######## design 1 ########
## src/rtl/mem_stage_pkg.sv

```systemverilog
// Shared pipeline definitions for the memory stage: word width, FSM encoding,
// write-back select encoding and the MEM/WB register payload.
package mem_stage_pkg;

    localparam int WORD_W = 16;

    typedef enum logic {
        MS_IDLE = 1'b0,
        MS_BUSY = 1'b1
    } ms_state_t;

    localparam logic WB_SEL_MEM = 1'b0;
    localparam logic WB_SEL_ALU = 1'b1;

    typedef struct packed {
        logic              valid;
        logic              mem_to_reg;
        logic              reg_write;
        logic              halt;
        logic [2:0]        write_reg;
        logic [WORD_W-1:0] alu_result;
        logic [WORD_W-1:0] read_data;
    } mem_wb_t;

endpackage

```

## src/rtl/mem_wb_reg.sv

```systemverilog
// MEM/WB pipeline register; a bubble clears the entry so write-back sees
// no valid instruction, no register write and no halt.
module mem_wb_reg
    import mem_stage_pkg::*;
(
    input  logic    clk,
    input  logic    rst,
    input  logic    load_bubble,
    input  mem_wb_t d,
    output mem_wb_t q
);

    always_ff @(posedge clk) begin
        if (rst || load_bubble) begin
            q <= '0;
        end else begin
            q <= d;
        end
    end

endmodule

```

## src/rtl/mem_stage.sv

```systemverilog
// Memory stage: issues loads/stores over a req/done handshake, stalls upstream
// while an access is outstanding, and guards against a hung memory.
module mem_stage
    import mem_stage_pkg::*;
#(
    parameter int MAX_WAIT = 15
) (
    input  logic              clk,
    input  logic              rst,
    input  logic              in_valid,
    input  logic [WORD_W-1:0] alu_result,
    input  logic [WORD_W-1:0] store_data,
    input  logic              mem_read,
    input  logic              mem_write,
    input  logic              mem_to_reg,
    input  logic              reg_write,
    input  logic [2:0]        write_reg,
    input  logic              halt,
    output logic              stall_out,
    output logic              dm_req,
    output logic              dm_wr,
    output logic [WORD_W-1:0] dm_addr,
    output logic [WORD_W-1:0] dm_wdata,
    input  logic              dm_done,
    input  logic [WORD_W-1:0] dm_rdata,
    output logic              wb_valid,
    output logic              wb_mem_to_reg,
    output logic              wb_reg_write,
    output logic              wb_halt,
    output logic [2:0]        wb_write_reg,
    output logic [WORD_W-1:0] wb_alu_result,
    output logic [WORD_W-1:0] wb_read_data,
    output logic              err
);

    localparam int CNT_W = $clog2(MAX_WAIT + 1);
    localparam logic [CNT_W-1:0] LAST_WAIT = CNT_W'(MAX_WAIT - 1);

    ms_state_t         state;
    logic [CNT_W-1:0]  wait_cnt;
    logic [WORD_W-1:0] cap_addr;
    logic [WORD_W-1:0] cap_wdata;
    logic              cap_wr;
    logic              cap_mem_to_reg;
    logic              cap_reg_write;
    logic [2:0]        cap_write_reg;
    logic              cap_halt;

    logic    is_mem_op;
    logic    misaligned;
    logic    timeout;
    logic    load_bubble;
    mem_wb_t wb_d;
    mem_wb_t wb_q;

    assign is_mem_op  = in_valid & (mem_read | mem_write);
    assign misaligned = alu_result[0];
    // The last permitted BUSY cycle; a done arriving here still wins.
    assign timeout    = (state == MS_BUSY) && !dm_done && (wait_cnt == LAST_WAIT);

    always_comb begin
        stall_out   = 1'b0;
        dm_req      = 1'b0;
        dm_wr       = 1'b0;
        dm_addr     = '0;
        dm_wdata    = '0;
        load_bubble = 1'b0;
        wb_d        = '0;
        if (!rst) begin
            case (state)
                MS_IDLE: begin
                    if (is_mem_op && !misaligned) begin
                        dm_req      = 1'b1;
                        dm_wr       = mem_write;
                        dm_addr     = alu_result;
                        dm_wdata    = store_data;
                        stall_out   = 1'b1;
                        load_bubble = 1'b1;
                    end else if (is_mem_op) begin
                        load_bubble = 1'b1;
                    end else begin
                        wb_d.valid      = in_valid;
                        wb_d.mem_to_reg = mem_to_reg;
                        wb_d.reg_write  = reg_write;
                        wb_d.halt       = halt;
                        wb_d.write_reg  = write_reg;
                        wb_d.alu_result = alu_result;
                        wb_d.read_data  = '0;
                    end
                end
                MS_BUSY: begin
                    dm_req   = 1'b1;
                    dm_wr    = cap_wr;
                    dm_addr  = cap_addr;
                    dm_wdata = cap_wdata;
                    if (dm_done) begin
                        wb_d.valid      = 1'b1;
                        wb_d.mem_to_reg = cap_mem_to_reg;
                        wb_d.reg_write  = cap_reg_write;
                        wb_d.halt       = cap_halt;
                        wb_d.write_reg  = cap_write_reg;
                        wb_d.alu_result = cap_addr;
                        wb_d.read_data  = cap_wr ? '0 : dm_rdata;
                    end else begin
                        stall_out   = !timeout;
                        load_bubble = 1'b1;
                    end
                end
                default: load_bubble = 1'b1;
            endcase
        end
    end

    // Request FSM, watchdog counter and capture of the in-flight instruction.
    always_ff @(posedge clk) begin
        if (rst) begin
            state          <= MS_IDLE;
            wait_cnt       <= '0;
            err            <= 1'b0;
            cap_addr       <= '0;
            cap_wdata      <= '0;
            cap_wr         <= 1'b0;
            cap_mem_to_reg <= 1'b0;
            cap_reg_write  <= 1'b0;
            cap_write_reg  <= '0;
            cap_halt       <= 1'b0;
        end else begin
            case (state)
                MS_IDLE: begin
                    if (is_mem_op && misaligned) begin
                        err <= 1'b1;
                    end else if (is_mem_op) begin
                        cap_addr       <= alu_result;
                        cap_wdata      <= store_data;
                        cap_wr         <= mem_write;
                        cap_mem_to_reg <= mem_to_reg;
                        cap_reg_write  <= reg_write;
                        cap_write_reg  <= write_reg;
                        cap_halt       <= halt;
                        wait_cnt       <= '0;
                        state          <= MS_BUSY;
                    end
                end
                MS_BUSY: begin
                    if (dm_done) begin
                        state <= MS_IDLE;
                    end else if (timeout) begin
                        err   <= 1'b1;
                        state <= MS_IDLE;
                    end else begin
                        wait_cnt <= wait_cnt + 1'b1;
                    end
                end
                default: state <= MS_IDLE;
            endcase
        end
    end

    mem_wb_reg u_mem_wb_reg (
        .clk         (clk),
        .rst         (rst),
        .load_bubble (load_bubble),
        .d           (wb_d),
        .q           (wb_q)
    );

    assign wb_valid      = wb_q.valid;
    assign wb_mem_to_reg = wb_q.mem_to_reg;
    assign wb_reg_write  = wb_q.reg_write;
    assign wb_halt       = wb_q.halt;
    assign wb_write_reg  = wb_q.write_reg;
    assign wb_alu_result = wb_q.alu_result;
    assign wb_read_data  = wb_q.read_data;

endmodule

```

## config.mk

```make
export PLATFORM = sky130hd
export DESIGN_NAME = mem_stage
export DESIGN_NICKNAME = d
export VERILOG_FILES = /design/src/rtl/mem_stage_pkg.sv /design/src/rtl/mem_wb_reg.sv /design/src/rtl/mem_stage.sv
export SDC_FILE = /design/constraint.sdc
export NUM_CORES = 1
export LEC_CHECK = 0
export CORE_MARGIN = 1.5
export CORE_UTILIZATION = 40
export CTS_CLUSTER_SIZE = 20
export DETAILED_ROUTE_END_ITERATION = 6
export PLACE_DENSITY_LB_ADDON = 0.25
export SLEW_MARGIN = 10
export SYNTH_ARGS = -nofsm -noshare
export SYNTH_HDL_FRONTEND = slang
export SYNTH_SLANG_ARGS = --single-unit
```

## constraint.sdc

```tcl
create_clock -name clk -period 3.22 [get_ports clk]
set_input_delay 0.483 -clock clk [delete_from_list [all_inputs] [get_ports clk]]
set_output_delay 0.483 -clock clk [all_outputs]
set_load 0.01 [all_outputs]
```

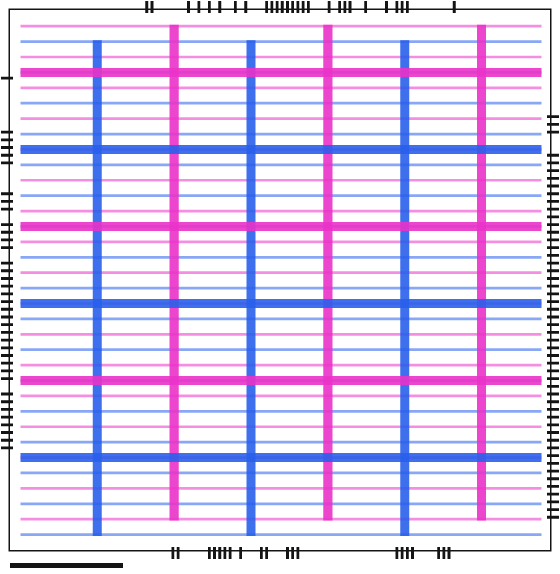
*Supply network, design 1*
The bar under the picture is 20 um long. Pins as bars on the die edge.
legend:
  blue:
    net: VSS
  magenta:
    net: VDD
rows: 33
met5 straps: 6
met1 rails: 34
signal pins: 135
met4 straps: 6

==> notes.md <==
From the run reports.

- The area of all placed cells without fillers is ~0.005 sq mm.
- The most common logic cells in the final layout are 133 x sky130_fd_sc_hd__clkdlybuf4s50_1, 84 x sky130_fd_sc_hd__dfxtp_1, 73 x sky130_fd_sc_hd__a21oi_1.
- The routing layer with the top usage in global route is met2.
- The iteration-0 DRC count of the detailed router reads about 180.
- The total met3 wirelength after detailed routing reads 985 um.
- The worst slew slack as a fraction of its limit is 20.6%.
- The fraction of cell area in multi-input combinational cells is reported as around 30%.
- The flip-flop count of the largest register, all copies and words added reads 39.
- The kind of critical path is input port to primary output.
- The largest registers in the layout are u_mem_wb_reg.q x39, cap_addr x16, cap_wdata x16.
- The internal power is approximately 1.7 mW.
- The core footprint reads 0.00826 sq mm.
- The number of cells on the worst reg-to-reg path is 4.
- The flow ran to the end, and the final reports show no timing, DRC or antenna violations.
- The clock edge transition at the registers on the reported setup and hold paths reads 0.07 ns.
- The count of unresolved DRC violations after routing is 0.
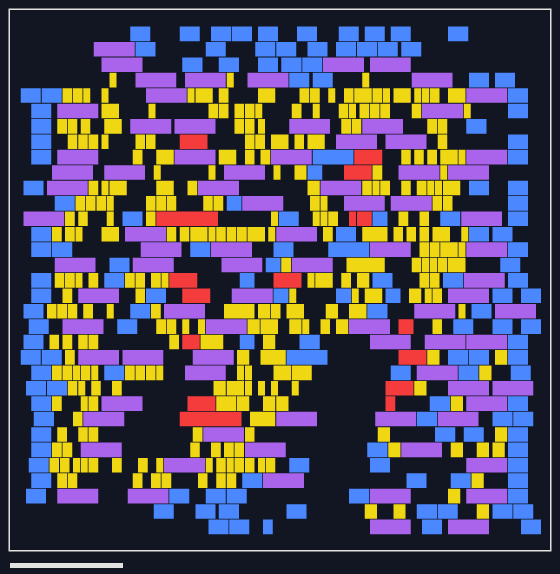
*Cells coloured by class, design 1*
The bar under the picture is 20 um long.
legend:
  yellow:
    class: all other logic
    cells: 284
  purple:
    class: flip-flops
    cells: 84
  red:
    class: clock drivers and dummy loads
    cells: 16
  blue:
    class: other buffers and delay cells
    cells: 146


######## design 2 ########
### Cells coloured by class, design 2

The bar under the picture is 50 um long.
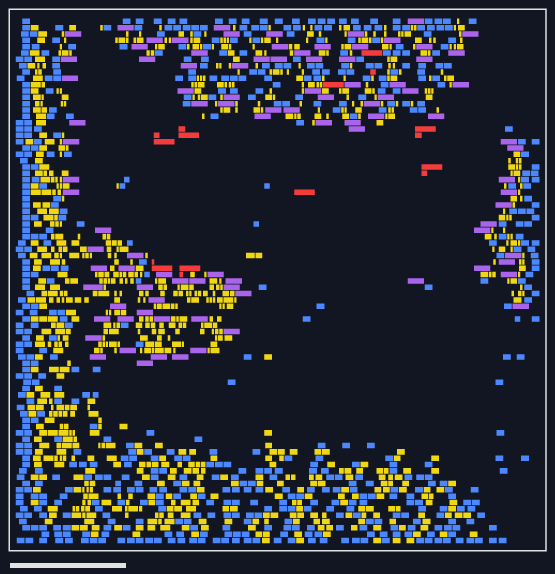
`src/rtl/proc_test_sequencer.sv`:
```
// rtl/proc_test_sequencer.sv - self-test sequencer running a program table on the single-cycle processor
//
// Purpose: for each table entry, holds the processor in reset with the
// entry's start PC, releases it, waits for currentpc to reach the entry's
// end PC (bounded by a watchdog) and compares MemtoRegOut with the expected
// value. Results are gathered into a pass count and pass/timeout masks.
//
// Optional build macro: STOP_ON_FAIL_EN - when defined, the first failing
// program (mismatch or timeout) ends the sequence; cur_prog keeps its index.
//
// Ports:
//   CLK           clock, rising edge
//   resetl        synchronous active-low reset
//   start         one-cycle pulse, begins a sequence when idle/done
//   prog_start    packed start PCs, program i at [i*PC_W +: PC_W]
//   prog_end      packed end PCs, same packing
//   prog_expect   packed expected results, program i at [i*DATA_W +: DATA_W]
//   currentpc     processor PC
//   MemtoRegOut   processor result
//   dut_resetl    registered active-low reset to the processor
//   dut_startpc   registered start PC to the processor
//   busy          sequence in progress
//   done          sequence complete, held until next start
//   all_pass      valid with done: every program passed
//   pass_count    number of programs passed
//   pass_mask     bit i set when program i passed
//   timeout_mask  bit i set when program i hit the watchdog
//   cur_prog      index of the current program

module proc_test_sequencer #(
  parameter int NUM_PROGS  = 2,
  parameter int PC_W       = 64,
  parameter int DATA_W     = 64,
  parameter int WDOG_W     = 16,
  parameter int WDOG_LIMIT = 255,
  parameter int RST_CYCLES = 2
) (
  input  logic                                              CLK,
  input  logic                                              resetl,
  input  logic                                              start,
  input  logic [NUM_PROGS*PC_W-1:0]                         prog_start,
  input  logic [NUM_PROGS*PC_W-1:0]                         prog_end,
  input  logic [NUM_PROGS*DATA_W-1:0]                       prog_expect,
  input  logic [PC_W-1:0]                                   currentpc,
  input  logic [DATA_W-1:0]                                 MemtoRegOut,
  output logic                                              dut_resetl,
  output logic [PC_W-1:0]                                   dut_startpc,
  output logic                                              busy,
  output logic                                              done,
  output logic                                              all_pass,
  output logic [$clog2(NUM_PROGS+1)-1:0]                    pass_count,
  output logic [NUM_PROGS-1:0]                              pass_mask,
  output logic [NUM_PROGS-1:0]                              timeout_mask,
  output logic [((NUM_PROGS > 1) ? $clog2(NUM_PROGS) : 1)-1:0] cur_prog
);

  localparam int CNT_W = $clog2(NUM_PROGS + 1);
  localparam int CP_W  = (NUM_PROGS > 1) ? $clog2(NUM_PROGS) : 1;
  localparam int RC_W  = (RST_CYCLES > 1) ? $clog2(RST_CYCLES) : 1;

  localparam logic [CP_W-1:0]   LAST_PROG = CP_W'(NUM_PROGS - 1);
  localparam logic [CNT_W-1:0]  ALL_CNT   = CNT_W'(NUM_PROGS);
  localparam logic [RC_W-1:0]   RST_LAST  = RC_W'(RST_CYCLES - 1);
  localparam logic [WDOG_W-1:0] WDOG_MAX  = WDOG_W'(WDOG_LIMIT);

  typedef enum logic [2:0] {
    IDLE = 3'd0,
    RST  = 3'd1,
    RUN  = 3'd2,
    NEXT = 3'd3,
    DONE = 3'd4
  } state_t;

  state_t state, state_nxt;

  // Unpacked views of the packed program table
  logic [PC_W-1:0]   start_a  [NUM_PROGS];
  logic [PC_W-1:0]   end_a    [NUM_PROGS];
  logic [DATA_W-1:0] expect_a [NUM_PROGS];

  for (genvar g = 0; g < NUM_PROGS; g++) begin : g_unpack
    assign start_a[g]  = prog_start[g*PC_W +: PC_W];
    assign end_a[g]    = prog_end[g*PC_W +: PC_W];
    assign expect_a[g] = prog_expect[g*DATA_W +: DATA_W];
  end

  logic [RC_W-1:0]   rst_cnt, rst_cnt_nxt;
  logic [WDOG_W-1:0] wdog, wdog_nxt;
  logic [CP_W-1:0]   cur_prog_nxt;
  logic [CNT_W-1:0]  pass_count_nxt;
  logic [NUM_PROGS-1:0] pass_mask_nxt, timeout_mask_nxt;
  logic [PC_W-1:0]   startpc_nxt;
  logic              all_pass_nxt;
  logic              stop_seq;

  always_ff @(posedge CLK) begin
    if (!resetl) begin
      state <= IDLE;
    end else begin
      state <= state_nxt;
    end
  end

  always_comb begin
    state_nxt        = state;
    rst_cnt_nxt      = rst_cnt;
    wdog_nxt         = wdog;
    cur_prog_nxt     = cur_prog;
    pass_count_nxt   = pass_count;
    pass_mask_nxt    = pass_mask;
    timeout_mask_nxt = timeout_mask;
    startpc_nxt      = dut_startpc;
    all_pass_nxt     = all_pass;
    stop_seq         = 1'b0;

    case (state)
      IDLE, DONE: begin
        if (start) begin
          state_nxt        = RST;
          rst_cnt_nxt      = '0;
          cur_prog_nxt     = '0;
          pass_count_nxt   = '0;
          pass_mask_nxt    = '0;
          timeout_mask_nxt = '0;
          all_pass_nxt     = 1'b0;
          startpc_nxt      = start_a[0];
        end
      end

      RST: begin
        if (rst_cnt == RST_LAST) begin
          state_nxt = RUN;
          wdog_nxt  = '0;
        end else begin
          rst_cnt_nxt = rst_cnt + RC_W'(1);
        end
      end

      RUN: begin
        // End-of-program detection outranks the watchdog in the same cycle
        if (currentpc >= end_a[cur_prog]) begin
          if (MemtoRegOut == expect_a[cur_prog]) begin
            pass_mask_nxt[cur_prog] = 1'b1;
            pass_count_nxt          = pass_count + CNT_W'(1);
          end
          state_nxt = NEXT;
        end else if (wdog == WDOG_MAX) begin
          timeout_mask_nxt[cur_prog] = 1'b1;
          state_nxt                  = NEXT;
        end else begin
          wdog_nxt = wdog + WDOG_W'(1);
        end
      end

      NEXT: begin
`ifdef STOP_ON_FAIL_EN
        // pass_mask was updated on RUN exit, so a clear bit means this program failed
        stop_seq = (cur_prog == LAST_PROG) || !pass_mask[cur_prog];
`else
        stop_seq = (cur_prog == LAST_PROG);
`endif
        if (stop_seq) begin
          state_nxt    = DONE;
          all_pass_nxt = (pass_count == ALL_CNT);
        end else begin
          cur_prog_nxt = cur_prog + CP_W'(1);
          rst_cnt_nxt  = '0;
          startpc_nxt  = start_a[cur_prog_nxt];
          state_nxt    = RST;
        end
      end

      default: state_nxt = IDLE;
    endcase
  end

  // Status outputs are registered from the next state so they line up with it
  always_ff @(posedge CLK) begin
    if (!resetl) begin
      rst_cnt      <= '0;
      wdog         <= '0;
      cur_prog     <= '0;
      pass_count   <= '0;
      pass_mask    <= '0;
      timeout_mask <= '0;
      all_pass     <= 1'b0;
      dut_startpc  <= '0;
      dut_resetl   <= 1'b0;
      busy         <= 1'b0;
      done         <= 1'b0;
    end else begin
      rst_cnt      <= rst_cnt_nxt;
      wdog         <= wdog_nxt;
      cur_prog     <= cur_prog_nxt;
      pass_count   <= pass_count_nxt;
      pass_mask    <= pass_mask_nxt;
      timeout_mask <= timeout_mask_nxt;
      all_pass     <= all_pass_nxt;
      dut_startpc  <= startpc_nxt;
      dut_resetl   <= (state_nxt == RUN);
      busy         <= (state_nxt == RST) || (state_nxt == RUN) || (state_nxt == NEXT);
      done         <= (state_nxt == DONE);
    end
  end

endmodule

```
`config.mk`:
```
export PLATFORM = sky130hd
export DESIGN_NAME = proc_test_sequencer
export DESIGN_NICKNAME = d
export VERILOG_FILES = /design/src/rtl/proc_test_sequencer.sv
export SDC_FILE = /design/constraint.sdc
export NUM_CORES = 1
export LEC_CHECK = 0
export CAP_MARGIN = 0
export CORE_AREA = 2 2 228 230
export CTS_CLUSTER_SIZE = 14
export DETAILED_ROUTE_END_ITERATION = 6
export DIE_AREA = 0 0 230 232
export GPL_ROUTABILITY_DRIVEN = 0
export SLEW_MARGIN = 25
export SYNTH_ARGS = -nofsm -noshare
export SYNTH_HDL_FRONTEND = slang
export SYNTH_SLANG_ARGS = --single-unit
export TNS_END_PERCENT = 50
```
`constraint.sdc`:
```
create_clock -name CLK -period 8.95 [get_ports CLK]
set_input_delay 1.79 -clock CLK [delete_from_list [all_inputs] [get_ports CLK]]
set_output_delay 1.79 -clock CLK [all_outputs]
set_load 0.01 [all_outputs]
```
==> notes.md <==
From the run reports.

- The worst register-to-register path has a setup slack of 4.13 ns.
- Summed over all routing layers, the global router reports a total usage of between 10 and 15%.
- The detailed router reports a met2 wire length of 18.8 mm.
- The power per cell area reads 93.0 mW/mm^2.
- The minimum clock period reads 4.88 ns.
- The average instance area after synthesis reads about 8 sq um.
- The total clock buffers created by CTS reads 9.
- In this run the critical path is formed by clkdlybuf4s50_1, mux2i_1, ha_1, nand4_1, nor2_1, a221o_1, a211oi_1, and3_1, or4b_4, a21boi_0, o32ai_1.
- The count of antenna-violating nets left after detailed routing is 0.
- The wire length per cell is around 19 um.
- The detailed router put a total of 17.3 mm of wire on met1.
- The launching element of the worst setup path reads prog_end[127].
- The top cell type by instance count after synthesis is sky130_fd_sc_hd__nand2_1.
- The share of the core filled with cells in the final layout is 28.6%.
- The H-tree depth reads 3.
- The number of different library cells in the post-synthesis netlist is 43.
- The top cell type by total area after synthesis reads sky130_fd_sc_hd__dfxtp_1.
- The startpoint type of the worst setup path is an input port.
- The number of warnings in the stage logs is 26.
- The script extracted a net switching power of 0.391 mW.
- The startpoint identified for the worst register-to-register timing path is cur_prog.
- STA reports the tightest min-delay check as being of type flop to flop.
- Of all the cell area in the finished design, the clock network holds 1.89%.
- Per the timing report, the biggest fanout along the worst path comes to 21.
- For this block, the routed nets add up to 40.5 mm of wire.
- The flip-flop count of the largest register, all copies and words added reads 64.
- The multi-input combinational cells in the finished layout cover a total of between 0.005 and 0.006 sq mm.
- STA classifies the critical path endpoint as a flop.
- The number of max-capacitance violations reported reads 0.
- The global routing report lists met3 layer usage as 5.59%.
- Yosys reported a register bit count of roughly 95.
- Setup slack closes at 4.07 ns.
- The total met3 wirelength after detailed routing reads 3.43 mm.
- dut_startpc holds more flip-flops than any other register.
- The number of sinks handled by clock tree synthesis is 95.
- The flow ran to the end, and the final reports show no timing, DRC or antenna violations.
- The depth of the critical timing path with buffers and inverters included reads 11.
- The simple-gate share of the synthesized area is between 20% and 30%.
- The finished cells cover approximately 0.015 sq mm.
- The cell type of the slowest stage on the worst timing path reads sky130_fd_sc_hd__or4b_4.
## Picture notes: 'Cells coloured by class' of design 2
legend:
  purple:
    class: flip-flops
    cells: 95
  yellow:
    class: all other logic
    cells: 781
  red:
    class: clock drivers and dummy loads
    cells: 16
  blue:
    class: other buffers and delay cells
    cells: 599


######## design 3 ########
**src/rtl/timer_dev.sv**
```systemverilog
// Memory-mapped countdown timer on the CPU data bus.
// Registers: CTRL {IM, MODE[1:0], EN} at +0x0, PRESET at +0x4, COUNT (read-only) at +0x8.
// Mode 0 is one-shot with a sticky, level-held interrupt; any other mode reloads periodically
// and pulses irq for one cycle per period.
//
// Bus handshake: there is no valid/ready pair. A bus cycle is a write exactly when the
// address hits this block and all four byte enables are set, and the write is accepted at
// the next rising clock edge. Reads are purely combinational and have no side effects.
module timer_dev #(
  parameter logic [31:0] BASE     = 32'h0000_7F00,
  parameter logic [3:0]  RST_CTRL = 4'h0
) (
  input  logic        clk,
  input  logic        reset,
  input  logic [31:0] addr,
  input  logic [31:0] wdata,
  input  logic [3:0]  byteen,
  output logic        hit,
  output logic [31:0] rdata,
  output logic        irq,
  output logic [1:0]  dbg_state_o
);

  typedef enum logic [1:0] {
    S_IDLE = 2'd0,
    S_LOAD = 2'd1,
    S_CNT  = 2'd2,
    S_INT  = 2'd3
  } state_t;

  state_t      state_q, state_d;
  logic [3:0]  ctrl_q, ctrl_d;
  logic [31:0] preset_q, preset_d;
  logic [31:0] count_q, count_d;
  logic        sticky_q, sticky_d;

  logic [31:0] offset;
  logic        wr;
  logic        wr_ctrl;
  logic        wr_preset;
  logic        en_eff;

  // The subtraction wraps for addresses below BASE, so one unsigned compare covers both ends.
  assign offset    = addr - BASE;
  assign hit       = (offset < 32'd12);
  assign wr        = hit & (byteen == 4'b1111);
  assign wr_ctrl   = wr & (offset[3:2] == 2'd0);
  assign wr_preset = wr & (offset[3:2] == 2'd1);

  // An enabling CTRL write starts the timer on the same edge it lands, so IDLE looks at
  // the incoming EN rather than the stored one.
  assign en_eff    = wr_ctrl ? wdata[0] : ctrl_q[0];

  assign irq         = ctrl_q[3] & ((state_q == S_INT) | sticky_q);
  assign dbg_state_o = state_q;

  // Combinational read mux, zero outside the decoded window.
  always_comb begin
    rdata = 32'h0;
    if (hit) begin
      case (offset[3:2])
        2'd0:    rdata = {28'h0, ctrl_q};
        2'd1:    rdata = preset_q;
        2'd2:    rdata = count_q;
        default: rdata = 32'h0;
      endcase
    end
  end

  // Next-state logic: FSM update first, then bus writes override it for the same edge.
  always_comb begin
    state_d  = state_q;
    ctrl_d   = ctrl_q;
    preset_d = preset_q;
    count_d  = count_q;
    sticky_d = sticky_q;

    case (state_q)
      S_IDLE: begin
        if (en_eff) state_d = S_LOAD;
      end
      S_LOAD: begin
        count_d = preset_q;
        state_d = S_CNT;
      end
      S_CNT: begin
        if (!ctrl_q[0]) begin
          state_d = S_IDLE;
        end else if (count_q > 32'd1) begin
          count_d = count_q - 32'd1;
        end else begin
          count_d = 32'h0;
          state_d = S_INT;
        end
      end
      S_INT: begin
        // One-shot: drop EN and latch the interrupt; periodic: fall back and reload.
        if (ctrl_q[2:1] == 2'b00) begin
          ctrl_d[0] = 1'b0;
          sticky_d  = 1'b1;
        end
        state_d = S_IDLE;
      end
      default: state_d = S_IDLE;
    endcase

    if (wr_ctrl) begin
      ctrl_d   = wdata[3:0];
      sticky_d = 1'b0;
    end
    if (wr_preset) begin
      preset_d = wdata;
    end
  end

  // State register with synchronous active-low reset.
  always_ff @(posedge clk) begin
    if (!reset) begin
      state_q  <= S_IDLE;
      ctrl_q   <= RST_CTRL;
      preset_q <= 32'h0;
      count_q  <= 32'h0;
      sticky_q <= 1'b0;
    end else begin
      state_q  <= state_d;
      ctrl_q   <= ctrl_d;
      preset_q <= preset_d;
      count_q  <= count_d;
      sticky_q <= sticky_d;
    end
  end

endmodule

```
**config.mk**
```make
export PLATFORM = sky130hd
export DESIGN_NAME = timer_dev
export DESIGN_NICKNAME = d
export VERILOG_FILES = /design/src/rtl/timer_dev.sv
export SDC_FILE = /design/constraint.sdc
export NUM_CORES = 1
export LEC_CHECK = 0
export ABC_CLOCK_PERIOD_IN_PS = 5200
export CORE_ASPECT_RATIO = 0.8
export CORE_MARGIN = 4
export CORE_UTILIZATION = 54
export CTS_CLUSTER_SIZE = 14
export DETAILED_ROUTE_END_ITERATION = 8
export PLACE_DENSITY = 0.86
export SLEW_MARGIN = 20
export SYNTH_ARGS = -nofsm -noshare
export SYNTH_HDL_FRONTEND = slang
export SYNTH_SLANG_ARGS = --single-unit
```
**constraint.sdc**
```tcl
create_clock -name clk -period 5.2 [get_ports clk]
set_input_delay 0.52 -clock clk [delete_from_list [all_inputs] [get_ports clk]]
set_output_delay 0.52 -clock clk [all_outputs]
set_load 0.02 [all_outputs]
```
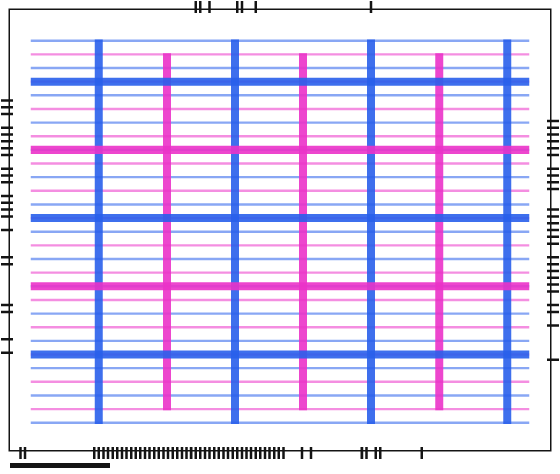
*Supply network, design 3*
The bar under the picture is 20 um long. Pins as bars on the die edge.
legend:
  blue:
    net: VSS
  magenta:
    net: VDD
met4 straps: 7
met1 rails: 29

==> notes.md <==
From the run reports.

- The flow ran to the end, and the final reports show no timing, DRC or antenna violations.
- The setup slack of the critical path after layout reads 1.53 ns.
- The area fraction in mux cells reads under 10%.
- The non-clock inverters instantiated in the layout total 9.
- The wire length of the first global-routing pass is between 20 and 25 mm.
- The number of combinational gates with multiple inputs reads 432.
- The global routing met3 resource utilization is 5.45%.
- The cell type of the slowest stage on the worst timing path is sky130_fd_sc_hd__clkdlybuf4s50_1.
- The startpoint type of the worst setup path reads an input port.
- The met1 routing resource usage after global routing reads 38.4%.
- The CTS log lists the clock sinks for this run as about 71.
- The final timing report lists a hold violation count of 0.
- The total overflow left after global routing is 0.
- The iteration-0 DRC count of the detailed router reads 437.
- The dominant delay contributor by cell family on the critical path is buffers and inverters.
- The gate count of the mapped netlist is 550.
- The worst-case setup slack after placement is 1.59 ns.
- The tally of non-filler cells in the final layout is 744.
- The CTS tree reads done.
- For reference, the clock transition at the flip-flops on the worst setup and hold paths is 0.08 ns.
- The total power reads 1.11 mW.
- The kind of critical path reads input port to primary output.
- The number of gates resized after CTS was 0.
- The clock insertion delay at the later pin of the skew report is roughly 0.35 ns.
- The post-route clock skew reads 0.0102 ns.
- Counting flops with a built-in enable in the synthesized netlist gives 0.
- The highest signal layer in the routed design is met4.
- The delay contributed by the slowest stage of the critical path is approximately 0.68 ns.
- The synthesis stats list as the most numerous cell sky130_fd_sc_hd__dfxtp_1.

######## design 4 ########
==> src/rtl/uart_tx_arbiter.sv <==
// Round-robin arbiter sharing one slow-clocked UART transmitter between NUM_REQ byte sources.
// Multi-byte messages are locked to their owner; the load strobe is stretched for the slow domain.
module uart_tx_arbiter #(
  parameter int NUM_REQ       = 2,
  parameter int STROBE_CYCLES = 16384,
  parameter int BUSY_TIMEOUT  = 65535
) (
  input  logic                   clk,
  input  logic                   rst,
  input  logic [NUM_REQ-1:0]     req,
  input  logic [8*NUM_REQ-1:0]   req_byte,
  input  logic [NUM_REQ-1:0]     req_last,
  output logic [NUM_REQ-1:0]     req_ack,
  output logic [NUM_REQ-1:0]     grant,
  output logic                   tx_din_rdy,
  output logic [7:0]             tx_din_byte,
  input  logic                   tx_uart_ready,
  output logic                   busy,
  output logic                   timeout_err
);

  localparam int CNT_MAX = (STROBE_CYCLES > BUSY_TIMEOUT) ? STROBE_CYCLES : BUSY_TIMEOUT;
  localparam int CW      = $clog2(CNT_MAX + 1);
  localparam int PW      = (NUM_REQ > 1) ? $clog2(NUM_REQ) : 1;
  localparam logic [NUM_REQ-1:0] ONE_HOT0 = NUM_REQ'(1);

  typedef enum logic [1:0] {
    IDLE,
    STROBE,
    WAIT_BUSY,
    WAIT_READY
  } state_t;

  state_t              state_reg, state_next;
  logic [CW-1:0]       cnt_reg, cnt_next;
  logic [PW-1:0]       ptr_reg, ptr_next;
  logic                lock_reg, lock_next;
  logic [NUM_REQ-1:0]  grant_reg, grant_next;
  logic [NUM_REQ-1:0]  ack_reg, ack_next;
  logic                rdy_out_reg, rdy_out_next;
  logic [7:0]          byte_reg, byte_next;
  logic                tout_reg, tout_next;
  logic                rdy_meta_reg, rdy_s_reg;

  logic [7:0]          req_byte_arr [NUM_REQ];
  logic                win_found;
  logic [PW-1:0]       win_idx;
  logic [PW-1:0]       cand;
  logic                load_en;
  logic [PW-1:0]       load_idx;

  genvar gi;
  generate
    for (gi = 0; gi < NUM_REQ; gi++) begin : g_byte_split
      assign req_byte_arr[gi] = req_byte[8*gi +: 8];
    end
  endgenerate

  // tx_uart_ready lives in the slow domain; only the synchronized copy is ever used.
  always_ff @(posedge clk) begin
    if (rst) begin
      rdy_meta_reg <= 1'b0;
      rdy_s_reg    <= 1'b0;
    end else begin
      rdy_meta_reg <= tx_uart_ready;
      rdy_s_reg    <= rdy_meta_reg;
    end
  end

  // Round-robin search starting just after the last owner.
  always_comb begin
    win_found = 1'b0;
    win_idx   = '0;
    cand      = '0;
    for (int k = 1; k <= NUM_REQ; k++) begin
      cand = PW'((int'(ptr_reg) + k) % NUM_REQ);
      if (!win_found && req[cand]) begin
        win_found = 1'b1;
        win_idx   = cand;
      end
    end
  end

  always_ff @(posedge clk) begin
    if (rst) begin
      state_reg   <= IDLE;
      cnt_reg     <= '0;
      ptr_reg     <= PW'(NUM_REQ - 1);
      lock_reg    <= 1'b0;
      grant_reg   <= '0;
      ack_reg     <= '0;
      rdy_out_reg <= 1'b0;
      byte_reg    <= '0;
      tout_reg    <= 1'b0;
    end else begin
      state_reg   <= state_next;
      cnt_reg     <= cnt_next;
      ptr_reg     <= ptr_next;
      lock_reg    <= lock_next;
      grant_reg   <= grant_next;
      ack_reg     <= ack_next;
      rdy_out_reg <= rdy_out_next;
      byte_reg    <= byte_next;
      tout_reg    <= tout_next;
    end
  end

  always_comb begin
    state_next   = state_reg;
    cnt_next     = cnt_reg;
    ptr_next     = ptr_reg;
    lock_next    = lock_reg;
    grant_next   = grant_reg;
    ack_next     = '0;
    rdy_out_next = rdy_out_reg;
    byte_next    = byte_reg;
    tout_next    = 1'b0;
    load_en      = 1'b0;
    load_idx     = win_idx;

    case (state_reg)
      IDLE: begin
        if (rdy_s_reg && win_found) begin
          load_en = 1'b1;
        end
      end
      STROBE: begin
        if (cnt_reg == '0) begin
          rdy_out_next = 1'b0;
          cnt_next     = CW'(BUSY_TIMEOUT - 1);
          state_next   = WAIT_BUSY;
        end else begin
          cnt_next = cnt_reg - CW'(1);
        end
      end
      WAIT_BUSY: begin
        if (!rdy_s_reg) begin
          state_next = WAIT_READY;
        end else if (cnt_reg == '0) begin
          tout_next  = 1'b1;
          lock_next  = 1'b0;
          grant_next = '0;
          state_next = IDLE;
        end else begin
          cnt_next = cnt_reg - CW'(1);
        end
      end
      WAIT_READY: begin
        // A locked owner keeps the transmitter; everyone else waits for IDLE.
        if (rdy_s_reg) begin
          if (lock_reg && req[ptr_reg]) begin
            load_en  = 1'b1;
            load_idx = ptr_reg;
          end else begin
            lock_next  = 1'b0;
            grant_next = '0;
            state_next = IDLE;
          end
        end
      end
      default: begin
        state_next = IDLE;
      end
    endcase

    if (load_en) begin
      grant_next   = ONE_HOT0 << load_idx;
      ack_next     = ONE_HOT0 << load_idx;
      ptr_next     = load_idx;
      byte_next    = req_byte_arr[load_idx];
      lock_next    = ~req_last[load_idx];
      rdy_out_next = 1'b1;
      cnt_next     = CW'(STROBE_CYCLES - 1);
      state_next   = STROBE;
    end
  end

  assign req_ack     = ack_reg;
  assign grant       = grant_reg;
  assign tx_din_rdy  = rdy_out_reg;
  assign tx_din_byte = byte_reg;
  assign busy        = (state_reg != IDLE);
  assign timeout_err = tout_reg;

endmodule

==> config.mk <==
export PLATFORM = sky130hd
export DESIGN_NAME = uart_tx_arbiter
export DESIGN_NICKNAME = d
export VERILOG_FILES = /design/src/rtl/uart_tx_arbiter.sv
export SDC_FILE = /design/constraint.sdc
export NUM_CORES = 1
export LEC_CHECK = 0
export ABC_AREA = 1
export CAP_MARGIN = 0
export CORE_UTILIZATION = 40
export DETAILED_ROUTE_END_ITERATION = 16
export PLACE_DENSITY = 0.68
export SLEW_MARGIN = 10
export SYNTH_ARGS = -nofsm -noshare
export SYNTH_HDL_FRONTEND = slang
export SYNTH_SLANG_ARGS = --single-unit
==> constraint.sdc <==
create_clock -name clk -period 2.9 [get_ports clk]
set_input_delay 0.58 -clock clk [delete_from_list [all_inputs] [get_ports clk]]
set_output_delay 0.58 -clock clk [all_outputs]
set_load 0.02 [all_outputs]
==> notes.md <==
From the run reports.

- The flow ran to the end, and the final reports show no timing, DRC or antenna violations.
- The net switching power reads around 1.5 mW.
- The number of global-route vias before repair was ~1,900.
- The setup TNS after final layout is 0 ns.
- The area of the mapped netlist reads approximately 0.0021 sq mm.
- The internal power reads approximately 1.5 mW.
- The transition at the pin with the smallest max-transition slack reads between 0.4 and 0.5 ns.
- Setup slack on the worst reg-to-reg path comes out at 0.89 ns.
- The buffer type at the clock tree root is sky130_fd_sc_hd__clkbuf_8.
- Before placement the cells fill 41.3% of the core.
- The count of input and output buffers is 37.
- The total buffers and inverters traversed by the critical path reads 3.
- The number of nets in the synthesized netlist is 343.
- The chip occupies 0.00557 sq mm.
- The most common logic cell in the final layout is sky130_fd_sc_hd__nand2_1.
- The first-pass iteration count of the detailed router is 4.
- The script logs the ratio of routed vias to standard cells as 4.89.
- The sequential cell count is 36.
- The register with the most flip-flops in the layout has 16 of them.
- The top flip-flop cell by instance count after synthesis reads sky130_fd_sc_hd__dfxtp_1.
- Counting the clock-network buffers in the layout gives 7.
- The hold slack is 0.432 ns.
- 0 antenna diodes ended up in the layout.
- Setup repair after global routing left no endpoint under its margin.
- The chip area in the Yosys report is 0.00211 sq mm.
- The async set or reset register ratio after synthesis reads 0%.
- The number of antenna violations at the first check in global routing is 0.
- The routing layer with the top usage in global route is met2.
- The share of the yosys chip area belonging to registers is 34.1%.
- In the synthesized netlist, the dominant kind of combinational cell is simple AND/OR/NAND/NOR gates.
- With fillers left out, the area of the finished cells amounts to 0.00262 sq mm.
- The total wire length is 4.96 mm.
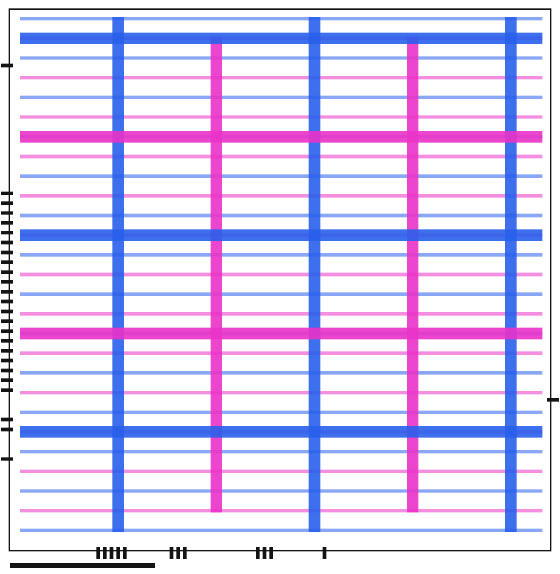
*Supply network, design 4*
The bar under the picture is 20 um long. Pins as bars on the die edge.
legend:
  blue:
    net: VSS
  magenta:
    net: VDD
rows: 26
met1 rails: 27
signal pins: 38


######## design 5 ########
### Supply network, design 5

The bar under the picture is 20 um long. Pins as bars on the die edge.
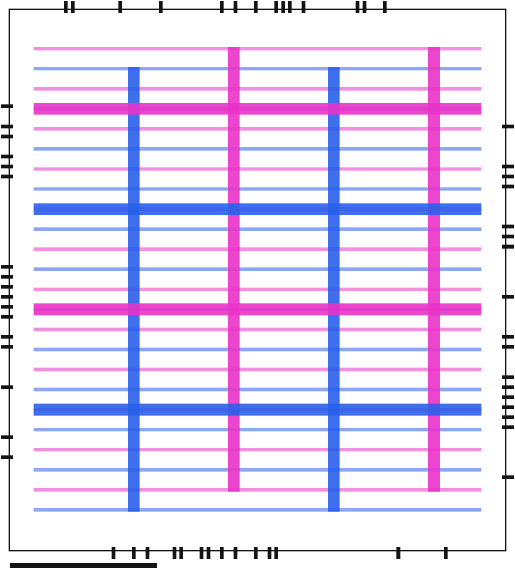
### Cells coloured by class, design 5

The bar under the picture is 20 um long.
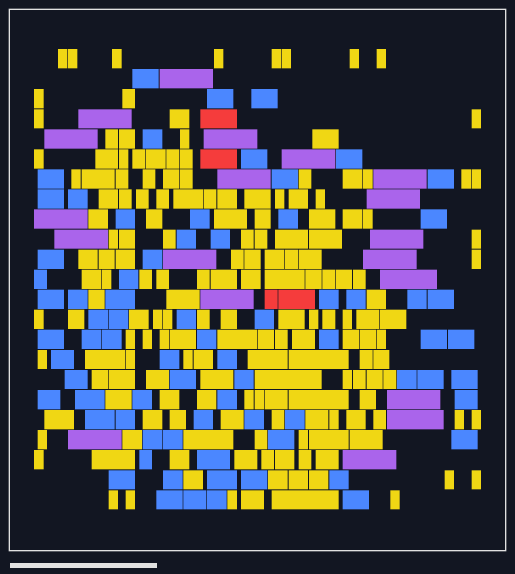
### Clock network drawn from the DEF, design 5

The bar under the picture is 20 um long.
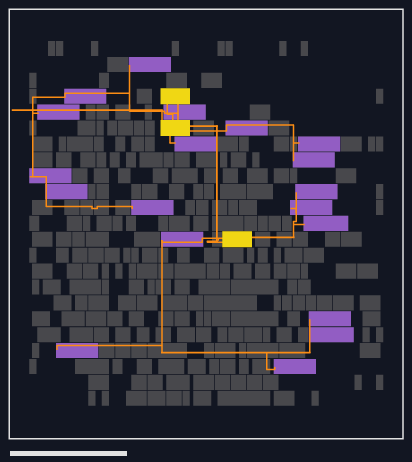
$ cat src/rtl/lib_cpu.sv
// Shared types for the 4-bit CPU: decoded opcodes, execute-stage FSM states, datapath width.
// Latency: none; declarations only.
// Backpressure: not applicable.
package lib_cpu;

   localparam int DATA_W = 4;

   // Decoded operation handed from the decoder to the execute stage
   typedef enum logic [3:0] {
      MOV_A_B   = 4'd0,
      MOV_B_A   = 4'd1,
      MOV_A_IMM = 4'd2,
      MOV_B_IMM = 4'd3,
      IN_A      = 4'd4,
      IN_B      = 4'd5,
      OUT_B     = 4'd6,
      OUT_IMM   = 4'd7,
      ADD_A_IMM = 4'd8,
      ADD_B_IMM = 4'd9,
      JMP_IMM   = 4'd10,
      JNC_IMM   = 4'd11,
      INVALID   = 4'd15
   } OPECODE;

   typedef enum logic {
      EXEC_RUN  = 1'b0,
      EXEC_HALT = 1'b1
   } EXEC_STATE;

endpackage

$ cat src/rtl/cpu_tick_gen.sv
// Retire-tick divider: tick is high once every CLK_DIV enabled cycles.
// Latency: tick is combinational from the registered count; the count advances one step per enabled cycle.
// Backpressure: en low freezes the count (used to hold the divider while the core is halted).
module cpu_tick_gen #(
   parameter int CLK_DIV = 4
) (
   input  logic clk,
   input  logic rst_n,
   input  logic en,
   output logic tick
);

   // CLK_DIV = 1 still needs one bit; that bit simply stays 0 and tick is permanently high.
   localparam int CW = (CLK_DIV > 1) ? $clog2(CLK_DIV) : 1;
   localparam logic [CW-1:0] LAST = CW'(CLK_DIV - 1);

   logic [CW-1:0] cnt;

   // Free-running modulo-CLK_DIV counter, paused when en is low
   always_ff @(posedge clk) begin
      if (!rst_n) begin
         cnt <= '0;
      end else if (en) begin
         cnt <= (cnt == LAST) ? '0 : cnt + CW'(1);
      end
   end

   assign tick = (cnt == LAST);

endmodule

$ cat src/rtl/cpu_execute.sv
// Execute/writeback stage of the 4-bit CPU: owns A, B, carry, out_port and PC; halts on INVALID.
// Latency: one cycle; results and the retire pulse appear the cycle after the executing edge.
// Backpressure: none upstream; instr_valid is consumed only in RUN on tick cycles (CPU_CLK_DIV_EN enables the divider).
module cpu_execute
   import lib_cpu::*;
#(
   parameter int PC_W    = 4,
   parameter int CLK_DIV = 4
) (
   input  logic              clk,
   input  logic              rst_n,
   input  OPECODE            opecode,
   input  logic [DATA_W-1:0] imm,
   input  logic              instr_valid,
   input  logic [DATA_W-1:0] in_port,
   output logic [31:0]       pc,
   output logic [DATA_W-1:0] reg_a,
   output logic [DATA_W-1:0] reg_b,
   output logic [DATA_W-1:0] out_port,
   output logic              carry,
   output logic              retire,
   output logic              halted
);

   // A zero divisor has no meaningful tick; reject it when the design is elaborated.
   if (CLK_DIV < 1) begin : g_bad_clk_div
      $error("cpu_execute: CLK_DIV must be >= 1");
   end

   EXEC_STATE         state_q, state_n;
   logic [PC_W-1:0]   pc_q, pc_n;
   logic [DATA_W-1:0] a_q, a_n;
   logic [DATA_W-1:0] b_q, b_n;
   logic [DATA_W-1:0] out_q, out_n;
   logic              carry_q, carry_n;
   logic              retire_q, retire_n;
   logic              tick;
   logic              exec;
   logic [PC_W-1:0]   pc_inc;
   logic [DATA_W:0]   sum_a;
   logic [DATA_W:0]   sum_b;

`ifdef CPU_CLK_DIV_EN
   // The divider only advances while running so a halted core stays frozen.
   cpu_tick_gen #(
      .CLK_DIV (CLK_DIV)
   ) u_tick_gen (
      .clk   (clk),
      .rst_n (rst_n),
      .en    (state_q == EXEC_RUN),
      .tick  (tick)
   );
`else
   assign tick = 1'b1;
`endif

   assign exec   = (state_q == EXEC_RUN) && instr_valid && tick;
   assign pc_inc = pc_q + PC_W'(1);
   assign sum_a  = {1'b0, a_q} + {1'b0, imm};
   assign sum_b  = {1'b0, b_q} + {1'b0, imm};

   // Next architectural state for the single instruction that may retire this cycle
   always_comb begin
      state_n  = state_q;
      pc_n     = pc_q;
      a_n      = a_q;
      b_n      = b_q;
      out_n    = out_q;
      carry_n  = carry_q;
      retire_n = 1'b0;
      if (exec) begin
         if (opecode == INVALID) begin
            // Unknown or INVALID encodings stop the core without touching any register.
            state_n = EXEC_HALT;
         end else begin
            retire_n = 1'b1;
            pc_n     = pc_inc;
            carry_n  = 1'b0;
            case (opecode)
               MOV_A_B:   a_n   = b_q;
               MOV_B_A:   b_n   = a_q;
               MOV_A_IMM: a_n   = imm;
               MOV_B_IMM: b_n   = imm;
               IN_A:      a_n   = in_port;
               IN_B:      b_n   = in_port;
               OUT_B:     out_n = b_q;
               OUT_IMM:   out_n = imm;
               ADD_A_IMM: {carry_n, a_n} = sum_a;
               ADD_B_IMM: {carry_n, b_n} = sum_b;
               JMP_IMM:   pc_n  = PC_W'(imm);
               // Carry tested here is the value before this instruction; it is cleared above.
               JNC_IMM:   pc_n  = carry_q ? pc_inc : PC_W'(imm);
               default: begin
                  state_n  = EXEC_HALT;
                  retire_n = 1'b0;
                  pc_n     = pc_q;
                  carry_n  = carry_q;
               end
            endcase
         end
      end
   end

   // Architectural state registers; reset overrides halt and any pending tick
   always_ff @(posedge clk) begin
      if (!rst_n) begin
         state_q  <= EXEC_RUN;
         pc_q     <= '0;
         a_q      <= '0;
         b_q      <= '0;
         out_q    <= '0;
         carry_q  <= 1'b0;
         retire_q <= 1'b0;
      end else begin
         state_q  <= state_n;
         pc_q     <= pc_n;
         a_q      <= a_n;
         b_q      <= b_n;
         out_q    <= out_n;
         carry_q  <= carry_n;
         retire_q <= retire_n;
      end
   end

   assign pc       = 32'(pc_q);
   assign reg_a    = a_q;
   assign reg_b    = b_q;
   assign out_port = out_q;
   assign carry    = carry_q;
   assign retire   = retire_q;
   assign halted   = (state_q == EXEC_HALT);

endmodule

$ cat config.mk
export PLATFORM = sky130hd
export DESIGN_NAME = cpu_execute
export DESIGN_NICKNAME = d
export VERILOG_FILES = /design/src/rtl/lib_cpu.sv /design/src/rtl/cpu_tick_gen.sv /design/src/rtl/cpu_execute.sv
export SDC_FILE = /design/constraint.sdc
export NUM_CORES = 1
export LEC_CHECK = 0
export CORE_ASPECT_RATIO = 1.1
export CORE_MARGIN = 3
export CORE_UTILIZATION = 40
export CTS_CLUSTER_SIZE = 20
export DETAILED_ROUTE_END_ITERATION = 10
export PLACE_DENSITY = 0.86
export SYNTH_ARGS = -nofsm -noshare
export SYNTH_HDL_FRONTEND = slang
export SYNTH_SLANG_ARGS = --single-unit
$ cat constraint.sdc
create_clock -name clk -period 1.9 [get_ports clk]
set_clock_uncertainty 0.2 [all_clocks]
set_input_delay 0.38 -clock clk [delete_from_list [all_inputs] [get_ports clk]]
set_output_delay 0.38 -clock clk [all_outputs]
set_load 0.005 [all_outputs]
==> notes.md <==
From the run reports.

- The worst-case setup slack after placement reads -0.677 ns.
- The end point of the most critical hold path reads out_port[2].
- The number of clock buffers in the layout reads 3.
- The XOR/XNOR share of the synthesized area reads 2.13%.
- The met1 routing resource usage after global routing is about a quarter.
- For this run, global-route usage on met2 was measured as 34.0%.
- Sequential cells account for 39.6% of the total power.
- The chip area in the Yosys report is about 0.0016 sq mm.
- The H-tree depth reads 1.
- The largest net degree at the start of global routing reads 13.
- After routing, the total negative slack on setup checks comes to 0 ns.
- The switching portion of total power reads 31.9%.
- The total clock buffers created by CTS is 3.
- The quantity of hold-fixing buffers added after cts reads 0.
- The total area of multi-input combinational cells is around 0.0012 sq mm.
- The flow ran to the end, and the final reports show no timing, DRC or antenna violations.
- Setup repair after global routing left no endpoint under its margin.
- The number of combinational gates with multiple inputs is about 170.
Notes on 'Supply network' of design 5 above:
legend:
  blue:
    net: VSS
  magenta:
    net: VDD
rows: 23
met5 straps: 4
met1 rails: 24
met4 straps: 4

Notes on 'Cells coloured by class' of design 5 above:
legend:
  blue:
    class: other buffers and delay cells
    cells: 73
  purple:
    class: flip-flops
    cells: 19
  yellow:
    class: all other logic
    cells: 173
  red:
    class: clock drivers and dummy loads
    cells: 4

Notes on 'Clock network drawn from the DEF' of design 5 above:
legend:
  purple:
    item: flip-flops
    count: 19
  orange:
    item: clock wires
    length: 288 um
  yellow:
    item: cells driving clock nets
    count: 3
routed clock nets: 4


######## design 6 ########
### Supply network, design 6

The bar under the picture is 20 um long. Pins as bars on the die edge.
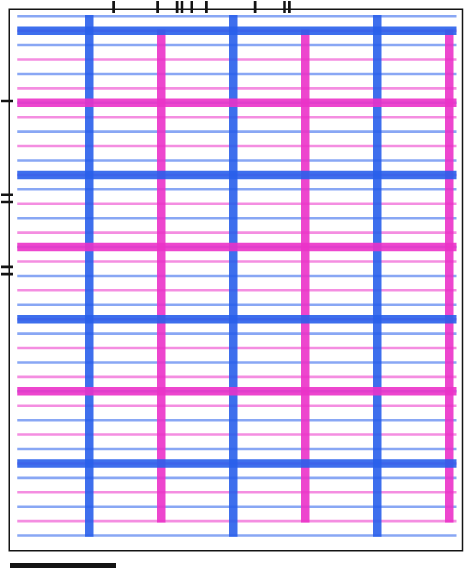
### Cells coloured by class, design 6

The bar under the picture is 20 um long.
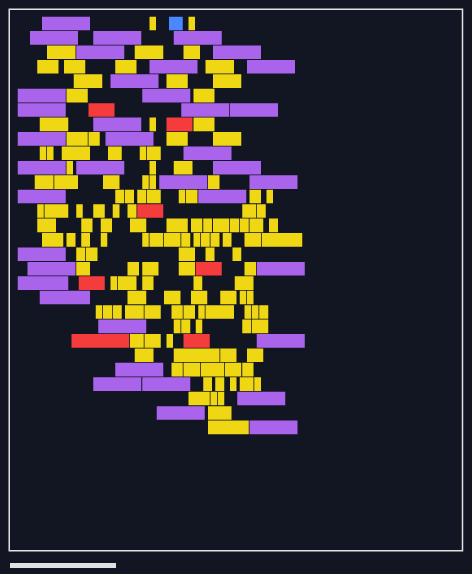
### Clock network drawn from the DEF, design 6

The bar under the picture is 20 um long.
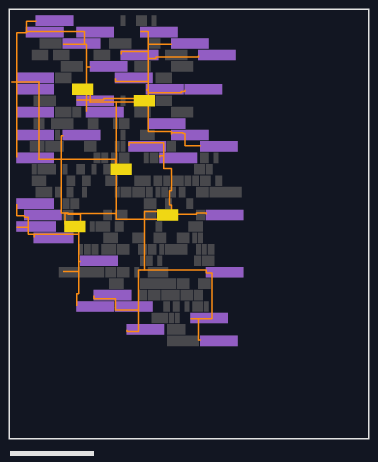
$ cat src/rtl/uart_rx_8n1.sv
// rtl/uart_rx_8n1.sv - 8N1 UART receiver with sticky rdy flag and framing-error report
//
// Recovers 8-data-bit, no-parity, one-stop-bit bytes from an asynchronous RX
// line. The line is synchronized through two flops and sampled mid-bit by a
// down-counting baud counter.
//
// Parameters:
//   BAUD_DIV  clk cycles per bit (must be >= 8)
//   CNT_W     baud counter width (2**CNT_W > BAUD_DIV)
//
// Ports:
//   clk      in   system clock, rising edge
//   rst      in   asynchronous active-high reset
//   RX       in   serial input, idle high, asynchronous to clk
//   clr_rdy  in   consumer acknowledge; clears rdy on the next edge
//   rx_data  out  last correctly framed byte (LSB received first)
//   rdy      out  byte available, sticky until cleared or next start bit
//   frm_err  out  last frame had stop bit 0, sticky until next start bit
module uart_rx_8n1 #(
    parameter int BAUD_DIV = 2604,
    parameter int CNT_W    = 12
) (
    input  logic       clk,
    input  logic       rst,
    input  logic       RX,
    input  logic       clr_rdy,
    output logic [7:0] rx_data,
    output logic       rdy,
    output logic       frm_err
);

    typedef enum logic [2:0] {
        S_IDLE,
        S_START,
        S_DATA,
        S_STOP,
        S_BREAK
    } state_t;

    localparam logic [CNT_W-1:0] HALF_RELOAD = CNT_W'(BAUD_DIV / 2 - 1);
    localparam logic [CNT_W-1:0] FULL_RELOAD = CNT_W'(BAUD_DIV - 1);

    state_t           state;
    logic             rx_m;
    logic             rx_s;
    logic [CNT_W-1:0] baud_cnt;
    logic [2:0]       bit_cnt;
    logic [7:0]       shreg;

    // Two-flop synchronizer; resets to the idle (high) line level so a reset
    // never looks like a start bit.
    always_ff @(posedge clk or posedge rst) begin
        if (rst) begin
            rx_m <= 1'b1;
            rx_s <= 1'b1;
        end else begin
            rx_m <= RX;
            rx_s <= rx_m;
        end
    end

    always_ff @(posedge clk or posedge rst) begin
        if (rst) begin
            state    <= S_IDLE;
            baud_cnt <= '0;
            bit_cnt  <= '0;
            shreg    <= '0;
            rx_data  <= '0;
            rdy      <= 1'b0;
            frm_err  <= 1'b0;
        end else begin
            // Acknowledge first; a set from the STOP state below overrides it.
            if (clr_rdy) begin
                rdy <= 1'b0;
            end

            case (state)
                S_IDLE: begin
                    if (!rx_s) begin
                        state    <= S_START;
                        baud_cnt <= HALF_RELOAD;
                        rdy      <= 1'b0;
                        frm_err  <= 1'b0;
                    end
                end

                S_START: begin
                    if (baud_cnt == '0) begin
                        if (rx_s) begin
                            // Line went back high by mid-start: treat as a glitch.
                            state <= S_IDLE;
                        end else begin
                            state    <= S_DATA;
                            bit_cnt  <= '0;
                            baud_cnt <= FULL_RELOAD;
                        end
                    end else begin
                        baud_cnt <= baud_cnt - CNT_W'(1);
                    end
                end

                S_DATA: begin
                    if (baud_cnt == '0) begin
                        shreg    <= {rx_s, shreg[7:1]};
                        baud_cnt <= FULL_RELOAD;
                        if (bit_cnt == 3'd7) begin
                            state <= S_STOP;
                        end else begin
                            bit_cnt <= bit_cnt + 3'd1;
                        end
                    end else begin
                        baud_cnt <= baud_cnt - CNT_W'(1);
                    end
                end

                S_STOP: begin
                    if (baud_cnt == '0) begin
                        if (rx_s) begin
                            rx_data <= shreg;
                            rdy     <= 1'b1;
                            state   <= S_IDLE;
                        end else begin
                            frm_err <= 1'b1;
                            state   <= S_BREAK;
                        end
                    end else begin
                        baud_cnt <= baud_cnt - CNT_W'(1);
                    end
                end

                S_BREAK: begin
                    // Wait for the line to return high so a held-low line is
                    // not mistaken for a stream of start bits.
                    if (rx_s) begin
                        state <= S_IDLE;
                    end
                end

                default: begin
                    state <= S_IDLE;
                end
            endcase
        end
    end

endmodule

$ cat config.mk
export PLATFORM = sky130hd
export DESIGN_NAME = uart_rx_8n1
export DESIGN_NICKNAME = d
export VERILOG_FILES = /design/src/rtl/uart_rx_8n1.sv
export SDC_FILE = /design/constraint.sdc
export NUM_CORES = 1
export LEC_CHECK = 0
export CAP_MARGIN = 20
export CORE_ASPECT_RATIO = 1.2
export CORE_UTILIZATION = 25
export CTS_CLUSTER_SIZE = 10
export DETAILED_ROUTE_END_ITERATION = 10
export DONT_BUFFER_PORTS = 1
export SETUP_SLACK_MARGIN = 0.15
export SKIP_CTS_REPAIR_TIMING = 1
export SLEW_MARGIN = 30
export SYNTH_ARGS = -nofsm -noshare
export SYNTH_HDL_FRONTEND = slang
export SYNTH_SLANG_ARGS = --single-unit
$ cat constraint.sdc
create_clock -name clk -period 5.1 [get_ports clk]
set_input_delay 0.765 -clock clk [delete_from_list [all_inputs] [get_ports clk]]
set_output_delay 0.765 -clock clk [all_outputs]
set_load 0.1 [all_outputs]
==> notes.md <==
From the run reports.

- The final worst-path cycle share is about half.
- The flow ran to the end, and the final reports show no timing, DRC or antenna violations.
- The number of tapcells reads 95.
- The count of input and output buffers is 0.
- The count of warnings emitted by yosys is 0.
- The leakage power summed over all cells is 0.959 nW.
- The chip width reads 85.2 um.
- The number of antenna violations at the first check in global routing reads 0.
- The share of total power dissipated in combinational logic is 1.7%.
- The average instance area after synthesis is 11.2 sq um.
- The wire length per cell is 15.2 um.
- Entering global routing, the biggest net connects 39 pins.
- The detailed router reports a met2 wire length of 2.09 mm.
- The fraction of power consumed by sequential logic reads 52.7%.
- Looking at the max-slew report, the worst-margin pin has a slew of 0.927 ns.
- The hold path startpoint reads rx_m.
- The largest cell class by area is combinational gates.
- The minimum clock period reads 2.46 ns.
- The registers reported with the highest flop counts are baud_cnt x12, rx_data x8, shreg x8.
About 'Supply network' of design 6:
legend:
  magenta:
    net: VDD
  blue:
    net: VSS
signal pins: 14
rows: 36

About 'Cells coloured by class' of design 6:
legend:
  yellow:
    class: all other logic
    cells: 138
  blue:
    class: other buffers and delay cells
    cells: 1
  red:
    class: clock drivers and dummy loads
    cells: 7
  purple:
    class: flip-flops
    cells: 38

About 'Clock network drawn from the DEF' of design 6:
legend:
  yellow:
    item: cells driving clock nets
    count: 5
  purple:
    item: flip-flops
    count: 38
  orange:
    item: clock wires
    length: 510 um
routed clock nets: 6


######## design 7 ########
===== config.mk =====
export PLATFORM = sky130hd
export DESIGN_NAME = exe_mem_stage
export DESIGN_NICKNAME = d
export VERILOG_FILES = /design/src/rtl/exe_mem_stage_pkg.sv /design/src/rtl/exe_mem_stage_pipe_skid_buf.sv /design/src/rtl/exe_mem_stage.sv
export SDC_FILE = /design/constraint.sdc
export NUM_CORES = 1
export LEC_CHECK = 0
export ABC_AREA = 1
export CELL_PAD_IN_SITES_DETAIL_PLACEMENT = 1
export CELL_PAD_IN_SITES_GLOBAL_PLACEMENT = 1
export CORE_ASPECT_RATIO = 0.8
export CORE_MARGIN = 10
export CORE_UTILIZATION = 33
export DETAILED_ROUTE_END_ITERATION = 7
export PLACE_DENSITY = 0.94
export RECOVER_POWER = 100
export SYNTH_ARGS = -nofsm -noshare
export SYNTH_HDL_FRONTEND = slang
export SYNTH_SLANG_ARGS = --single-unit

===== constraint.sdc =====
create_clock -name clk_i -period 2.1 [get_ports clk_i]
set_input_delay 0.42 -clock clk_i [delete_from_list [all_inputs] [get_ports clk_i]]
set_output_delay 0.42 -clock clk_i [all_outputs]
set_load 0.005 [all_outputs]

===== src/rtl/exe_mem_stage_pkg.sv =====
// Shared definitions for the EXE/MEM boundary: bus widths, zero constants, memory op codes.
// Latency: none (declarations only).
// Backpressure: n/a.
package exe_mem_stage_pkg;

  localparam int unsigned RegBus     = 32;
  localparam int unsigned RegAddrBus = 5;
  localparam int unsigned MopBus     = 3;

  localparam logic [RegBus-1:0]     ZeroWord = '0;
  localparam logic [RegAddrBus-1:0] ZeroReg  = '0;

  localparam logic WriteEnable  = 1'b1;
  localparam logic WriteDisable = 1'b0;

  // Bit 2 selects zero-extension for loads; bits 1:0 give the access size.
  // Stores reuse the size codes since mem_we already tells them apart.
  localparam logic [MopBus-1:0] MEM_OP_LB  = 3'b000;
  localparam logic [MopBus-1:0] MEM_OP_LH  = 3'b001;
  localparam logic [MopBus-1:0] MEM_OP_LW  = 3'b010;
  localparam logic [MopBus-1:0] MEM_OP_LBU = 3'b100;
  localparam logic [MopBus-1:0] MEM_OP_LHU = 3'b101;
  localparam logic [MopBus-1:0] MEM_OP_SB  = 3'b000;
  localparam logic [MopBus-1:0] MEM_OP_SH  = 3'b001;
  localparam logic [MopBus-1:0] MEM_OP_SW  = 3'b010;

endpackage


===== src/rtl/exe_mem_stage_pipe_skid_buf.sv =====
// Generic valid/ready pipeline register with optional 2-entry skid and synchronous flush.
// Latency: 1 cycle in both modes.
// Backpressure: SKID=0 ready is combinational from out_ready_i; SKID=1 ready is a flop (!skid valid).
module pipe_skid_buf #(
  parameter int unsigned WIDTH = 8,
  parameter int unsigned SKID  = 0
) (
  input  logic             clk_i,
  input  logic             rst_ni,
  input  logic             flush_i,
  input  logic             in_valid_i,
  output logic             in_ready_o,
  input  logic [WIDTH-1:0] in_data_i,
  output logic             out_valid_o,
  input  logic             out_ready_i,
  output logic [WIDTH-1:0] out_data_o
);

  logic             main_vld_q, main_vld_d;
  logic [WIDTH-1:0] main_q, main_d;
  logic             main_we;

  generate
    if (SKID == 0) begin : g_single
      logic in_fire;

      assign in_ready_o = !main_vld_q | out_ready_i;
      assign in_fire    = in_valid_i & in_ready_o;

      // Single entry: a new accept refills the slot even while the old head drains.
      always_comb begin
        main_d     = in_data_i;
        main_we    = in_fire & !flush_i;
        main_vld_d = main_vld_q;
        if (flush_i) begin
          main_vld_d = 1'b0;
        end else if (in_fire) begin
          main_vld_d = 1'b1;
        end else if (out_ready_i) begin
          main_vld_d = 1'b0;
        end
      end
    end else begin : g_skid
      logic             skid_vld_q, skid_vld_d;
      logic [WIDTH-1:0] skid_q;
      logic             skid_we;
      logic             in_fire;
      logic             drain;

      // Ready is the inverted skid flag, so it never depends on out_ready_i this cycle.
      assign in_ready_o = !skid_vld_q;
      assign in_fire    = in_valid_i & !skid_vld_q;
      assign drain      = main_vld_q & out_ready_i;

      // Steer accepts to main when it frees up this cycle, otherwise park in skid.
      always_comb begin
        main_d     = in_data_i;
        main_we    = 1'b0;
        main_vld_d = main_vld_q;
        skid_we    = 1'b0;
        skid_vld_d = skid_vld_q;
        if (flush_i) begin
          main_vld_d = 1'b0;
          skid_vld_d = 1'b0;
        end else if (skid_vld_q) begin
          if (drain) begin
            main_d     = skid_q;
            main_we    = 1'b1;
            skid_vld_d = 1'b0;
          end
        end else if (in_fire) begin
          if (!main_vld_q || drain) begin
            main_we    = 1'b1;
            main_vld_d = 1'b1;
          end else begin
            skid_we    = 1'b1;
            skid_vld_d = 1'b1;
          end
        end else if (drain) begin
          main_vld_d = 1'b0;
        end
      end

      // Skid entry state; payload only loads when the entry is written.
      always_ff @(posedge clk_i or negedge rst_ni) begin
        if (!rst_ni) begin
          skid_vld_q <= 1'b0;
          skid_q     <= '0;
        end else begin
          skid_vld_q <= skid_vld_d;
          if (skid_we) begin
            skid_q <= in_data_i;
          end
        end
      end
    end
  endgenerate

  // Main entry state; it is always the head presented downstream.
  always_ff @(posedge clk_i or negedge rst_ni) begin
    if (!rst_ni) begin
      main_vld_q <= 1'b0;
      main_q     <= '0;
    end else begin
      main_vld_q <= main_vld_d;
      if (main_we) begin
        main_q <= main_d;
      end
    end
  end

  assign out_valid_o = main_vld_q;
  assign out_data_o  = main_q;

endmodule


===== src/rtl/exe_mem_stage.sv =====
// EXE->MEM pipeline boundary carrying writeback fields and a memory request.
// Latency: 1 cycle; throughput 1 per cycle in both SKID modes.
// Backpressure: holds the head stable while out_ready_i is low; in_ready_o drops when full.
module exe_mem_stage
  import exe_mem_stage_pkg::*;
#(
  parameter int unsigned DATA_W  = RegBus,
  parameter int unsigned RADDR_W = RegAddrBus,
  parameter int unsigned MOP_W   = MopBus,
  parameter int unsigned SKID    = 0
) (
  input  logic               clk_i,
  input  logic               rst_i,
  input  logic               flush_i,
  input  logic               in_valid_i,
  output logic               in_ready_o,
  input  logic [RADDR_W-1:0] reg_waddr_i,
  input  logic               reg_we_i,
  input  logic [DATA_W-1:0]  reg_wdata_i,
  input  logic               mem_req_i,
  input  logic               mem_we_i,
  input  logic [MOP_W-1:0]   mem_op_i,
  input  logic [DATA_W-1:0]  mem_addr_i,
  input  logic [DATA_W-1:0]  mem_wdata_i,
  output logic               out_valid_o,
  input  logic               out_ready_i,
  output logic [RADDR_W-1:0] reg_waddr_o,
  output logic               reg_we_o,
  output logic [DATA_W-1:0]  reg_wdata_o,
  output logic               mem_req_o,
  output logic               mem_we_o,
  output logic [MOP_W-1:0]   mem_op_o,
  output logic [DATA_W-1:0]  mem_addr_o,
  output logic [DATA_W-1:0]  mem_wdata_o
);

  localparam int unsigned PW = RADDR_W + 1 + DATA_W + 1 + 1 + MOP_W + DATA_W + DATA_W;

  logic [PW-1:0] in_dat;
  logic [PW-1:0] out_dat;
  logic          head_reg_we;
  logic          head_mem_req;
  logic          head_mem_we;

  assign in_dat = {reg_waddr_i, reg_we_i, reg_wdata_i, mem_req_i,
                   mem_we_i, mem_op_i, mem_addr_i, mem_wdata_i};

  pipe_skid_buf #(
    .WIDTH (PW),
    .SKID  (SKID)
  ) u_buf (
    .clk_i       (clk_i),
    .rst_ni      (rst_i),
    .flush_i     (flush_i),
    .in_valid_i  (in_valid_i),
    .in_ready_o  (in_ready_o),
    .in_data_i   (in_dat),
    .out_valid_o (out_valid_o),
    .out_ready_i (out_ready_i),
    .out_data_o  (out_dat)
  );

  assign {reg_waddr_o, head_reg_we, reg_wdata_o, head_mem_req,
          head_mem_we, mem_op_o, mem_addr_o, mem_wdata_o} = out_dat;

  // Side-effecting strobes are qualified so a bubble never writes or issues memory.
  assign reg_we_o  = head_reg_we  & out_valid_o;
  assign mem_req_o = head_mem_req & out_valid_o;
  assign mem_we_o  = head_mem_we  & out_valid_o;

endmodule


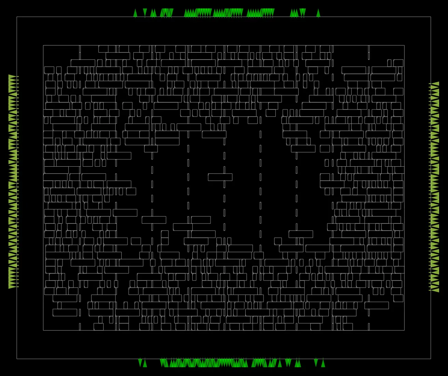
*Placement view, design 7*
Final Util: 46.1%
Std-Cell Core Area: 0.0150 sq mm
n_taps: 189
Seq cells: 108

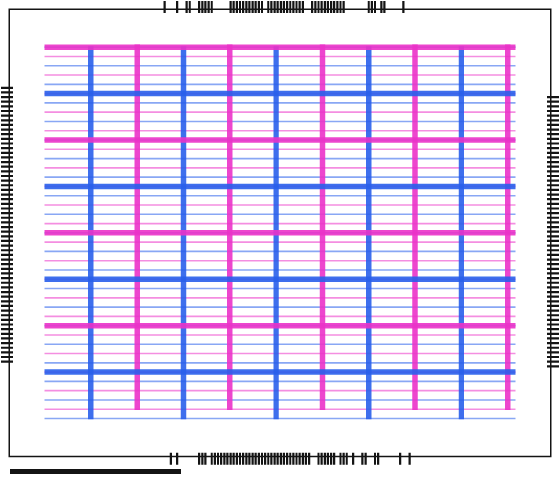
*Supply network, design 7*
The bar under the picture is 50 um long. Pins as bars on the die edge.
legend:
  blue:
    net: VSS
  magenta:
    net: VDD
met5 straps: 8
signal pins: 221
rows: 40

==> notes.md <==
From the run reports.

- The launching element of the worst setup path is out_ready_i.
- Wire segments on met3 add up to 1.70 mm in the final route.
- The count of final setup violators is 0.
- The top power group is sequential cells.
- The internal power is 3.96 mW.
- The sequential power reads between 2 and 3 mW.
- The startpoint type of the worst setup path reads an input port.
- The number of warnings in the stage logs is 26.
- Registers take ~0.0027 sq mm.
- The top cell type by instance count after synthesis is sky130_fd_sc_hd__nand2_1.
- The cell occurring most often along the worst timing path is sky130_fd_sc_hd__clkdlybuf4s50_1.
- The cell type of the slowest stage on the worst timing path reads sky130_fd_sc_hd__clkdlybuf4s50_1.
- The count of antenna-violating nets left after detailed routing reads 0.
- The XOR/XNOR share of the synthesized area reads 0%.
- The length of routed wiring on met1 reads 6.40 mm.
- The global routing met3 resource utilization reads 7.25%.
- Multi-input logic gates represent a cell area share of 19.9%.
- By area the synthesized netlist is led by sky130_fd_sc_hd__dfrtp_1 54%, sky130_fd_sc_hd__nand2_1 16%, sky130_fd_sc_hd__buf_4 16%, sky130_fd_sc_hd__nand3_1 11%, sky130_fd_sc_hd__buf_2 1.8%.
- The top fanout value on the critical path reads 2.
- The layout-stage area growth over the synthesis result is 37.2%.
- The number of instances in the placed design reads 859.
- The endpoint of the worst register-to-register path reads u_buf.out_data_o[14].
- 328 cells are multi-input combinational gates.
- The chip area in the Yosys report reads 0.00504 sq mm.
- The tally of non-filler cells in the final layout reads between 800 and 900.
- Per the layout area report, the sequential fraction of cell area is 39.1%.
- The gate count of the mapped netlist is 579.
- The iteration-0 DRC count of the detailed router is 176.
- The total buffers and inverters traversed by the critical path is 3.
- In the final layout, clock buffers and inverters account for 4.07% of the cell area.
- In this design, the stage delay of the slowest critical-path cell is 0.52 ns.
- The aggregate global-route resource usage is 15.1%.
- The class occupying the most area after layout is reported as flip-flops and latches.
- The wire length of the first global-routing pass is 24.2 mm.
- Routed signal wires occupy layers up through met4.
- The number of different library cells in the post-synthesis netlist is 11.
- The run finished with clean final reports.
- The share of the yosys chip area belonging to registers reads 53.6%.
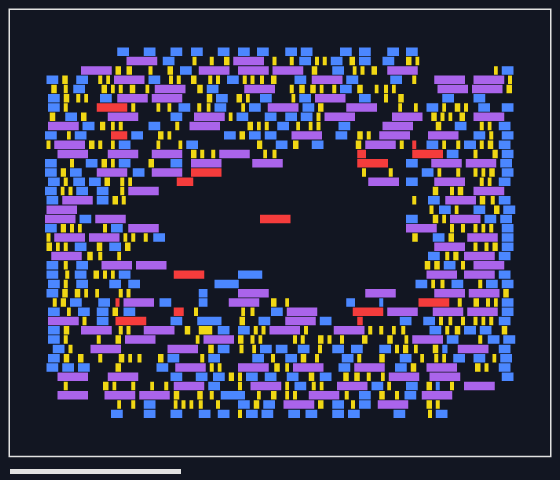
*Cells coloured by class, design 7*
The bar under the picture is 50 um long.
legend:
  red:
    class: clock drivers and dummy loads
    cells: 16
  yellow:
    class: all other logic
    cells: 333
  purple:
    class: flip-flops
    cells: 108
  blue:
    class: other buffers and delay cells
    cells: 229


######## design 8 ########
<file path="config.mk">
export PLATFORM = sky130hd
export DESIGN_NAME = apb_access_sequencer
export DESIGN_NICKNAME = d
export VERILOG_FILES = /design/src/rtl/apb_access_sequencer.sv
export SDC_FILE = /design/constraint.sdc
export NUM_CORES = 1
export LEC_CHECK = 0
export CAP_MARGIN = 20
export CORE_UTILIZATION = 25
export CTS_CLUSTER_DIAMETER = 30
export DETAILED_ROUTE_END_ITERATION = 10
export SETUP_SLACK_MARGIN = 0.05
export SYNTH_ARGS = -nofsm -noshare
export SYNTH_HDL_FRONTEND = slang
export SYNTH_SLANG_ARGS = --single-unit
</file>
<file path="constraint.sdc">
create_clock -name PCLK -period 3.6 [get_ports PCLK]
set_clock_uncertainty 0.15 [all_clocks]
set_input_delay 0.9 -clock PCLK [delete_from_list [all_inputs] [get_ports PCLK]]
set_output_delay 0.9 -clock PCLK [all_outputs]
set_load 0.01 [all_outputs]
</file>
<file path="src/rtl/apb_access_sequencer.sv">
// Two-requester APB master: round-robin arbitration, SETUP/ACCESS sequencing,
// optional ACCESS-phase timeout, and a one-cycle done/rdata/err report.
module apb_access_sequencer #(
  parameter int ADDR_W      = 16,
  parameter int TIMEOUT_CYC = 255
) (
  input  logic                  PCLK,
  input  logic                  PRESETn,
  input  logic [1:0]            req,
  input  logic [2*ADDR_W-1:0]   req_addr,
  input  logic [1:0]            req_write,
  input  logic [63:0]           req_wdata,
  output logic [1:0]            gnt,
  output logic [1:0]            done,
  output logic [31:0]           rdata,
  output logic                  err,
  output logic                  busy,
  output logic                  PSEL,
  output logic                  PENABLE,
  output logic                  PWRITE,
  output logic [ADDR_W-1:0]     PADDR,
  output logic [31:0]           PWDATA,
  input  logic                  PREADY,
  input  logic                  PSLVERR,
  input  logic [31:0]           PRDATA
);

  // state   | meaning
  // IDLE    | no transfer; grant a requester if any req is high
  // SETUP   | PSEL=1, PENABLE=0 for one cycle
  // ACCESS  | PSEL=1, PENABLE=1 until PREADY or timeout
  typedef enum logic [1:0] {S_IDLE, S_SETUP, S_ACCESS} state_e;

  localparam bit         TMO_EN   = (TIMEOUT_CYC != 0);
  localparam logic [7:0] TMO_LAST = TMO_EN ? 8'(TIMEOUT_CYC - 1) : 8'd0;

  state_e              state_q, state_d;
  logic                last_q, last_d;
  logic                id_q, id_d;
  logic [ADDR_W-1:0]   paddr_q, paddr_d;
  logic                pwrite_q, pwrite_d;
  logic [31:0]         pwdata_q, pwdata_d;
  logic [7:0]          tmo_q, tmo_d;
  logic [1:0]          done_q, done_d;
  logic [31:0]         rdata_q, rdata_d;
  logic                err_q, err_d;
  logic [1:0]          gnt_c;
  logic                grant_id;

  always_comb begin
    state_d  = state_q;
    last_d   = last_q;
    id_d     = id_q;
    paddr_d  = paddr_q;
    pwrite_d = pwrite_q;
    pwdata_d = pwdata_q;
    tmo_d    = tmo_q;
    done_d   = 2'b00;
    rdata_d  = 32'd0;
    err_d    = 1'b0;
    gnt_c    = 2'b00;
    grant_id = 1'b0;
    case (state_q)
      S_IDLE: begin
        if (req != 2'b00) begin
          // Contention goes to whoever was not served last.
          grant_id = (req == 2'b11) ? ~last_q : req[1];
          gnt_c    = grant_id ? 2'b10 : 2'b01;
          id_d     = grant_id;
          last_d   = grant_id;
          paddr_d  = grant_id ? req_addr[2*ADDR_W-1:ADDR_W] : req_addr[ADDR_W-1:0];
          pwrite_d = req_write[grant_id];
          pwdata_d = grant_id ? req_wdata[63:32] : req_wdata[31:0];
          state_d  = S_SETUP;
        end
      end
      S_SETUP: begin
        tmo_d   = 8'd0;
        state_d = S_ACCESS;
      end
      S_ACCESS: begin
        tmo_d = tmo_q + 8'd1;
        if (PREADY) begin
          state_d = S_IDLE;
          done_d  = id_q ? 2'b10 : 2'b01;
          err_d   = PSLVERR;
          rdata_d = pwrite_q ? 32'd0 : PRDATA;
        end else if (TMO_EN && (tmo_q == TMO_LAST)) begin
          state_d = S_IDLE;
          done_d  = id_q ? 2'b10 : 2'b01;
          err_d   = 1'b1;
        end
      end
      default: state_d = S_IDLE;
    endcase
  end

  always_ff @(posedge PCLK or negedge PRESETn) begin
    if (!PRESETn) begin
      state_q  <= S_IDLE;
      last_q   <= 1'b1;
      id_q     <= 1'b0;
      paddr_q  <= '0;
      pwrite_q <= 1'b0;
      pwdata_q <= 32'd0;
      tmo_q    <= 8'd0;
      done_q   <= 2'b00;
      rdata_q  <= 32'd0;
      err_q    <= 1'b0;
    end else begin
      state_q  <= state_d;
      last_q   <= last_d;
      id_q     <= id_d;
      paddr_q  <= paddr_d;
      pwrite_q <= pwrite_d;
      pwdata_q <= pwdata_d;
      tmo_q    <= tmo_d;
      done_q   <= done_d;
      rdata_q  <= rdata_d;
      err_q    <= err_d;
    end
  end

  // gnt is a same-cycle pulse; masking with PRESETn keeps it quiet while in reset.
  assign gnt     = gnt_c & {2{PRESETn}};
  assign done    = done_q;
  assign rdata   = rdata_q;
  assign err     = err_q;
  assign PSEL    = (state_q != S_IDLE);
  assign PENABLE = (state_q == S_ACCESS);
  assign busy    = PSEL;
  assign PADDR   = paddr_q;
  assign PWRITE  = pwrite_q;
  assign PWDATA  = pwdata_q;

endmodule
</file>
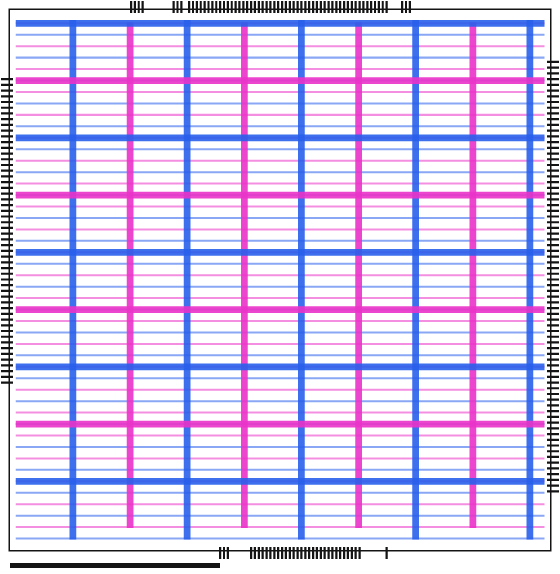
*Supply network, design 8*
The bar under the picture is 50 um long. Pins as bars on the die edge.
legend:
  magenta:
    net: VDD
  blue:
    net: VSS
signal pins: 225
rows: 45
met5 straps: 9
met1 rails: 46
met4 straps: 9

==> notes.md <==
From the run reports.

- The sequential cells in the finished layout cover a total of 0.00240 sq mm.
- The most common logic cell in the final layout is sky130_fd_sc_hd__clkdlybuf4s50_1.
- The buffer type at the clock tree root is sky130_fd_sc_hd__clkbuf_16.
- The total power is 4.53 mW.
- The first global-routing pass estimated around 19 mm of wire.
- The clock passes through at most 2 buffers.
- Grouping stages by cell kind, the critical path spends the most delay in buffers and inverters.
- Once detail routing completed, the nets flagged for antenna violations numbered 0.
- The pre-antenna-repair detailed-routing pass consisted of 4 iterations.
- For reference, the final report shows the hold violation count at 0.
- By instance count after routing, the leading logic cell types are 223 x sky130_fd_sc_hd__clkdlybuf4s50_1, 95 x sky130_fd_sc_hd__dfrtp_1, 73 x sky130_fd_sc_hd__and2_1.
- The total buffers and inverters traversed by the critical path is 2.
- The largest cell class by area is flip-flops and latches.
- The share of Yosys cell area claimed by the top area cell type reads 59.6%.
- In this run the cell area of the synthesized design comes to between 0.003 and 0.004 sq mm.
- Pin placement for this block handled approximately 230 I/O pins.
- The area fraction in compound gates reads between 10% and 20%.
- In the detailed route, the total length drawn on met2 is 6.09 mm.
- The most numerous cell type found on the critical path is sky130_fd_sc_hd__clkdlybuf4s50_1.
- Switching power as a fraction of the total was reported as a little under a third.
- The internal power is just over 3 mW.
- The total congestion overflow reads 0.
- The fraction of power consumed by sequential logic reads between 30% and 40%.
- The synthesis report lists the most area-consuming cells as sky130_fd_sc_hd__dfrtp_1 60%, sky130_fd_sc_hd__and2_1 11%, sky130_fd_sc_hd__a221o_1 10%, sky130_fd_sc_hd__mux2i_1 2.8%, sky130_fd_sc_hd__nand2_1 1.8%.
- Non-clock buffering takes up between 30% and 40% of total cell area after layout.
- Summed over all routing layers, the global router reports a total usage of between 15 and 20%.
- The minimum clock period reads 3.41 ns.
- The arrival time reported for the critical path endpoint reads 2.36 ns.
- Among all stages on the critical path, the largest delay is contributed by sky130_fd_sc_hd__clkdlybuf4s50_1.
- Logic depth along the worst register-to-register path is recorded as 6.
- The highest signal layer in the routed design is met4.
- The largest net degree at the start of global routing is 72.
- Per the detail_route report, vias per standard cell equal 4.42.
- The count of unresolved DRC violations after routing is 0.
- The flow ran to the end, and the final reports show no timing, DRC or antenna violations.
- The final critical path takes up a little over nine tenths of the cycle.
- The final net count is 692.
- The cell row count is roughly 45.

######## design 9 ########
**config.mk**
```make
export PLATFORM = sky130hd
export DESIGN_NAME = pipelined_addsub
export DESIGN_NICKNAME = d
export VERILOG_FILES = /design/src/rtl/pipelined_addsub.sv
export SDC_FILE = /design/constraint.sdc
export NUM_CORES = 1
export LEC_CHECK = 0
export ABC_AREA = 1
export CELL_PAD_IN_SITES_DETAIL_PLACEMENT = 1
export CELL_PAD_IN_SITES_GLOBAL_PLACEMENT = 1
export CORE_MARGIN = 8
export CORE_UTILIZATION = 35
export CTS_CLUSTER_SIZE = 24
export DETAILED_ROUTE_END_ITERATION = 10
export PLACE_DENSITY_LB_ADDON = 0.1
export REMOVE_ABC_BUFFERS = 1
export SYNTH_ARGS = -nofsm -noshare
export SYNTH_HDL_FRONTEND = slang
export SYNTH_SLANG_ARGS = --single-unit
```
**constraint.sdc**
```tcl
create_clock -name clk -period 2.95 [get_ports clk]
set_input_delay 0.59 -clock clk [delete_from_list [all_inputs] [get_ports clk]]
set_output_delay 0.59 -clock clk [all_outputs]
set_load 0.01 [all_outputs]
```
**src/rtl/pipelined_addsub.sv**
```systemverilog
// Pipelined WIDTH-bit adder/subtractor: one carry-chained slice per stage, global valid/ready stall.
// Define ADDSUB_SAT_EN to saturate the sum to the signed limit on overflow (default: wrap).
module pipelined_addsub #(
    parameter int WIDTH  = 32,
    parameter int STAGES = 2
) (
    input  logic             clk,
    input  logic             reset_n,
    input  logic             in_valid,
    output logic             in_ready,
    input  logic [WIDTH-1:0] a,
    input  logic [WIDTH-1:0] b,
    input  logic             sub,
    output logic             out_valid,
    input  logic             out_ready,
    output logic [WIDTH-1:0] sum,
    output logic             cout,
    output logic             ovf,
    output logic             zero
);
    localparam int SW   = WIDTH / STAGES;
    localparam int NMID = (STAGES > 1) ? STAGES - 1 : 1;

    if (STAGES < 1 || STAGES > WIDTH || (WIDTH % STAGES) != 0) begin : g_bad_cfg
        $error("pipelined_addsub: WIDTH must be a multiple of STAGES, 1 <= STAGES <= WIDTH");
    end

    // Stages 0..STAGES-2 hold operands, partial result and slice carry; the last stage is the output register.
    logic [NMID-1:0]  mid_valid_q, mid_valid_d;
    logic [NMID-1:0]  mid_carry_q, mid_carry_d;
    logic [WIDTH-1:0] mid_a_q   [NMID];
    logic [WIDTH-1:0] mid_a_d   [NMID];
    logic [WIDTH-1:0] mid_bx_q  [NMID];
    logic [WIDTH-1:0] mid_bx_d  [NMID];
    logic [WIDTH-1:0] mid_res_q [NMID];
    logic [WIDTH-1:0] mid_res_d [NMID];

    logic             out_valid_q, out_valid_d;
    logic [WIDTH-1:0] sum_q, sum_d;
    logic             cout_q, cout_d;
    logic             ovf_q, ovf_d;
    logic             zero_q, zero_d;
    logic             en;

    always_comb begin
        logic [WIDTH-1:0] op_a, op_bx, res;
        logic             c_in, v_in, c_msb;
        logic [SW:0]      slice;

        // NOTE: every output of this block gets a default first, so no path through it can infer a latch.
        en          = out_ready | ~out_valid_q;
        mid_valid_d = mid_valid_q;
        mid_carry_d = mid_carry_q;
        mid_a_d     = mid_a_q;
        mid_bx_d    = mid_bx_q;
        mid_res_d   = mid_res_q;
        out_valid_d = out_valid_q;
        sum_d       = sum_q;
        cout_d      = cout_q;
        ovf_d       = ovf_q;
        zero_d      = zero_q;

        op_a  = a;
        op_bx = b ^ {WIDTH{sub}};
        res   = '0;
        c_in  = sub;
        v_in  = in_valid & en;
        slice = '0;
        c_msb = 1'b0;

        if (en) begin
            for (int k = 0; k < STAGES; k++) begin
                if (k > 0) begin
                    op_a  = mid_a_q[k-1];
                    op_bx = mid_bx_q[k-1];
                    res   = mid_res_q[k-1];
                    c_in  = mid_carry_q[k-1];
                    v_in  = mid_valid_q[k-1];
                end
                slice = {1'b0, op_a[k*SW +: SW]} + {1'b0, op_bx[k*SW +: SW]} + {{SW{1'b0}}, c_in};
                res[k*SW +: SW] = slice[SW-1:0];

                if (k < STAGES - 1) begin
                    mid_valid_d[k] = v_in;
                    mid_carry_d[k] = slice[SW];
                    mid_a_d[k]     = op_a;
                    mid_bx_d[k]    = op_bx;
                    mid_res_d[k]   = res;
                end else begin
                    // Carry into the MSB recovered from the MSB sum bit and its two operand bits.
                    c_msb       = res[WIDTH-1] ^ op_a[WIDTH-1] ^ op_bx[WIDTH-1];
                    out_valid_d = v_in;
                    cout_d      = slice[SW];
                    ovf_d       = c_msb ^ slice[SW];
`ifdef ADDSUB_SAT_EN
                    if (ovf_d) begin
                        res = op_a[WIDTH-1] ? {1'b1, {(WIDTH-1){1'b0}}} : {1'b0, {(WIDTH-1){1'b1}}};
                    end
`endif
                    sum_d  = res;
                    zero_d = (res == '0);
                end
            end
        end
    end

    // NOTE: state flops use non-blocking assignments so every stage samples its neighbour's pre-edge value.
    always_ff @(posedge clk or negedge reset_n) begin
        if (!reset_n) begin
            mid_valid_q <= '0;
            out_valid_q <= 1'b0;
            sum_q       <= '0;
            cout_q      <= 1'b0;
            ovf_q       <= 1'b0;
            zero_q      <= 1'b0;
        end else begin
            mid_valid_q <= mid_valid_d;
            out_valid_q <= out_valid_d;
            sum_q       <= sum_d;
            cout_q      <= cout_d;
            ovf_q       <= ovf_d;
            zero_q      <= zero_d;
        end
    end

    // NOTE: the data path has no reset; its contents are ignored until the matching valid bit is set.
    always_ff @(posedge clk) begin
        mid_carry_q <= mid_carry_d;
        mid_a_q     <= mid_a_d;
        mid_bx_q    <= mid_bx_d;
        mid_res_q   <= mid_res_d;
    end

    assign in_ready  = en;
    assign out_valid = out_valid_q;
    assign sum       = sum_q;
    assign cout      = cout_q;
    assign ovf       = ovf_q;
    assign zero      = zero_q;
endmodule

```
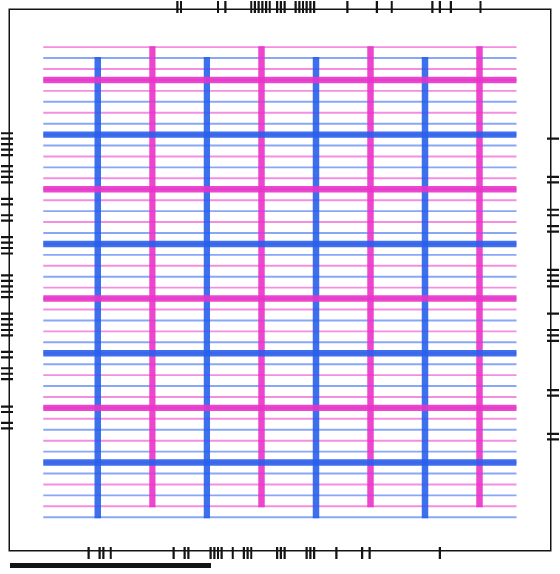
*Supply network, design 9*
The bar under the picture is 50 um long. Pins as bars on the die edge.
legend:
  magenta:
    net: VDD
  blue:
    net: VSS
rows: 43
met5 straps: 8
met1 rails: 44
signal pins: 106

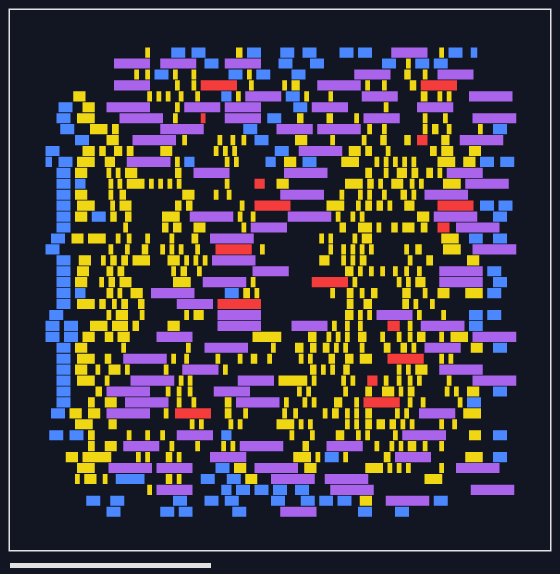
*Cells coloured by class, design 9*
The bar under the picture is 50 um long.
legend:
  red:
    class: clock drivers and dummy loads
    cells: 16
  purple:
    class: flip-flops
    cells: 86
  yellow:
    class: all other logic
    cells: 450
  blue:
    class: other buffers and delay cells
    cells: 113

==> notes.md <==
From the run reports.

- For this run, global-route usage on met3 was measured as 3.29%.
- The script computed the net switching share of total power as 32.9%.
- The clock network power reads about 1.2 mW.
- The startpoint of the worst register-to-register path is mid_carry_q.
- In this run, synthesis produced a sequential element count of 86.
- The number of global-route vias before repair is between 4,000 and 5,000.
- The area of all sequential standard cells reads 0.00240 sq mm.
- The count of library flops with an enable pin is between 40 and 50.
- The combinational share of cell area reads 34.8%.
- The met2 track utilization from global routing reads a little over a quarter.
- The fraction of power consumed by sequential logic reads 39.6%.
- The first-pass iteration count of the detailed router is 4.
- According to the cell report, the number of logic gates is 397.
- The count of input and output buffers is 105.
- Ranked by total area, the top cell class in this layout is flip-flops and latches.
- The XOR/XNOR share of the synthesized area reads between 8 and 9%.
- The area fraction in compound gates is approximately 7.3%.
- The post-route clock skew reads 0.00779 ns.
- At the end of the flow the core is filled with cells to 47.1%.
- The count of instances resized after the clock tree is built is 0.
- According to the timing report, the data required time at the worst endpoint equals 3.19 ns.
- OpenROAD reports that the post-layout worst path occupies 88.6% of the period.
- The total area of multi-input combinational cells reads 0.00226 sq mm.
- The area fraction in mux cells is 0%.
- The critical path is of the flop to flop type.
- The met1 routing resource usage after global routing reads 17.8%.
- The CTS tree is done.
- In the layout the commonest cells are 168 x sky130_fd_sc_hd__nand2_1, 103 x sky130_fd_sc_hd__clkdlybuf4s50_1, 50 x sky130_fd_sc_hd__inv_1.
- The share of Yosys cell area claimed by the top area cell type is 30.0%.
- The non-clock buffer instance count of the final layout reads roughly 110.
- The simple-gate share of the synthesized area reads 21.2%.
- The antenna diode instance count reads 0.
- The chip area reads around 0.018 sq mm.
- In the final report, the number of endpoints failing setup comes to 0.
- The power report puts the net switching power at about 1.4 mW.
- The number of buffers inserted to repair setup after CTS reads 0.
- The number of clock buffers in the layout is 10.
- Leaving out filler cells and counting taps, the final layout contains 845.
- The flow ran to the end, and the final reports show no timing, DRC or antenna violations.
- The cell type of the slowest stage on the worst timing path reads sky130_fd_sc_hd__fa_1.
- The routed wirelength on the met1 layer is recorded as around 5.7 mm.
- The startpoint type of the worst setup path reads a flop.
- The total clock buffers created by CTS is 9.
- The largest net degree at the start of global routing reads 81.
- The number of antenna violations at the first check in global routing came to 0.
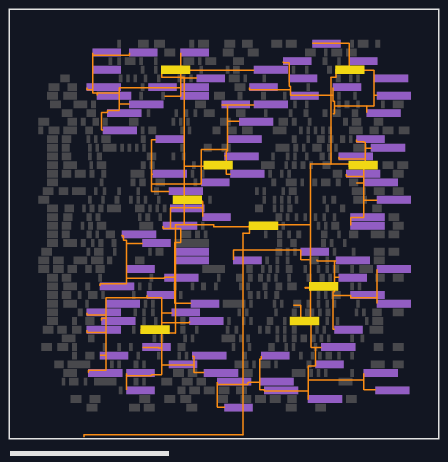
*Clock network drawn from the DEF, design 9*
The bar under the picture is 50 um long.
legend:
  orange:
    item: clock wires
    length: 1,210 um
  purple:
    item: flip-flops
    count: 86
  yellow:
    item: cells driving clock nets
    count: 9
flops lie: spread over the die
routed clock nets: 10


######## design 10 ########
### Cells coloured by class, design 10

The bar under the picture is 20 um long.
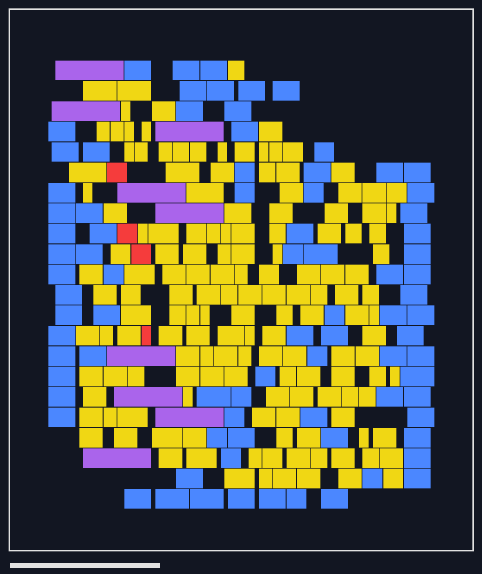
<file path="src/rtl/hazard_scoreboard_unit.sv">
// hazard_scoreboard_unit: 5-stage RISC-V hazard unit with E/D forwarding,
// load-use stall, branch flush, and a scoreboard for one outstanding
// multi-cycle MDU op (mul/div) that writes through its own register port.
// Optional build macro: HAZARD_PERF_CNT_EN adds saturating performance
// counters PerfStall, PerfFlush and PerfMdu.
module hazard_scoreboard_unit #(
  parameter  int REG_AW  = 5,
  parameter  int MDU_LAT = 4,
  localparam int CNT_W   = $clog2(MDU_LAT + 1)
) (
  input  logic              clk,
  input  logic              reset,
  input  logic [REG_AW-1:0] Ra1D,
  input  logic [REG_AW-1:0] Ra2D,
  input  logic [REG_AW-1:0] RdD,
  input  logic              MduReqD,
  input  logic [REG_AW-1:0] Ra1E,
  input  logic [REG_AW-1:0] Ra2E,
  input  logic [REG_AW-1:0] RdE,
  input  logic              ResultSrcE,
  input  logic              MduStartE,
  input  logic [1:0]        PCSrcE,
  input  logic [REG_AW-1:0] RdM,
  input  logic [REG_AW-1:0] RdW,
  input  logic              RegWriteM,
  input  logic              RegWriteW,
  output logic [1:0]        ForwardAE,
  output logic [1:0]        ForwardBE,
  output logic [1:0]        ForwardAD,
  output logic [1:0]        ForwardBD,
  output logic              StallF,
  output logic              StallD,
  output logic              FlushD,
  output logic              FlushE,
  output logic              MduBusy,
  output logic              MduDone,
  output logic [REG_AW-1:0] MduRd
`ifdef HAZARD_PERF_CNT_EN
  ,
  output logic [31:0]       PerfStall,
  output logic [31:0]       PerfFlush,
  output logic [31:0]       PerfMdu
`endif
);

  // Scoreboard state
  logic              busy_q, busy_d;
  logic [CNT_W-1:0]  cnt_q,  cnt_d;
  logic [REG_AW-1:0] rd_q,   rd_d;

  logic done;
  logic lw_stall, iss_stall, sb_stall, stall, redir;
  logic accept;

  // Pipeline-register forwarding select: M beats W, x0 never forwards.
  function automatic logic [1:0] fwd_mw(input logic [REG_AW-1:0] src,
                                        input logic [REG_AW-1:0] rd_m,
                                        input logic              we_m,
                                        input logic [REG_AW-1:0] rd_w,
                                        input logic              we_w);
    logic [1:0] sel;
    sel = 2'b00;
    if (src != '0 && we_m && src == rd_m)      sel = 2'b10;
    else if (src != '0 && we_w && src == rd_w) sel = 2'b01;
    return sel;
  endfunction

  // Done is a pure function of registered state.
  always_comb begin
    done    = busy_q && (cnt_q == '0);
    MduBusy = busy_q;
    MduDone = done;
    MduRd   = rd_q;
  end

  // Operand forwarding for E and D stages; MDU completion has top priority in D.
  always_comb begin
    ForwardAE = fwd_mw(Ra1E, RdM, RegWriteM, RdW, RegWriteW);
    ForwardBE = fwd_mw(Ra2E, RdM, RegWriteM, RdW, RegWriteW);
    ForwardAD = fwd_mw(Ra1D, RdM, RegWriteM, RdW, RegWriteW);
    ForwardBD = fwd_mw(Ra2D, RdM, RegWriteM, RdW, RegWriteW);
    if (done && Ra1D != '0 && Ra1D == rd_q) ForwardAD = 2'b11;
    if (done && Ra2D != '0 && Ra2D == rd_q) ForwardBD = 2'b11;
  end

  // Stall/flush generation; a redirect squashes the stalled D instruction.
  always_comb begin
    lw_stall  = ResultSrcE && (RdE != '0) && (Ra1D == RdE || Ra2D == RdE);
    iss_stall = MduStartE && (MduReqD ||
                ((RdE != '0) && (Ra1D == RdE || Ra2D == RdE || RdD == RdE)));
    sb_stall  = busy_q && !done && (MduReqD ||
                ((rd_q != '0) && (Ra1D == rd_q || Ra2D == rd_q || RdD == rd_q)));
    stall     = lw_stall || iss_stall || sb_stall;
    redir     = (PCSrcE != 2'b00);
    StallF    = stall && !redir;
    StallD    = stall && !redir;
    FlushD    = redir;
    FlushE    = redir || stall;
  end

  // Scoreboard next state: a new issue on the done cycle reloads without a gap.
  always_comb begin
    busy_d = busy_q;
    cnt_d  = cnt_q;
    rd_d   = rd_q;
    accept = MduStartE && (!busy_q || done);
    if (busy_q && !done) cnt_d = cnt_q - CNT_W'(1);
    if (done)            busy_d = 1'b0;
    if (accept) begin
      busy_d = 1'b1;
      rd_d   = RdE;
      cnt_d  = CNT_W'(MDU_LAT - 1);
    end
  end

  // Scoreboard registers; reset abandons any outstanding op immediately.
  always_ff @(posedge clk or posedge reset) begin
    if (reset) begin
      busy_q <= 1'b0;
      cnt_q  <= '0;
      rd_q   <= '0;
    end else begin
      busy_q <= busy_d;
      cnt_q  <= cnt_d;
      rd_q   <= rd_d;
    end
  end

  // An issue while an op is still in flight means the stall logic was bypassed.
  a_no_issue_while_busy: assert property (@(posedge clk) disable iff (reset)
    !(MduStartE && busy_q && !done));

`ifdef HAZARD_PERF_CNT_EN
  logic [31:0] perf_stall_q, perf_stall_d;
  logic [31:0] perf_flush_q, perf_flush_d;
  logic [31:0] perf_mdu_q,   perf_mdu_d;

  // Saturating event counters.
  always_comb begin
    perf_stall_d = perf_stall_q;
    perf_flush_d = perf_flush_q;
    perf_mdu_d   = perf_mdu_q;
    if (StallF && perf_stall_q != '1)                  perf_stall_d = perf_stall_q + 32'd1;
    if (FlushD && perf_flush_q != '1)                  perf_flush_d = perf_flush_q + 32'd1;
    if ((sb_stall || iss_stall) && perf_mdu_q != '1)   perf_mdu_d   = perf_mdu_q + 32'd1;
    PerfStall = perf_stall_q;
    PerfFlush = perf_flush_q;
    PerfMdu   = perf_mdu_q;
  end

  // Counter registers.
  always_ff @(posedge clk or posedge reset) begin
    if (reset) begin
      perf_stall_q <= '0;
      perf_flush_q <= '0;
      perf_mdu_q   <= '0;
    end else begin
      perf_stall_q <= perf_stall_d;
      perf_flush_q <= perf_flush_d;
      perf_mdu_q   <= perf_mdu_d;
    end
  end
`endif

endmodule

</file>
<file path="config.mk">
export PLATFORM = sky130hd
export DESIGN_NAME = hazard_scoreboard_unit
export DESIGN_NICKNAME = d
export VERILOG_FILES = /design/src/rtl/hazard_scoreboard_unit.sv
export SDC_FILE = /design/constraint.sdc
export NUM_CORES = 1
export LEC_CHECK = 0
export CORE_ASPECT_RATIO = 1.2
export CORE_MARGIN = 5
export CORE_UTILIZATION = 44
export CTS_CLUSTER_SIZE = 14
export DETAILED_ROUTE_END_ITERATION = 12
export PLACE_DENSITY = 0.89
export SLEW_MARGIN = 10
export SYNTH_ARGS = -nofsm -noshare
export SYNTH_HDL_FRONTEND = slang
export SYNTH_SLANG_ARGS = --single-unit
</file>
<file path="constraint.sdc">
create_clock -name clk -period 2.8 [get_ports clk]
set_clock_uncertainty 0.1 [all_clocks]
set_input_delay 0.28 -clock clk [delete_from_list [all_inputs] [get_ports clk]]
set_output_delay 0.28 -clock clk [all_outputs]
set_load 0.005 [all_outputs]
</file>
==> notes.md <==
From the run reports.

- The flow ran to the end, and the final reports show no timing, DRC or antenna violations.
- Measured along the x axis, the die boundary spans 61.6 um.
- In the final report, the number of hold violations comes to 0.
- The clock insertion delay at the later pin of the skew report is 0.26 ns.
- The critical path goes through clkdlybuf4s50_1, or4_1, o221ai_1, a31oi_2, clkdlybuf4s50_1.
- The count of antenna-violating nets left after detailed routing is 0.
- Summed over the clock group, the power is 0.102 mW.
- The dominant combinational cell family by area after synthesis is XOR/XNOR gates.
- The power attributed to combinational cells reads 0.682 mW.
- The number of antenna violations at the first check in global routing came to 0.
- The cell row count is 22.
- The internal reg-to-reg setup slack is 0.99 ns.
- In this run, the synthesized area fraction spent on AND-OR/OR-AND gates is recorded as 6.58%.
- The buffer type at the clock tree root is sky130_fd_sc_hd__clkbuf_4.
- Across the run, the number of max-cap violations was 0.
- Leaving out the clock tree, the finished layout contains an inverter count of 5.
- In this design, the critical path's most frequently occurring cell is sky130_fd_sc_hd__clkdlybuf4s50_1.
- The share of Yosys cell area claimed by the top area cell type is 31.1%.
- The arrival time reported for the critical path endpoint is 2.37 ns.
- The setup slack of the critical path after layout reads 0.0451 ns.
## Picture notes: 'Cells coloured by class' of design 10
legend:
  purple:
    class: flip-flops
    cells: 9
  yellow:
    class: all other logic
    cells: 149
  red:
    class: clock drivers and dummy loads
    cells: 4
  blue:
    class: other buffers and delay cells
    cells: 82


######## design 11 ########
<file path="src/rtl/sram_like_arbiter.sv">
// sram_like_arbiter: two SRAM-like masters (inst, data) sharing one SRAM-like port, one transaction outstanding.
// Define SRAM_ARB_RR_EN for round-robin arbitration; otherwise data has fixed priority over inst.
module sram_like_arbiter (
  input  logic        clk,
  input  logic        rstn,
  input  logic        inst_req,
  input  logic        inst_wr,
  input  logic [1:0]  inst_size,
  input  logic [31:0] inst_addr,
  input  logic [31:0] inst_wdata,
  output logic [31:0] inst_rdata,
  output logic        inst_addr_ok,
  output logic        inst_data_ok,
  input  logic        data_req,
  input  logic        data_wr,
  input  logic [1:0]  data_size,
  input  logic [31:0] data_addr,
  input  logic [31:0] data_wdata,
  output logic [31:0] data_rdata,
  output logic        data_addr_ok,
  output logic        data_data_ok,
  output logic        mem_req,
  output logic        mem_wr,
  output logic [1:0]  mem_size,
  output logic [31:0] mem_addr,
  output logic [31:0] mem_wdata,
  input  logic [31:0] mem_rdata,
  input  logic        mem_addr_ok,
  input  logic        mem_data_ok
);
  typedef enum logic [1:0] {IDLE, ADDR, RESP} state_t;
  state_t state;
  logic own, win, sel, sel_req, resp_ok;
`ifdef SRAM_ARB_RR_EN
  logic rr_last;
  always_comb win = (inst_req & data_req) ? ~rr_last : data_req;
  always_ff @(posedge clk or negedge rstn)
    if (!rstn) rr_last <= 1'b0;
    else if (mem_req & mem_addr_ok) rr_last <= sel;
`else
  always_comb win = data_req;
`endif
  // Request fields are zeroed whenever nothing is being presented downstream.
  always_comb begin
    sel = (state == ADDR) ? own : win;
    sel_req = sel ? data_req : inst_req;
    mem_req = (state != RESP) & sel_req;
    mem_wr = mem_req & (sel ? data_wr : inst_wr);
    mem_size = mem_req ? (sel ? data_size : inst_size) : 2'b0;
    mem_addr = mem_req ? (sel ? data_addr : inst_addr) : 32'h0;
    mem_wdata = mem_req ? (sel ? data_wdata : inst_wdata) : 32'h0;
    inst_addr_ok = mem_req & ~sel & mem_addr_ok;
    data_addr_ok = mem_req & sel & mem_addr_ok;
    resp_ok = (state == RESP) & mem_data_ok;
    inst_data_ok = resp_ok & ~own;
    data_data_ok = resp_ok & own;
    inst_rdata = inst_data_ok ? mem_rdata : 32'h0;
    data_rdata = data_data_ok ? mem_rdata : 32'h0;
  end
  always_ff @(posedge clk or negedge rstn) begin
    if (!rstn) begin
      state <= IDLE;
      own <= 1'b0;
    end else begin
      case (state)
        IDLE: if (mem_req) begin
          own <= win;
          state <= mem_addr_ok ? RESP : ADDR;
        end
        ADDR: state <= !mem_req ? IDLE : mem_addr_ok ? RESP : ADDR;
        RESP: state <= mem_data_ok ? IDLE : RESP;
        default: state <= IDLE;
      endcase
    end
  end
endmodule

</file>
<file path="config.mk">
export PLATFORM = sky130hd
export DESIGN_NAME = sram_like_arbiter
export DESIGN_NICKNAME = d
export VERILOG_FILES = /design/src/rtl/sram_like_arbiter.sv
export SDC_FILE = /design/constraint.sdc
export NUM_CORES = 1
export LEC_CHECK = 0
export CAP_MARGIN = 10
export CORE_AREA = 2 2 121 123
export CTS_CLUSTER_DIAMETER = 40
export DETAILED_ROUTE_END_ITERATION = 8
export DIE_AREA = 0 0 123 125
export GPL_ROUTABILITY_DRIVEN = 1
export GPL_TIMING_DRIVEN = 1
export PLACE_DENSITY_LB_ADDON = 0.1
export SYNTH_ARGS = -nofsm -noshare
export SYNTH_HDL_FRONTEND = slang
export SYNTH_SLANG_ARGS = --single-unit
export TNS_END_PERCENT = 100
</file>
<file path="constraint.sdc">
create_clock -name clk -period 1.8 [get_ports clk]
set_input_delay 0.36 -clock clk [delete_from_list [all_inputs] [get_ports clk]]
set_output_delay 0.36 -clock clk [all_outputs]
set_load 0.02 [all_outputs]
</file>
==> notes.md <==
From the run reports.

- The run finished, with violations left.
- The checks that failed: setup timing.
- The placed standard-cell area is 0.00498 sq mm.
- Registers represent a cell area share of 1.25%.
- Per the synth stats, the proportion of register bits with asynchronous set or reset is 100%.
- The count of final setup violators reads 135.
- The routability congestion estimate reads 0.813.
- The top flip-flop cell by instance count after synthesis reads sky130_fd_sc_hd__dfrtp_1.
- The fraction of area in clock buffers and inverters reads 1.29%.
- The per-cell via count in the routed design is 4.09.
- The non-clock buffer instance count of the final layout reads roughly 360.
- Per the post-route antenna check, the number of violating nets is 0.
- Per the OpenROAD power report, switching power amounts to approximately 1.3 mW.
- The number of warnings in the stage logs reads 29.
- The chip width reads around 120 um.
- The number of sinks handled by clock tree synthesis reads 3.
- The top cell types in the final layout, fill and taps aside, are 169 x sky130_fd_sc_hd__clkdlybuf4s50_1, 142 x sky130_fd_sc_hd__buf_6, 64 x sky130_fd_sc_hd__and2_4.
- The switching portion of total power reads 37.4%.
- The wire length per cell reads ~17 um.
- The area fraction in mux cells reads 1.56%.
- The setup slack of the critical path after layout reads -0.498 ns.
- For this design, Yosys synthesis ends with a cell count of between 150 and 200.
- The total of fill cells in the finished design reads roughly 1,400.
- The top cell type by instance count after synthesis is sky130_fd_sc_hd__a22o_1.
- The combinational power share is 87.6%.
- TritonCTS built the clock tree.
- The kind of capture point of the worst setup path reads a primary output.
- According to the report, the first pass of detailed routing completed in 4 iterations.
- Headroom to the max-slew limit came out at 84.6%.
- The leakage power summed over all cells is about 2.8 nW.
- The count of instances resized after the clock tree is built reads 694.
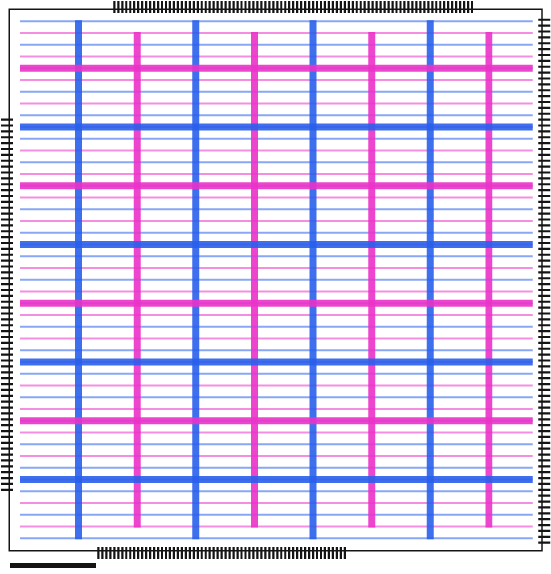
*Supply network, design 11*
The bar under the picture is 20 um long. Pins as bars on the die edge.
legend:
  magenta:
    net: VDD
  blue:
    net: VSS
met5 straps: 8
rows: 44
signal pins: 308
met1 rails: 45

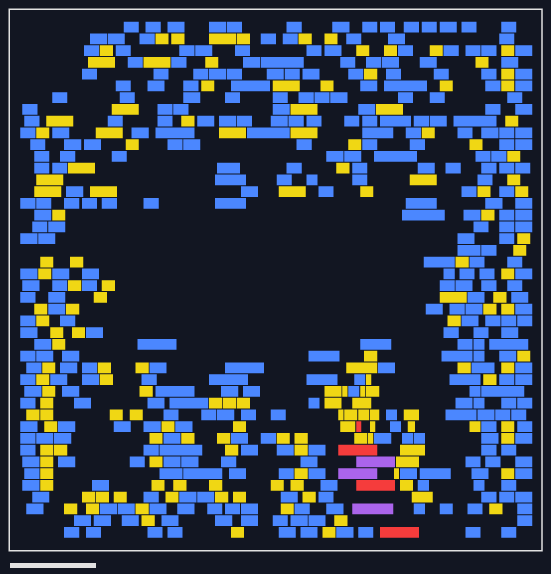
*Cells coloured by class, design 11*
The bar under the picture is 20 um long.
legend:
  purple:
    class: flip-flops
    cells: 3
  blue:
    class: other buffers and delay cells
    cells: 363
  red:
    class: clock drivers and dummy loads
    cells: 4
  yellow:
    class: all other logic
    cells: 156


######## design 12 ########
### Supply network, design 12

The bar under the picture is 20 um long. Pins as bars on the die edge.
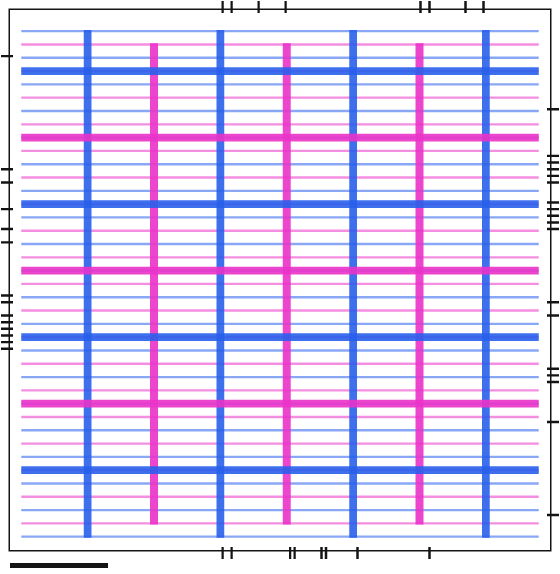
### Cells coloured by class, design 12

The bar under the picture is 20 um long.
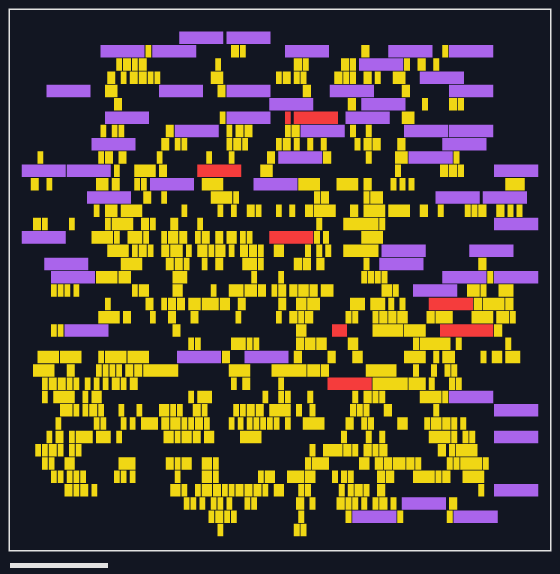
### Clock network drawn from the DEF, design 12

The bar under the picture is 20 um long.
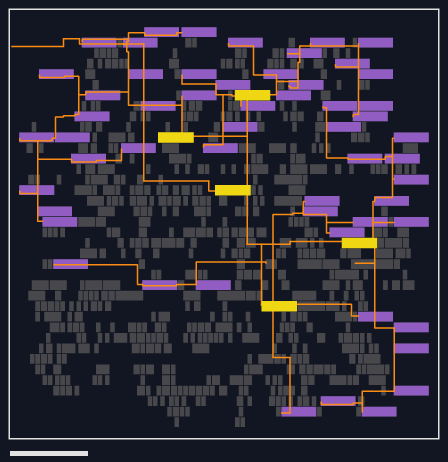
===== src/rtl/rpn_calc_pkg.sv =====
// Shared definitions for the RPN calculator controller.
// Key codes, FSM states, stack ops and the signed-max helper.
package rpn_calc_pkg;

    localparam logic [3:0] KEY_ADD = 4'hA;
    localparam logic [3:0] KEY_SUB = 4'hB;
    localparam logic [3:0] KEY_STO = 4'hC;
    localparam logic [3:0] KEY_RCL = 4'hD;
    localparam logic [3:0] KEY_ENT = 4'hE;
    localparam logic [3:0] KEY_CLR = 4'hF;

    typedef enum logic [1:0] {
        IDLE,
        LOAD_WAIT,
        ERR
    } state_t;

    typedef enum logic [2:0] {
        STK_NOP,
        STK_PUSH,
        STK_POP,
        STK_SETX,
        STK_CLEAR
    } stk_op_t;

    function automatic int signed_max(input int w);
        return (1 << (w - 1)) - 1;
    endfunction

endpackage


===== src/rtl/rpn_stack.sv =====
// Operand stack: push, pop-with-replace, replace-X and clear.
// Entry 0 is X, entry 1 is Y.
module rpn_stack
    import rpn_calc_pkg::*;
#(
    parameter int WIDTH = 8,
    parameter int DEPTH = 4
) (
    input  logic             clk,
    input  logic             reset,
    input  stk_op_t          op,
    input  logic [WIDTH-1:0] din,
    output logic [WIDTH-1:0] x,
    output logic [WIDTH-1:0] y
);

    logic [WIDTH-1:0] ent [DEPTH];

    // stack entries update according to the requested op
    always_ff @(posedge clk or negedge reset) begin
        if (!reset) begin
            for (int i = 0; i < DEPTH; i++) ent[i] <= '0;
        end else begin
            unique case (op)
                STK_PUSH: begin
                    ent[0] <= din;
                    for (int i = 1; i < DEPTH; i++) ent[i] <= ent[i-1];
                end
                STK_POP: begin
                    ent[0] <= din;
                    for (int i = 1; i < DEPTH - 1; i++) ent[i] <= ent[i+1];
                    ent[DEPTH-1] <= '0;
                end
                STK_SETX: ent[0] <= din;
                STK_CLEAR: begin
                    for (int i = 0; i < DEPTH; i++) ent[i] <= '0;
                end
                default: ;
            endcase
        end
    end

    assign x = ent[0];
    assign y = ent[1];

endmodule


===== src/rtl/rpn_calc_ctrl.sv =====
// RPN calculator controller: key decode, add/sub, store/load.
// Any overflow or range/timeout error saturates X and parks in ERR.
module rpn_calc_ctrl
    import rpn_calc_pkg::*;
#(
    parameter int WIDTH        = 8,
    parameter int DEPTH        = 4,
    parameter int NREGS        = 10,
    parameter int AW           = 4,
    parameter int LOAD_TIMEOUT = 15
) (
    input  logic             clk,
    input  logic             reset,
    input  logic             key_valid,
    input  logic [3:0]       key_code,
    output logic             key_ready,
    output logic [WIDTH-1:0] x_out,
    output logic [WIDTH-1:0] y_out,
    output logic             err,
    output logic [AW-1:0]    reg_addr,
    output logic [WIDTH-1:0] reg_wdata,
    output logic             reg_we,
    output logic             reg_re,
    input  logic             reg_rvalid,
    input  logic [WIDTH-1:0] reg_rdata
);

    localparam logic [WIDTH-1:0] SMAX = WIDTH'(signed_max(WIDTH));
    localparam int TW = $clog2(LOAD_TIMEOUT + 1);
    localparam int M  = WIDTH - 1;

    state_t           state, state_n;
    logic             entering, entering_n;
    logic             lift, lift_n;
    logic             err_n, fault;
    logic [TW-1:0]    tcnt, tcnt_n;
    logic [AW-1:0]    addr_n;
    logic [WIDTH-1:0] wdata_n;
    logic             we_n, re_n;
    stk_op_t          sop;
    logic [WIDTH-1:0] sdin;

    logic             accept, is_digit;
    logic [WIDTH+4:0] xs, dk, dig_ext;
    logic [5:0]       dig_hi;
    logic             dig_ov;
    logic [WIDTH-1:0] sum, diff;
    logic             add_ov, sub_ov, oor;

    rpn_stack #(.WIDTH(WIDTH), .DEPTH(DEPTH)) u_stack (
        .clk  (clk),
        .reset(reset),
        .op   (sop),
        .din  (sdin),
        .x    (x_out),
        .y    (y_out)
    );

    assign key_ready = (state != LOAD_WAIT);
    assign accept    = key_valid & key_ready;
    assign is_digit  = (key_code <= 4'd9);

    // digit entry evaluated wide; it fits only if the top bits agree
    assign xs      = {{5{x_out[M]}}, x_out};
    assign dk      = {(WIDTH + 1)'(0), key_code};
    assign dig_ext = (entering ? (xs << 3) + (xs << 1) : '0) + dk;
    assign dig_hi  = dig_ext[WIDTH+4:WIDTH-1];
    assign dig_ov  = !((&dig_hi) || (~|dig_hi));

    assign sum    = y_out + x_out;
    assign diff   = y_out - x_out;
    assign add_ov = (x_out[M] == y_out[M]) && (sum[M] != y_out[M]);
    assign sub_ov = (x_out[M] != y_out[M]) && (diff[M] != y_out[M]);
    assign oor    = x_out[M] || ({1'b0, x_out} >= (WIDTH + 1)'(NREGS));

    // next-state, stack op and register-port decode
    always_comb begin
        state_n    = state;
        entering_n = entering;
        lift_n     = lift;
        err_n      = err;
        tcnt_n     = tcnt;
        addr_n     = reg_addr;
        wdata_n    = reg_wdata;
        we_n       = 1'b0;
        re_n       = 1'b0;
        sop        = STK_NOP;
        sdin       = x_out;
        fault      = 1'b0;
        unique case (state)
            IDLE: begin
                if (accept) begin
                    unique case (1'b1)
                        is_digit: begin
                            if (dig_ov) begin
                                fault = 1'b1;
                            end else begin
                                sdin       = dig_ext[WIDTH-1:0];
                                sop        = (!entering && lift) ? STK_PUSH : STK_SETX;
                                entering_n = 1'b1;
                                lift_n     = 1'b0;
                            end
                        end
                        (key_code == KEY_ADD): begin
                            if (add_ov) fault = 1'b1;
                            else begin
                                sop        = STK_POP;
                                sdin       = sum;
                                entering_n = 1'b0;
                                lift_n     = 1'b1;
                            end
                        end
                        (key_code == KEY_SUB): begin
                            if (sub_ov) fault = 1'b1;
                            else begin
                                sop        = STK_POP;
                                sdin       = diff;
                                entering_n = 1'b0;
                                lift_n     = 1'b1;
                            end
                        end
                        (key_code == KEY_STO): begin
                            if (oor) fault = 1'b1;
                            else begin
                                we_n       = 1'b1;
                                addr_n     = x_out[AW-1:0];
                                wdata_n    = y_out;
                                entering_n = 1'b0;
                                lift_n     = 1'b1;
                            end
                        end
                        (key_code == KEY_RCL): begin
                            if (oor) fault = 1'b1;
                            else begin
                                re_n    = 1'b1;
                                addr_n  = x_out[AW-1:0];
                                tcnt_n  = '0;
                                state_n = LOAD_WAIT;
                            end
                        end
                        (key_code == KEY_ENT): begin
                            sop        = STK_PUSH;
                            sdin       = x_out;
                            entering_n = 1'b0;
                            lift_n     = 1'b0;
                        end
                        (key_code == KEY_CLR): ;
                    endcase
                end
            end
            LOAD_WAIT: begin
                if (reg_rvalid) begin
                    sop        = STK_SETX;
                    sdin       = reg_rdata;
                    state_n    = IDLE;
                    entering_n = 1'b0;
                    lift_n     = 1'b1;
                end else if (tcnt == TW'(LOAD_TIMEOUT - 1)) begin
                    fault = 1'b1;
                end else begin
                    tcnt_n = tcnt + 1'b1;
                end
            end
            ERR: begin
                if (accept && key_code == KEY_CLR) begin
                    err_n      = 1'b0;
                    state_n    = IDLE;
                    entering_n = 1'b0;
                    lift_n     = 1'b1;
                end
            end
            default: state_n = IDLE;
        endcase
        if (fault) begin
            sop     = STK_SETX;
            sdin    = SMAX;
            err_n   = 1'b1;
            state_n = ERR;
            we_n    = 1'b0;
            re_n    = 1'b0;
        end
    end

    // state, flags and registered register-port outputs
    always_ff @(posedge clk or negedge reset) begin
        if (!reset) begin
            state     <= IDLE;
            entering  <= 1'b0;
            lift      <= 1'b0;
            err       <= 1'b0;
            tcnt      <= '0;
            reg_addr  <= '0;
            reg_wdata <= '0;
            reg_we    <= 1'b0;
            reg_re    <= 1'b0;
        end else begin
            state     <= state_n;
            entering  <= entering_n;
            lift      <= lift_n;
            err       <= err_n;
            tcnt      <= tcnt_n;
            reg_addr  <= addr_n;
            reg_wdata <= wdata_n;
            reg_we    <= we_n;
            reg_re    <= re_n;
        end
    end

endmodule


===== config.mk =====
export PLATFORM = sky130hd
export DESIGN_NAME = rpn_calc_ctrl
export DESIGN_NICKNAME = d
export VERILOG_FILES = /design/src/rtl/rpn_calc_pkg.sv /design/src/rtl/rpn_stack.sv /design/src/rtl/rpn_calc_ctrl.sv
export SDC_FILE = /design/constraint.sdc
export NUM_CORES = 1
export LEC_CHECK = 0
export ABC_AREA = 1
export CAP_MARGIN = 20
export CORE_MARGIN = 2
export CORE_UTILIZATION = 40
export CTS_CLUSTER_SIZE = 10
export DETAILED_ROUTE_END_ITERATION = 16
export DONT_BUFFER_PORTS = 1
export GPL_ROUTABILITY_DRIVEN = 1
export PLACE_DENSITY_LB_ADDON = 0.05
export SKIP_LAST_GASP = 1
export SYNTH_ARGS = -nofsm -noshare
export SYNTH_HDL_FRONTEND = slang
export SYNTH_SLANG_ARGS = --single-unit

===== constraint.sdc =====
create_clock -name clk -period 9.16 [get_ports clk]
set_input_delay 2.748 -clock clk [delete_from_list [all_inputs] [get_ports clk]]
set_output_delay 2.748 -clock clk [all_outputs]
set_load 0.01 [all_outputs]

==> notes.md <==
From the run reports.

- The number of tapcells is approximately 140.
- The run finished with clean final reports.
- The transition at the pin with the smallest max-transition slack is 1.02 ns.
- In the power breakdown, the internal column shows 0.928 mW.
- The cell type of the slowest stage on the worst timing path is sky130_fd_sc_hd__ha_1.
- After synthesis, the share of flip-flops with an asynchronous set or reset is 100%.
- The critical path data required time is 9.35 ns.
- The total of fill cells in the finished design is 1,163.
- The startpoint of the worst register-to-register path reads entering.
- The length of routed wiring on met1 is 6.01 mm.
- The top-level I/O count reads 48.
- Looking at the gate-level netlist, the highest instance count belongs to sky130_fd_sc_hd__nand2_1.
- The combinational share of cell area is 56.3%.
- Once placement finished, the instance area stood at 0.00449 sq mm.
- The final timing summary puts the cycle share of the worst path at 71.9%.
- The first-pass iteration count of the detailed router reads 4.
- The number of max-capacitance violations reported is 0.
- The total power is 2.01 mW.
- The area of all placed cells without fillers is 0.00465 sq mm.
- The internal reg-to-reg setup slack reads 4.08 ns.
- The setup TNS after final layout reads 0 ns.
- The total congestion overflow is 0.
- Sequential elements use between 30% and 40% of the synthesized area.
- In the synthesized netlist, the cells that appear most often are 152 x sky130_fd_sc_hd__nand2_1, 78 x sky130_fd_sc_hd__inv_1, 55 x sky130_fd_sc_hd__dfrtp_1, 52 x sky130_fd_sc_hd__a21oi_1, 51 x sky130_fd_sc_hd__nor2_1.
- Entering global routing, the biggest net connects around 56 pins.
- The number of hold buffers added after CTS was 0.
- According to the cell report, the number of logic gates is 459.
- Routability-driven placement finished with a final weighted congestion of 0.899.
- The chip area is 0.0122 sq mm.
- The number of endpoints with negative hold slack in the final report reads 0.
- The number of different library cells in the post-synthesis netlist reads 46.
- The largest part of the power goes to combinational cells.
- The count of unresolved DRC violations after routing is 0.
- The kind of path behind the tightest hold check reads flop to flop.
- The yosys stat cell total is 633.
- The total wire length is about 12 mm.
- The most common library cell in the layout ignoring fill and taps reads sky130_fd_sc_hd__nand2_1.
- The worst slew slack as a fraction of its limit reads around 32%.
- The die is roughly 110 um tall.
- The depth of the most critical reg-to-reg path is 29.
- The non-clock inverter total of the final layout is about 84.
- The top fanout value on the critical path reads 33.
- The final net count is about 660.
About 'Supply network' of design 12:
legend:
  magenta:
    net: VDD
  blue:
    net: VSS
signal pins: 48
met5 straps: 7

About 'Cells coloured by class' of design 12:
legend:
  red:
    class: clock drivers and dummy loads
    cells: 8
  yellow:
    class: all other logic
    cells: 543
  purple:
    class: flip-flops
    cells: 55

About 'Clock network drawn from the DEF' of design 12:
legend:
  yellow:
    item: cells driving clock nets
    count: 5
  orange:
    item: clock wires
    length: 850 um
  purple:
    item: flip-flops
    count: 55
flops lie: spread over the die
routed clock nets: 6


######## design 13 ########
[src/rtl/downscale_pkg.sv]
// Shared definitions for the downscale sequencer: resolution table,
// FSM state encoding and default table depth. Width macros defaulted here.
`ifndef RESOLUTION_PAIR_LOG2
`define RESOLUTION_PAIR_LOG2 3
`endif
`ifndef MAX_ROW_LOG2
`define MAX_ROW_LOG2 12
`endif
`ifndef MAX_COL_LOG2
`define MAX_COL_LOG2 12
`endif

package downscale_pkg;

    localparam int NUM_PAIRS_DEF = 4;
    localparam int IDX_W = `RESOLUTION_PAIR_LOG2;
    localparam int ROW_W = `MAX_ROW_LOG2;
    localparam int COL_W = `MAX_COL_LOG2;

    typedef enum logic [1:0] {
        IDLE   = 2'd0,
        LINE   = 2'd1,
        HBLANK = 2'd2,
        DONE   = 2'd3
    } state_e;

    typedef struct packed {
        logic [ROW_W-1:0] src_w;
        logic [COL_W-1:0] src_h;
        logic [ROW_W-1:0] tar_w;
        logic [COL_W-1:0] tar_h;
        logic [2:0]       x_f;
        logic [2:0]       y_f;
    } res_cfg_t;

    function automatic res_cfg_t res_lookup(input logic [IDX_W-1:0] idx);
        res_cfg_t c;
        c = '0;
        case (idx)
            IDX_W'(0): c = '{ROW_W'(1920), COL_W'(1080),
                             ROW_W'(960), COL_W'(540), 3'd2, 3'd2};
            IDX_W'(1): c = '{ROW_W'(1920), COL_W'(1080),
                             ROW_W'(640), COL_W'(360), 3'd3, 3'd3};
            IDX_W'(2): c = '{ROW_W'(3840), COL_W'(2160),
                             ROW_W'(960), COL_W'(540), 3'd4, 3'd4};
            IDX_W'(3): c = '{ROW_W'(1280), COL_W'(720),
                             ROW_W'(640), COL_W'(360), 3'd2, 3'd2};
            default:   c = '0;
        endcase
        return c;
    endfunction

endpackage

[src/rtl/downscale_phase_cnt.sv]
// Wrap counter 0..limit with terminal flag; clr has priority over inc.
// Ports: clk, rst_n, clr, inc, limit in; cnt, last out.
module downscale_phase_cnt #(
    parameter int W = 3
) (
    input  logic         clk,
    input  logic         rst_n,
    input  logic         clr,
    input  logic         inc,
    input  logic [W-1:0] limit,
    output logic [W-1:0] cnt,
    output logic         last
);

    logic [W-1:0] cnt_q;
    logic [W-1:0] cnt_d;

    assign cnt  = cnt_q;
    assign last = (cnt_q == limit);

    always_comb begin
        cnt_d = cnt_q;
        if (clr) begin
            cnt_d = '0;
        end else if (inc) begin
            cnt_d = last ? '0 : cnt_q + W'(1);
        end
    end

    always_ff @(posedge clk or negedge rst_n) begin
        if (!rst_n) cnt_q <= '0;
        else        cnt_q <= cnt_d;
    end

endmodule

[src/rtl/downscale_seq_ctrl.sv]
// Downscaler sequencer: latches a resolution pair at vsync and emits per-beat
// FIR phases one cycle after each active beat. Optional DOWNSCALE_LINE_CHECK_EN.
// In: clk, rst_n, vsync, hsync, data_enable, resolution_pair_idx.
// Out: factors, target size, pix_valid, phases, emits, line_sel, frame_done,
// cfg_err, line_err.
module downscale_seq_ctrl
    import downscale_pkg::*;
#(
    parameter int NUM_PAIRS = NUM_PAIRS_DEF
) (
    input  logic                             clk,
    input  logic                             rst_n,
    input  logic                             vsync,
    input  logic                             hsync,
    input  logic                             data_enable,
    input  logic [`RESOLUTION_PAIR_LOG2-1:0] resolution_pair_idx,
    output logic [2:0]                       X_factor,
    output logic [2:0]                       Y_factor,
    output logic [`MAX_ROW_LOG2-1:0]         tar_width,
    output logic [`MAX_COL_LOG2-1:0]         tar_height,
    output logic                             pix_valid,
    output logic [2:0]                       col_phase,
    output logic [2:0]                       row_phase,
    output logic                             x_emit,
    output logic                             y_emit,
    output logic                             line_sel,
    output logic                             frame_done,
    output logic                             cfg_err,
    output logic                             line_err
);

    state_e           state_q, state_d;
    logic [2:0]       x_f_q, x_f_d, y_f_q, y_f_d;
    logic [ROW_W-1:0] tar_w_q, tar_w_d;
    logic [COL_W-1:0] tar_h_q, tar_h_d;
    logic [COL_W-1:0] src_h_q, src_h_d;
    logic [COL_W-1:0] row_cnt_q, row_cnt_d;
    logic             cfg_err_q, cfg_err_d;
    logic             pix_valid_q, pix_valid_d;
    logic [2:0]       col_ph_q, col_ph_d, row_ph_q, row_ph_d;
    logic             x_emit_q, x_emit_d, y_emit_q, y_emit_d;
    logic             line_sel_q, line_sel_d;
    logic             frame_done_q, frame_done_d;

    res_cfg_t         cfg;
    logic             idx_bad;
    logic             frame_full;
    logic             beat;
    logic             line_end;
    logic [2:0]       col_cnt, row_cnt;
    logic             col_last, row_last;
    logic             unused_hsync;

    assign unused_hsync = hsync;

    assign cfg     = res_lookup(resolution_pair_idx);
    assign idx_bad = 32'(resolution_pair_idx) >= NUM_PAIRS;

    // All source rows consumed; later lines must not produce beats.
    assign frame_full = (row_cnt_q == src_h_q);

    assign beat = data_enable && !vsync &&
                  ((state_q == LINE) ||
                   ((state_q == HBLANK) && !frame_full));

    assign line_end = !vsync && !data_enable && (state_q == LINE);

    downscale_phase_cnt #(.W(3)) u_col_cnt (
        .clk   (clk),
        .rst_n (rst_n),
        .clr   (vsync || line_end),
        .inc   (beat),
        .limit (x_f_q - 3'd1),
        .cnt   (col_cnt),
        .last  (col_last)
    );

    downscale_phase_cnt #(.W(3)) u_row_cnt (
        .clk   (clk),
        .rst_n (rst_n),
        .clr   (vsync),
        .inc   (line_end),
        .limit (y_f_q - 3'd1),
        .cnt   (row_cnt),
        .last  (row_last)
    );

    always_comb begin
        state_d = state_q;
        case (state_q)
            IDLE:    state_d = IDLE;
            HBLANK: begin
                if (frame_full)       state_d = DONE;
                else if (data_enable) state_d = LINE;
            end
            LINE:    if (!data_enable) state_d = HBLANK;
            DONE:    state_d = IDLE;
            default: state_d = IDLE;
        endcase
        if (vsync) state_d = idx_bad ? IDLE : HBLANK;
    end

    always_comb begin
        x_f_d        = x_f_q;
        y_f_d        = y_f_q;
        tar_w_d      = tar_w_q;
        tar_h_d      = tar_h_q;
        src_h_d      = src_h_q;
        cfg_err_d    = cfg_err_q;
        row_cnt_d    = row_cnt_q;
        line_sel_d   = line_sel_q;
        pix_valid_d  = beat;
        col_ph_d     = col_ph_q;
        row_ph_d     = row_ph_q;
        x_emit_d     = 1'b0;
        y_emit_d     = 1'b0;
        frame_done_d = (state_q != DONE) && (state_d == DONE);

        if (vsync) begin
            cfg_err_d  = idx_bad;
            x_f_d      = idx_bad ? 3'd0 : cfg.x_f;
            y_f_d      = idx_bad ? 3'd0 : cfg.y_f;
            tar_w_d    = idx_bad ? '0 : cfg.tar_w;
            tar_h_d    = idx_bad ? '0 : cfg.tar_h;
            src_h_d    = idx_bad ? '0 : cfg.src_h;
            row_cnt_d  = '0;
            line_sel_d = 1'b0;
            col_ph_d   = 3'd0;
            row_ph_d   = 3'd0;
        end else begin
            if (line_end) begin
                row_cnt_d = row_cnt_q + COL_W'(1);
                if (row_last) line_sel_d = ~line_sel_q;
            end
            if (beat) begin
                col_ph_d = col_cnt;
                row_ph_d = row_cnt;
                x_emit_d = col_last;
                y_emit_d = row_last;
            end
        end
    end

    always_ff @(posedge clk or negedge rst_n) begin
        if (!rst_n) begin
            state_q      <= IDLE;
            x_f_q        <= '0;
            y_f_q        <= '0;
            tar_w_q      <= '0;
            tar_h_q      <= '0;
            src_h_q      <= '0;
            row_cnt_q    <= '0;
            cfg_err_q    <= 1'b0;
            pix_valid_q  <= 1'b0;
            col_ph_q     <= '0;
            row_ph_q     <= '0;
            x_emit_q     <= 1'b0;
            y_emit_q     <= 1'b0;
            line_sel_q   <= 1'b0;
            frame_done_q <= 1'b0;
        end else begin
            state_q      <= state_d;
            x_f_q        <= x_f_d;
            y_f_q        <= y_f_d;
            tar_w_q      <= tar_w_d;
            tar_h_q      <= tar_h_d;
            src_h_q      <= src_h_d;
            row_cnt_q    <= row_cnt_d;
            cfg_err_q    <= cfg_err_d;
            pix_valid_q  <= pix_valid_d;
            col_ph_q     <= col_ph_d;
            row_ph_q     <= row_ph_d;
            x_emit_q     <= x_emit_d;
            y_emit_q     <= y_emit_d;
            line_sel_q   <= line_sel_d;
            frame_done_q <= frame_done_d;
        end
    end

`ifdef DOWNSCALE_LINE_CHECK_EN
    logic [ROW_W-1:0] src_w_q, src_w_d;
    logic [ROW_W-1:0] beat_cnt_q, beat_cnt_d;
    logic             line_err_q, line_err_d;

    always_comb begin
        src_w_d    = src_w_q;
        beat_cnt_d = beat_cnt_q;
        line_err_d = line_err_q;
        if (vsync) begin
            src_w_d    = idx_bad ? '0 : cfg.src_w;
            beat_cnt_d = '0;
            line_err_d = 1'b0;
        end else if (line_end) begin
            beat_cnt_d = '0;
            if (beat_cnt_q != src_w_q) line_err_d = 1'b1;
        end else if (beat) begin
            beat_cnt_d = beat_cnt_q + ROW_W'(1);
        end
    end

    always_ff @(posedge clk or negedge rst_n) begin
        if (!rst_n) begin
            src_w_q    <= '0;
            beat_cnt_q <= '0;
            line_err_q <= 1'b0;
        end else begin
            src_w_q    <= src_w_d;
            beat_cnt_q <= beat_cnt_d;
            line_err_q <= line_err_d;
        end
    end

    assign line_err = line_err_q;
`else
    logic [ROW_W-1:0] unused_src_w;
    assign unused_src_w = cfg.src_w;
    assign line_err     = 1'b0;
`endif

    assign X_factor   = x_f_q;
    assign Y_factor   = y_f_q;
    assign tar_width  = tar_w_q;
    assign tar_height = tar_h_q;
    assign pix_valid  = pix_valid_q;
    assign col_phase  = col_ph_q;
    assign row_phase  = row_ph_q;
    assign x_emit     = x_emit_q;
    assign y_emit     = y_emit_q;
    assign line_sel   = line_sel_q;
    assign frame_done = frame_done_q;
    assign cfg_err    = cfg_err_q;

endmodule

[config.mk]
export PLATFORM = sky130hd
export DESIGN_NAME = downscale_seq_ctrl
export DESIGN_NICKNAME = d
export VERILOG_FILES = /design/src/rtl/downscale_pkg.sv /design/src/rtl/downscale_phase_cnt.sv /design/src/rtl/downscale_seq_ctrl.sv
export SDC_FILE = /design/constraint.sdc
export NUM_CORES = 1
export LEC_CHECK = 0
export CAP_MARGIN = 20
export CELL_PAD_IN_SITES_DETAIL_PLACEMENT = 1
export CELL_PAD_IN_SITES_GLOBAL_PLACEMENT = 2
export CORE_MARGIN = 1
export CORE_UTILIZATION = 31
export DETAILED_ROUTE_END_ITERATION = 10
export PLACE_DENSITY_LB_ADDON = 0.1
export SLEW_MARGIN = 5
export SYNTH_ARGS = -nofsm -noshare
export SYNTH_HDL_FRONTEND = slang
export SYNTH_SLANG_ARGS = --single-unit
[constraint.sdc]
create_clock -name clk -period 2.3 [get_ports clk]
set_clock_uncertainty 0.1 [all_clocks]
set_input_delay 0.23 -clock clk [delete_from_list [all_inputs] [get_ports clk]]
set_output_delay 0.23 -clock clk [all_outputs]
set_load 0.01 [all_outputs]
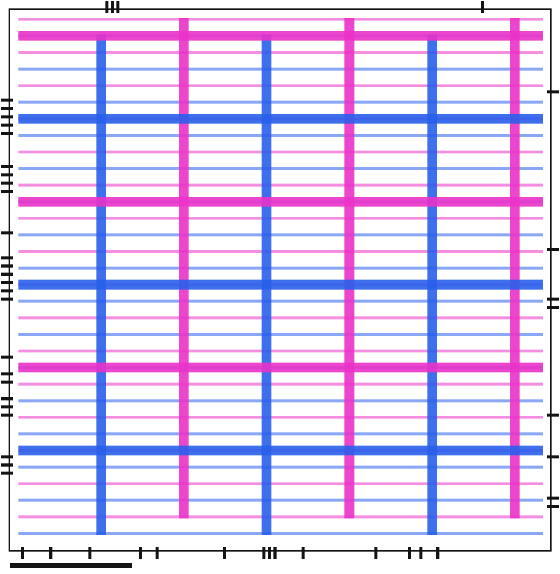
*Supply network, design 13*
The bar under the picture is 20 um long. Pins as bars on the die edge.
legend:
  magenta:
    net: VDD
  blue:
    net: VSS
met1 rails: 32
met5 straps: 6
signal pins: 51
rows: 31
met4 straps: 6

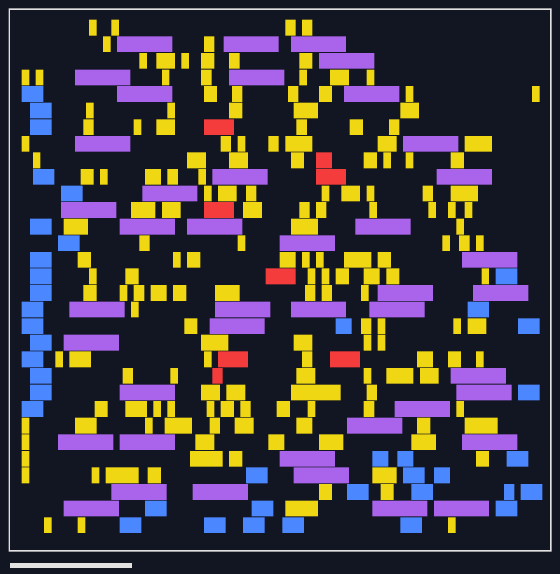
*Cells coloured by class, design 13*
The bar under the picture is 20 um long.
legend:
  red:
    class: clock drivers and dummy loads
    cells: 8
  purple:
    class: flip-flops
    cells: 42
  yellow:
    class: all other logic
    cells: 173
  blue:
    class: other buffers and delay cells
    cells: 40

==> notes.md <==
From the run reports.

- The flow ran to the end, and the final reports show no timing, DRC or antenna violations.
- The main area contributors are sky130_fd_sc_hd__dfrtp_1 45%, sky130_fd_sc_hd__buf_4 8.7%, sky130_fd_sc_hd__xnor2_1 3.8%, sky130_fd_sc_hd__nor2_1 3.2%, sky130_fd_sc_hd__nand2_1 3.1%.
- The largest registers in the layout are row_cnt_q x12, src_h_q x5.
- The H-tree depth reads 2.
- Dividing the detail-routed wire length by the instance count gives 13.5 um.
- The synthesized-area fraction occupied by adder cells is 2.69%.
- The XOR/XNOR share of the synthesized area reads under 10%.
- The number of instances in the placed design is 353.
- The number of maximum-capacitance violations recorded for the run is 0.
- The startpoint type of the worst setup path is a flop.
- The top-level I/O count reads just over 50.
- The layout report lists the multi-input gate area as 0.00104 sq mm.
- The chip area reads 0.00785 sq mm.
- The number of endpoints with negative hold slack in the final report is 0.
- The kind of path behind the tightest hold check reads input port to async pin.
- The number of buffers inserted to repair setup after CTS reads 0.
- The iteration-0 DRC count of the detailed router reads 111.
- The y dimension of the die is a little under 90 um.
- The number of hold buffers added after CTS was 1.
- The cell sequence reported for the critical path is xnor2_1, nand3_1, nor4_2, or3_4, mux2_2.
- The endpoint of the worst register-to-register path is row_phase[0].
- The internal power is 1.14 mW.
- The startpoint of the worst register-to-register path reads row_cnt_q[5].
- The worst setup path endpoint is row_phase[0].
- The count of input and output buffers is 35.
- In this run the VDD rail shows a maximum IR drop of 0.213 mV.
- The largest cell class by area reads flip-flops and latches.
- Overall routing resource usage recorded by global route was approximately 14%.
- The total power reads 1.57 mW.
- The total overflow left after global routing is 0.
- The number of antenna violations at the first check in global routing is 0.
- The final worst-path cycle share reads 88.3%.
- The wire length of the first global-routing pass reads 7.93 mm.
- The layout-stage area growth over the synthesis result reads 17.9%.
- The total buffers and inverters traversed by the critical path reads 0.
- Setup repair after global routing left no endpoint under its margin.
- The top fanout value on the critical path reads 12.
- For this run, the detailed router's first-pass iteration total came to 4.
- The clock network power reads 0.509 mW.
- The tightest hold path in the finished design has a slack of 0.278 ns.
- At the floorplan stage, the core utilization is reported as 32.0%.
- Detailed routing placed a total of 2.12 mm of wire on met2.
- The area of the mapped netlist is 0.00232 sq mm.

######## design 14 ########
### Supply network, design 14

The bar under the picture is 10 um long. Pins as bars on the die edge.
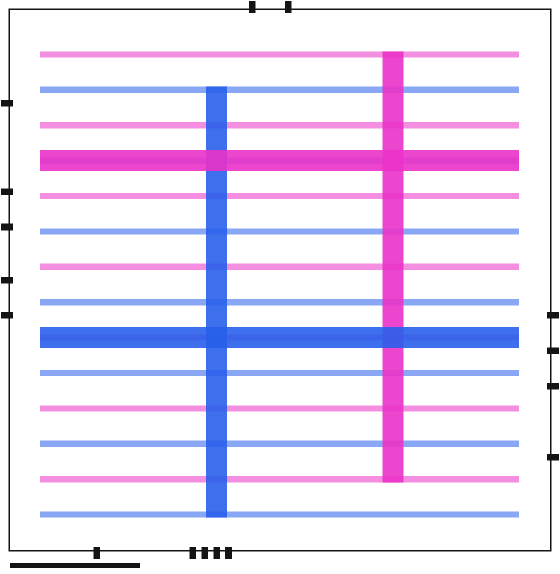
### Cells coloured by class, design 14

The bar under the picture is 10 um long.
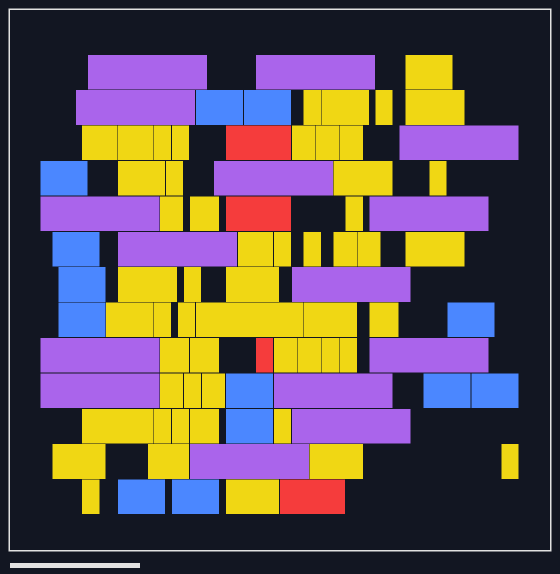
### Clock network drawn from the DEF, design 14

The bar under the picture is 10 um long.
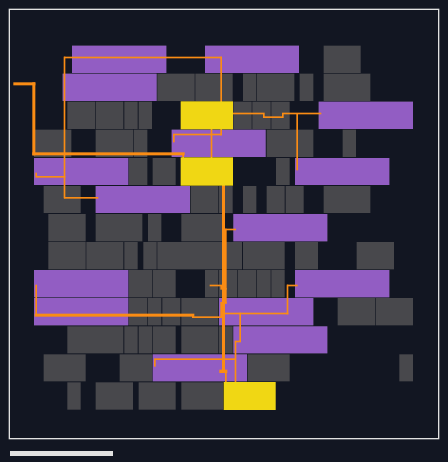
`src/rtl/round_robin_bus_arbiter_if.sv`:
```
// Bus-ownership handshake between the round-robin arbiter (master) and the
// requesting sources plus the downstream mux select (slave).
interface round_robin_bus_arbiter_if #(
  parameter int NumberOfRequesters = 4
);
  logic [NumberOfRequesters-1:0] Request;
  logic [NumberOfRequesters-1:0] Grant;
  logic [NumberOfRequesters-1:0] Select;
  logic                          Valid;
  logic                          Timeout;

  modport master (
    input  Request,
    output Grant,
    output Select,
    output Valid,
    output Timeout
  );

  modport slave (
    output Request,
    input  Grant,
    input  Select,
    input  Valid,
    input  Timeout
  );
endinterface

```
`src/rtl/round_robin_bus_arbiter.sv`:
```
// Round-robin owner selection for a shared bus with a bounded hold time and a
// single dead turnaround cycle between consecutive owners.
module round_robin_bus_arbiter #(
  parameter int NumberOfRequesters = 4,
  parameter int MaxHoldCycles      = 15
) (
  input  logic                      i_Clock,
  input  logic                      i_Resetn,
  round_robin_bus_arbiter_if.master io_Bus
);

  localparam int OwnerWidth   = $clog2(NumberOfRequesters);
  localparam int ScanWidth    = OwnerWidth + 1;
  localparam int CounterWidth = (MaxHoldCycles > 1) ? $clog2(MaxHoldCycles) : 1;

  localparam logic [CounterWidth-1:0] LastCount      = CounterWidth'(MaxHoldCycles - 1);
  localparam logic [ScanWidth-1:0]    RequesterCount = ScanWidth'(NumberOfRequesters);
  localparam logic [OwnerWidth-1:0]   LastOwner      = OwnerWidth'(NumberOfRequesters - 1);

  typedef enum logic [1:0] {
    StateIdle    = 2'd0,
    StateOwned   = 2'd1,
    StateRelease = 2'd2
  } ArbState;

  ArbState                       r_state;
  ArbState                       w_nextState;
  logic [OwnerWidth-1:0]         r_owner;
  logic [OwnerWidth-1:0]         w_nextOwner;
  logic [OwnerWidth-1:0]         r_pointer;
  logic [OwnerWidth-1:0]         w_nextPointer;
  logic [CounterWidth-1:0]       r_counter;
  logic [CounterWidth-1:0]       w_nextCounter;
  logic [NumberOfRequesters-1:0] r_grant;
  logic [NumberOfRequesters-1:0] w_nextGrant;
  logic                          r_timeout;
  logic                          w_nextTimeout;

  logic                          w_found;
  logic [OwnerWidth-1:0]         w_winner;
  logic [ScanWidth-1:0]          w_scanIndex;
  logic [OwnerWidth-1:0]         w_ownerPlusOne;
  logic                          w_ownerRequest;

  // Scan upward from the pointer with wrap; the first requester found wins.
  always_comb begin
    w_found     = 1'b0;
    w_winner    = '0;
    w_scanIndex = '0;
    for (int i = 0; i < NumberOfRequesters; i++) begin
      w_scanIndex = {1'b0, r_pointer} + ScanWidth'(i);
      if (w_scanIndex >= RequesterCount) begin
        w_scanIndex = w_scanIndex - RequesterCount;
      end
      if (!w_found && io_Bus.Request[w_scanIndex[OwnerWidth-1:0]]) begin
        w_found  = 1'b1;
        w_winner = w_scanIndex[OwnerWidth-1:0];
      end
    end
  end

  always_comb begin
    w_ownerPlusOne = (r_owner == LastOwner) ? '0 : r_owner + OwnerWidth'(1);
    w_ownerRequest = io_Bus.Request[r_owner];
  end

  always_ff @(posedge i_Clock or negedge i_Resetn) begin
    if (!i_Resetn) begin
      r_state   <= StateIdle;
      r_owner   <= '0;
      r_pointer <= '0;
      r_counter <= '0;
      r_grant   <= '0;
      r_timeout <= 1'b0;
    end else begin
      r_state   <= w_nextState;
      r_owner   <= w_nextOwner;
      r_pointer <= w_nextPointer;
      r_counter <= w_nextCounter;
      r_grant   <= w_nextGrant;
      r_timeout <= w_nextTimeout;
    end
  end

  // Owner index is only overwritten on a new grant, so Select holds while idle.
  always_comb begin
    w_nextState   = r_state;
    w_nextOwner   = r_owner;
    w_nextPointer = r_pointer;
    w_nextCounter = r_counter;
    w_nextGrant   = r_grant;
    w_nextTimeout = 1'b0;
    case (r_state)
      StateIdle, StateRelease: begin
        if (w_found) begin
          w_nextState   = StateOwned;
          w_nextOwner   = w_winner;
          w_nextCounter = '0;
          w_nextGrant   = NumberOfRequesters'(1) << w_winner;
        end else begin
          w_nextState = StateIdle;
          w_nextGrant = '0;
        end
      end
      StateOwned: begin
        if (!w_ownerRequest || (r_counter == LastCount)) begin
          w_nextState   = StateRelease;
          w_nextGrant   = '0;
          w_nextPointer = w_ownerPlusOne;
          w_nextTimeout = w_ownerRequest;
        end else begin
          w_nextCounter = r_counter + CounterWidth'(1);
        end
      end
      default: begin
        w_nextState = StateIdle;
        w_nextGrant = '0;
      end
    endcase
  end

  always_comb begin
    io_Bus.Grant   = r_grant;
    io_Bus.Select  = NumberOfRequesters'(r_owner);
    io_Bus.Valid   = (r_state == StateOwned);
    io_Bus.Timeout = r_timeout;
  end

  grantOneHot: assert property (@(posedge i_Clock) disable iff (!i_Resetn)
    $onehot0(r_grant));

  grantMatchesOwner: assert property (@(posedge i_Clock) disable iff (!i_Resetn)
    r_grant == ((r_state == StateOwned) ? (NumberOfRequesters'(1) << r_owner)
                                        : {NumberOfRequesters{1'b0}}));

  counterInRange: assert property (@(posedge i_Clock) disable iff (!i_Resetn)
    r_counter <= LastCount);

endmodule

```
`src/flat_wrapper.sv`:
```
// flat-port wrapper written by rule: the top's interface ports become plain ports
module round_robin_bus_arbiter_flat 
#(
  parameter int NumberOfRequesters = 4,
  parameter int MaxHoldCycles      = 15
)
  (i_Clock, i_Resetn, io_Bus_Request, io_Bus_Grant, io_Bus_Select, io_Bus_Valid, io_Bus_Timeout);
  round_robin_bus_arbiter_if #(.NumberOfRequesters(NumberOfRequesters)) io_Bus_i ();
  input  logic i_Clock;
  input  logic i_Resetn;
  input wire logic [$bits(io_Bus_i.Request)-1:0] io_Bus_Request;
  output wire logic [$bits(io_Bus_i.Grant)-1:0] io_Bus_Grant;
  output wire logic [$bits(io_Bus_i.Select)-1:0] io_Bus_Select;
  output wire logic [$bits(io_Bus_i.Valid)-1:0] io_Bus_Valid;
  output wire logic [$bits(io_Bus_i.Timeout)-1:0] io_Bus_Timeout;
  assign io_Bus_i.Request = io_Bus_Request;
  assign io_Bus_Grant = io_Bus_i.Grant;
  assign io_Bus_Select = io_Bus_i.Select;
  assign io_Bus_Valid = io_Bus_i.Valid;
  assign io_Bus_Timeout = io_Bus_i.Timeout;
  round_robin_bus_arbiter #(.NumberOfRequesters(NumberOfRequesters), .MaxHoldCycles(MaxHoldCycles)) u_core (.i_Clock(i_Clock), .i_Resetn(i_Resetn), .io_Bus(io_Bus_i));
endmodule
```
`config.mk`:
```
export PLATFORM = sky130hd
export DESIGN_NAME = round_robin_bus_arbiter_flat
export DESIGN_NICKNAME = d
export VERILOG_FILES = /design/src/rtl/round_robin_bus_arbiter_if.sv /design/src/rtl/round_robin_bus_arbiter.sv /design/src/flat_wrapper.sv
export SDC_FILE = /design/constraint.sdc
export NUM_CORES = 1
export LEC_CHECK = 0
export CAP_MARGIN = 40
export CORE_MARGIN = 2
export CORE_UTILIZATION = 55
export CTS_BUF_LIST = sky130_fd_sc_hd__clkbuf_8
export CTS_CLUSTER_SIZE = 16
export DETAILED_ROUTE_END_ITERATION = 10
export PLACE_DENSITY = 0.91
export SLEW_MARGIN = 20
export SYNTH_ARGS = -nofsm -noshare
export SYNTH_HDL_FRONTEND = slang
export SYNTH_SLANG_ARGS = --single-unit
```
`constraint.sdc`:
```
create_clock -name i_Clock -period 4.5 [get_ports i_Clock]
set_clock_uncertainty 0.05 [all_clocks]
set_input_delay 0.9 -clock i_Clock [delete_from_list [all_inputs] [get_ports i_Clock]]
set_output_delay 0.9 -clock i_Clock [all_outputs]
set_load 0.05 [all_outputs]
```
==> notes.md <==
From the run reports.

- The run finished with clean final reports.
- The transition at the pin with the smallest max-transition slack reads 0.655 ns.
- Grouping non-sequential cells by family puts the most area in AND-OR/OR-AND gates.
- The mapped netlist covers 773 sq um.
- The total buffers and inverters traversed by the critical path reads 1.
- The share of the yosys chip area belonging to registers is 48.5%.
- The startpoint identified for the worst hold timing path is u_core.io_Bus.Grant[2].
- By area, flip-flops and latches come first.
- The number of global-route vias before repair is 600.
- The share of cells above drive strength 1 reads 14.0%.
- Per the OpenROAD power report, switching power amounts to 0.322 mW.
- The worst ir drop on vdd is about 0.43 mV.
- The startpoint type of the worst setup path reads a flop.
- The synthesized-area fraction occupied by adder cells is 4.85%.
- The first-pass iteration count of the detailed router reads 4.
- The number of clock buffers in the layout is 3.
- The cell row count is 13.
- The cell type of the slowest stage on the worst timing path is sky130_fd_sc_hd__clkdlybuf4s50_1.
- The top fanout value on the critical path is 5.
About 'Supply network' of design 14:
legend:
  magenta:
    net: VDD
  blue:
    net: VSS
met4 straps: 2
met1 rails: 14
met5 straps: 2
rows: 13
signal pins: 16

About 'Cells coloured by class' of design 14:
legend:
  purple:
    class: flip-flops
    cells: 15
  blue:
    class: other buffers and delay cells
    cells: 13
  red:
    class: clock drivers and dummy loads
    cells: 4
  yellow:
    class: all other logic
    cells: 54

About 'Clock network drawn from the DEF' of design 14:
legend:
  purple:
    item: flip-flops
    count: 15
  orange:
    item: clock wires
    length: 182 um
  yellow:
    item: cells driving clock nets
    count: 3
routed clock nets: 4


######## design 15 ########
### Supply network, design 15

The bar under the picture is 20 um long. Pins as bars on the die edge.
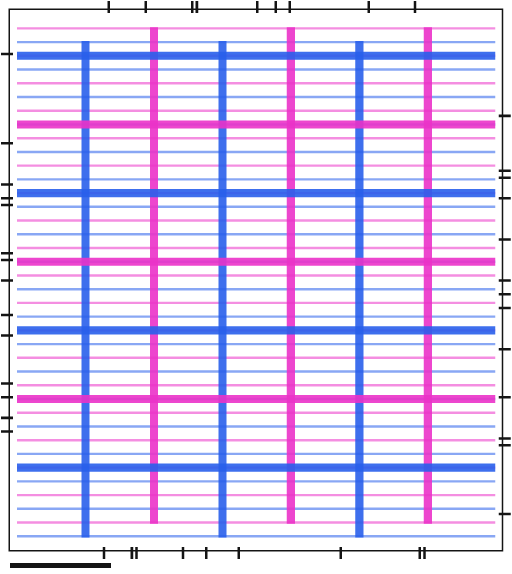
### Cells coloured by class, design 15

The bar under the picture is 20 um long.
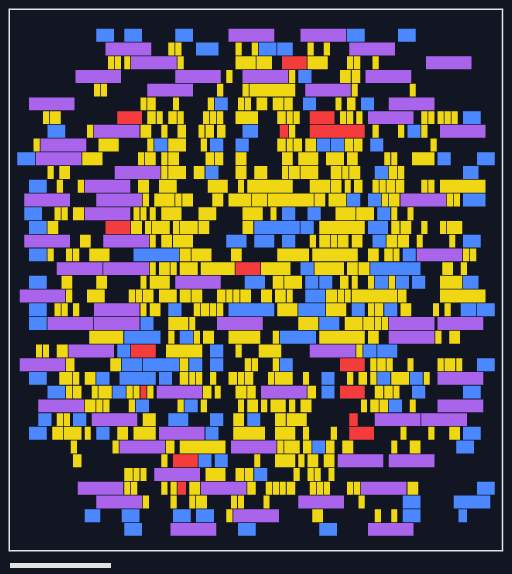
[config.mk]
export PLATFORM = sky130hd
export DESIGN_NAME = sint_peak_tracker
export DESIGN_NICKNAME = d
export VERILOG_FILES = /design/src/rtl/sint_peak_tracker_pkg.sv /design/src/rtl/sint_cmp_update.sv /design/src/rtl/sint_peak_tracker.sv
export SDC_FILE = /design/constraint.sdc
export NUM_CORES = 1
export LEC_CHECK = 0
export ABC_AREA = 1
export CAP_MARGIN = 20
export CELL_PAD_IN_SITES_DETAIL_PLACEMENT = 0
export CELL_PAD_IN_SITES_GLOBAL_PLACEMENT = 1
export CORE_ASPECT_RATIO = 1.1
export CORE_UTILIZATION = 37
export DETAILED_ROUTE_END_ITERATION = 7
export PLACE_DENSITY_LB_ADDON = 0.2
export SYNTH_ARGS = -nofsm -noshare
export SYNTH_HDL_FRONTEND = slang
export SYNTH_SLANG_ARGS = --single-unit
[constraint.sdc]
create_clock -name CLK -period 1.8 [get_ports CLK]
set_input_delay 0.27 -clock CLK [delete_from_list [all_inputs] [get_ports CLK]]
set_output_delay 0.27 -clock CLK [all_outputs]
set_load 0.03 [all_outputs]
[src/rtl/sint_peak_tracker_pkg.sv]
// Shared types and defaults for the signed peak tracker.
package sint_peak_tracker_pkg;

  localparam int unsigned DefWidth    = 7;
  localparam int unsigned DefCntWidth = 8;

  typedef enum logic [1:0] {
    StIdle   = 2'd0,
    StAccum  = 2'd1,
    StReport = 2'd2
  } state_e;

  // Result record at the default widths, for consumers built around the defaults.
  typedef struct packed {
    logic [DefWidth-1:0]    max;
    logic [DefWidth-1:0]    min;
    logic [DefCntWidth-1:0] max_idx;
    logic [DefCntWidth-1:0] count;
    logic                   ovf;
  } result_t;

endpackage

[src/rtl/sint_cmp_update.sv]
// Signed running max/min update for one incoming sample.
module sint_cmp_update #(
  parameter int unsigned WIDTH = 7
) (
  input  logic [WIDTH-1:0] max_i,
  input  logic [WIDTH-1:0] min_i,
  input  logic [WIDTH-1:0] sample_i,
  output logic [WIDTH-1:0] max_o,
  output logic [WIDTH-1:0] min_o,
  output logic             gt_o,
  output logic             lt_o
);

  // Strict comparisons: ties keep the existing extreme and its index.
  assign gt_o  = $signed(sample_i) > $signed(max_i);
  assign lt_o  = $signed(sample_i) < $signed(min_i);
  assign max_o = gt_o ? sample_i : max_i;
  assign min_o = lt_o ? sample_i : min_i;

endmodule

[src/rtl/sint_peak_tracker.sv]
// Per-frame signed max/min/argmax/count over a valid/ready sample stream.
module sint_peak_tracker
  import sint_peak_tracker_pkg::*;
#(
  parameter int unsigned WIDTH     = DefWidth,
  parameter int unsigned CNT_WIDTH = DefCntWidth
) (
  input  logic                 CLK,
  input  logic                 ASYNCRESETN,
  input  logic                 I_valid,
  output logic                 I_ready,
  input  logic [WIDTH-1:0]     I_data,
  input  logic                 I_last,
  output logic                 O_valid,
  input  logic                 O_ready,
  output logic [WIDTH-1:0]     O_max,
  output logic [WIDTH-1:0]     O_min,
  output logic [CNT_WIDTH-1:0] O_max_idx,
  output logic [CNT_WIDTH-1:0] O_count,
  output logic                 O_ovf
);

  typedef struct packed {
    logic [WIDTH-1:0]     max;
    logic [WIDTH-1:0]     min;
    logic [CNT_WIDTH-1:0] max_idx;
    logic [CNT_WIDTH-1:0] count;
    logic                 ovf;
  } res_t;

  state_e state_q, state_d;
  res_t   acc_q, acc_d;
  res_t   out_q, out_d;

  logic                 in_xfer;
  logic                 finish;
  logic [CNT_WIDTH-1:0] cnt_inc;
  logic [WIDTH-1:0]     cmp_max, cmp_min;
  logic                 cmp_gt, cmp_lt;

  sint_cmp_update #(
    .WIDTH(WIDTH)
  ) u_cmp (
    .max_i   (acc_q.max),
    .min_i   (acc_q.min),
    .sample_i(I_data),
    .max_o   (cmp_max),
    .min_o   (cmp_min),
    .gt_o    (cmp_gt),
    .lt_o    (cmp_lt)
  );

  assign I_ready = (state_q != StReport);
  assign O_valid = (state_q == StReport);
  assign in_xfer = I_valid && I_ready;
  assign cnt_inc = acc_q.count + 1'b1;

  always_comb begin
    state_d = state_q;
    acc_d   = acc_q;
    finish  = 1'b0;
    case (state_q)
      StIdle: begin
        if (in_xfer) begin
          acc_d.max     = I_data;
          acc_d.min     = I_data;
          acc_d.max_idx = '0;
          acc_d.count   = '0;
          acc_d.ovf     = 1'b0;
          if (I_last) begin
            state_d = StReport;
            finish  = 1'b1;
          end else begin
            state_d = StAccum;
          end
        end
      end
      StAccum: begin
        if (in_xfer) begin
          acc_d.count = cnt_inc;
          if (cmp_gt) begin
            acc_d.max     = cmp_max;
            acc_d.max_idx = cnt_inc;
          end
          if (cmp_lt) acc_d.min = cmp_min;
          if (I_last) begin
            state_d = StReport;
            finish  = 1'b1;
          end else if (cnt_inc == {CNT_WIDTH{1'b1}}) begin
            // Frame is full but not ended: truncate, the rest forms a new frame.
            acc_d.ovf = 1'b1;
            state_d   = StReport;
            finish    = 1'b1;
          end
        end
      end
      StReport: begin
        if (O_ready) state_d = StIdle;
      end
      default: state_d = StIdle;
    endcase
    out_d = finish ? acc_d : out_q;
  end

  always_ff @(posedge CLK or negedge ASYNCRESETN) begin
    if (!ASYNCRESETN) begin
      state_q <= StIdle;
      acc_q   <= '0;
      out_q   <= '0;
    end else begin
      state_q <= state_d;
      acc_q   <= acc_d;
      out_q   <= out_d;
    end
  end

  assign O_max     = out_q.max;
  assign O_min     = out_q.min;
  assign O_max_idx = out_q.max_idx;
  assign O_count   = out_q.count;
  assign O_ovf     = out_q.ovf;

endmodule

==> notes.md <==
From the run reports.

- The largest register by flop count reads acc_q.
- In this run the power spent charging and discharging nets is about 4.8 mW.
- The number of warnings in the stage logs is 30.
- The final antenna diode tally reported by the flow is 0.
- For this run, the post-layout net count is 645.
- The worst slew slack as a fraction of its limit reads 74.7%.
- The non-clock inverter total of the final layout is 59.
- The chip area in the Yosys report reads 0.00371 sq mm.
- The setup slack of the critical path after layout reads -0.0947 ns.
- The kind of capture point of the worst setup path reads a flop.
- The first global-routing pass estimated around 17 mm of wire.
- The routed design shows a via density per instance of ~5.
- The async set or reset register ratio after synthesis is 100%.
- The total buffers and inverters traversed by the critical path is 3.
- Grouping non-sequential cells by family puts the most area in simple AND/OR/NAND/NOR gates.
- The count of final setup violators is 35.
- The number of antenna violations at the first check in global routing is 0.
- The later pin in the worst-skew pair is clocked with a latency of 0.36 ns.
- The count of unresolved DRC violations after routing is 0.
- The depth of the most critical reg-to-reg path reads 12.
- The delay contributed by the slowest stage of the critical path is 0.42 ns.
- The count of library flops with an enable pin reads 0.
- The share of the core filled with cells in the final layout is 59.6%.
- The run finished, with violations left.
- The checks that failed: setup timing.
- In the final layout, excluding clock buffers the buffer count is 124.
- The chip width reads 97.5 um.
- The dominant delay contributor by cell family on the critical path is simple AND/OR/NAND/NOR gates.
- Compared with the post-synthesis result, the final layout area differs by 53.2%.
- The most common library cell in the layout ignoring fill and taps is sky130_fd_sc_hd__nand2_1.
- The total of fill cells in the finished design is a little under 900.
- Summing all non-filler instances in the final layout gives an area of 0.00568 sq mm.
- The arrival time reported for the critical path endpoint reads 2.18 ns.
- The sequential power is ~2.4 mW.
Notes on 'Supply network' of design 15 above:
legend:
  blue:
    net: VSS
  magenta:
    net: VDD
rows: 37
met1 rails: 38

Notes on 'Cells coloured by class' of design 15 above:
legend:
  blue:
    class: other buffers and delay cells
    cells: 124
  red:
    class: clock drivers and dummy loads
    cells: 15
  yellow:
    class: all other logic
    cells: 418
  purple:
    class: flip-flops
    cells: 64


######## design 16 ########
### Signal wires by layer, design 16

Two of the layers only.
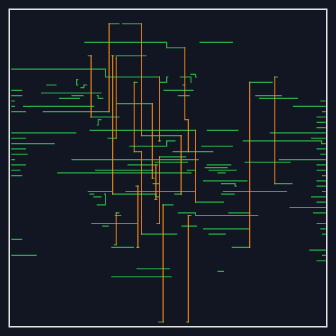
### Cells coloured by class, design 16

The bar under the picture is 20 um long.
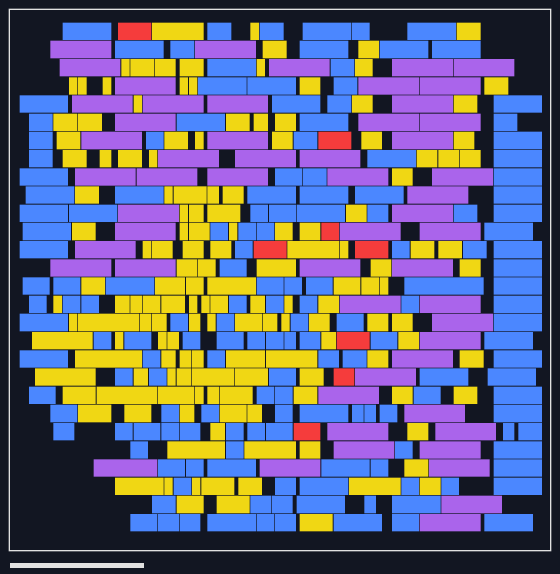
File: src/rtl/alu_op_decoder.sv
// RV32I decode stage: R-type ALU, I-type ALU and LUI into a registered ALU control bundle.
// Optional: define DECODE_HALT_ON_ILLEGAL_EN to park in HALT after an illegal instruction until flush.
module alu_op_decoder #(
   parameter int XLEN = 32
) (
   input  logic            clk,
   input  logic            reset,
   input  logic            flush,
   input  logic            in_valid,
   output logic            in_ready,
   input  logic [31:0]     in_inst,
   output logic            out_valid,
   input  logic            out_ready,
   output logic [3:0]      alu_decode,
   output logic [4:0]      rs1_addr,
   output logic [4:0]      rs2_addr,
   output logic [4:0]      rd_addr,
   output logic            rd_we,
   output logic            use_imm,
   output logic [XLEN-1:0] imm,
   output logic            illegal
);

   localparam logic [3:0] OP_AND  = 4'd0;
   localparam logic [3:0] OP_OR   = 4'd1;
   localparam logic [3:0] OP_ADD  = 4'd2;
   localparam logic [3:0] OP_SUB  = 4'd3;
   localparam logic [3:0] OP_XOR  = 4'd4;
   localparam logic [3:0] OP_SLL  = 4'd5;
   localparam logic [3:0] OP_SRL  = 4'd6;
   localparam logic [3:0] OP_SLT  = 4'd7;
   localparam logic [3:0] OP_SLTU = 4'd8;
   localparam logic [3:0] OP_SRA  = 4'd9;

   localparam logic [6:0] OPC_OP    = 7'b0110011;
   localparam logic [6:0] OPC_OPIMM = 7'b0010011;
   localparam logic [6:0] OPC_LUI   = 7'b0110111;
   localparam logic [6:0] F7_ALT    = 7'b0100000;

   typedef enum logic [1:0] {S_EMPTY, S_FULL, S_HALT} state_t;

   typedef struct packed {
      logic [3:0]      op;
      logic [4:0]      rs1;
      logic [4:0]      rs2;
      logic [4:0]      rd;
      logic            we;
      logic            use_imm;
      logic [XLEN-1:0] imm;
      logic            illegal;
   } bundle_t;

   state_t  state_q, state_d;
   bundle_t bundle_q, bundle_d;
   bundle_t dec;

   logic [6:0]      opcode, funct7;
   logic [2:0]      funct3;
   logic            legal, rs1_used, rs2_used, imm_sel;
   logic [3:0]      op;
   logic [XLEN-1:0] imm_v;
   logic            capture;

   assign opcode = in_inst[6:0];
   assign funct3 = in_inst[14:12];
   assign funct7 = in_inst[31:25];

   always_comb begin
      legal    = 1'b0;
      op       = OP_ADD;
      imm_v    = '0;
      imm_sel  = 1'b0;
      rs1_used = 1'b1;
      rs2_used = 1'b0;
      case (opcode)
         OPC_OP: begin
            rs2_used = 1'b1;
            if (funct7 == 7'b0) begin
               legal = 1'b1;
               case (funct3)
                  3'b000: op = OP_ADD;
                  3'b001: op = OP_SLL;
                  3'b010: op = OP_SLT;
                  3'b011: op = OP_SLTU;
                  3'b100: op = OP_XOR;
                  3'b101: op = OP_SRL;
                  3'b110: op = OP_OR;
                  3'b111: op = OP_AND;
               endcase
            end else if (funct7 == F7_ALT && funct3 == 3'b000) begin
               legal = 1'b1;
               op    = OP_SUB;
            end else if (funct7 == F7_ALT && funct3 == 3'b101) begin
               legal = 1'b1;
               op    = OP_SRA;
            end
         end
         OPC_OPIMM: begin
            imm_sel = 1'b1;
            imm_v   = {{(XLEN-12){in_inst[31]}}, in_inst[31:20]};
            case (funct3)
               3'b000: begin legal = 1'b1; op = OP_ADD;  end
               3'b010: begin legal = 1'b1; op = OP_SLT;  end
               3'b011: begin legal = 1'b1; op = OP_SLTU; end
               3'b100: begin legal = 1'b1; op = OP_XOR;  end
               3'b110: begin legal = 1'b1; op = OP_OR;   end
               3'b111: begin legal = 1'b1; op = OP_AND;  end
               3'b001: begin
                  legal = (funct7 == 7'b0);
                  op    = OP_SLL;
                  imm_v = {{(XLEN-5){1'b0}}, in_inst[24:20]};
               end
               3'b101: begin
                  legal = (funct7 == 7'b0) || (funct7 == F7_ALT);
                  op    = funct7[5] ? OP_SRA : OP_SRL;
                  imm_v = {{(XLEN-5){1'b0}}, in_inst[24:20]};
               end
            endcase
         end
         OPC_LUI: begin
            legal    = 1'b1;
            imm_sel  = 1'b1;
            rs1_used = 1'b0;
            imm_v    = {in_inst[31:12], {(XLEN-20){1'b0}}};
         end
         default: ;
      endcase
   end

   // Illegal words collapse to a harmless ADD with no writeback and zeroed fields.
   always_comb begin
      dec    = '0;
      dec.op = OP_ADD;
      if (legal) begin
         dec.op      = op;
         dec.rs1     = rs1_used ? in_inst[19:15] : 5'd0;
         dec.rs2     = rs2_used ? in_inst[24:20] : 5'd0;
         dec.rd      = in_inst[11:7];
         dec.we      = |in_inst[11:7];
         dec.use_imm = imm_sel;
         dec.imm     = imm_v;
      end else begin
         dec.illegal = 1'b1;
      end
   end

   assign in_ready = !flush && ((state_q == S_EMPTY) || (state_q == S_FULL && out_ready));
   assign capture  = in_valid && in_ready;

   always_comb begin
      state_d  = state_q;
      bundle_d = bundle_q;
      if (flush) begin
         state_d = S_EMPTY;
      end else if (capture) begin
         bundle_d = dec;
`ifdef DECODE_HALT_ON_ILLEGAL_EN
         state_d  = dec.illegal ? S_HALT : S_FULL;
`else
         state_d  = S_FULL;
`endif
      end else if (state_q == S_FULL && out_ready) begin
         state_d = S_EMPTY;
      end
   end

   always_ff @(posedge clk or negedge reset) begin
      if (!reset) begin
         state_q  <= S_EMPTY;
         bundle_q <= '0;
      end else begin
         state_q  <= state_d;
         bundle_q <= bundle_d;
      end
   end

   assign out_valid  = (state_q != S_EMPTY);
   assign alu_decode = bundle_q.op;
   assign rs1_addr   = bundle_q.rs1;
   assign rs2_addr   = bundle_q.rs2;
   assign rd_addr    = bundle_q.rd;
   assign rd_we      = bundle_q.we;
   assign use_imm    = bundle_q.use_imm;
   assign imm        = bundle_q.imm;
   assign illegal    = bundle_q.illegal;

endmodule

File: config.mk
export PLATFORM = sky130hd
export DESIGN_NAME = alu_op_decoder
export DESIGN_NICKNAME = d
export VERILOG_FILES = /design/src/rtl/alu_op_decoder.sv
export SDC_FILE = /design/constraint.sdc
export NUM_CORES = 1
export LEC_CHECK = 0
export CAP_MARGIN = 30
export CORE_UTILIZATION = 40
export DETAILED_ROUTE_END_ITERATION = 12
export PLACE_DENSITY = 0.86
export SETUP_SLACK_MARGIN = 0.15
export SLEW_MARGIN = 10
export SYNTH_ARGS = -nofsm -noshare
export SYNTH_HDL_FRONTEND = slang
export SYNTH_SLANG_ARGS = --single-unit
File: constraint.sdc
create_clock -name clk -period 1.4 [get_ports clk]
set_input_delay 0.28 -clock clk [delete_from_list [all_inputs] [get_ports clk]]
set_output_delay 0.28 -clock clk [all_outputs]
set_load 0.05 [all_outputs]
==> notes.md <==
From the run reports.

- The number of max-capacitance violations reported reads 0.
- The number of hold buffers added after CTS was 1.
- The setup slack of the critical path after layout is -0.218 ns.
- The count of warnings emitted by yosys reads 0.
- The HPWL after detailed placement reads around 5.7 mm.
- The transition time recorded at the tightest slew-check pin is 0.386 ns.
- The worst setup path is of the flop to flop kind.
- The count of instances resized after the clock tree is built reads 84.
- Setup violations remaining at the end of the flow were counted as 55.
- The synthesized netlist handed to floorplanning was reported with a cell count of 215.
- The number of global-route vias before repair is 2,691.
- The most common library cell in the layout ignoring fill and taps reads sky130_fd_sc_hd__buf_12.
- Global routing used 34.6% of the available met1 tracks.
- The top fanout value on the critical path reads 6.
- By area the synthesized netlist is led by sky130_fd_sc_hd__dfrtp_1 56%, sky130_fd_sc_hd__a221o_1 7.7%, sky130_fd_sc_hd__a22o_1 7.4%, sky130_fd_sc_hd__nand2_1 3.6%, sky130_fd_sc_hd__ha_1 2.0%.
- The clock insertion delay at the later pin of the skew report reads approximately 0.32 ns.
- The final reports fail on setup timing.
- The internal reg-to-reg setup slack is -0.22 ns.
- Detailed-route iteration 0 reported a violation count of 250.
- The run finished, with violations left.
## Picture notes: 'Signal wires by layer' of design 16
legend:
  orange:
    layer: met4
    wire_length: 433 um
  green:
    layer: met3
    wire_length: 812 um

## Picture notes: 'Cells coloured by class' of design 16
legend:
  yellow:
    class: all other logic
    cells: 149
  blue:
    class: other buffers and delay cells
    cells: 159
  purple:
    class: flip-flops
    cells: 55
  red:
    class: clock drivers and dummy loads
    cells: 8


######## design 17 ########
### Supply network, design 17

The bar under the picture is 50 um long. Pins as bars on the die edge.
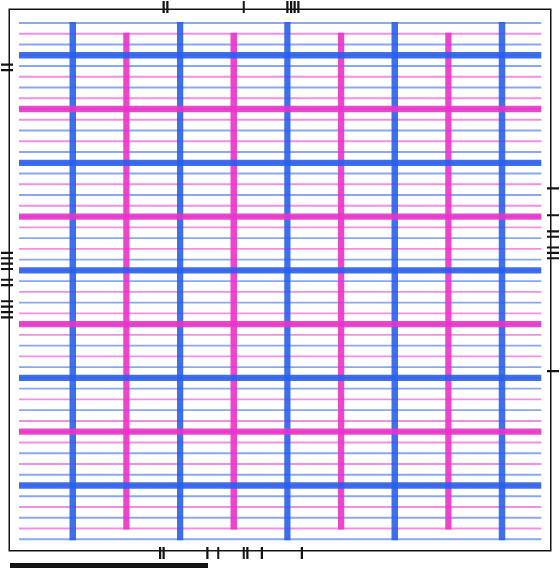
### Cells coloured by class, design 17

The bar under the picture is 50 um long.
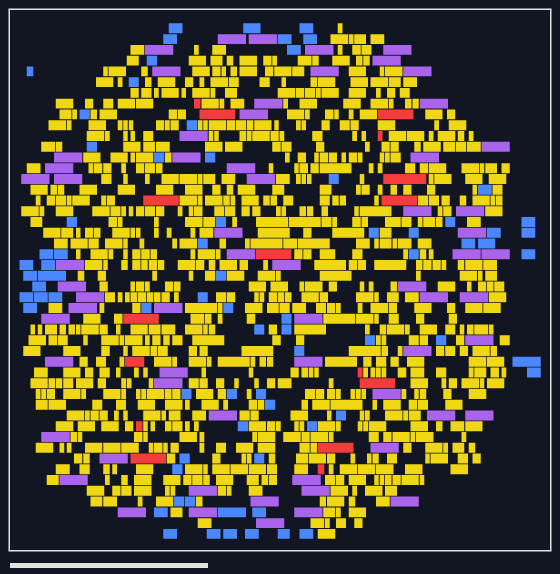
**src/rtl/ix_scoreboard_pkg.sv**
```systemverilog
`default_nettype none
// ============================================================================
// Module   : ix_scoreboard_pkg
// Purpose  : Shared register-index width and writeback-port indices for the
//            issue scoreboard.
// Revision : 1.0
// ============================================================================
package ix_scoreboard_pkg;

    localparam int REG_IDX_W = 5;
    localparam int NUM_REGS  = 32;

    // Writeback port assignment: integer pipe and load/store pipe
    localparam int WB_IP  = 0;
    localparam int WB_LSP = 1;

    typedef logic [REG_IDX_W-1:0] reg_idx_t;

    function automatic int max_i(input int a, input int b);
        return (a > b) ? a : b;
    endfunction

endpackage
`default_nettype wire

```
**src/rtl/ix_sb_cnt.sv**
```systemverilog
`default_nettype none
// ============================================================================
// Module   : ix_sb_cnt
// Purpose  : In-flight write counter for one architectural register; saturates
//            on overflow/underflow and flags the protocol error.
// Revision : 1.0
// ============================================================================
module ix_sb_cnt
    import ix_scoreboard_pkg::*;
#(
    parameter int CNT_W = 2,
    parameter int DEC_W = 2
) (
    input  logic             clk,
    input  logic             rst,
    input  logic             issue_i,
    input  logic [DEC_W-1:0] dec_i,
    output logic [CNT_W-1:0] cnt_o,
    output logic             full_o,
    output logic             err_o
);

    localparam int EW = max_i(CNT_W, DEC_W) + 1;
    localparam logic [CNT_W-1:0] CNT_MAX = '1;

    logic [CNT_W-1:0] cnt_q;
    logic [CNT_W-1:0] cnt_d;
    logic [EW-1:0]    w_sum;
    logic [EW-1:0]    w_dec;
    logic             w_inc;
    logic             w_over;
    logic             w_under;

    assign full_o = (cnt_q == CNT_MAX);
    assign cnt_o  = cnt_q;

    // Sum is formed one bit wider so the underflow compare sees the true value
    always_comb begin
        w_inc   = issue_i && !full_o;
        w_over  = issue_i && full_o;
        w_sum   = EW'(cnt_q) + EW'(w_inc);
        w_dec   = EW'(dec_i);
        w_under = (w_dec > w_sum);
        cnt_d   = w_under ? '0 : CNT_W'(w_sum - w_dec);
        err_o   = w_over || w_under;
    end

    always_ff @(posedge clk) begin
        if (rst) begin
            cnt_q <= '0;
        end else begin
            cnt_q <= cnt_d;
        end
    end

endmodule
`default_nettype wire

```
**src/rtl/ix_scoreboard.sv**
```systemverilog
`default_nettype none
// ============================================================================
// Module   : ix_scoreboard
// Purpose  : Per-register pending-write scoreboard for x1..x31 with RAW/WAW
//            readiness, idle and sticky error. Option macro: IX_SB_BYPASS_EN
//            (same-cycle writeback makes a source ready).
// Revision : 1.0
// ============================================================================
module ix_scoreboard
    import ix_scoreboard_pkg::*;
#(
    parameter int NUM_RS = 2,
    parameter int NUM_WB = 2,
    parameter int CNT_W  = 2
) (
    input  logic                          clk,
    input  logic                          rst,
    input  logic [NUM_RS*REG_IDX_W-1:0]   rs_addr,
    output logic [NUM_RS-1:0]             rs_ready,
    input  logic [REG_IDX_W-1:0]          rd_addr,
    output logic                          rd_ready,
    input  logic                          issue_valid,
    input  logic [NUM_WB-1:0]             wb_valid,
    input  logic [NUM_WB*REG_IDX_W-1:0]   wb_dst,
    output logic                          sb_idle,
    output logic                          sb_err
);

    localparam int DEC_W = $clog2(NUM_WB + 1);
    localparam int EW    = max_i(CNT_W, DEC_W);

    logic [CNT_W-1:0]    w_cnt [NUM_REGS];
    logic [DEC_W-1:0]    w_dec [NUM_REGS];
    logic [NUM_REGS-1:0] w_full;
    logic [NUM_REGS-1:0] w_err;
    logic                w_busy;
    logic                err_q;
    logic                err_d;

    // x0 has no storage: it reads as permanently empty
    assign w_cnt[0]  = '0;
    assign w_dec[0]  = '0;
    assign w_full[0] = 1'b0;
    assign w_err[0]  = 1'b0;

    for (genvar r = 1; r < NUM_REGS; r++) begin : g_reg
        logic             w_issue_r;
        logic [DEC_W-1:0] w_dec_r;

        assign w_issue_r = issue_valid && (rd_addr == REG_IDX_W'(r));

        always_comb begin
            w_dec_r = '0;
            for (int p = 0; p < NUM_WB; p++) begin
                if (wb_valid[p] && (wb_dst[p*REG_IDX_W +: REG_IDX_W] == REG_IDX_W'(r))) begin
                    w_dec_r = w_dec_r + DEC_W'(1);
                end
            end
        end

        assign w_dec[r] = w_dec_r;

        ix_sb_cnt #(
            .CNT_W (CNT_W),
            .DEC_W (DEC_W)
        ) u_cnt (
            .clk     (clk),
            .rst     (rst),
            .issue_i (w_issue_r),
            .dec_i   (w_dec_r),
            .cnt_o   (w_cnt[r]),
            .full_o  (w_full[r]),
            .err_o   (w_err[r])
        );
    end

    for (genvar k = 0; k < NUM_RS; k++) begin : g_rs
        reg_idx_t w_a;
        assign w_a = rs_addr[k*REG_IDX_W +: REG_IDX_W];
`ifdef IX_SB_BYPASS_EN
        // Writebacks retiring every pending write this cycle clear the hazard
        assign rs_ready[k] = (w_a == '0) || (w_cnt[w_a] == '0) ||
                             (EW'(w_cnt[w_a]) == EW'(w_dec[w_a]));
`else
        assign rs_ready[k] = (w_a == '0) || (w_cnt[w_a] == '0);
`endif
    end

    assign rd_ready = (rd_addr == '0) || !w_full[rd_addr];

    always_comb begin
        w_busy = 1'b0;
        for (int r = 1; r < NUM_REGS; r++) begin
            w_busy = w_busy || (w_cnt[r] != '0);
        end
    end

    assign sb_idle = !w_busy;

    assign err_d = err_q || (|w_err);

    always_ff @(posedge clk) begin
        if (rst) begin
            err_q <= 1'b0;
        end else begin
            err_q <= err_d;
        end
    end

    assign sb_err = err_q;

endmodule
`default_nettype wire

```
**config.mk**
```make
export PLATFORM = sky130hd
export DESIGN_NAME = ix_scoreboard
export DESIGN_NICKNAME = d
export VERILOG_FILES = /design/src/rtl/ix_scoreboard_pkg.sv /design/src/rtl/ix_sb_cnt.sv /design/src/rtl/ix_scoreboard.sv
export SDC_FILE = /design/constraint.sdc
export NUM_CORES = 1
export LEC_CHECK = 0
export CAP_MARGIN = 20
export CORE_MARGIN = 2
export CORE_UTILIZATION = 43
export DETAILED_ROUTE_END_ITERATION = 7
export SLEW_MARGIN = 20
export SYNTH_ARGS = -nofsm -noshare
export SYNTH_HDL_FRONTEND = slang
export SYNTH_HIERARCHICAL = 1
export SYNTH_SLANG_ARGS = --single-unit
```
**constraint.sdc**
```tcl
create_clock -name clk -period 4.9 [get_ports clk]
set_input_delay 1.225 -clock clk [delete_from_list [all_inputs] [get_ports clk]]
set_output_delay 1.225 -clock clk [all_outputs]
set_load 0.02 [all_outputs]
```
==> notes.md <==
From the run reports.

- The run finished with clean final reports.
- The average instance area after synthesis is 8.40 sq um.
- The dominant combinational cell family by area after synthesis reads adder cells.
- The final antenna diode tally reported by the flow is 0.
- The synthesis report lists the most area-consuming cells as sky130_fd_sc_hd__ha_1 31%, sky130_fd_sc_hd__dfxtp_1 17%, sky130_fd_sc_hd__nor2_1 6.6%, sky130_fd_sc_hd__mux4_2 6.0%, sky130_fd_sc_hd__nor2b_1 5.9%.
- The share of Yosys cell area claimed by the top area cell type is 30.8%.
- Per the final layout report, the fraction of cells sized above drive strength 1 comes to around 11%.
- In the detailed route, the total length drawn on met2 is about 9.6 mm.
- The sequential cell count is 63.
- Setup slack on the worst reg-to-reg path comes out at 1.90 ns.
- The wire length of the first global-routing pass is 33.1 mm.
- The routing layer with the top usage in global route is met2.
- In this run the critical register-to-register path is captured at sb_err.
- The aggregate global-route resource usage reads between 20% and 30%.
- For reference, the critical path is launched at rs_addr[0].
- The hold slack is 0.660 ns.
- The worst ir drop on vdd reads 0.177 mV.
- The flow reported a cell area power density of 188 mW/mm^2.
- The synthesized netlist handed to floorplanning was reported with a cell count of 900.
- The net switching power in the latest report is 0.512 mW.
- For this run, global-route usage on met3 was measured as 3.81%.
- After layout the signal buffers, clock cells excluded, come to 7.75% of cell area.
- The clock edge transition at the registers on the reported setup and hold paths reads about 0.06 ns.
- The XOR/XNOR share of the synthesized area is 3.59%.
- The startpoint type of the worst setup path is an input port.
- In this run the deepest clock path goes through 2 buffers.
- The synthesis run shows the most used standard cells to be 186 x sky130_fd_sc_hd__ha_1, 132 x sky130_fd_sc_hd__nor2_1, 97 x sky130_fd_sc_hd__inv_1, 71 x sky130_fd_sc_hd__nor2b_1, 63 x sky130_fd_sc_hd__dfxtp_1.
- The depth of the most critical reg-to-reg path is 14.
- The top fanout value on the critical path is 13.
- Before any placement, the netlist area is recorded as 0.00756 sq mm.
- Including well taps, the total number of placed cells is 1,182.
- The hold path startpoint is sb_err.
Notes on 'Supply network' of design 17 above:
legend:
  blue:
    net: VSS
  magenta:
    net: VDD
rows: 48
met5 straps: 9
met4 straps: 9
signal pins: 35
met1 rails: 49

Notes on 'Cells coloured by class' of design 17 above:
legend:
  yellow:
    class: all other logic
    cells: 820
  blue:
    class: other buffers and delay cells
    cells: 74
  purple:
    class: flip-flops
    cells: 63
  red:
    class: clock drivers and dummy loads
    cells: 16


######## design 18 ########
$ cat src/rtl/p18_lives_keeper.sv
// Lives bookkeeping and game-flow FSM for the breakout core: tracks remaining
// lives, serve/play/respawn/game-over phases and the frame-timed holds between them.
module p18_lives_keeper #(
  parameter logic [1:0] START_LIVES     = 2'd3,
  parameter logic [5:0] RESPAWN_FRAMES  = 6'd60,
  parameter logic [7:0] GAMEOVER_FRAMES = 8'd180
) (
  input  logic       clk,
  input  logic       nRst,
  input  logic       frame_start,
  input  logic       ball_lost,
  input  logic       bricks_cleared,
  input  logic       btn_start,
  output logic [1:0] lives,
  output logic       show_lives,
  output logic       ball_hold,
  output logic       playing,
  output logic       game_over
);

  typedef enum logic [2:0] {
    ATTRACT,
    SERVE,
    PLAY,
    RESPAWN,
    GAME_OVER
  } state_t;

  state_t     state;
  logic [7:0] frame_cnt;
  logic [7:0] frame_cnt_dec;
  logic       btn_meta;
  logic       btn_sync;
  logic       btn_prev;
  logic       start_edge;

  // NOTE: the synchronizer resets to 1 so a button already held while reset
  // is released looks like a steady high level, not a fresh press.
  always_ff @(posedge clk or negedge nRst) begin
    if (!nRst) begin
      btn_meta <= 1'b1;
      btn_sync <= 1'b1;
      btn_prev <= 1'b1;
    end else begin
      // NOTE: non-blocking assignments so every flop samples the pre-edge value
      // of its predecessor, forming a true shift chain.
      btn_meta <= btn_start;
      btn_sync <= btn_meta;
      btn_prev <= btn_sync;
    end
  end

  assign start_edge    = btn_sync & ~btn_prev;
  assign frame_cnt_dec = frame_cnt - 8'd1;

  always_ff @(posedge clk or negedge nRst) begin
    if (!nRst) begin
      state      <= ATTRACT;
      lives      <= 2'd0;
      show_lives <= 1'b1;
      ball_hold  <= 1'b1;
      playing    <= 1'b0;
      game_over  <= 1'b0;
      frame_cnt  <= 8'd0;
    end else begin
      case (state)
        ATTRACT: begin
          if (start_edge) begin
            state <= SERVE;
            lives <= START_LIVES;
          end
        end

        SERVE: begin
          if (start_edge) begin
            state     <= PLAY;
            playing   <= 1'b1;
            ball_hold <= 1'b0;
          end
        end

        PLAY: begin
          // A ball loss takes priority; a coincident level clear is discarded.
          if (ball_lost) begin
            playing   <= 1'b0;
            ball_hold <= 1'b1;
            if (lives > 2'd1) begin
              state      <= RESPAWN;
              lives      <= lives - 2'd1;
              frame_cnt  <= {2'b00, RESPAWN_FRAMES};
              show_lives <= ~RESPAWN_FRAMES[3];
            end else begin
              state     <= GAME_OVER;
              lives     <= 2'd0;
              frame_cnt <= GAMEOVER_FRAMES;
              game_over <= 1'b1;
            end
          end else if (bricks_cleared) begin
            state     <= SERVE;
            playing   <= 1'b0;
            ball_hold <= 1'b1;
            if (lives != 2'd3) begin
              lives <= lives + 2'd1;
            end
          end
        end

        RESPAWN: begin
          if (frame_start) begin
            if (frame_cnt <= 8'd1) begin
              state      <= SERVE;
              frame_cnt  <= 8'd0;
              show_lives <= 1'b1;
            end else begin
              frame_cnt  <= frame_cnt_dec;
              show_lives <= ~frame_cnt_dec[3];
            end
          end
        end

        GAME_OVER: begin
          if (frame_start) begin
            if (frame_cnt <= 8'd1) begin
              state     <= ATTRACT;
              frame_cnt <= 8'd0;
              game_over <= 1'b0;
            end else begin
              frame_cnt <= frame_cnt_dec;
            end
          end
        end

        default: begin
          state      <= ATTRACT;
          lives      <= 2'd0;
          show_lives <= 1'b1;
          ball_hold  <= 1'b1;
          playing    <= 1'b0;
          game_over  <= 1'b0;
          frame_cnt  <= 8'd0;
        end
      endcase
    end
  end

endmodule

$ cat config.mk
export PLATFORM = sky130hd
export DESIGN_NAME = p18_lives_keeper
export DESIGN_NICKNAME = d
export VERILOG_FILES = /design/src/rtl/p18_lives_keeper.sv
export SDC_FILE = /design/constraint.sdc
export NUM_CORES = 1
export LEC_CHECK = 0
export ABC_CLOCK_PERIOD_IN_PS = 1800
export CORE_ASPECT_RATIO = 1.25
export CORE_MARGIN = 5
export CORE_UTILIZATION = 56
export DETAILED_ROUTE_END_ITERATION = 10
export PLACE_DENSITY = 0.78
export SETUP_SLACK_MARGIN = 0.2
export SLEW_MARGIN = 20
export SYNTH_ARGS = -nofsm -noshare
export SYNTH_HDL_FRONTEND = slang
export SYNTH_SLANG_ARGS = --single-unit
$ cat constraint.sdc
create_clock -name clk -period 1.8 [get_ports clk]
set_input_delay 0.45 -clock clk [delete_from_list [all_inputs] [get_ports clk]]
set_output_delay 0.45 -clock clk [all_outputs]
set_load 0.01 [all_outputs]
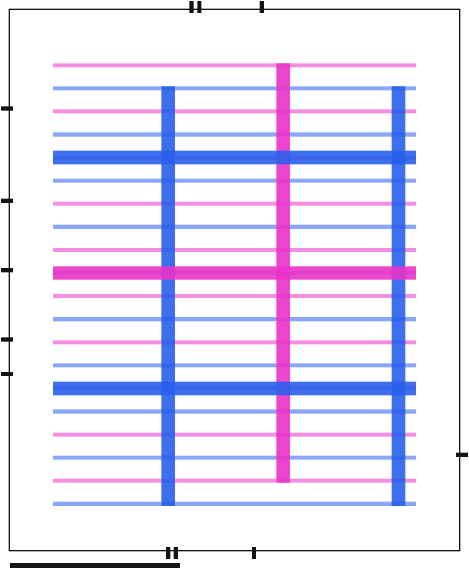
*Supply network, design 18*
The bar under the picture is 20 um long. Pins as bars on the die edge.
legend:
  blue:
    net: VSS
  magenta:
    net: VDD
met1 rails: 20
rows: 19
signal pins: 12
met5 straps: 3
met4 straps: 3

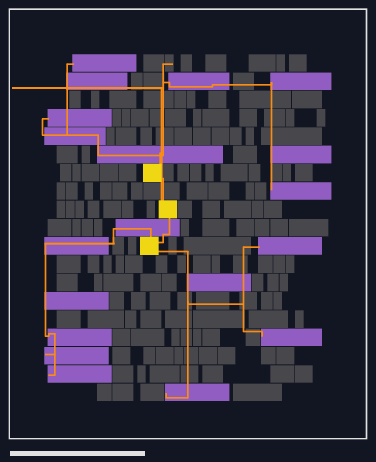
*Clock network drawn from the DEF, design 18*
The bar under the picture is 20 um long.
legend:
  yellow:
    item: cells driving clock nets
    count: 3
  orange:
    item: clock wires
    length: 250 um
  purple:
    item: flip-flops
    count: 20
routed clock nets: 4
flops lie: spread over the die

==> notes.md <==
From the run reports.

- The power attributed to combinational cells is between 1.5 and 2 mW.
- The report lists the number of cells resized after CTS as 23.
- The worst-case setup slack after placement reads -0.260 ns.
- The commonest cells after synthesis are 17 x sky130_fd_sc_hd__nand2_1, 15 x sky130_fd_sc_hd__dfrtp_1, 15 x sky130_fd_sc_hd__nor2_1, 14 x sky130_fd_sc_hd__a21oi_1, 10 x sky130_fd_sc_hd__inv_1.
- The largest register by flop count is frame_cnt.
- Non-clock buffers make up 19.8% of the layout cell area.
- The total clock buffers created by CTS reads 3.
- The number of max-capacitance violations reported is 0.
- The first-pass iteration count of the detailed router is 4.
- The startpoint of the worst register-to-register path reads state[0].
- The number of sequential cells reported for the layout is 20.
- The global routing met3 resource utilization is 3.30%.
- The floorplan report gives the top-level pin count as 12.
- The main area contributors are sky130_fd_sc_hd__dfrtp_1 29%, sky130_fd_sc_hd__dfstp_2 10%, sky130_fd_sc_hd__a21oi_1 5.4%, sky130_fd_sc_hd__nand2_1 5.0%, sky130_fd_sc_hd__ha_1 4.9%.
- Counting tap cells, the placed design contains a total of slightly below 200 instances.
- The highest signal layer in the routed design is met4.
- For reference, the mux area share after synthesis is 0.874%.
- The count of input and output buffers is 11.
- For this design, the slowest cell found on the critical path is sky130_fd_sc_hd__dfrtp_2.
- Summed over all layers, the global routing overflow is 0.
- All stages included, the depth of the critical timing path comes to 7.
- The buffer type at the clock tree root is sky130_fd_sc_hd__clkbuf_4.
- The average instance area after synthesis reads 8.65 sq um.
- The run finished with clean final reports.
- The post-route clock skew is ~0.0016 ns.
- The startpoint type of the worst setup path reads a flop.
- The area of all placed cells without fillers is 0.00173 sq mm.
- The share of Yosys cell area claimed by the top area cell type is 29.1%.
- The H-tree depth is 1.
- The per-cell via count in the routed design reads 5.65.
- For reference, the critical path cell chain is buf_6, buf_4, nor2_1, and2_1, nand2_1, a21oi_1, a2111o_1.
- The aggregate global-route resource usage is 19.4%.
- The arrival time reported for the critical path endpoint is 1.80 ns.
- After its last routability iteration, the placer logged a weighted congestion of 0.789.

######## design 19 ########
### Supply network, design 19

The bar under the picture is 100 um long. Pins as bars on the die edge.
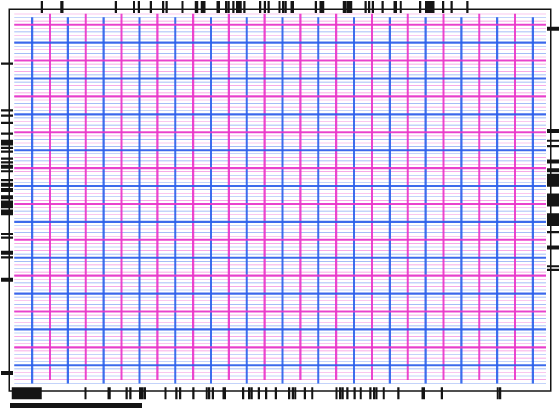
### Cells coloured by class, design 19

The bar under the picture is 100 um long.
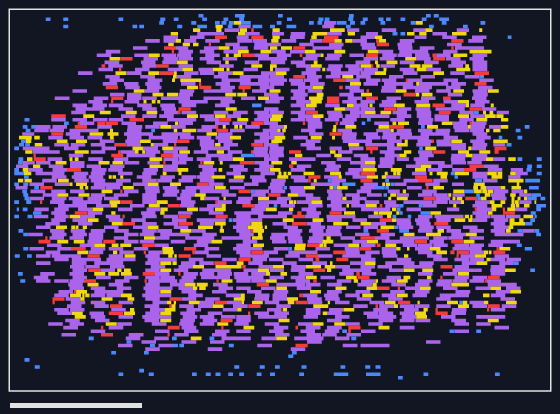
<file path="src/rtl/instruction_cache_if.sv">
// CPU fetch port and block-wide instruction memory port of the instruction cache.
// master = the cache itself, slave = the CPU/memory side that drives PC and read data.
interface instruction_cache_if #(
  parameter int ADDR_BITS = 10,
  parameter int LINE_BITS = 128
);
  logic [31:0]          PC;
  logic [31:0]          INSTRUCTION;
  logic                 BUSYWAIT;
  logic                 MEM_READ;
  logic [ADDR_BITS-5:0] MEM_ADDRESS;
  logic [LINE_BITS-1:0] MEM_READDATA;
  logic                 MEM_BUSYWAIT;

  modport master (
    input  PC, MEM_READDATA, MEM_BUSYWAIT,
    output INSTRUCTION, BUSYWAIT, MEM_READ, MEM_ADDRESS
  );

  modport slave (
    output PC, MEM_READDATA, MEM_BUSYWAIT,
    input  INSTRUCTION, BUSYWAIT, MEM_READ, MEM_ADDRESS
  );
endinterface

</file>
<file path="src/rtl/instruction_cache.sv">
// Direct-mapped read-only instruction cache: zero-cycle hits, block refill on miss.
//   state      | meaning
//   IDLE       | lookup; hit serves the word, miss latches tag/index
//   MEM_READ   | MEM_READ held until memory drops MEM_BUSYWAIT, block captured
//   UPDATE     | captured block, tag and valid written into the latched line
module instruction_cache #(
  parameter int NUM_BLOCKS      = 8,
  parameter int WORDS_PER_BLOCK = 4,
  parameter int ADDR_BITS       = 10
) (
  input logic                 CLK,
  input logic                 RESET,
  instruction_cache_if.master bus
);
  localparam int IW  = $clog2(NUM_BLOCKS);
  localparam int WSW = $clog2(WORDS_PER_BLOCK);
  localparam int OW  = WSW + 2;
  localparam int TW  = ADDR_BITS - OW - IW;
  localparam int LW  = 32 * WORDS_PER_BLOCK;

  localparam logic [1:0] S_IDLE     = 2'd0;
  localparam logic [1:0] S_MEM_READ = 2'd1;
  localparam logic [1:0] S_UPDATE   = 2'd2;

  logic [1:0]            state;
  logic [NUM_BLOCKS-1:0] valid_q;
  logic [TW-1:0]         tag_mem  [NUM_BLOCKS];
  logic [LW-1:0]         data_mem [NUM_BLOCKS];
  logic [IW-1:0]         idx_q;
  logic [TW-1:0]         tag_q;
  logic [LW-1:0]         fill_q;
  logic [31:0]           instr_q;

  logic [IW-1:0]         pc_idx;
  logic [TW-1:0]         pc_tag;
  logic [WSW-1:0]        pc_word;
  logic [WSW+4:0]        word_lsb;
  logic [31:0]           hit_word;
  logic                  hit;
  logic                  unused_pc;

  assign pc_word   = bus.PC[OW-1:2];
  assign pc_idx    = bus.PC[OW+IW-1:OW];
  assign pc_tag    = bus.PC[ADDR_BITS-1:OW+IW];
  assign unused_pc = ^{bus.PC[31:ADDR_BITS], bus.PC[1:0]};

  assign word_lsb = {pc_word, 5'd0};
  assign hit_word = data_mem[pc_idx][word_lsb +: 32];
  assign hit      = (state == S_IDLE) && valid_q[pc_idx] && (tag_mem[pc_idx] == pc_tag);

  // RESET gates BUSYWAIT so the stall drops the instant reset is applied
  assign bus.BUSYWAIT    = RESET && !hit;
  assign bus.INSTRUCTION = hit ? hit_word : instr_q;
  assign bus.MEM_READ    = (state == S_MEM_READ);
  assign bus.MEM_ADDRESS = {tag_q, idx_q};

  always_ff @(posedge CLK or negedge RESET) begin
    if (!RESET) begin
      state   <= S_IDLE;
      valid_q <= '0;
      idx_q   <= '0;
      tag_q   <= '0;
      instr_q <= '0;
    end else begin
      case (state)
        S_IDLE: begin
          if (hit) begin
            instr_q <= hit_word;
          end else begin
            idx_q <= pc_idx;
            tag_q <= pc_tag;
            state <= S_MEM_READ;
          end
        end
        S_MEM_READ: begin
          if (!bus.MEM_BUSYWAIT) state <= S_UPDATE;
        end
        S_UPDATE: begin
          valid_q[idx_q] <= 1'b1;
          state          <= S_IDLE;
        end
        default: state <= S_IDLE;
      endcase
    end
  end

  // Tag and data storage carry no reset; valid_q alone decides whether a line is usable
  always_ff @(posedge CLK) begin
    if (state == S_MEM_READ && !bus.MEM_BUSYWAIT) fill_q <= bus.MEM_READDATA;
    if (state == S_UPDATE) begin
      data_mem[idx_q] <= fill_q;
      tag_mem[idx_q]  <= tag_q;
    end
  end
endmodule

</file>
<file path="src/flat_wrapper.sv">
// flat-port wrapper written by rule: the top's interface ports become plain ports
module instruction_cache_flat 
#(
  parameter int NUM_BLOCKS      = 8,
  parameter int WORDS_PER_BLOCK = 4,
  parameter int ADDR_BITS       = 10
)
  (CLK, RESET, bus_PC, bus_MEM_READDATA, bus_MEM_BUSYWAIT, bus_INSTRUCTION, bus_BUSYWAIT, bus_MEM_READ, bus_MEM_ADDRESS);
  instruction_cache_if #(.ADDR_BITS(ADDR_BITS)) bus_i ();
  input logic CLK;
  input logic RESET;
  input wire logic [$bits(bus_i.PC)-1:0] bus_PC;
  input wire logic [$bits(bus_i.MEM_READDATA)-1:0] bus_MEM_READDATA;
  input wire logic [$bits(bus_i.MEM_BUSYWAIT)-1:0] bus_MEM_BUSYWAIT;
  output wire logic [$bits(bus_i.INSTRUCTION)-1:0] bus_INSTRUCTION;
  output wire logic [$bits(bus_i.BUSYWAIT)-1:0] bus_BUSYWAIT;
  output wire logic [$bits(bus_i.MEM_READ)-1:0] bus_MEM_READ;
  output wire logic [$bits(bus_i.MEM_ADDRESS)-1:0] bus_MEM_ADDRESS;
  assign bus_i.PC = bus_PC;
  assign bus_i.MEM_READDATA = bus_MEM_READDATA;
  assign bus_i.MEM_BUSYWAIT = bus_MEM_BUSYWAIT;
  assign bus_INSTRUCTION = bus_i.INSTRUCTION;
  assign bus_BUSYWAIT = bus_i.BUSYWAIT;
  assign bus_MEM_READ = bus_i.MEM_READ;
  assign bus_MEM_ADDRESS = bus_i.MEM_ADDRESS;
  instruction_cache #(.NUM_BLOCKS(NUM_BLOCKS), .WORDS_PER_BLOCK(WORDS_PER_BLOCK), .ADDR_BITS(ADDR_BITS)) u_core (.CLK(CLK), .RESET(RESET), .bus(bus_i));
endmodule
</file>
<file path="config.mk">
export PLATFORM = sky130hd
export DESIGN_NAME = instruction_cache_flat
export DESIGN_NICKNAME = d
export VERILOG_FILES = /design/src/rtl/instruction_cache_if.sv /design/src/rtl/instruction_cache.sv /design/src/flat_wrapper.sv
export SDC_FILE = /design/constraint.sdc
export NUM_CORES = 1
export LEC_CHECK = 0
export CAP_MARGIN = 20
export CORE_ASPECT_RATIO = 0.7
export CORE_MARGIN = 3
export CORE_UTILIZATION = 40
export CTS_BUF_LIST = sky130_fd_sc_hd__clkbuf_8 sky130_fd_sc_hd__clkbuf_16
export DETAILED_ROUTE_END_ITERATION = 6
export SYNTH_ARGS = -nofsm -noshare
export SYNTH_HDL_FRONTEND = slang
export SYNTH_SLANG_ARGS = --single-unit
</file>
<file path="constraint.sdc">
create_clock -name CLK -period 27.2 [get_ports CLK]
set_clock_uncertainty 0.15 [all_clocks]
set_input_delay 8.16 -clock CLK [delete_from_list [all_inputs] [get_ports CLK]]
set_output_delay 8.16 -clock CLK [all_outputs]
set_load 0.005 [all_outputs]
</file>
==> notes.md <==
From the run reports.

- Across the whole layout, storage elements make up 69.0% of the cell area.
- Per the layout area report, the combinational gate area comes to 0.00869 sq mm.
- The chip width reads 410 um.
- The sequential cell count is ~1,200.
- The worst slew slack as a fraction of its limit reads 29.4%.
- VDD sags by at most 0.0470 mV.
- The total buffers and inverters traversed by the critical path reads 5.
- Sorting the synthesis cell report by count puts at the top sky130_fd_sc_hd__edfxtp_1.
- The buffer type at the clock tree root reads sky130_fd_sc_hd__clkbuf_16.
- The total clock buffers created by CTS is 110.
- The run finished with clean final reports.
- The final max-slew violation count recorded for this run is 0.
- Power attributed to combinational cells is 0.380 mW.
- The CTS tree is done.
- The end point of the most critical hold path reads u_core.valid_q[5].
- Dividing total power by cell area gives a power density of about 80 mW/mm^2.
- Detailed placement ended at an HPWL of around 53 mm.
- Before antenna repair, the detailed router went through 5 iterations.
- The top cell types in the final layout, fill and taps aside, are 1,176 x sky130_fd_sc_hd__edfxtp_1, 261 x sky130_fd_sc_hd__mux4_2, 174 x sky130_fd_sc_hd__clkdlybuf4s50_1.
- For reference, full adder, half adder and majority cells occupy 0% of the area reported after synthesis.
- The achievable frequency is 47.6 MHz.
- The total of fill cells in the finished design is 9,198.
- The quantity of hold-fixing buffers added after cts reads 0.
- The combinational power share reads 9.0%.
## Picture notes: 'Supply network' of design 19
legend:
  magenta:
    net: VDD
  blue:
    net: VSS
met1 rails: 104
rows: 103
signal pins: 203
met4 straps: 29
met5 straps: 20

## Picture notes: 'Cells coloured by class' of design 19
legend:
  purple:
    class: flip-flops
    cells: 1,224
  blue:
    class: other buffers and delay cells
    cells: 218
  red:
    class: clock drivers and dummy loads
    cells: 205
  yellow:
    class: all other logic
    cells: 580


######## design 20 ########
### Supply network, design 20

The bar under the picture is 20 um long. Pins as bars on the die edge.
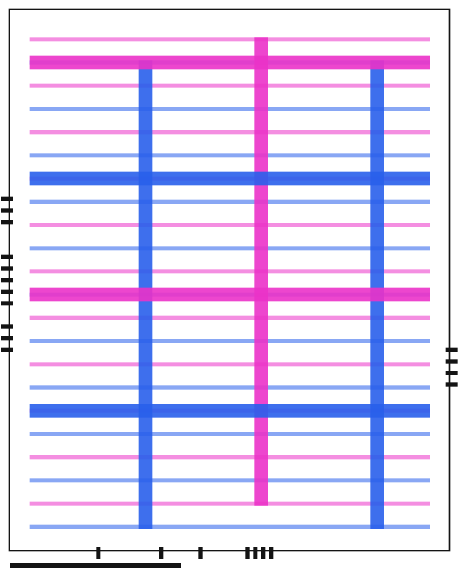
### Cells coloured by class, design 20

The bar under the picture is 20 um long.
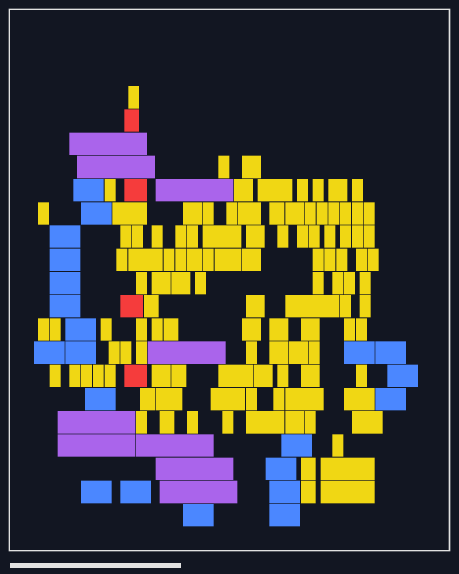
### Clock network drawn from the DEF, design 20

The bar under the picture is 20 um long.
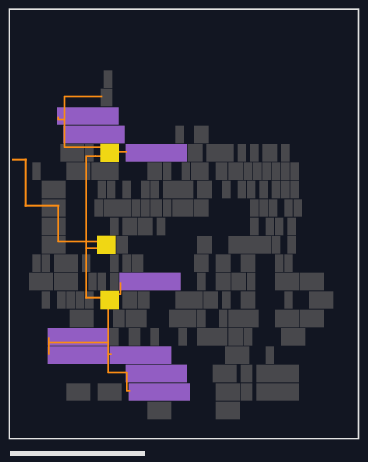
## src/rtl/arb_pkg.sv

```systemverilog
// arb_pkg: shared state encoding and pointer arithmetic for the round-robin packet arbiter.
package arb_pkg;
  typedef enum logic {ARB_IDLE, ARB_LOCKED} arb_state_t;
  function automatic int rr_next_ptr(int idx, int n);
    return (idx + 1 >= n) ? 0 : idx + 1;
  endfunction
endpackage

```

## src/rtl/rr_priority_pick.sv

```systemverilog
// rr_priority_pick: combinational pick of the first unmasked request at or after start, wrapping modulo N.
module rr_priority_pick #(
  parameter int N = 4,
  localparam int W = $clog2(N)
) (
  input  logic [N-1:0] req,
  input  logic [N-1:0] mask,
  input  logic [W-1:0] start,
  output logic         hit,
  output logic [W-1:0] winner,
  output logic [N-1:0] winner_oh
);
  logic [N-1:0]   avail, rot;
  logic [2*N-1:0] dbl;
  logic [W-1:0]   off;
  logic [W:0]     sum;
  assign avail = req & ~mask;
  assign dbl = {avail, avail};
  always_comb begin
    rot = '0;
    for (int i = 0; i < N; i++) rot[i] = dbl[{1'b0, start} + (W+1)'(i)];
  end
  always_comb begin
    off = '0;
    for (int i = N - 1; i >= 0; i--) if (rot[i]) off = W'(i);
  end
  assign hit = |rot;
  assign sum = {1'b0, start} + {1'b0, off};
  assign winner = (sum >= (W+1)'(N)) ? W'(sum - (W+1)'(N)) : W'(sum);
  assign winner_oh = hit ? (N'(1) << winner) : '0;
endmodule

```

## src/rtl/rr_packet_arbiter.sv

```systemverilog
// rr_packet_arbiter: round-robin arbiter that locks onto a requester for a whole packet,
// then rotates priority; its grant_idx drives a mux select.
module rr_packet_arbiter
  import arb_pkg::*;
#(
  parameter int N_REQ = 4,
  localparam int SEL_WIDTH = $clog2(N_REQ)
) (
  input  logic                 clk,
  input  logic                 rst_n,
  input  logic [N_REQ-1:0]     req,
  input  logic [N_REQ-1:0]     req_last,
  input  logic                 out_ready,
  output logic                 grant_valid,
  output logic [SEL_WIDTH-1:0] grant_idx,
  output logic [N_REQ-1:0]     grant_oh,
  output logic [N_REQ-1:0]     req_ready
);
  arb_state_t           state_q, state_d;
  logic [SEL_WIDTH-1:0] ptr_q, ptr_d, grant_idx_q, grant_idx_d;
  logic [SEL_WIDTH-1:0] next_idx, pick_start, win_idx;
  logic [N_REQ-1:0]     grant_oh_q, grant_oh_d, pick_mask, win_oh;
  logic                 locked, release_pkt, hit;
  assign locked = state_q == ARB_LOCKED;
  assign next_idx = SEL_WIDTH'(rr_next_ptr(int'(grant_idx_q), N_REQ));
  assign release_pkt = locked & req[grant_idx_q] & out_ready & req_last[grant_idx_q];
  // One picker serves both paths: IDLE searches from ptr, release masks the finished requester.
  assign pick_start = release_pkt ? next_idx : ptr_q;
  assign pick_mask = release_pkt ? grant_oh_q : '0;
  rr_priority_pick #(.N(N_REQ)) u_pick (
    .req       (req),
    .mask      (pick_mask),
    .start     (pick_start),
    .hit       (hit),
    .winner    (win_idx),
    .winner_oh (win_oh)
  );
  always_comb begin
    state_d = state_q;
    ptr_d = ptr_q;
    grant_idx_d = grant_idx_q;
    grant_oh_d = grant_oh_q;
    if (!locked && hit) begin
      state_d = ARB_LOCKED;
      grant_idx_d = win_idx;
      grant_oh_d = win_oh;
    end else if (release_pkt) begin
      ptr_d = next_idx;
      state_d = hit ? ARB_LOCKED : ARB_IDLE;
      grant_idx_d = hit ? win_idx : grant_idx_q;
      grant_oh_d = hit ? win_oh : '0;
    end
  end
  always_ff @(posedge clk or negedge rst_n) begin
    if (!rst_n) begin
      state_q <= ARB_IDLE;
      ptr_q <= '0;
      grant_idx_q <= '0;
      grant_oh_q <= '0;
    end else begin
      state_q <= state_d;
      ptr_q <= ptr_d;
      grant_idx_q <= grant_idx_d;
      grant_oh_q <= grant_oh_d;
    end
  end
  assign grant_valid = locked;
  assign grant_idx = grant_idx_q;
  assign grant_oh = grant_oh_q;
  assign req_ready = grant_oh_q & {N_REQ{out_ready}};
  a_onehot: assert property (@(posedge clk) disable iff (!rst_n) $onehot0(grant_oh_q));
  a_valid_oh: assert property (@(posedge clk) disable iff (!rst_n) grant_valid == |grant_oh_q);
  a_idx_oh: assert property (@(posedge clk) disable iff (!rst_n)
    grant_valid |-> grant_oh_q == (N_REQ'(1) << grant_idx_q));
endmodule

```

## config.mk

```make
export PLATFORM = sky130hd
export DESIGN_NAME = rr_packet_arbiter
export DESIGN_NICKNAME = d
export VERILOG_FILES = /design/src/rtl/arb_pkg.sv /design/src/rtl/rr_priority_pick.sv /design/src/rtl/rr_packet_arbiter.sv
export SDC_FILE = /design/constraint.sdc
export NUM_CORES = 1
export LEC_CHECK = 0
export ABC_AREA = 1
export CAP_MARGIN = 20
export CORE_ASPECT_RATIO = 1.25
export CORE_MARGIN = 2
export CORE_UTILIZATION = 30
export DETAILED_ROUTE_END_ITERATION = 16
export GPL_TIMING_DRIVEN = 1
export HOLD_SLACK_MARGIN = 0.12
export PLACE_DENSITY_LB_ADDON = 0.3
export SYNTH_ARGS = -nofsm -noshare
export SYNTH_HDL_FRONTEND = slang
export SYNTH_SLANG_ARGS = --single-unit
```

## constraint.sdc

```tcl
create_clock -name clk -period 6.35 [get_ports clk]
set_clock_uncertainty 0.05 [all_clocks]
set_input_delay 0.9525 -clock clk [delete_from_list [all_inputs] [get_ports clk]]
set_output_delay 0.9525 -clock clk [all_outputs]
set_load 0.01 [all_outputs]
```

==> notes.md <==
From the run reports.

- The top fanout value on the critical path is 9.
- TritonCTS built the clock tree.
- The pin closest to its max-slew limit shows a slew of approximately 0.40 ns.
- The leakage power summed over all cells reads around 0.6 nW.
- The count of unresolved DRC violations after routing is 0.
- The flow ran to the end, and the final reports show no timing, DRC or antenna violations.
- Per the STA report, the cell with the highest stage delay on the worst path is sky130_fd_sc_hd__clkdlybuf4s50_1.
- The share of the core area taken by cells at floorplan is around a third.
- The internal reg-to-reg setup slack is 3.73 ns.
- The tightest min-delay check is of the flop to flop type.
- After Yosys synthesis, full adders, half adders and majority gates account for under 10% of the synthesized area.
- The layout-stage area growth over the synthesis result reads 33.2%.
- The cell row count is 21.
- The HPWL after detailed placement reads 1.63 mm.
- The share of the yosys chip area belonging to registers reads 26.7%.
- The number of buffers inserted to repair setup after CTS reads 0.
- The share of Yosys cell area claimed by the top area cell type reads 26.7%.
- The share of final layout cell area taken by non-clock buffers is 18.7%.
- The met1 routing resource usage after global routing reads between 15 and 20%.
- In the finished design, the share of the clock period the worst path needs comes to 51.6%.
- The arrival time reported for the critical path endpoint reads 3.38 ns.
- The startpoint type of the worst setup path is an input port.
- The share of the core filled with cells in the final layout reads 41.9%.
- The total power is 0.554 mW.
- The cell occurring most often along the worst timing path reads sky130_fd_sc_hd__nand2_1.
- The clock insertion delay at the later pin of the skew report is 0.26 ns.
- The Yosys step of the flow raised 0 warnings.
- The area of the mapped netlist reads 843 sq um.
- The OpenROAD report gives the critical path a required time of around 6.5 ns.
- Signal routing reaches up to met4.
- The worst-case setup slack after placement is 2.84 ns.
- In the final layout, multi-input gates take up 49.3% of the cell area.
- The startpoint of the worst register-to-register path is grant_idx[0].
- The aggregate global-route resource usage is 13.7%.
- For this run, asynchronously set or reset flops after synthesis account for 100%.
- The tally of non-filler cells in the final layout reads 182.
- The top flip-flop cell by instance count after synthesis is sky130_fd_sc_hd__dfrtp_1.
- The area of all sequential standard cells reads 225 sq um.
## Picture notes: 'Supply network' of design 20
legend:
  magenta:
    net: VDD
  blue:
    net: VSS
met4 straps: 3
signal pins: 22
met1 rails: 22
rows: 21

## Picture notes: 'Cells coloured by class' of design 20
legend:
  red:
    class: clock drivers and dummy loads
    cells: 4
  blue:
    class: other buffers and delay cells
    cells: 21
  yellow:
    class: all other logic
    cells: 114
  purple:
    class: flip-flops
    cells: 9

## Picture notes: 'Clock network drawn from the DEF' of design 20
legend:
  orange:
    item: clock wires
    length: 114 um
  purple:
    item: flip-flops
    count: 9
  yellow:
    item: cells driving clock nets
    count: 3
routed clock nets: 4


######## design 21 ########
### config.mk
export PLATFORM = sky130hd
export DESIGN_NAME = pool_row_scheduler_flat
export DESIGN_NICKNAME = d
export VERILOG_FILES = /design/src/rtl/pool_row_scheduler_if.sv /design/src/rtl/pool_row_scheduler.sv /design/src/flat_wrapper.sv
export SDC_FILE = /design/constraint.sdc
export NUM_CORES = 1
export LEC_CHECK = 0
export CAP_MARGIN = 20
export CORE_MARGIN = 10
export CORE_UTILIZATION = 40
export DETAILED_ROUTE_END_ITERATION = 6
export SLEW_MARGIN = 40
export SYNTH_ARGS = -nofsm -noshare
export SYNTH_HDL_FRONTEND = slang
export SYNTH_SLANG_ARGS = --single-unit
### constraint.sdc
create_clock -name clk -period 3.8 [get_ports clk]
set_input_delay 0.76 -clock clk [delete_from_list [all_inputs] [get_ports clk]]
set_output_delay 0.76 -clock clk [all_outputs]
set_load 0.1 [all_outputs]
### src/rtl/pool_row_scheduler_if.sv
// Handshake bundle between the pooling row scheduler, the layer controller,
// the row-buffer writer and the next-layer reader.
interface pool_row_scheduler_if #(
    parameter int ROW_WIDTH  = 10,
    parameter int WAIT_WIDTH = 16
);
    logic                  layer_start;
    logic [ROW_WIDTH-1:0]  layer_rows;
    logic                  layer_abort;
    logic                  writer_en;
    logic                  writer_done;
    logic                  bank_sel;
    logic [ROW_WIDTH-1:0]  row_idx;
    logic [1:0]            bank_full;
    logic [1:0]            bank_release;
    logic                  busy;
    logic                  layer_done;
    logic [WAIT_WIDTH-1:0] stall_cycles;

    modport master (
        output layer_start, layer_rows, layer_abort, writer_done, bank_release,
        input  writer_en, bank_sel, row_idx, bank_full, busy, layer_done, stall_cycles
    );

    modport slave (
        input  layer_start, layer_rows, layer_abort, writer_done, bank_release,
        output writer_en, bank_sel, row_idx, bank_full, busy, layer_done, stall_cycles
    );
endinterface

### src/rtl/pool_row_scheduler.sv
// Walks the output rows of a pooling layer, ping-ponging between two row-buffer
// banks and stalling whenever the target bank still holds unconsumed data.
module pool_row_scheduler #(
    parameter int ROW_WIDTH  = 10,
    parameter int WAIT_WIDTH = 16
) (
    input  logic                clk,
    input  logic                rstn,
    pool_row_scheduler_if.slave bus
);
    typedef enum logic [2:0] {
        IDLE,
        WAIT_BANK,
        ISSUE,
        RUN,
        COMMIT,
        DONE
    } state_t;

    state_t                r_state;
    state_t                w_next_state;
    logic [ROW_WIDTH-1:0]  r_rows;
    logic [ROW_WIDTH-1:0]  r_row_idx;
    logic [ROW_WIDTH-1:0]  w_row_inc;
    logic                  r_bank_sel;
    logic [1:0]            r_bank_full;
    logic [1:0]            w_set_mask;
    logic [WAIT_WIDTH-1:0] r_stall;
    logic                  r_writer_en;
    logic                  r_layer_done;
    logic                  r_busy;
    logic                  w_abort;
    logic                  w_commit;
    logic                  w_accept;
    logic                  w_stalling;

    assign w_abort    = bus.layer_abort && (r_state != IDLE);
    assign w_accept   = (r_state == IDLE) && bus.layer_start && (bus.layer_rows != '0);
    assign w_commit   = (r_state == COMMIT) && !w_abort;
    assign w_stalling = (r_state == WAIT_BANK) && r_bank_full[r_bank_sel] && !w_abort;
    assign w_row_inc  = r_row_idx + ROW_WIDTH'(1);
    assign w_set_mask = w_commit ? (r_bank_sel ? 2'b10 : 2'b01) : 2'b00;

    always_ff @(posedge clk or negedge rstn) begin
        if (!rstn) begin
            r_state <= IDLE;
        end else begin
            r_state <= w_next_state;
        end
    end

    always_comb begin
        w_next_state = r_state;
        unique case (r_state)
            IDLE: begin
                if (bus.layer_start) begin
                    w_next_state = (bus.layer_rows != '0) ? WAIT_BANK : DONE;
                end
            end
            WAIT_BANK: begin
                if (!r_bank_full[r_bank_sel]) begin
                    w_next_state = ISSUE;
                end
            end
            ISSUE: w_next_state = RUN;
            RUN: begin
                if (bus.writer_done) begin
                    w_next_state = COMMIT;
                end
            end
            COMMIT:  w_next_state = (w_row_inc == r_rows) ? DONE : WAIT_BANK;
            DONE:    w_next_state = IDLE;
            default: w_next_state = IDLE;
        endcase
        if (w_abort) begin
            w_next_state = IDLE;
        end
    end

    // Pulses lag their state by one cycle so every output comes straight from a flop.
    always_ff @(posedge clk or negedge rstn) begin
        if (!rstn) begin
            r_writer_en  <= 1'b0;
            r_layer_done <= 1'b0;
            r_busy       <= 1'b0;
        end else begin
            r_writer_en  <= (r_state == ISSUE) && !w_abort;
            r_layer_done <= (r_state == DONE) && !w_abort;
            r_busy       <= (w_next_state != IDLE);
        end
    end

    always_ff @(posedge clk or negedge rstn) begin
        if (!rstn) begin
            r_rows     <= '0;
            r_row_idx  <= '0;
            r_bank_sel <= 1'b0;
            r_stall    <= '0;
        end else if (w_accept) begin
            r_rows     <= bus.layer_rows;
            r_row_idx  <= '0;
            r_bank_sel <= 1'b0;
            r_stall    <= '0;
        end else begin
            if (w_commit) begin
                r_row_idx  <= w_row_inc;
                r_bank_sel <= ~r_bank_sel;
            end
            if (w_stalling && (r_stall != '1)) begin
                r_stall <= r_stall + WAIT_WIDTH'(1);
            end
        end
    end

    // A commit only ever targets an empty bank, so a same-cycle release of it must lose.
    always_ff @(posedge clk or negedge rstn) begin
        if (!rstn) begin
            r_bank_full <= 2'b00;
        end else begin
            r_bank_full <= (r_bank_full & ~bus.bank_release) | w_set_mask;
        end
    end

    assign bus.writer_en    = r_writer_en;
    assign bus.layer_done   = r_layer_done;
    assign bus.busy         = r_busy;
    assign bus.bank_sel     = r_bank_sel;
    assign bus.row_idx      = r_row_idx;
    assign bus.bank_full    = r_bank_full;
    assign bus.stall_cycles = r_stall;
endmodule

### src/flat_wrapper.sv
// flat-port wrapper written by rule: the top's interface ports become plain ports
module pool_row_scheduler_flat 
#(
    parameter int ROW_WIDTH  = 10,
    parameter int WAIT_WIDTH = 16
)
  (clk, rstn, bus_layer_start, bus_layer_rows, bus_layer_abort, bus_writer_done, bus_bank_release, bus_writer_en, bus_bank_sel, bus_row_idx, bus_bank_full, bus_busy, bus_layer_done, bus_stall_cycles);
  pool_row_scheduler_if #(.ROW_WIDTH(ROW_WIDTH), .WAIT_WIDTH(WAIT_WIDTH)) bus_i ();
  input  logic clk;
  input  logic rstn;
  input wire logic [$bits(bus_i.layer_start)-1:0] bus_layer_start;
  input wire logic [$bits(bus_i.layer_rows)-1:0] bus_layer_rows;
  input wire logic [$bits(bus_i.layer_abort)-1:0] bus_layer_abort;
  input wire logic [$bits(bus_i.writer_done)-1:0] bus_writer_done;
  input wire logic [$bits(bus_i.bank_release)-1:0] bus_bank_release;
  output wire logic [$bits(bus_i.writer_en)-1:0] bus_writer_en;
  output wire logic [$bits(bus_i.bank_sel)-1:0] bus_bank_sel;
  output wire logic [$bits(bus_i.row_idx)-1:0] bus_row_idx;
  output wire logic [$bits(bus_i.bank_full)-1:0] bus_bank_full;
  output wire logic [$bits(bus_i.busy)-1:0] bus_busy;
  output wire logic [$bits(bus_i.layer_done)-1:0] bus_layer_done;
  output wire logic [$bits(bus_i.stall_cycles)-1:0] bus_stall_cycles;
  assign bus_i.layer_start = bus_layer_start;
  assign bus_i.layer_rows = bus_layer_rows;
  assign bus_i.layer_abort = bus_layer_abort;
  assign bus_i.writer_done = bus_writer_done;
  assign bus_i.bank_release = bus_bank_release;
  assign bus_writer_en = bus_i.writer_en;
  assign bus_bank_sel = bus_i.bank_sel;
  assign bus_row_idx = bus_i.row_idx;
  assign bus_bank_full = bus_i.bank_full;
  assign bus_busy = bus_i.busy;
  assign bus_layer_done = bus_i.layer_done;
  assign bus_stall_cycles = bus_i.stall_cycles;
  pool_row_scheduler #(.ROW_WIDTH(ROW_WIDTH), .WAIT_WIDTH(WAIT_WIDTH)) u_core (.clk(clk), .rstn(rstn), .bus(bus_i));
endmodule
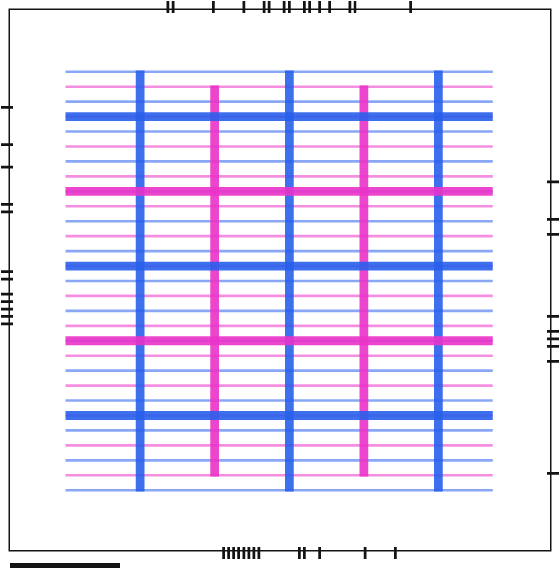
*Supply network, design 21*
The bar under the picture is 20 um long. Pins as bars on the die edge.
legend:
  blue:
    net: VSS
  magenta:
    net: VDD
met4 straps: 5
met5 straps: 5
signal pins: 49
met1 rails: 29

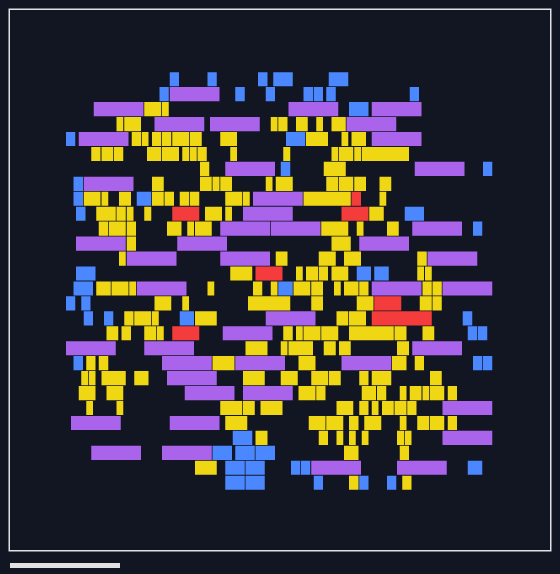
*Cells coloured by class, design 21*
The bar under the picture is 20 um long.
legend:
  purple:
    class: flip-flops
    cells: 45
  blue:
    class: other buffers and delay cells
    cells: 53
  yellow:
    class: all other logic
    cells: 189
  red:
    class: clock drivers and dummy loads
    cells: 7

==> notes.md <==
From the run reports.

- Setup repair after global routing left no endpoint under its margin.
- The share of cells above drive strength 1 reads 18.0%.
- Looking at the cell usage after synthesis, the top flip-flop cell is sky130_fd_sc_hd__dfrtp_1.
- The wire length of the first global-routing pass is 9.88 mm.
- The iteration-0 DRC count of the detailed router reads 61.
- The total congestion overflow is 0.
- The pin closest to its max-slew limit shows a slew of 0.657 ns.
- The cell sequence reported for the critical path is clkdlybuf4s50_1, nor4_1, a31oi_4, nor2_1, o21ai_1, o31ai_1.
- As logged by OpenROAD, the buffers inserted on ports number 48.
- The number of tapcells reads between 70 and 80.
- The run finished with clean final reports.
- The length of routed wiring on met1 is around 2.9 mm.
- The top power group is sequential cells.
- The kind of critical path is input port to flop.
- The number of instances in the placed design reads 362.
- After routing the design area is 0.00294 sq mm.
- The largest net degree at the start of global routing is 46.

######## design 22 ########
### Supply network, design 22

The bar under the picture is 50 um long. Pins as bars on the die edge.
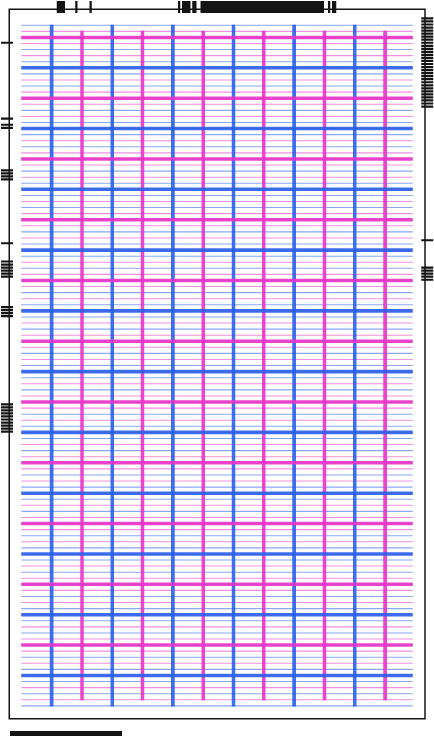
### Cells coloured by class, design 22

The bar under the picture is 50 um long.
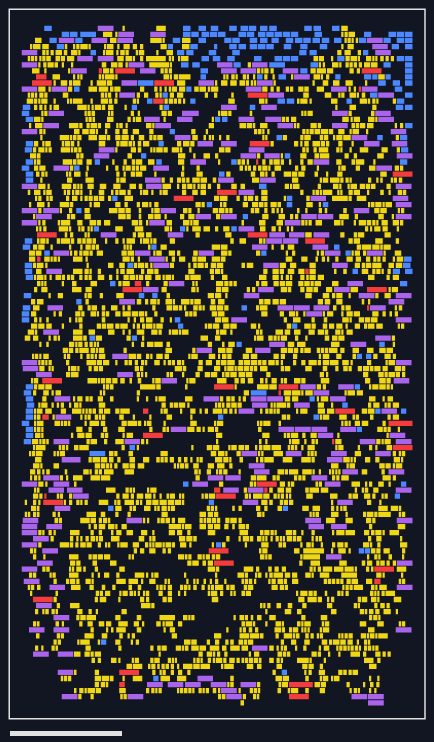
<file path="config.mk">
export PLATFORM = sky130hd
export DESIGN_NAME = mult_div_flat
export DESIGN_NICKNAME = d
export VERILOG_FILES = /design/src/rtl/mult_div_if.sv /design/src/rtl/mult_div.sv /design/src/flat_wrapper.sv
export SDC_FILE = /design/constraint.sdc
export NUM_CORES = 1
export LEC_CHECK = 0
export CORE_ASPECT_RATIO = 1.75
export CORE_MARGIN = 5
export CORE_UTILIZATION = 43
export DETAILED_ROUTE_END_ITERATION = 8
export SYNTH_ARGS = -nofsm -noshare
export SYNTH_HDL_FRONTEND = slang
export SYNTH_SLANG_ARGS = --single-unit
export TNS_END_PERCENT = 1
</file>
<file path="constraint.sdc">
create_clock -name clk -period 6.7 [get_ports clk]
set_input_delay 2.01 -clock clk [delete_from_list [all_inputs] [get_ports clk]]
set_output_delay 2.01 -clock clk [all_outputs]
set_load 0.01 [all_outputs]
</file>
<file path="src/rtl/mult_div_if.sv">
`default_nettype none
// ============================================================================
// Module      : mult_div_if
// Description : Request/response bundle between the EX stage (master) and the
//               multi-cycle multiply/divide unit (slave).
//               master drives : start, funct, operand_1, operand_2, flush,
//                               stall_in
//               slave drives  : done, busy, result ({HI, LO})
// Revision    : 1.0 - initial release
// ============================================================================
interface mult_div_if;
  localparam int DATA_BUS     = 32;
  localparam int MULT_DIV_BUS = 64;

  logic                    start;
  logic [5:0]              funct;
  logic [DATA_BUS-1:0]     operand_1;
  logic [DATA_BUS-1:0]     operand_2;
  logic                    flush;
  logic                    stall_in;
  logic                    done;
  logic                    busy;
  logic [MULT_DIV_BUS-1:0] result;

  modport master (
    output start, funct, operand_1, operand_2, flush, stall_in,
    input  done, busy, result
  );

  modport slave (
    input  start, funct, operand_1, operand_2, flush, stall_in,
    output done, busy, result
  );
endinterface
`default_nettype wire

</file>
<file path="src/rtl/mult_div.sv">
`default_nettype none
// ============================================================================
// Module      : mult_div
// Description : Multi-cycle MULT/MULTU/DIV/DIVU unit sitting beside EX.
//               Radix-2 shift-add multiply and restoring radix-2 divide, each
//               32 iterations; result is {HI, LO}.
//               Optional build macro MULT_DIV_FAST_MULT_EN: multiplies are
//               done by one combinational 32x32 product (done in cycle 1).
// Ports       : clk  - clock, rising edge
//               rst  - synchronous reset, active low
//               bus  - mult_div_if.slave (start/funct/operands/flush/
//                      stall_in in; done/busy/result out)
// Revision    : 1.0 - initial release
// ============================================================================
module mult_div (
  input  wire logic   clk,
  input  wire logic   rst,
  mult_div_if.slave   bus
);

  localparam logic [5:0] FUNCT_MULT  = 6'h18;
  localparam logic [5:0] FUNCT_MULTU = 6'h19;
  localparam logic [5:0] FUNCT_DIV   = 6'h1A;
  localparam logic [5:0] FUNCT_DIVU  = 6'h1B;
  localparam logic [5:0] LAST_ITER   = 6'd31;

  typedef enum logic [1:0] {
    S_IDLE = 2'd0,
    S_MUL  = 2'd1,
    S_DIV  = 2'd2,
    S_DONE = 2'd3
  } state_t;

  state_t      state_q, state_d;
  logic [5:0]  cnt_q, cnt_d;
  // Multiply: acc = partial product. Divide: acc = {remainder, quotient}.
  logic [63:0] acc_q, acc_d;
  logic [63:0] mcand_q, mcand_d;     // multiplicand, shifted left each step
  logic [31:0] opb_q, opb_d;         // multiplier (shifted right) or divisor
  logic        neg_q, neg_d;         // negate product / quotient
  logic        rem_neg_q, rem_neg_d; // negate remainder (dividend sign)
  logic [63:0] result_q, result_d;

  // ---------------- operand conditioning in IDLE ----------------
  logic        is_signed, a_neg, b_neg;
  logic [31:0] a_abs, b_abs;

  assign is_signed = (bus.funct == FUNCT_MULT) || (bus.funct == FUNCT_DIV);
  assign a_neg     = is_signed & bus.operand_1[31];
  assign b_neg     = is_signed & bus.operand_2[31];
  assign a_abs     = a_neg ? (~bus.operand_1 + 32'd1) : bus.operand_1;
  assign b_abs     = b_neg ? (~bus.operand_2 + 32'd1) : bus.operand_2;

  // ---------------- iteration datapath ----------------
  logic [63:0] mul_sum, mul_fix;
  logic [32:0] div_shift;
  logic        div_ge;
  logic [31:0] div_diff, quo_fix, rem_fix;
  logic [63:0] div_next;

  assign mul_sum = opb_q[0] ? (acc_q + mcand_q) : acc_q;
  assign mul_fix = neg_q ? (~mul_sum + 64'd1) : mul_sum;

  // Shift the pair left by one; the bit leaving the quotient enters the
  // remainder. The trial difference fits in 32 bits whenever it is kept.
  assign div_shift = {acc_q[63:32], acc_q[31]};
  assign div_ge    = div_shift >= {1'b0, opb_q};
  assign div_diff  = div_shift[31:0] - opb_q;
  assign div_next  = div_ge ? {div_diff, acc_q[30:0], 1'b1}
                            : {div_shift[31:0], acc_q[30:0], 1'b0};
  // Quotient negation wraps in 32 bits, so 0x8000_0000 / -1 stays 0x8000_0000.
  assign quo_fix   = neg_q     ? (~div_next[31:0]  + 32'd1) : div_next[31:0];
  assign rem_fix   = rem_neg_q ? (~div_next[63:32] + 32'd1) : div_next[63:32];

`ifdef MULT_DIV_FAST_MULT_EN
  logic [63:0] fast_uprod, fast_sprod;
  assign fast_uprod = {32'd0, bus.operand_1} * {32'd0, bus.operand_2};
  // Sign-extended operands; the low 64 bits equal the signed product.
  assign fast_sprod = {{32{bus.operand_1[31]}}, bus.operand_1} *
                      {{32{bus.operand_2[31]}}, bus.operand_2};
`endif

  // ---------------- next-state logic ----------------
  always_comb begin
    state_d   = state_q;
    cnt_d     = cnt_q;
    acc_d     = acc_q;
    mcand_d   = mcand_q;
    opb_d     = opb_q;
    neg_d     = neg_q;
    rem_neg_d = rem_neg_q;
    result_d  = result_q;

    case (state_q)
      S_IDLE: begin
        if (bus.start) begin
          case (bus.funct)
            FUNCT_MULT, FUNCT_MULTU: begin
`ifdef MULT_DIV_FAST_MULT_EN
              result_d = (bus.funct == FUNCT_MULT) ? fast_sprod : fast_uprod;
              state_d  = S_DONE;
`else
              acc_d   = 64'd0;
              mcand_d = {32'd0, a_abs};
              opb_d   = b_abs;
              neg_d   = a_neg ^ b_neg;
              cnt_d   = 6'd0;
              state_d = S_MUL;
`endif
            end
            FUNCT_DIV, FUNCT_DIVU: begin
              if (bus.operand_2 == 32'd0) begin
                // Divide by zero: raw dividend in HI, all ones in LO.
                result_d = {bus.operand_1, 32'hFFFF_FFFF};
                state_d  = S_DONE;
              end else begin
                acc_d     = {32'd0, a_abs};
                opb_d     = b_abs;
                neg_d     = a_neg ^ b_neg;
                rem_neg_d = a_neg;
                cnt_d     = 6'd0;
                state_d   = S_DIV;
              end
            end
            default: ;
          endcase
        end
      end

      S_MUL: begin
        if (!bus.start) begin
          state_d = S_IDLE;
        end else begin
          acc_d   = mul_sum;
          mcand_d = {mcand_q[62:0], 1'b0};
          opb_d   = {1'b0, opb_q[31:1]};
          cnt_d   = cnt_q + 6'd1;
          if (cnt_q == LAST_ITER) begin
            result_d = mul_fix;
            state_d  = S_DONE;
          end
        end
      end

      S_DIV: begin
        if (!bus.start) begin
          state_d = S_IDLE;
        end else begin
          acc_d = div_next;
          cnt_d = cnt_q + 6'd1;
          if (cnt_q == LAST_ITER) begin
            result_d = {rem_fix, quo_fix};
            state_d  = S_DONE;
          end
        end
      end

      S_DONE: begin
        if (!bus.stall_in) begin
          state_d = S_IDLE;
        end
      end

      default: state_d = S_IDLE;
    endcase

    // Abort wins over everything except reset and never touches result.
    if (bus.flush) begin
      state_d  = S_IDLE;
      result_d = result_q;
    end
  end

  always_ff @(posedge clk) begin
    if (!rst) begin
      state_q   <= S_IDLE;
      cnt_q     <= 6'd0;
      acc_q     <= 64'd0;
      mcand_q   <= 64'd0;
      opb_q     <= 32'd0;
      neg_q     <= 1'b0;
      rem_neg_q <= 1'b0;
      result_q  <= 64'd0;
    end else begin
      state_q   <= state_d;
      cnt_q     <= cnt_d;
      acc_q     <= acc_d;
      mcand_q   <= mcand_d;
      opb_q     <= opb_d;
      neg_q     <= neg_d;
      rem_neg_q <= rem_neg_d;
      result_q  <= result_d;
    end
  end

  assign bus.done   = (state_q == S_DONE);
  assign bus.busy   = (state_q == S_MUL) || (state_q == S_DIV);
  assign bus.result = result_q;

endmodule
`default_nettype wire
</file>
<file path="src/flat_wrapper.sv">
// flat-port wrapper written by rule: the top's interface ports become plain ports
module mult_div_flat 
  (clk, rst, bus_start, bus_funct, bus_operand_1, bus_operand_2, bus_flush, bus_stall_in, bus_done, bus_busy, bus_result);
  mult_div_if bus_i ();
  input  wire logic clk;
  input  wire logic rst;
  input wire logic [$bits(bus_i.start)-1:0] bus_start;
  input wire logic [$bits(bus_i.funct)-1:0] bus_funct;
  input wire logic [$bits(bus_i.operand_1)-1:0] bus_operand_1;
  input wire logic [$bits(bus_i.operand_2)-1:0] bus_operand_2;
  input wire logic [$bits(bus_i.flush)-1:0] bus_flush;
  input wire logic [$bits(bus_i.stall_in)-1:0] bus_stall_in;
  output wire logic [$bits(bus_i.done)-1:0] bus_done;
  output wire logic [$bits(bus_i.busy)-1:0] bus_busy;
  output wire logic [$bits(bus_i.result)-1:0] bus_result;
  assign bus_i.start = bus_start;
  assign bus_i.funct = bus_funct;
  assign bus_i.operand_1 = bus_operand_1;
  assign bus_i.operand_2 = bus_operand_2;
  assign bus_i.flush = bus_flush;
  assign bus_i.stall_in = bus_stall_in;
  assign bus_done = bus_i.done;
  assign bus_busy = bus_i.busy;
  assign bus_result = bus_i.result;
  mult_div u_core (.clk(clk), .rst(rst), .bus(bus_i));
endmodule
</file>
==> notes.md <==
From the run reports.

- The run finished, with violations left.
- The internal power reads 2.75 mW.
- The met2 track utilization from global routing reads 64.0%.
- The setup path with the least slack is of type flop to flop.
- The clock network power reads roughly 1.6 mW.
- In this run the critical register-to-register path is launched from u_core.acc_q[38].
- The setup slack of the critical path after layout is 0.622 ns.
- Signal nets in the final route climb as high as met5.
- Looking at the worst setup and hold paths, the clock pins of their registers show a slew of 0.08 ns.
- The checks that failed: DRC, capacitance limit.
- The depth of the critical timing path with buffers and inverters included is 13.
- The chip area reads 0.0587 sq mm.
- The worst-case IR drop observed on VDD is 0.210 mV.
- The script computed the net switching share of total power as 37.0%.
- The worst hold path cell count is 2.
- The delay contributed by the slowest stage of the critical path reads 0.74 ns.
- After detailed routing, the met3 layer carries between 7 and 8 mm of wire.
- The worst setup path is captured at a flop.
- The length of routed wiring on met1 reads 37.9 mm.
- The quantity of hold-fixing buffers added after cts reads 0.
- met3 track demand over resource after global routing is 5.60%.
- The endpoint of the worst register-to-register path reads u_core.bus.result[61].
- The number of multi-input combinational cells in the layout is 2,752.
- The count of unresolved DRC violations after routing reads 1.
- Per the cell usage report, the commonest logic cells after layout are 395 x sky130_fd_sc_hd__nor2_1, 339 x sky130_fd_sc_hd__nand2_1, 328 x sky130_fd_sc_hd__a21oi_1.
- The aggregate global-route resource usage is between 30% and 40%.
- The number of max-capacitance violations reported is 1.
- After detailed routing, the total wire length is 116 mm.
- The y dimension of the die reads 317 um.
- The share of Yosys cell area claimed by the top area cell type is 20.2%.
- Ranked by power, first place goes to clock.
Notes on 'Supply network' of design 22 above:
legend:
  blue:
    net: VSS
  magenta:
    net: VDD
signal pins: 141
rows: 112
met1 rails: 113
met4 straps: 12

Notes on 'Cells coloured by class' of design 22 above:
legend:
  red:
    class: clock drivers and dummy loads
    cells: 49
  blue:
    class: other buffers and delay cells
    cells: 227
  purple:
    class: flip-flops
    cells: 234
  yellow:
    class: all other logic
    cells: 2,839


######## design 23 ########
### Supply network, design 23

The bar under the picture is 10 um long. Pins as bars on the die edge.
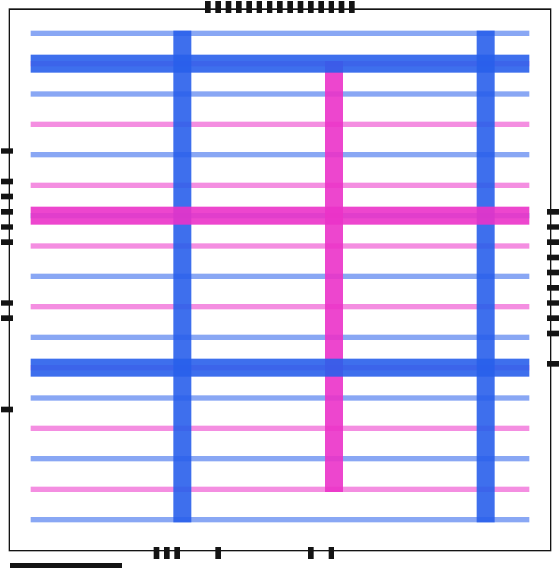
### Cells coloured by class, design 23

The bar under the picture is 10 um long.
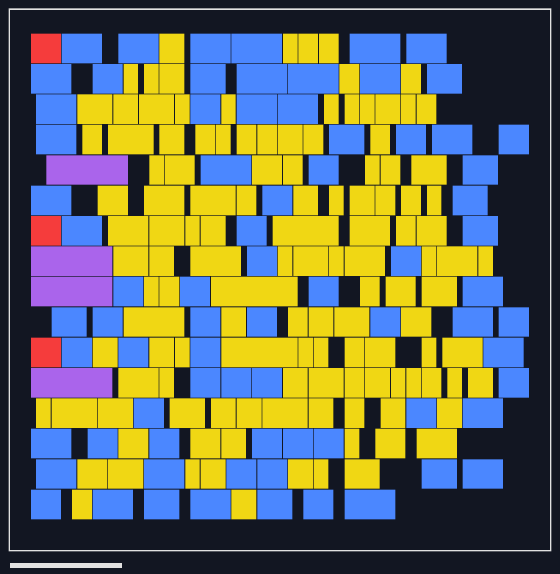
### Clock network drawn from the DEF, design 23

The bar under the picture is 10 um long.
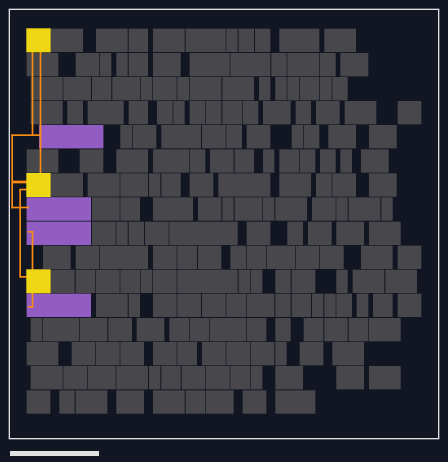
--- src/rtl/mc_ctrl_pkg.sv ---
`default_nettype none
// +----------------------------------------------------------------------+
// | mc_ctrl_pkg                                                          |
// | Shared ALU codes, Op/Funct constants, FSM states and class decode.   |
// | Rev 1.0                                                              |
// +----------------------------------------------------------------------+
package mc_ctrl_pkg;

  localparam logic [3:0] c_ALU_NOP  = 4'd0;
  localparam logic [3:0] c_ALU_ADD  = 4'd1;
  localparam logic [3:0] c_ALU_SUB  = 4'd2;
  localparam logic [3:0] c_ALU_AND  = 4'd3;
  localparam logic [3:0] c_ALU_OR   = 4'd4;
  localparam logic [3:0] c_ALU_NOR  = 4'd5;
  localparam logic [3:0] c_ALU_SLT  = 4'd6;
  localparam logic [3:0] c_ALU_SLTU = 4'd7;
  localparam logic [3:0] c_ALU_SLL  = 4'd8;
  localparam logic [3:0] c_ALU_SRL  = 4'd9;
  localparam logic [3:0] c_ALU_LUI  = 4'd10;

  localparam logic [5:0] c_OP_RTYPE = 6'h00;
  localparam logic [5:0] c_OP_J     = 6'h02;
  localparam logic [5:0] c_OP_JAL   = 6'h03;
  localparam logic [5:0] c_OP_BEQ   = 6'h04;
  localparam logic [5:0] c_OP_BNE   = 6'h05;
  localparam logic [5:0] c_OP_ADDI  = 6'h08;
  localparam logic [5:0] c_OP_ADDIU = 6'h09;
  localparam logic [5:0] c_OP_SLTI  = 6'h0A;
  localparam logic [5:0] c_OP_ANDI  = 6'h0C;
  localparam logic [5:0] c_OP_ORI   = 6'h0D;
  localparam logic [5:0] c_OP_LUI   = 6'h0F;
  localparam logic [5:0] c_OP_LW    = 6'h23;
  localparam logic [5:0] c_OP_SW    = 6'h2B;

  localparam logic [5:0] c_FN_SLL  = 6'h00;
  localparam logic [5:0] c_FN_SRL  = 6'h02;
  localparam logic [5:0] c_FN_SLLV = 6'h04;
  localparam logic [5:0] c_FN_SRLV = 6'h06;
  localparam logic [5:0] c_FN_JR   = 6'h08;
  localparam logic [5:0] c_FN_ADD  = 6'h20;
  localparam logic [5:0] c_FN_ADDU = 6'h21;
  localparam logic [5:0] c_FN_SUB  = 6'h22;
  localparam logic [5:0] c_FN_SUBU = 6'h23;
  localparam logic [5:0] c_FN_AND  = 6'h24;
  localparam logic [5:0] c_FN_OR   = 6'h25;
  localparam logic [5:0] c_FN_NOR  = 6'h27;
  localparam logic [5:0] c_FN_SLT  = 6'h2A;
  localparam logic [5:0] c_FN_SLTU = 6'h2B;

  typedef enum logic [3:0] {
    S_FETCH  = 4'd0,
    S_DCODE  = 4'd1,
    S_MADR   = 4'd2,
    S_MRD    = 4'd3,
    S_MWB    = 4'd4,
    S_MWR    = 4'd5,
    S_EXE    = 4'd6,
    S_ALUWB  = 4'd7,
    S_BRANCH = 4'd8,
    S_JUMP   = 4'd9
  } state_e;

  typedef enum logic [2:0] {
    IC_MEM     = 3'd0,
    IC_RALU    = 3'd1,
    IC_IALU    = 3'd2,
    IC_BRANCH  = 3'd3,
    IC_JUMP    = 3'd4,
    IC_ILLEGAL = 3'd5
  } iclass_e;

  // Picks the DCODE successor; jr is routed with the jumps, not the ALU ops.
  function automatic iclass_e classify(input logic [5:0] op, input logic [5:0] funct);
    iclass_e cls;
    cls = IC_ILLEGAL;
    case (op)
      c_OP_RTYPE: begin
        case (funct)
          c_FN_ADD, c_FN_ADDU, c_FN_SUB, c_FN_SUBU, c_FN_AND, c_FN_OR, c_FN_NOR,
          c_FN_SLT, c_FN_SLTU, c_FN_SLL, c_FN_SRL, c_FN_SLLV, c_FN_SRLV: cls = IC_RALU;
          c_FN_JR: cls = IC_JUMP;
          default: cls = IC_ILLEGAL;
        endcase
      end
      c_OP_LW, c_OP_SW:                       cls = IC_MEM;
      c_OP_BEQ, c_OP_BNE:                     cls = IC_BRANCH;
      c_OP_J, c_OP_JAL:                       cls = IC_JUMP;
      c_OP_ADDI, c_OP_ADDIU, c_OP_SLTI,
      c_OP_ANDI, c_OP_ORI, c_OP_LUI:          cls = IC_IALU;
      default:                                cls = IC_ILLEGAL;
    endcase
    return cls;
  endfunction

endpackage
`default_nettype wire

--- src/rtl/mc_ctrl_alu_dec.sv ---
`default_nettype none
// +----------------------------------------------------------------------+
// | mc_ctrl_alu_dec                                                      |
// | Combinational Op/Funct -> ALUOp, shamt-source select, EXTOp.         |
// | Rev 1.0                                                              |
// +----------------------------------------------------------------------+
module mc_ctrl_alu_dec
  import mc_ctrl_pkg::*;
(
  input  logic [5:0] op_i,
  input  logic [5:0] funct_i,
  output logic [3:0] alu_op_o,
  output logic       shamt_sel_o,
  output logic       ext_op_o
);

  always_comb begin
    alu_op_o    = c_ALU_NOP;
    shamt_sel_o = 1'b0;
    ext_op_o    = 1'b0;
    if (op_i == c_OP_RTYPE) begin
      case (funct_i)
        c_FN_ADD, c_FN_ADDU: alu_op_o = c_ALU_ADD;
        c_FN_SUB, c_FN_SUBU: alu_op_o = c_ALU_SUB;
        c_FN_AND:            alu_op_o = c_ALU_AND;
        c_FN_OR:             alu_op_o = c_ALU_OR;
        c_FN_NOR:            alu_op_o = c_ALU_NOR;
        c_FN_SLT:            alu_op_o = c_ALU_SLT;
        c_FN_SLTU:           alu_op_o = c_ALU_SLTU;
        c_FN_SLL: begin alu_op_o = c_ALU_SLL; shamt_sel_o = 1'b1; end
        c_FN_SRL: begin alu_op_o = c_ALU_SRL; shamt_sel_o = 1'b1; end
        c_FN_SLLV:           alu_op_o = c_ALU_SLL;
        c_FN_SRLV:           alu_op_o = c_ALU_SRL;
        default:             alu_op_o = c_ALU_NOP;
      endcase
    end else begin
      case (op_i)
        c_OP_ADDI, c_OP_ADDIU: begin alu_op_o = c_ALU_ADD; ext_op_o = 1'b1; end
        c_OP_SLTI:             begin alu_op_o = c_ALU_SLT; ext_op_o = 1'b1; end
        c_OP_ANDI:             alu_op_o = c_ALU_AND;
        c_OP_ORI:              alu_op_o = c_ALU_OR;
        c_OP_LUI:              alu_op_o = c_ALU_LUI;
        default:               alu_op_o = c_ALU_NOP;
      endcase
    end
  end

endmodule
`default_nettype wire

--- src/rtl/mc_ctrl.sv ---
`default_nettype none
// +----------------------------------------------------------------------+
// | mc_ctrl                                                              |
// | Multicycle MIPS main controller: Moore FSM driving datapath controls.|
// | Rev 1.0                                                              |
// +----------------------------------------------------------------------+
module mc_ctrl
  import mc_ctrl_pkg::*;
#(
  parameter int STATE_W = 4
) (
  input  logic               clk,
  input  logic               rst,
  input  logic [5:0]         Op,
  input  logic [5:0]         Funct,
  input  logic               Zero,
  output logic               PCWrite,
  output logic               IRWrite,
  output logic               MemWrite,
  output logic               RegWrite,
  output logic               IorD,
  output logic [1:0]         ALUSrcA,
  output logic [1:0]         ALUSrcB,
  output logic [3:0]         ALUOp,
  output logic               EXTOp,
  output logic [1:0]         PCSource,
  output logic [1:0]         RegDst,
  output logic [1:0]         WDSel,
  output logic               Illegal,
  output logic [STATE_W-1:0] State
);

  state_e     state_q, state_d;
  iclass_e    w_iclass;
  logic [3:0] w_alu_op;
  logic       w_shamt_sel, w_ext_op;
  logic       w_pc_write, w_ir_write, w_mem_write, w_reg_write, w_illegal;

  assign w_iclass = classify(Op, Funct);

  mc_ctrl_alu_dec u_alu_dec (
    .op_i        (Op),
    .funct_i     (Funct),
    .alu_op_o    (w_alu_op),
    .shamt_sel_o (w_shamt_sel),
    .ext_op_o    (w_ext_op)
  );

  always_ff @(posedge clk) begin
    if (rst) state_q <= S_FETCH;
    else     state_q <= state_d;
  end

  always_comb begin
    state_d     = state_q;
    w_pc_write  = 1'b0;
    w_ir_write  = 1'b0;
    w_mem_write = 1'b0;
    w_reg_write = 1'b0;
    w_illegal   = 1'b0;
    IorD        = 1'b0;
    ALUSrcA     = 2'd0;
    ALUSrcB     = 2'd0;
    ALUOp       = c_ALU_NOP;
    EXTOp       = 1'b0;
    PCSource    = 2'd0;
    RegDst      = 2'd0;
    WDSel       = 2'd0;
    case (state_q)
      S_FETCH: begin
        w_ir_write = 1'b1;
        w_pc_write = 1'b1;
        ALUSrcB    = 2'd1;
        ALUOp      = c_ALU_ADD;
        state_d    = S_DCODE;
      end
      // Branch target is computed speculatively here so BRANCH can use ALUOut.
      S_DCODE: begin
        ALUSrcB = 2'd3;
        EXTOp   = 1'b1;
        ALUOp   = c_ALU_ADD;
        case (w_iclass)
          IC_MEM:           state_d = S_MADR;
          IC_RALU, IC_IALU: state_d = S_EXE;
          IC_BRANCH:        state_d = S_BRANCH;
          IC_JUMP:          state_d = S_JUMP;
          default: begin
            w_illegal = 1'b1;
            state_d   = S_FETCH;
          end
        endcase
      end
      S_MADR: begin
        ALUSrcA = 2'd1;
        ALUSrcB = 2'd2;
        EXTOp   = 1'b1;
        ALUOp   = c_ALU_ADD;
        state_d = (Op == c_OP_LW) ? S_MRD : S_MWR;
      end
      S_MRD: begin
        IorD    = 1'b1;
        state_d = S_MWB;
      end
      S_MWB: begin
        w_reg_write = 1'b1;
        WDSel       = 2'd1;
        state_d     = S_FETCH;
      end
      S_MWR: begin
        IorD        = 1'b1;
        w_mem_write = 1'b1;
        state_d     = S_FETCH;
      end
      S_EXE: begin
        ALUOp = w_alu_op;
        EXTOp = w_ext_op;
        if (Op == c_OP_RTYPE) begin
          ALUSrcA = w_shamt_sel ? 2'd2 : 2'd1;
          ALUSrcB = 2'd0;
        end else begin
          ALUSrcA = 2'd1;
          ALUSrcB = 2'd2;
        end
        state_d = S_ALUWB;
      end
      S_ALUWB: begin
        w_reg_write = 1'b1;
        RegDst      = (Op == c_OP_RTYPE) ? 2'd1 : 2'd0;
        state_d     = S_FETCH;
      end
      S_BRANCH: begin
        ALUSrcA    = 2'd1;
        ALUOp      = c_ALU_SUB;
        PCSource   = 2'd1;
        w_pc_write = (Op == c_OP_BEQ) ? Zero : ~Zero;
        state_d    = S_FETCH;
      end
      // PC already holds PC+4 from FETCH, which is the jal link value.
      S_JUMP: begin
        w_pc_write = 1'b1;
        if (Op == c_OP_RTYPE) begin
          PCSource = 2'd3;
        end else begin
          PCSource = 2'd2;
          if (Op == c_OP_JAL) begin
            w_reg_write = 1'b1;
            RegDst      = 2'd2;
            WDSel       = 2'd2;
          end
        end
        state_d = S_FETCH;
      end
      default: state_d = S_FETCH;
    endcase
  end

  assign PCWrite  = w_pc_write  & ~rst;
  assign IRWrite  = w_ir_write  & ~rst;
  assign MemWrite = w_mem_write & ~rst;
  assign RegWrite = w_reg_write & ~rst;
  assign Illegal  = w_illegal   & ~rst;
  assign State    = STATE_W'(state_q);

endmodule
`default_nettype wire

--- config.mk ---
export PLATFORM = sky130hd
export DESIGN_NAME = mc_ctrl
export DESIGN_NICKNAME = d
export VERILOG_FILES = /design/src/rtl/mc_ctrl_pkg.sv /design/src/rtl/mc_ctrl_alu_dec.sv /design/src/rtl/mc_ctrl.sv
export SDC_FILE = /design/constraint.sdc
export NUM_CORES = 1
export LEC_CHECK = 0
export CAP_MARGIN = 0
export CORE_MARGIN = 1.5
export CORE_UTILIZATION = 46
export CTS_CLUSTER_SIZE = 28
export DETAILED_ROUTE_END_ITERATION = 10
export GPL_ROUTABILITY_DRIVEN = 0
export PLACE_DENSITY = 0.84
export SYNTH_ARGS = -nofsm -noshare
export SYNTH_HDL_FRONTEND = slang
export SYNTH_SLANG_ARGS = --single-unit
--- constraint.sdc ---
create_clock -name clk -period 3.29 [get_ports clk]
set_input_delay 0.658 -clock clk [delete_from_list [all_inputs] [get_ports clk]]
set_output_delay 0.658 -clock clk [all_outputs]
set_load 0.01 [all_outputs]
==> notes.md <==
From the run reports.

- The iteration-0 DRC count of the detailed router is 38.
- The most numerous cell type found on the critical path is sky130_fd_sc_hd__buf_4.
- The delay contributed by the slowest stage of the critical path reads ~0.44 ns.
- For this design the static power due to leakage is 0.784 nW.
- The first-pass iteration count of the detailed router reads 4.
- According to the floorplan report, the placeable core area is 0.00194 sq mm.
- The area fraction in compound gates is 30.9%.
- The worst-case max-slew headroom was logged as 70.0%.
- The top-level I/O count reads 40.
- By area, combinational gates come first.
- The worst setup path endpoint reads Illegal.
- The clock group share of total power is 22.3%.
- The combinational power share is 56.4%.
- The global routing met3 resource utilization is 1.54%.
- The setup slack of the critical path after layout is ~0.044 ns.
- The first global-routing pass estimated around 5.8 mm of wire.
- The repair_antennas step left the layout with diodes totalling 0.
- Yosys stat counts 140 cells in the synthesized netlist.
- The depth of the most critical reg-to-reg path is 4.
- Leaving out filler cells and counting taps, the final layout contains approximately 230.
- The count of input and output buffers is 39.
- The number of different library cells in the post-synthesis netlist is 55.
- The flow ran to the end, and the final reports show no timing, DRC or antenna violations.
- Ranking logic cells in the layout by count gives the top entries 35 x sky130_fd_sc_hd__buf_4, 23 x sky130_fd_sc_hd__clkdlybuf4s50_1, 14 x sky130_fd_sc_hd__nor2_1.
- The number of antenna violations at the first check in global routing came to 0.
- The power attributed to combinational cells reads approximately 0.15 mW.
- Per the placement report, the placed cell count is 228.
- The kind of capture point of the worst setup path is a primary output.
- The quantity of hold-fixing buffers added after cts reads 0.
- Synthesis handed over a netlist of around 140 instances.
- The top power group is combinational cells.
- The total area of multi-input combinational cells is slightly below 800 sq um.
- Per the timing report, the most critical flop-to-flop path finishes at State[2].
- The number of combinational gates with multiple inputs reads 117.
- The area of the mapped netlist is 945 sq um.
- The share of the core filled with cells in the final layout is 82.7%.
- The fraction of area in clock buffers and inverters reads 1.40%.
- The chip width reads between 40 and 50 um.
- Among logic cells in the layout, the one with the most instances is sky130_fd_sc_hd__buf_4.
- The area of all sequential standard cells is 80.1 sq um.
- STA on the placed design reports a worst setup slack of -0.193 ns.
- The non-clock inverter total of the final layout reads 7.
- Per the post-route antenna check, the number of violating nets is 0.
- Per the hold report, the tightest min-delay path originates at State[1].
## Picture notes: 'Supply network' of design 23
legend:
  magenta:
    net: VDD
  blue:
    net: VSS
rows: 16
signal pins: 40
met1 rails: 17

## Picture notes: 'Cells coloured by class' of design 23
legend:
  yellow:
    class: all other logic
    cells: 124
  red:
    class: cells driving clock nets
    cells: 3
  purple:
    class: flip-flops
    cells: 4
  blue:
    class: other buffers and delay cells
    cells: 74

## Picture notes: 'Clock network drawn from the DEF' of design 23
legend:
  yellow:
    item: cells driving clock nets
    count: 3
  purple:
    item: flip-flops
    count: 4
  orange:
    item: clock wires
    length: 67.1 um
routed clock nets: 4



==> notes/layouts.md <==
Pictures saved along the way, in no particular order.

Signal wires by layer.
Two of the layers only.
(a)
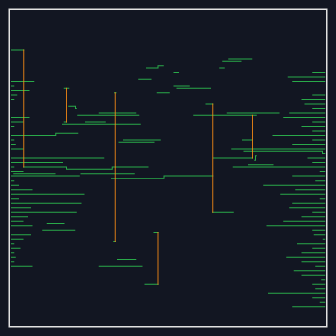
(b)
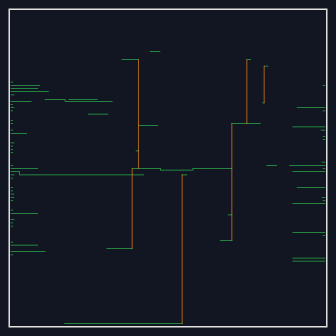
(c)
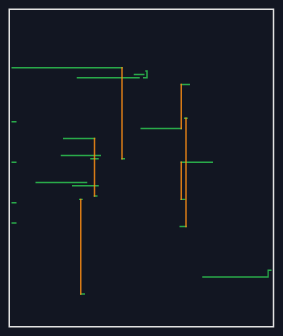
(d)
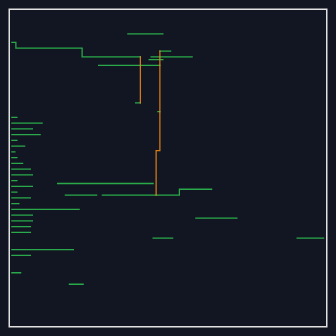
(e)
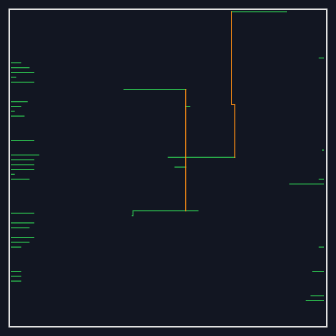
(f)
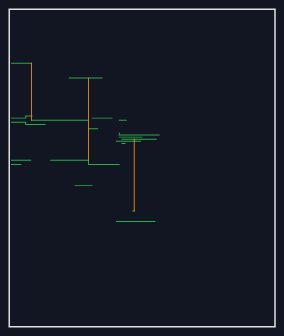
| from | picture |
|---|---|
| design 13 | (e) |
| design 6 | (f) |
| design 18 | (c) |
| design 1 | (a) |
| design 9 | (b) |
| design 4 | (d) |
Of these, least wire: (c)
Of these, most wire: (b)

Key to (e):
legend:
  orange:
    layer: met4
    wire_length: 75.7 um
  green:
    layer: met3
    wire_length: 208 um


## Gallery

Supply network.
shot_01.png
The bar under the picture is 20 um long. Pins as bars on the die edge.
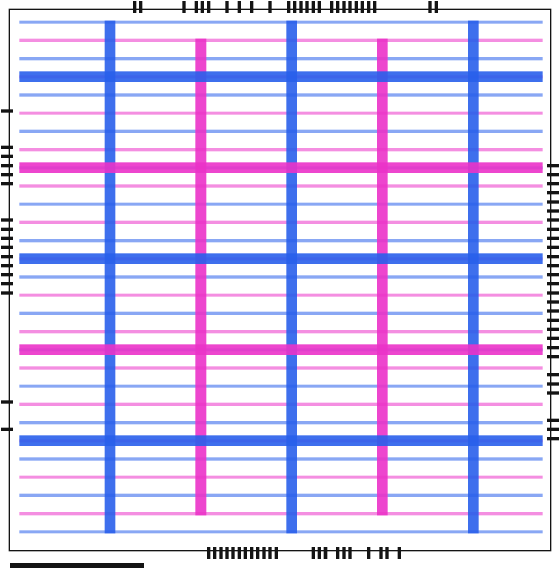
shot_02.png
The bar under the picture is 50 um long. Pins as bars on the die edge.
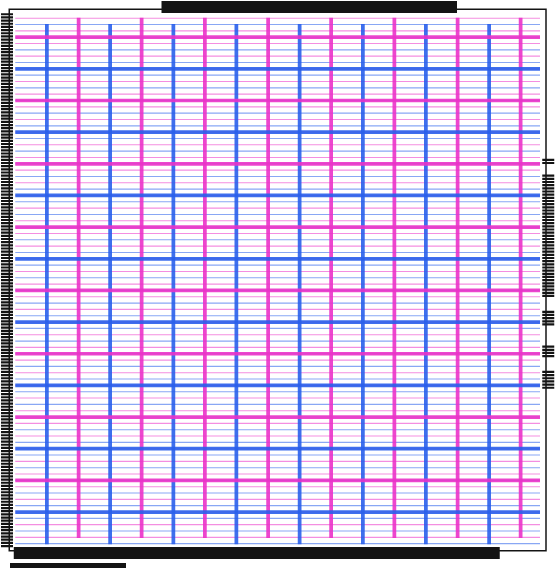
shot_03.png
The bar under the picture is 20 um long. Pins as bars on the die edge.
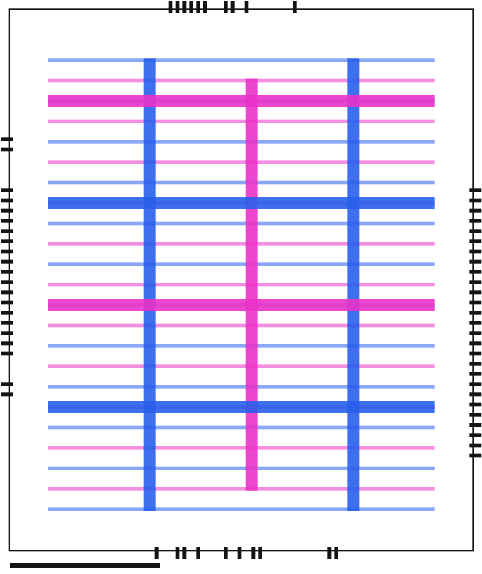
Of these, fewest pins: shot_03.png
Of these, most pins: shot_02.png
shot_02.png: design 2
shot_03.png: design 10
shot_01.png: design 16

Key to shot_02.png:
legend:
  magenta:
    net: VDD
  blue:
    net: VSS
met4 straps: 16
met1 rails: 84
signal pins: 590

Power figures rest on the tool's default switching activity, not on a simulated workload.
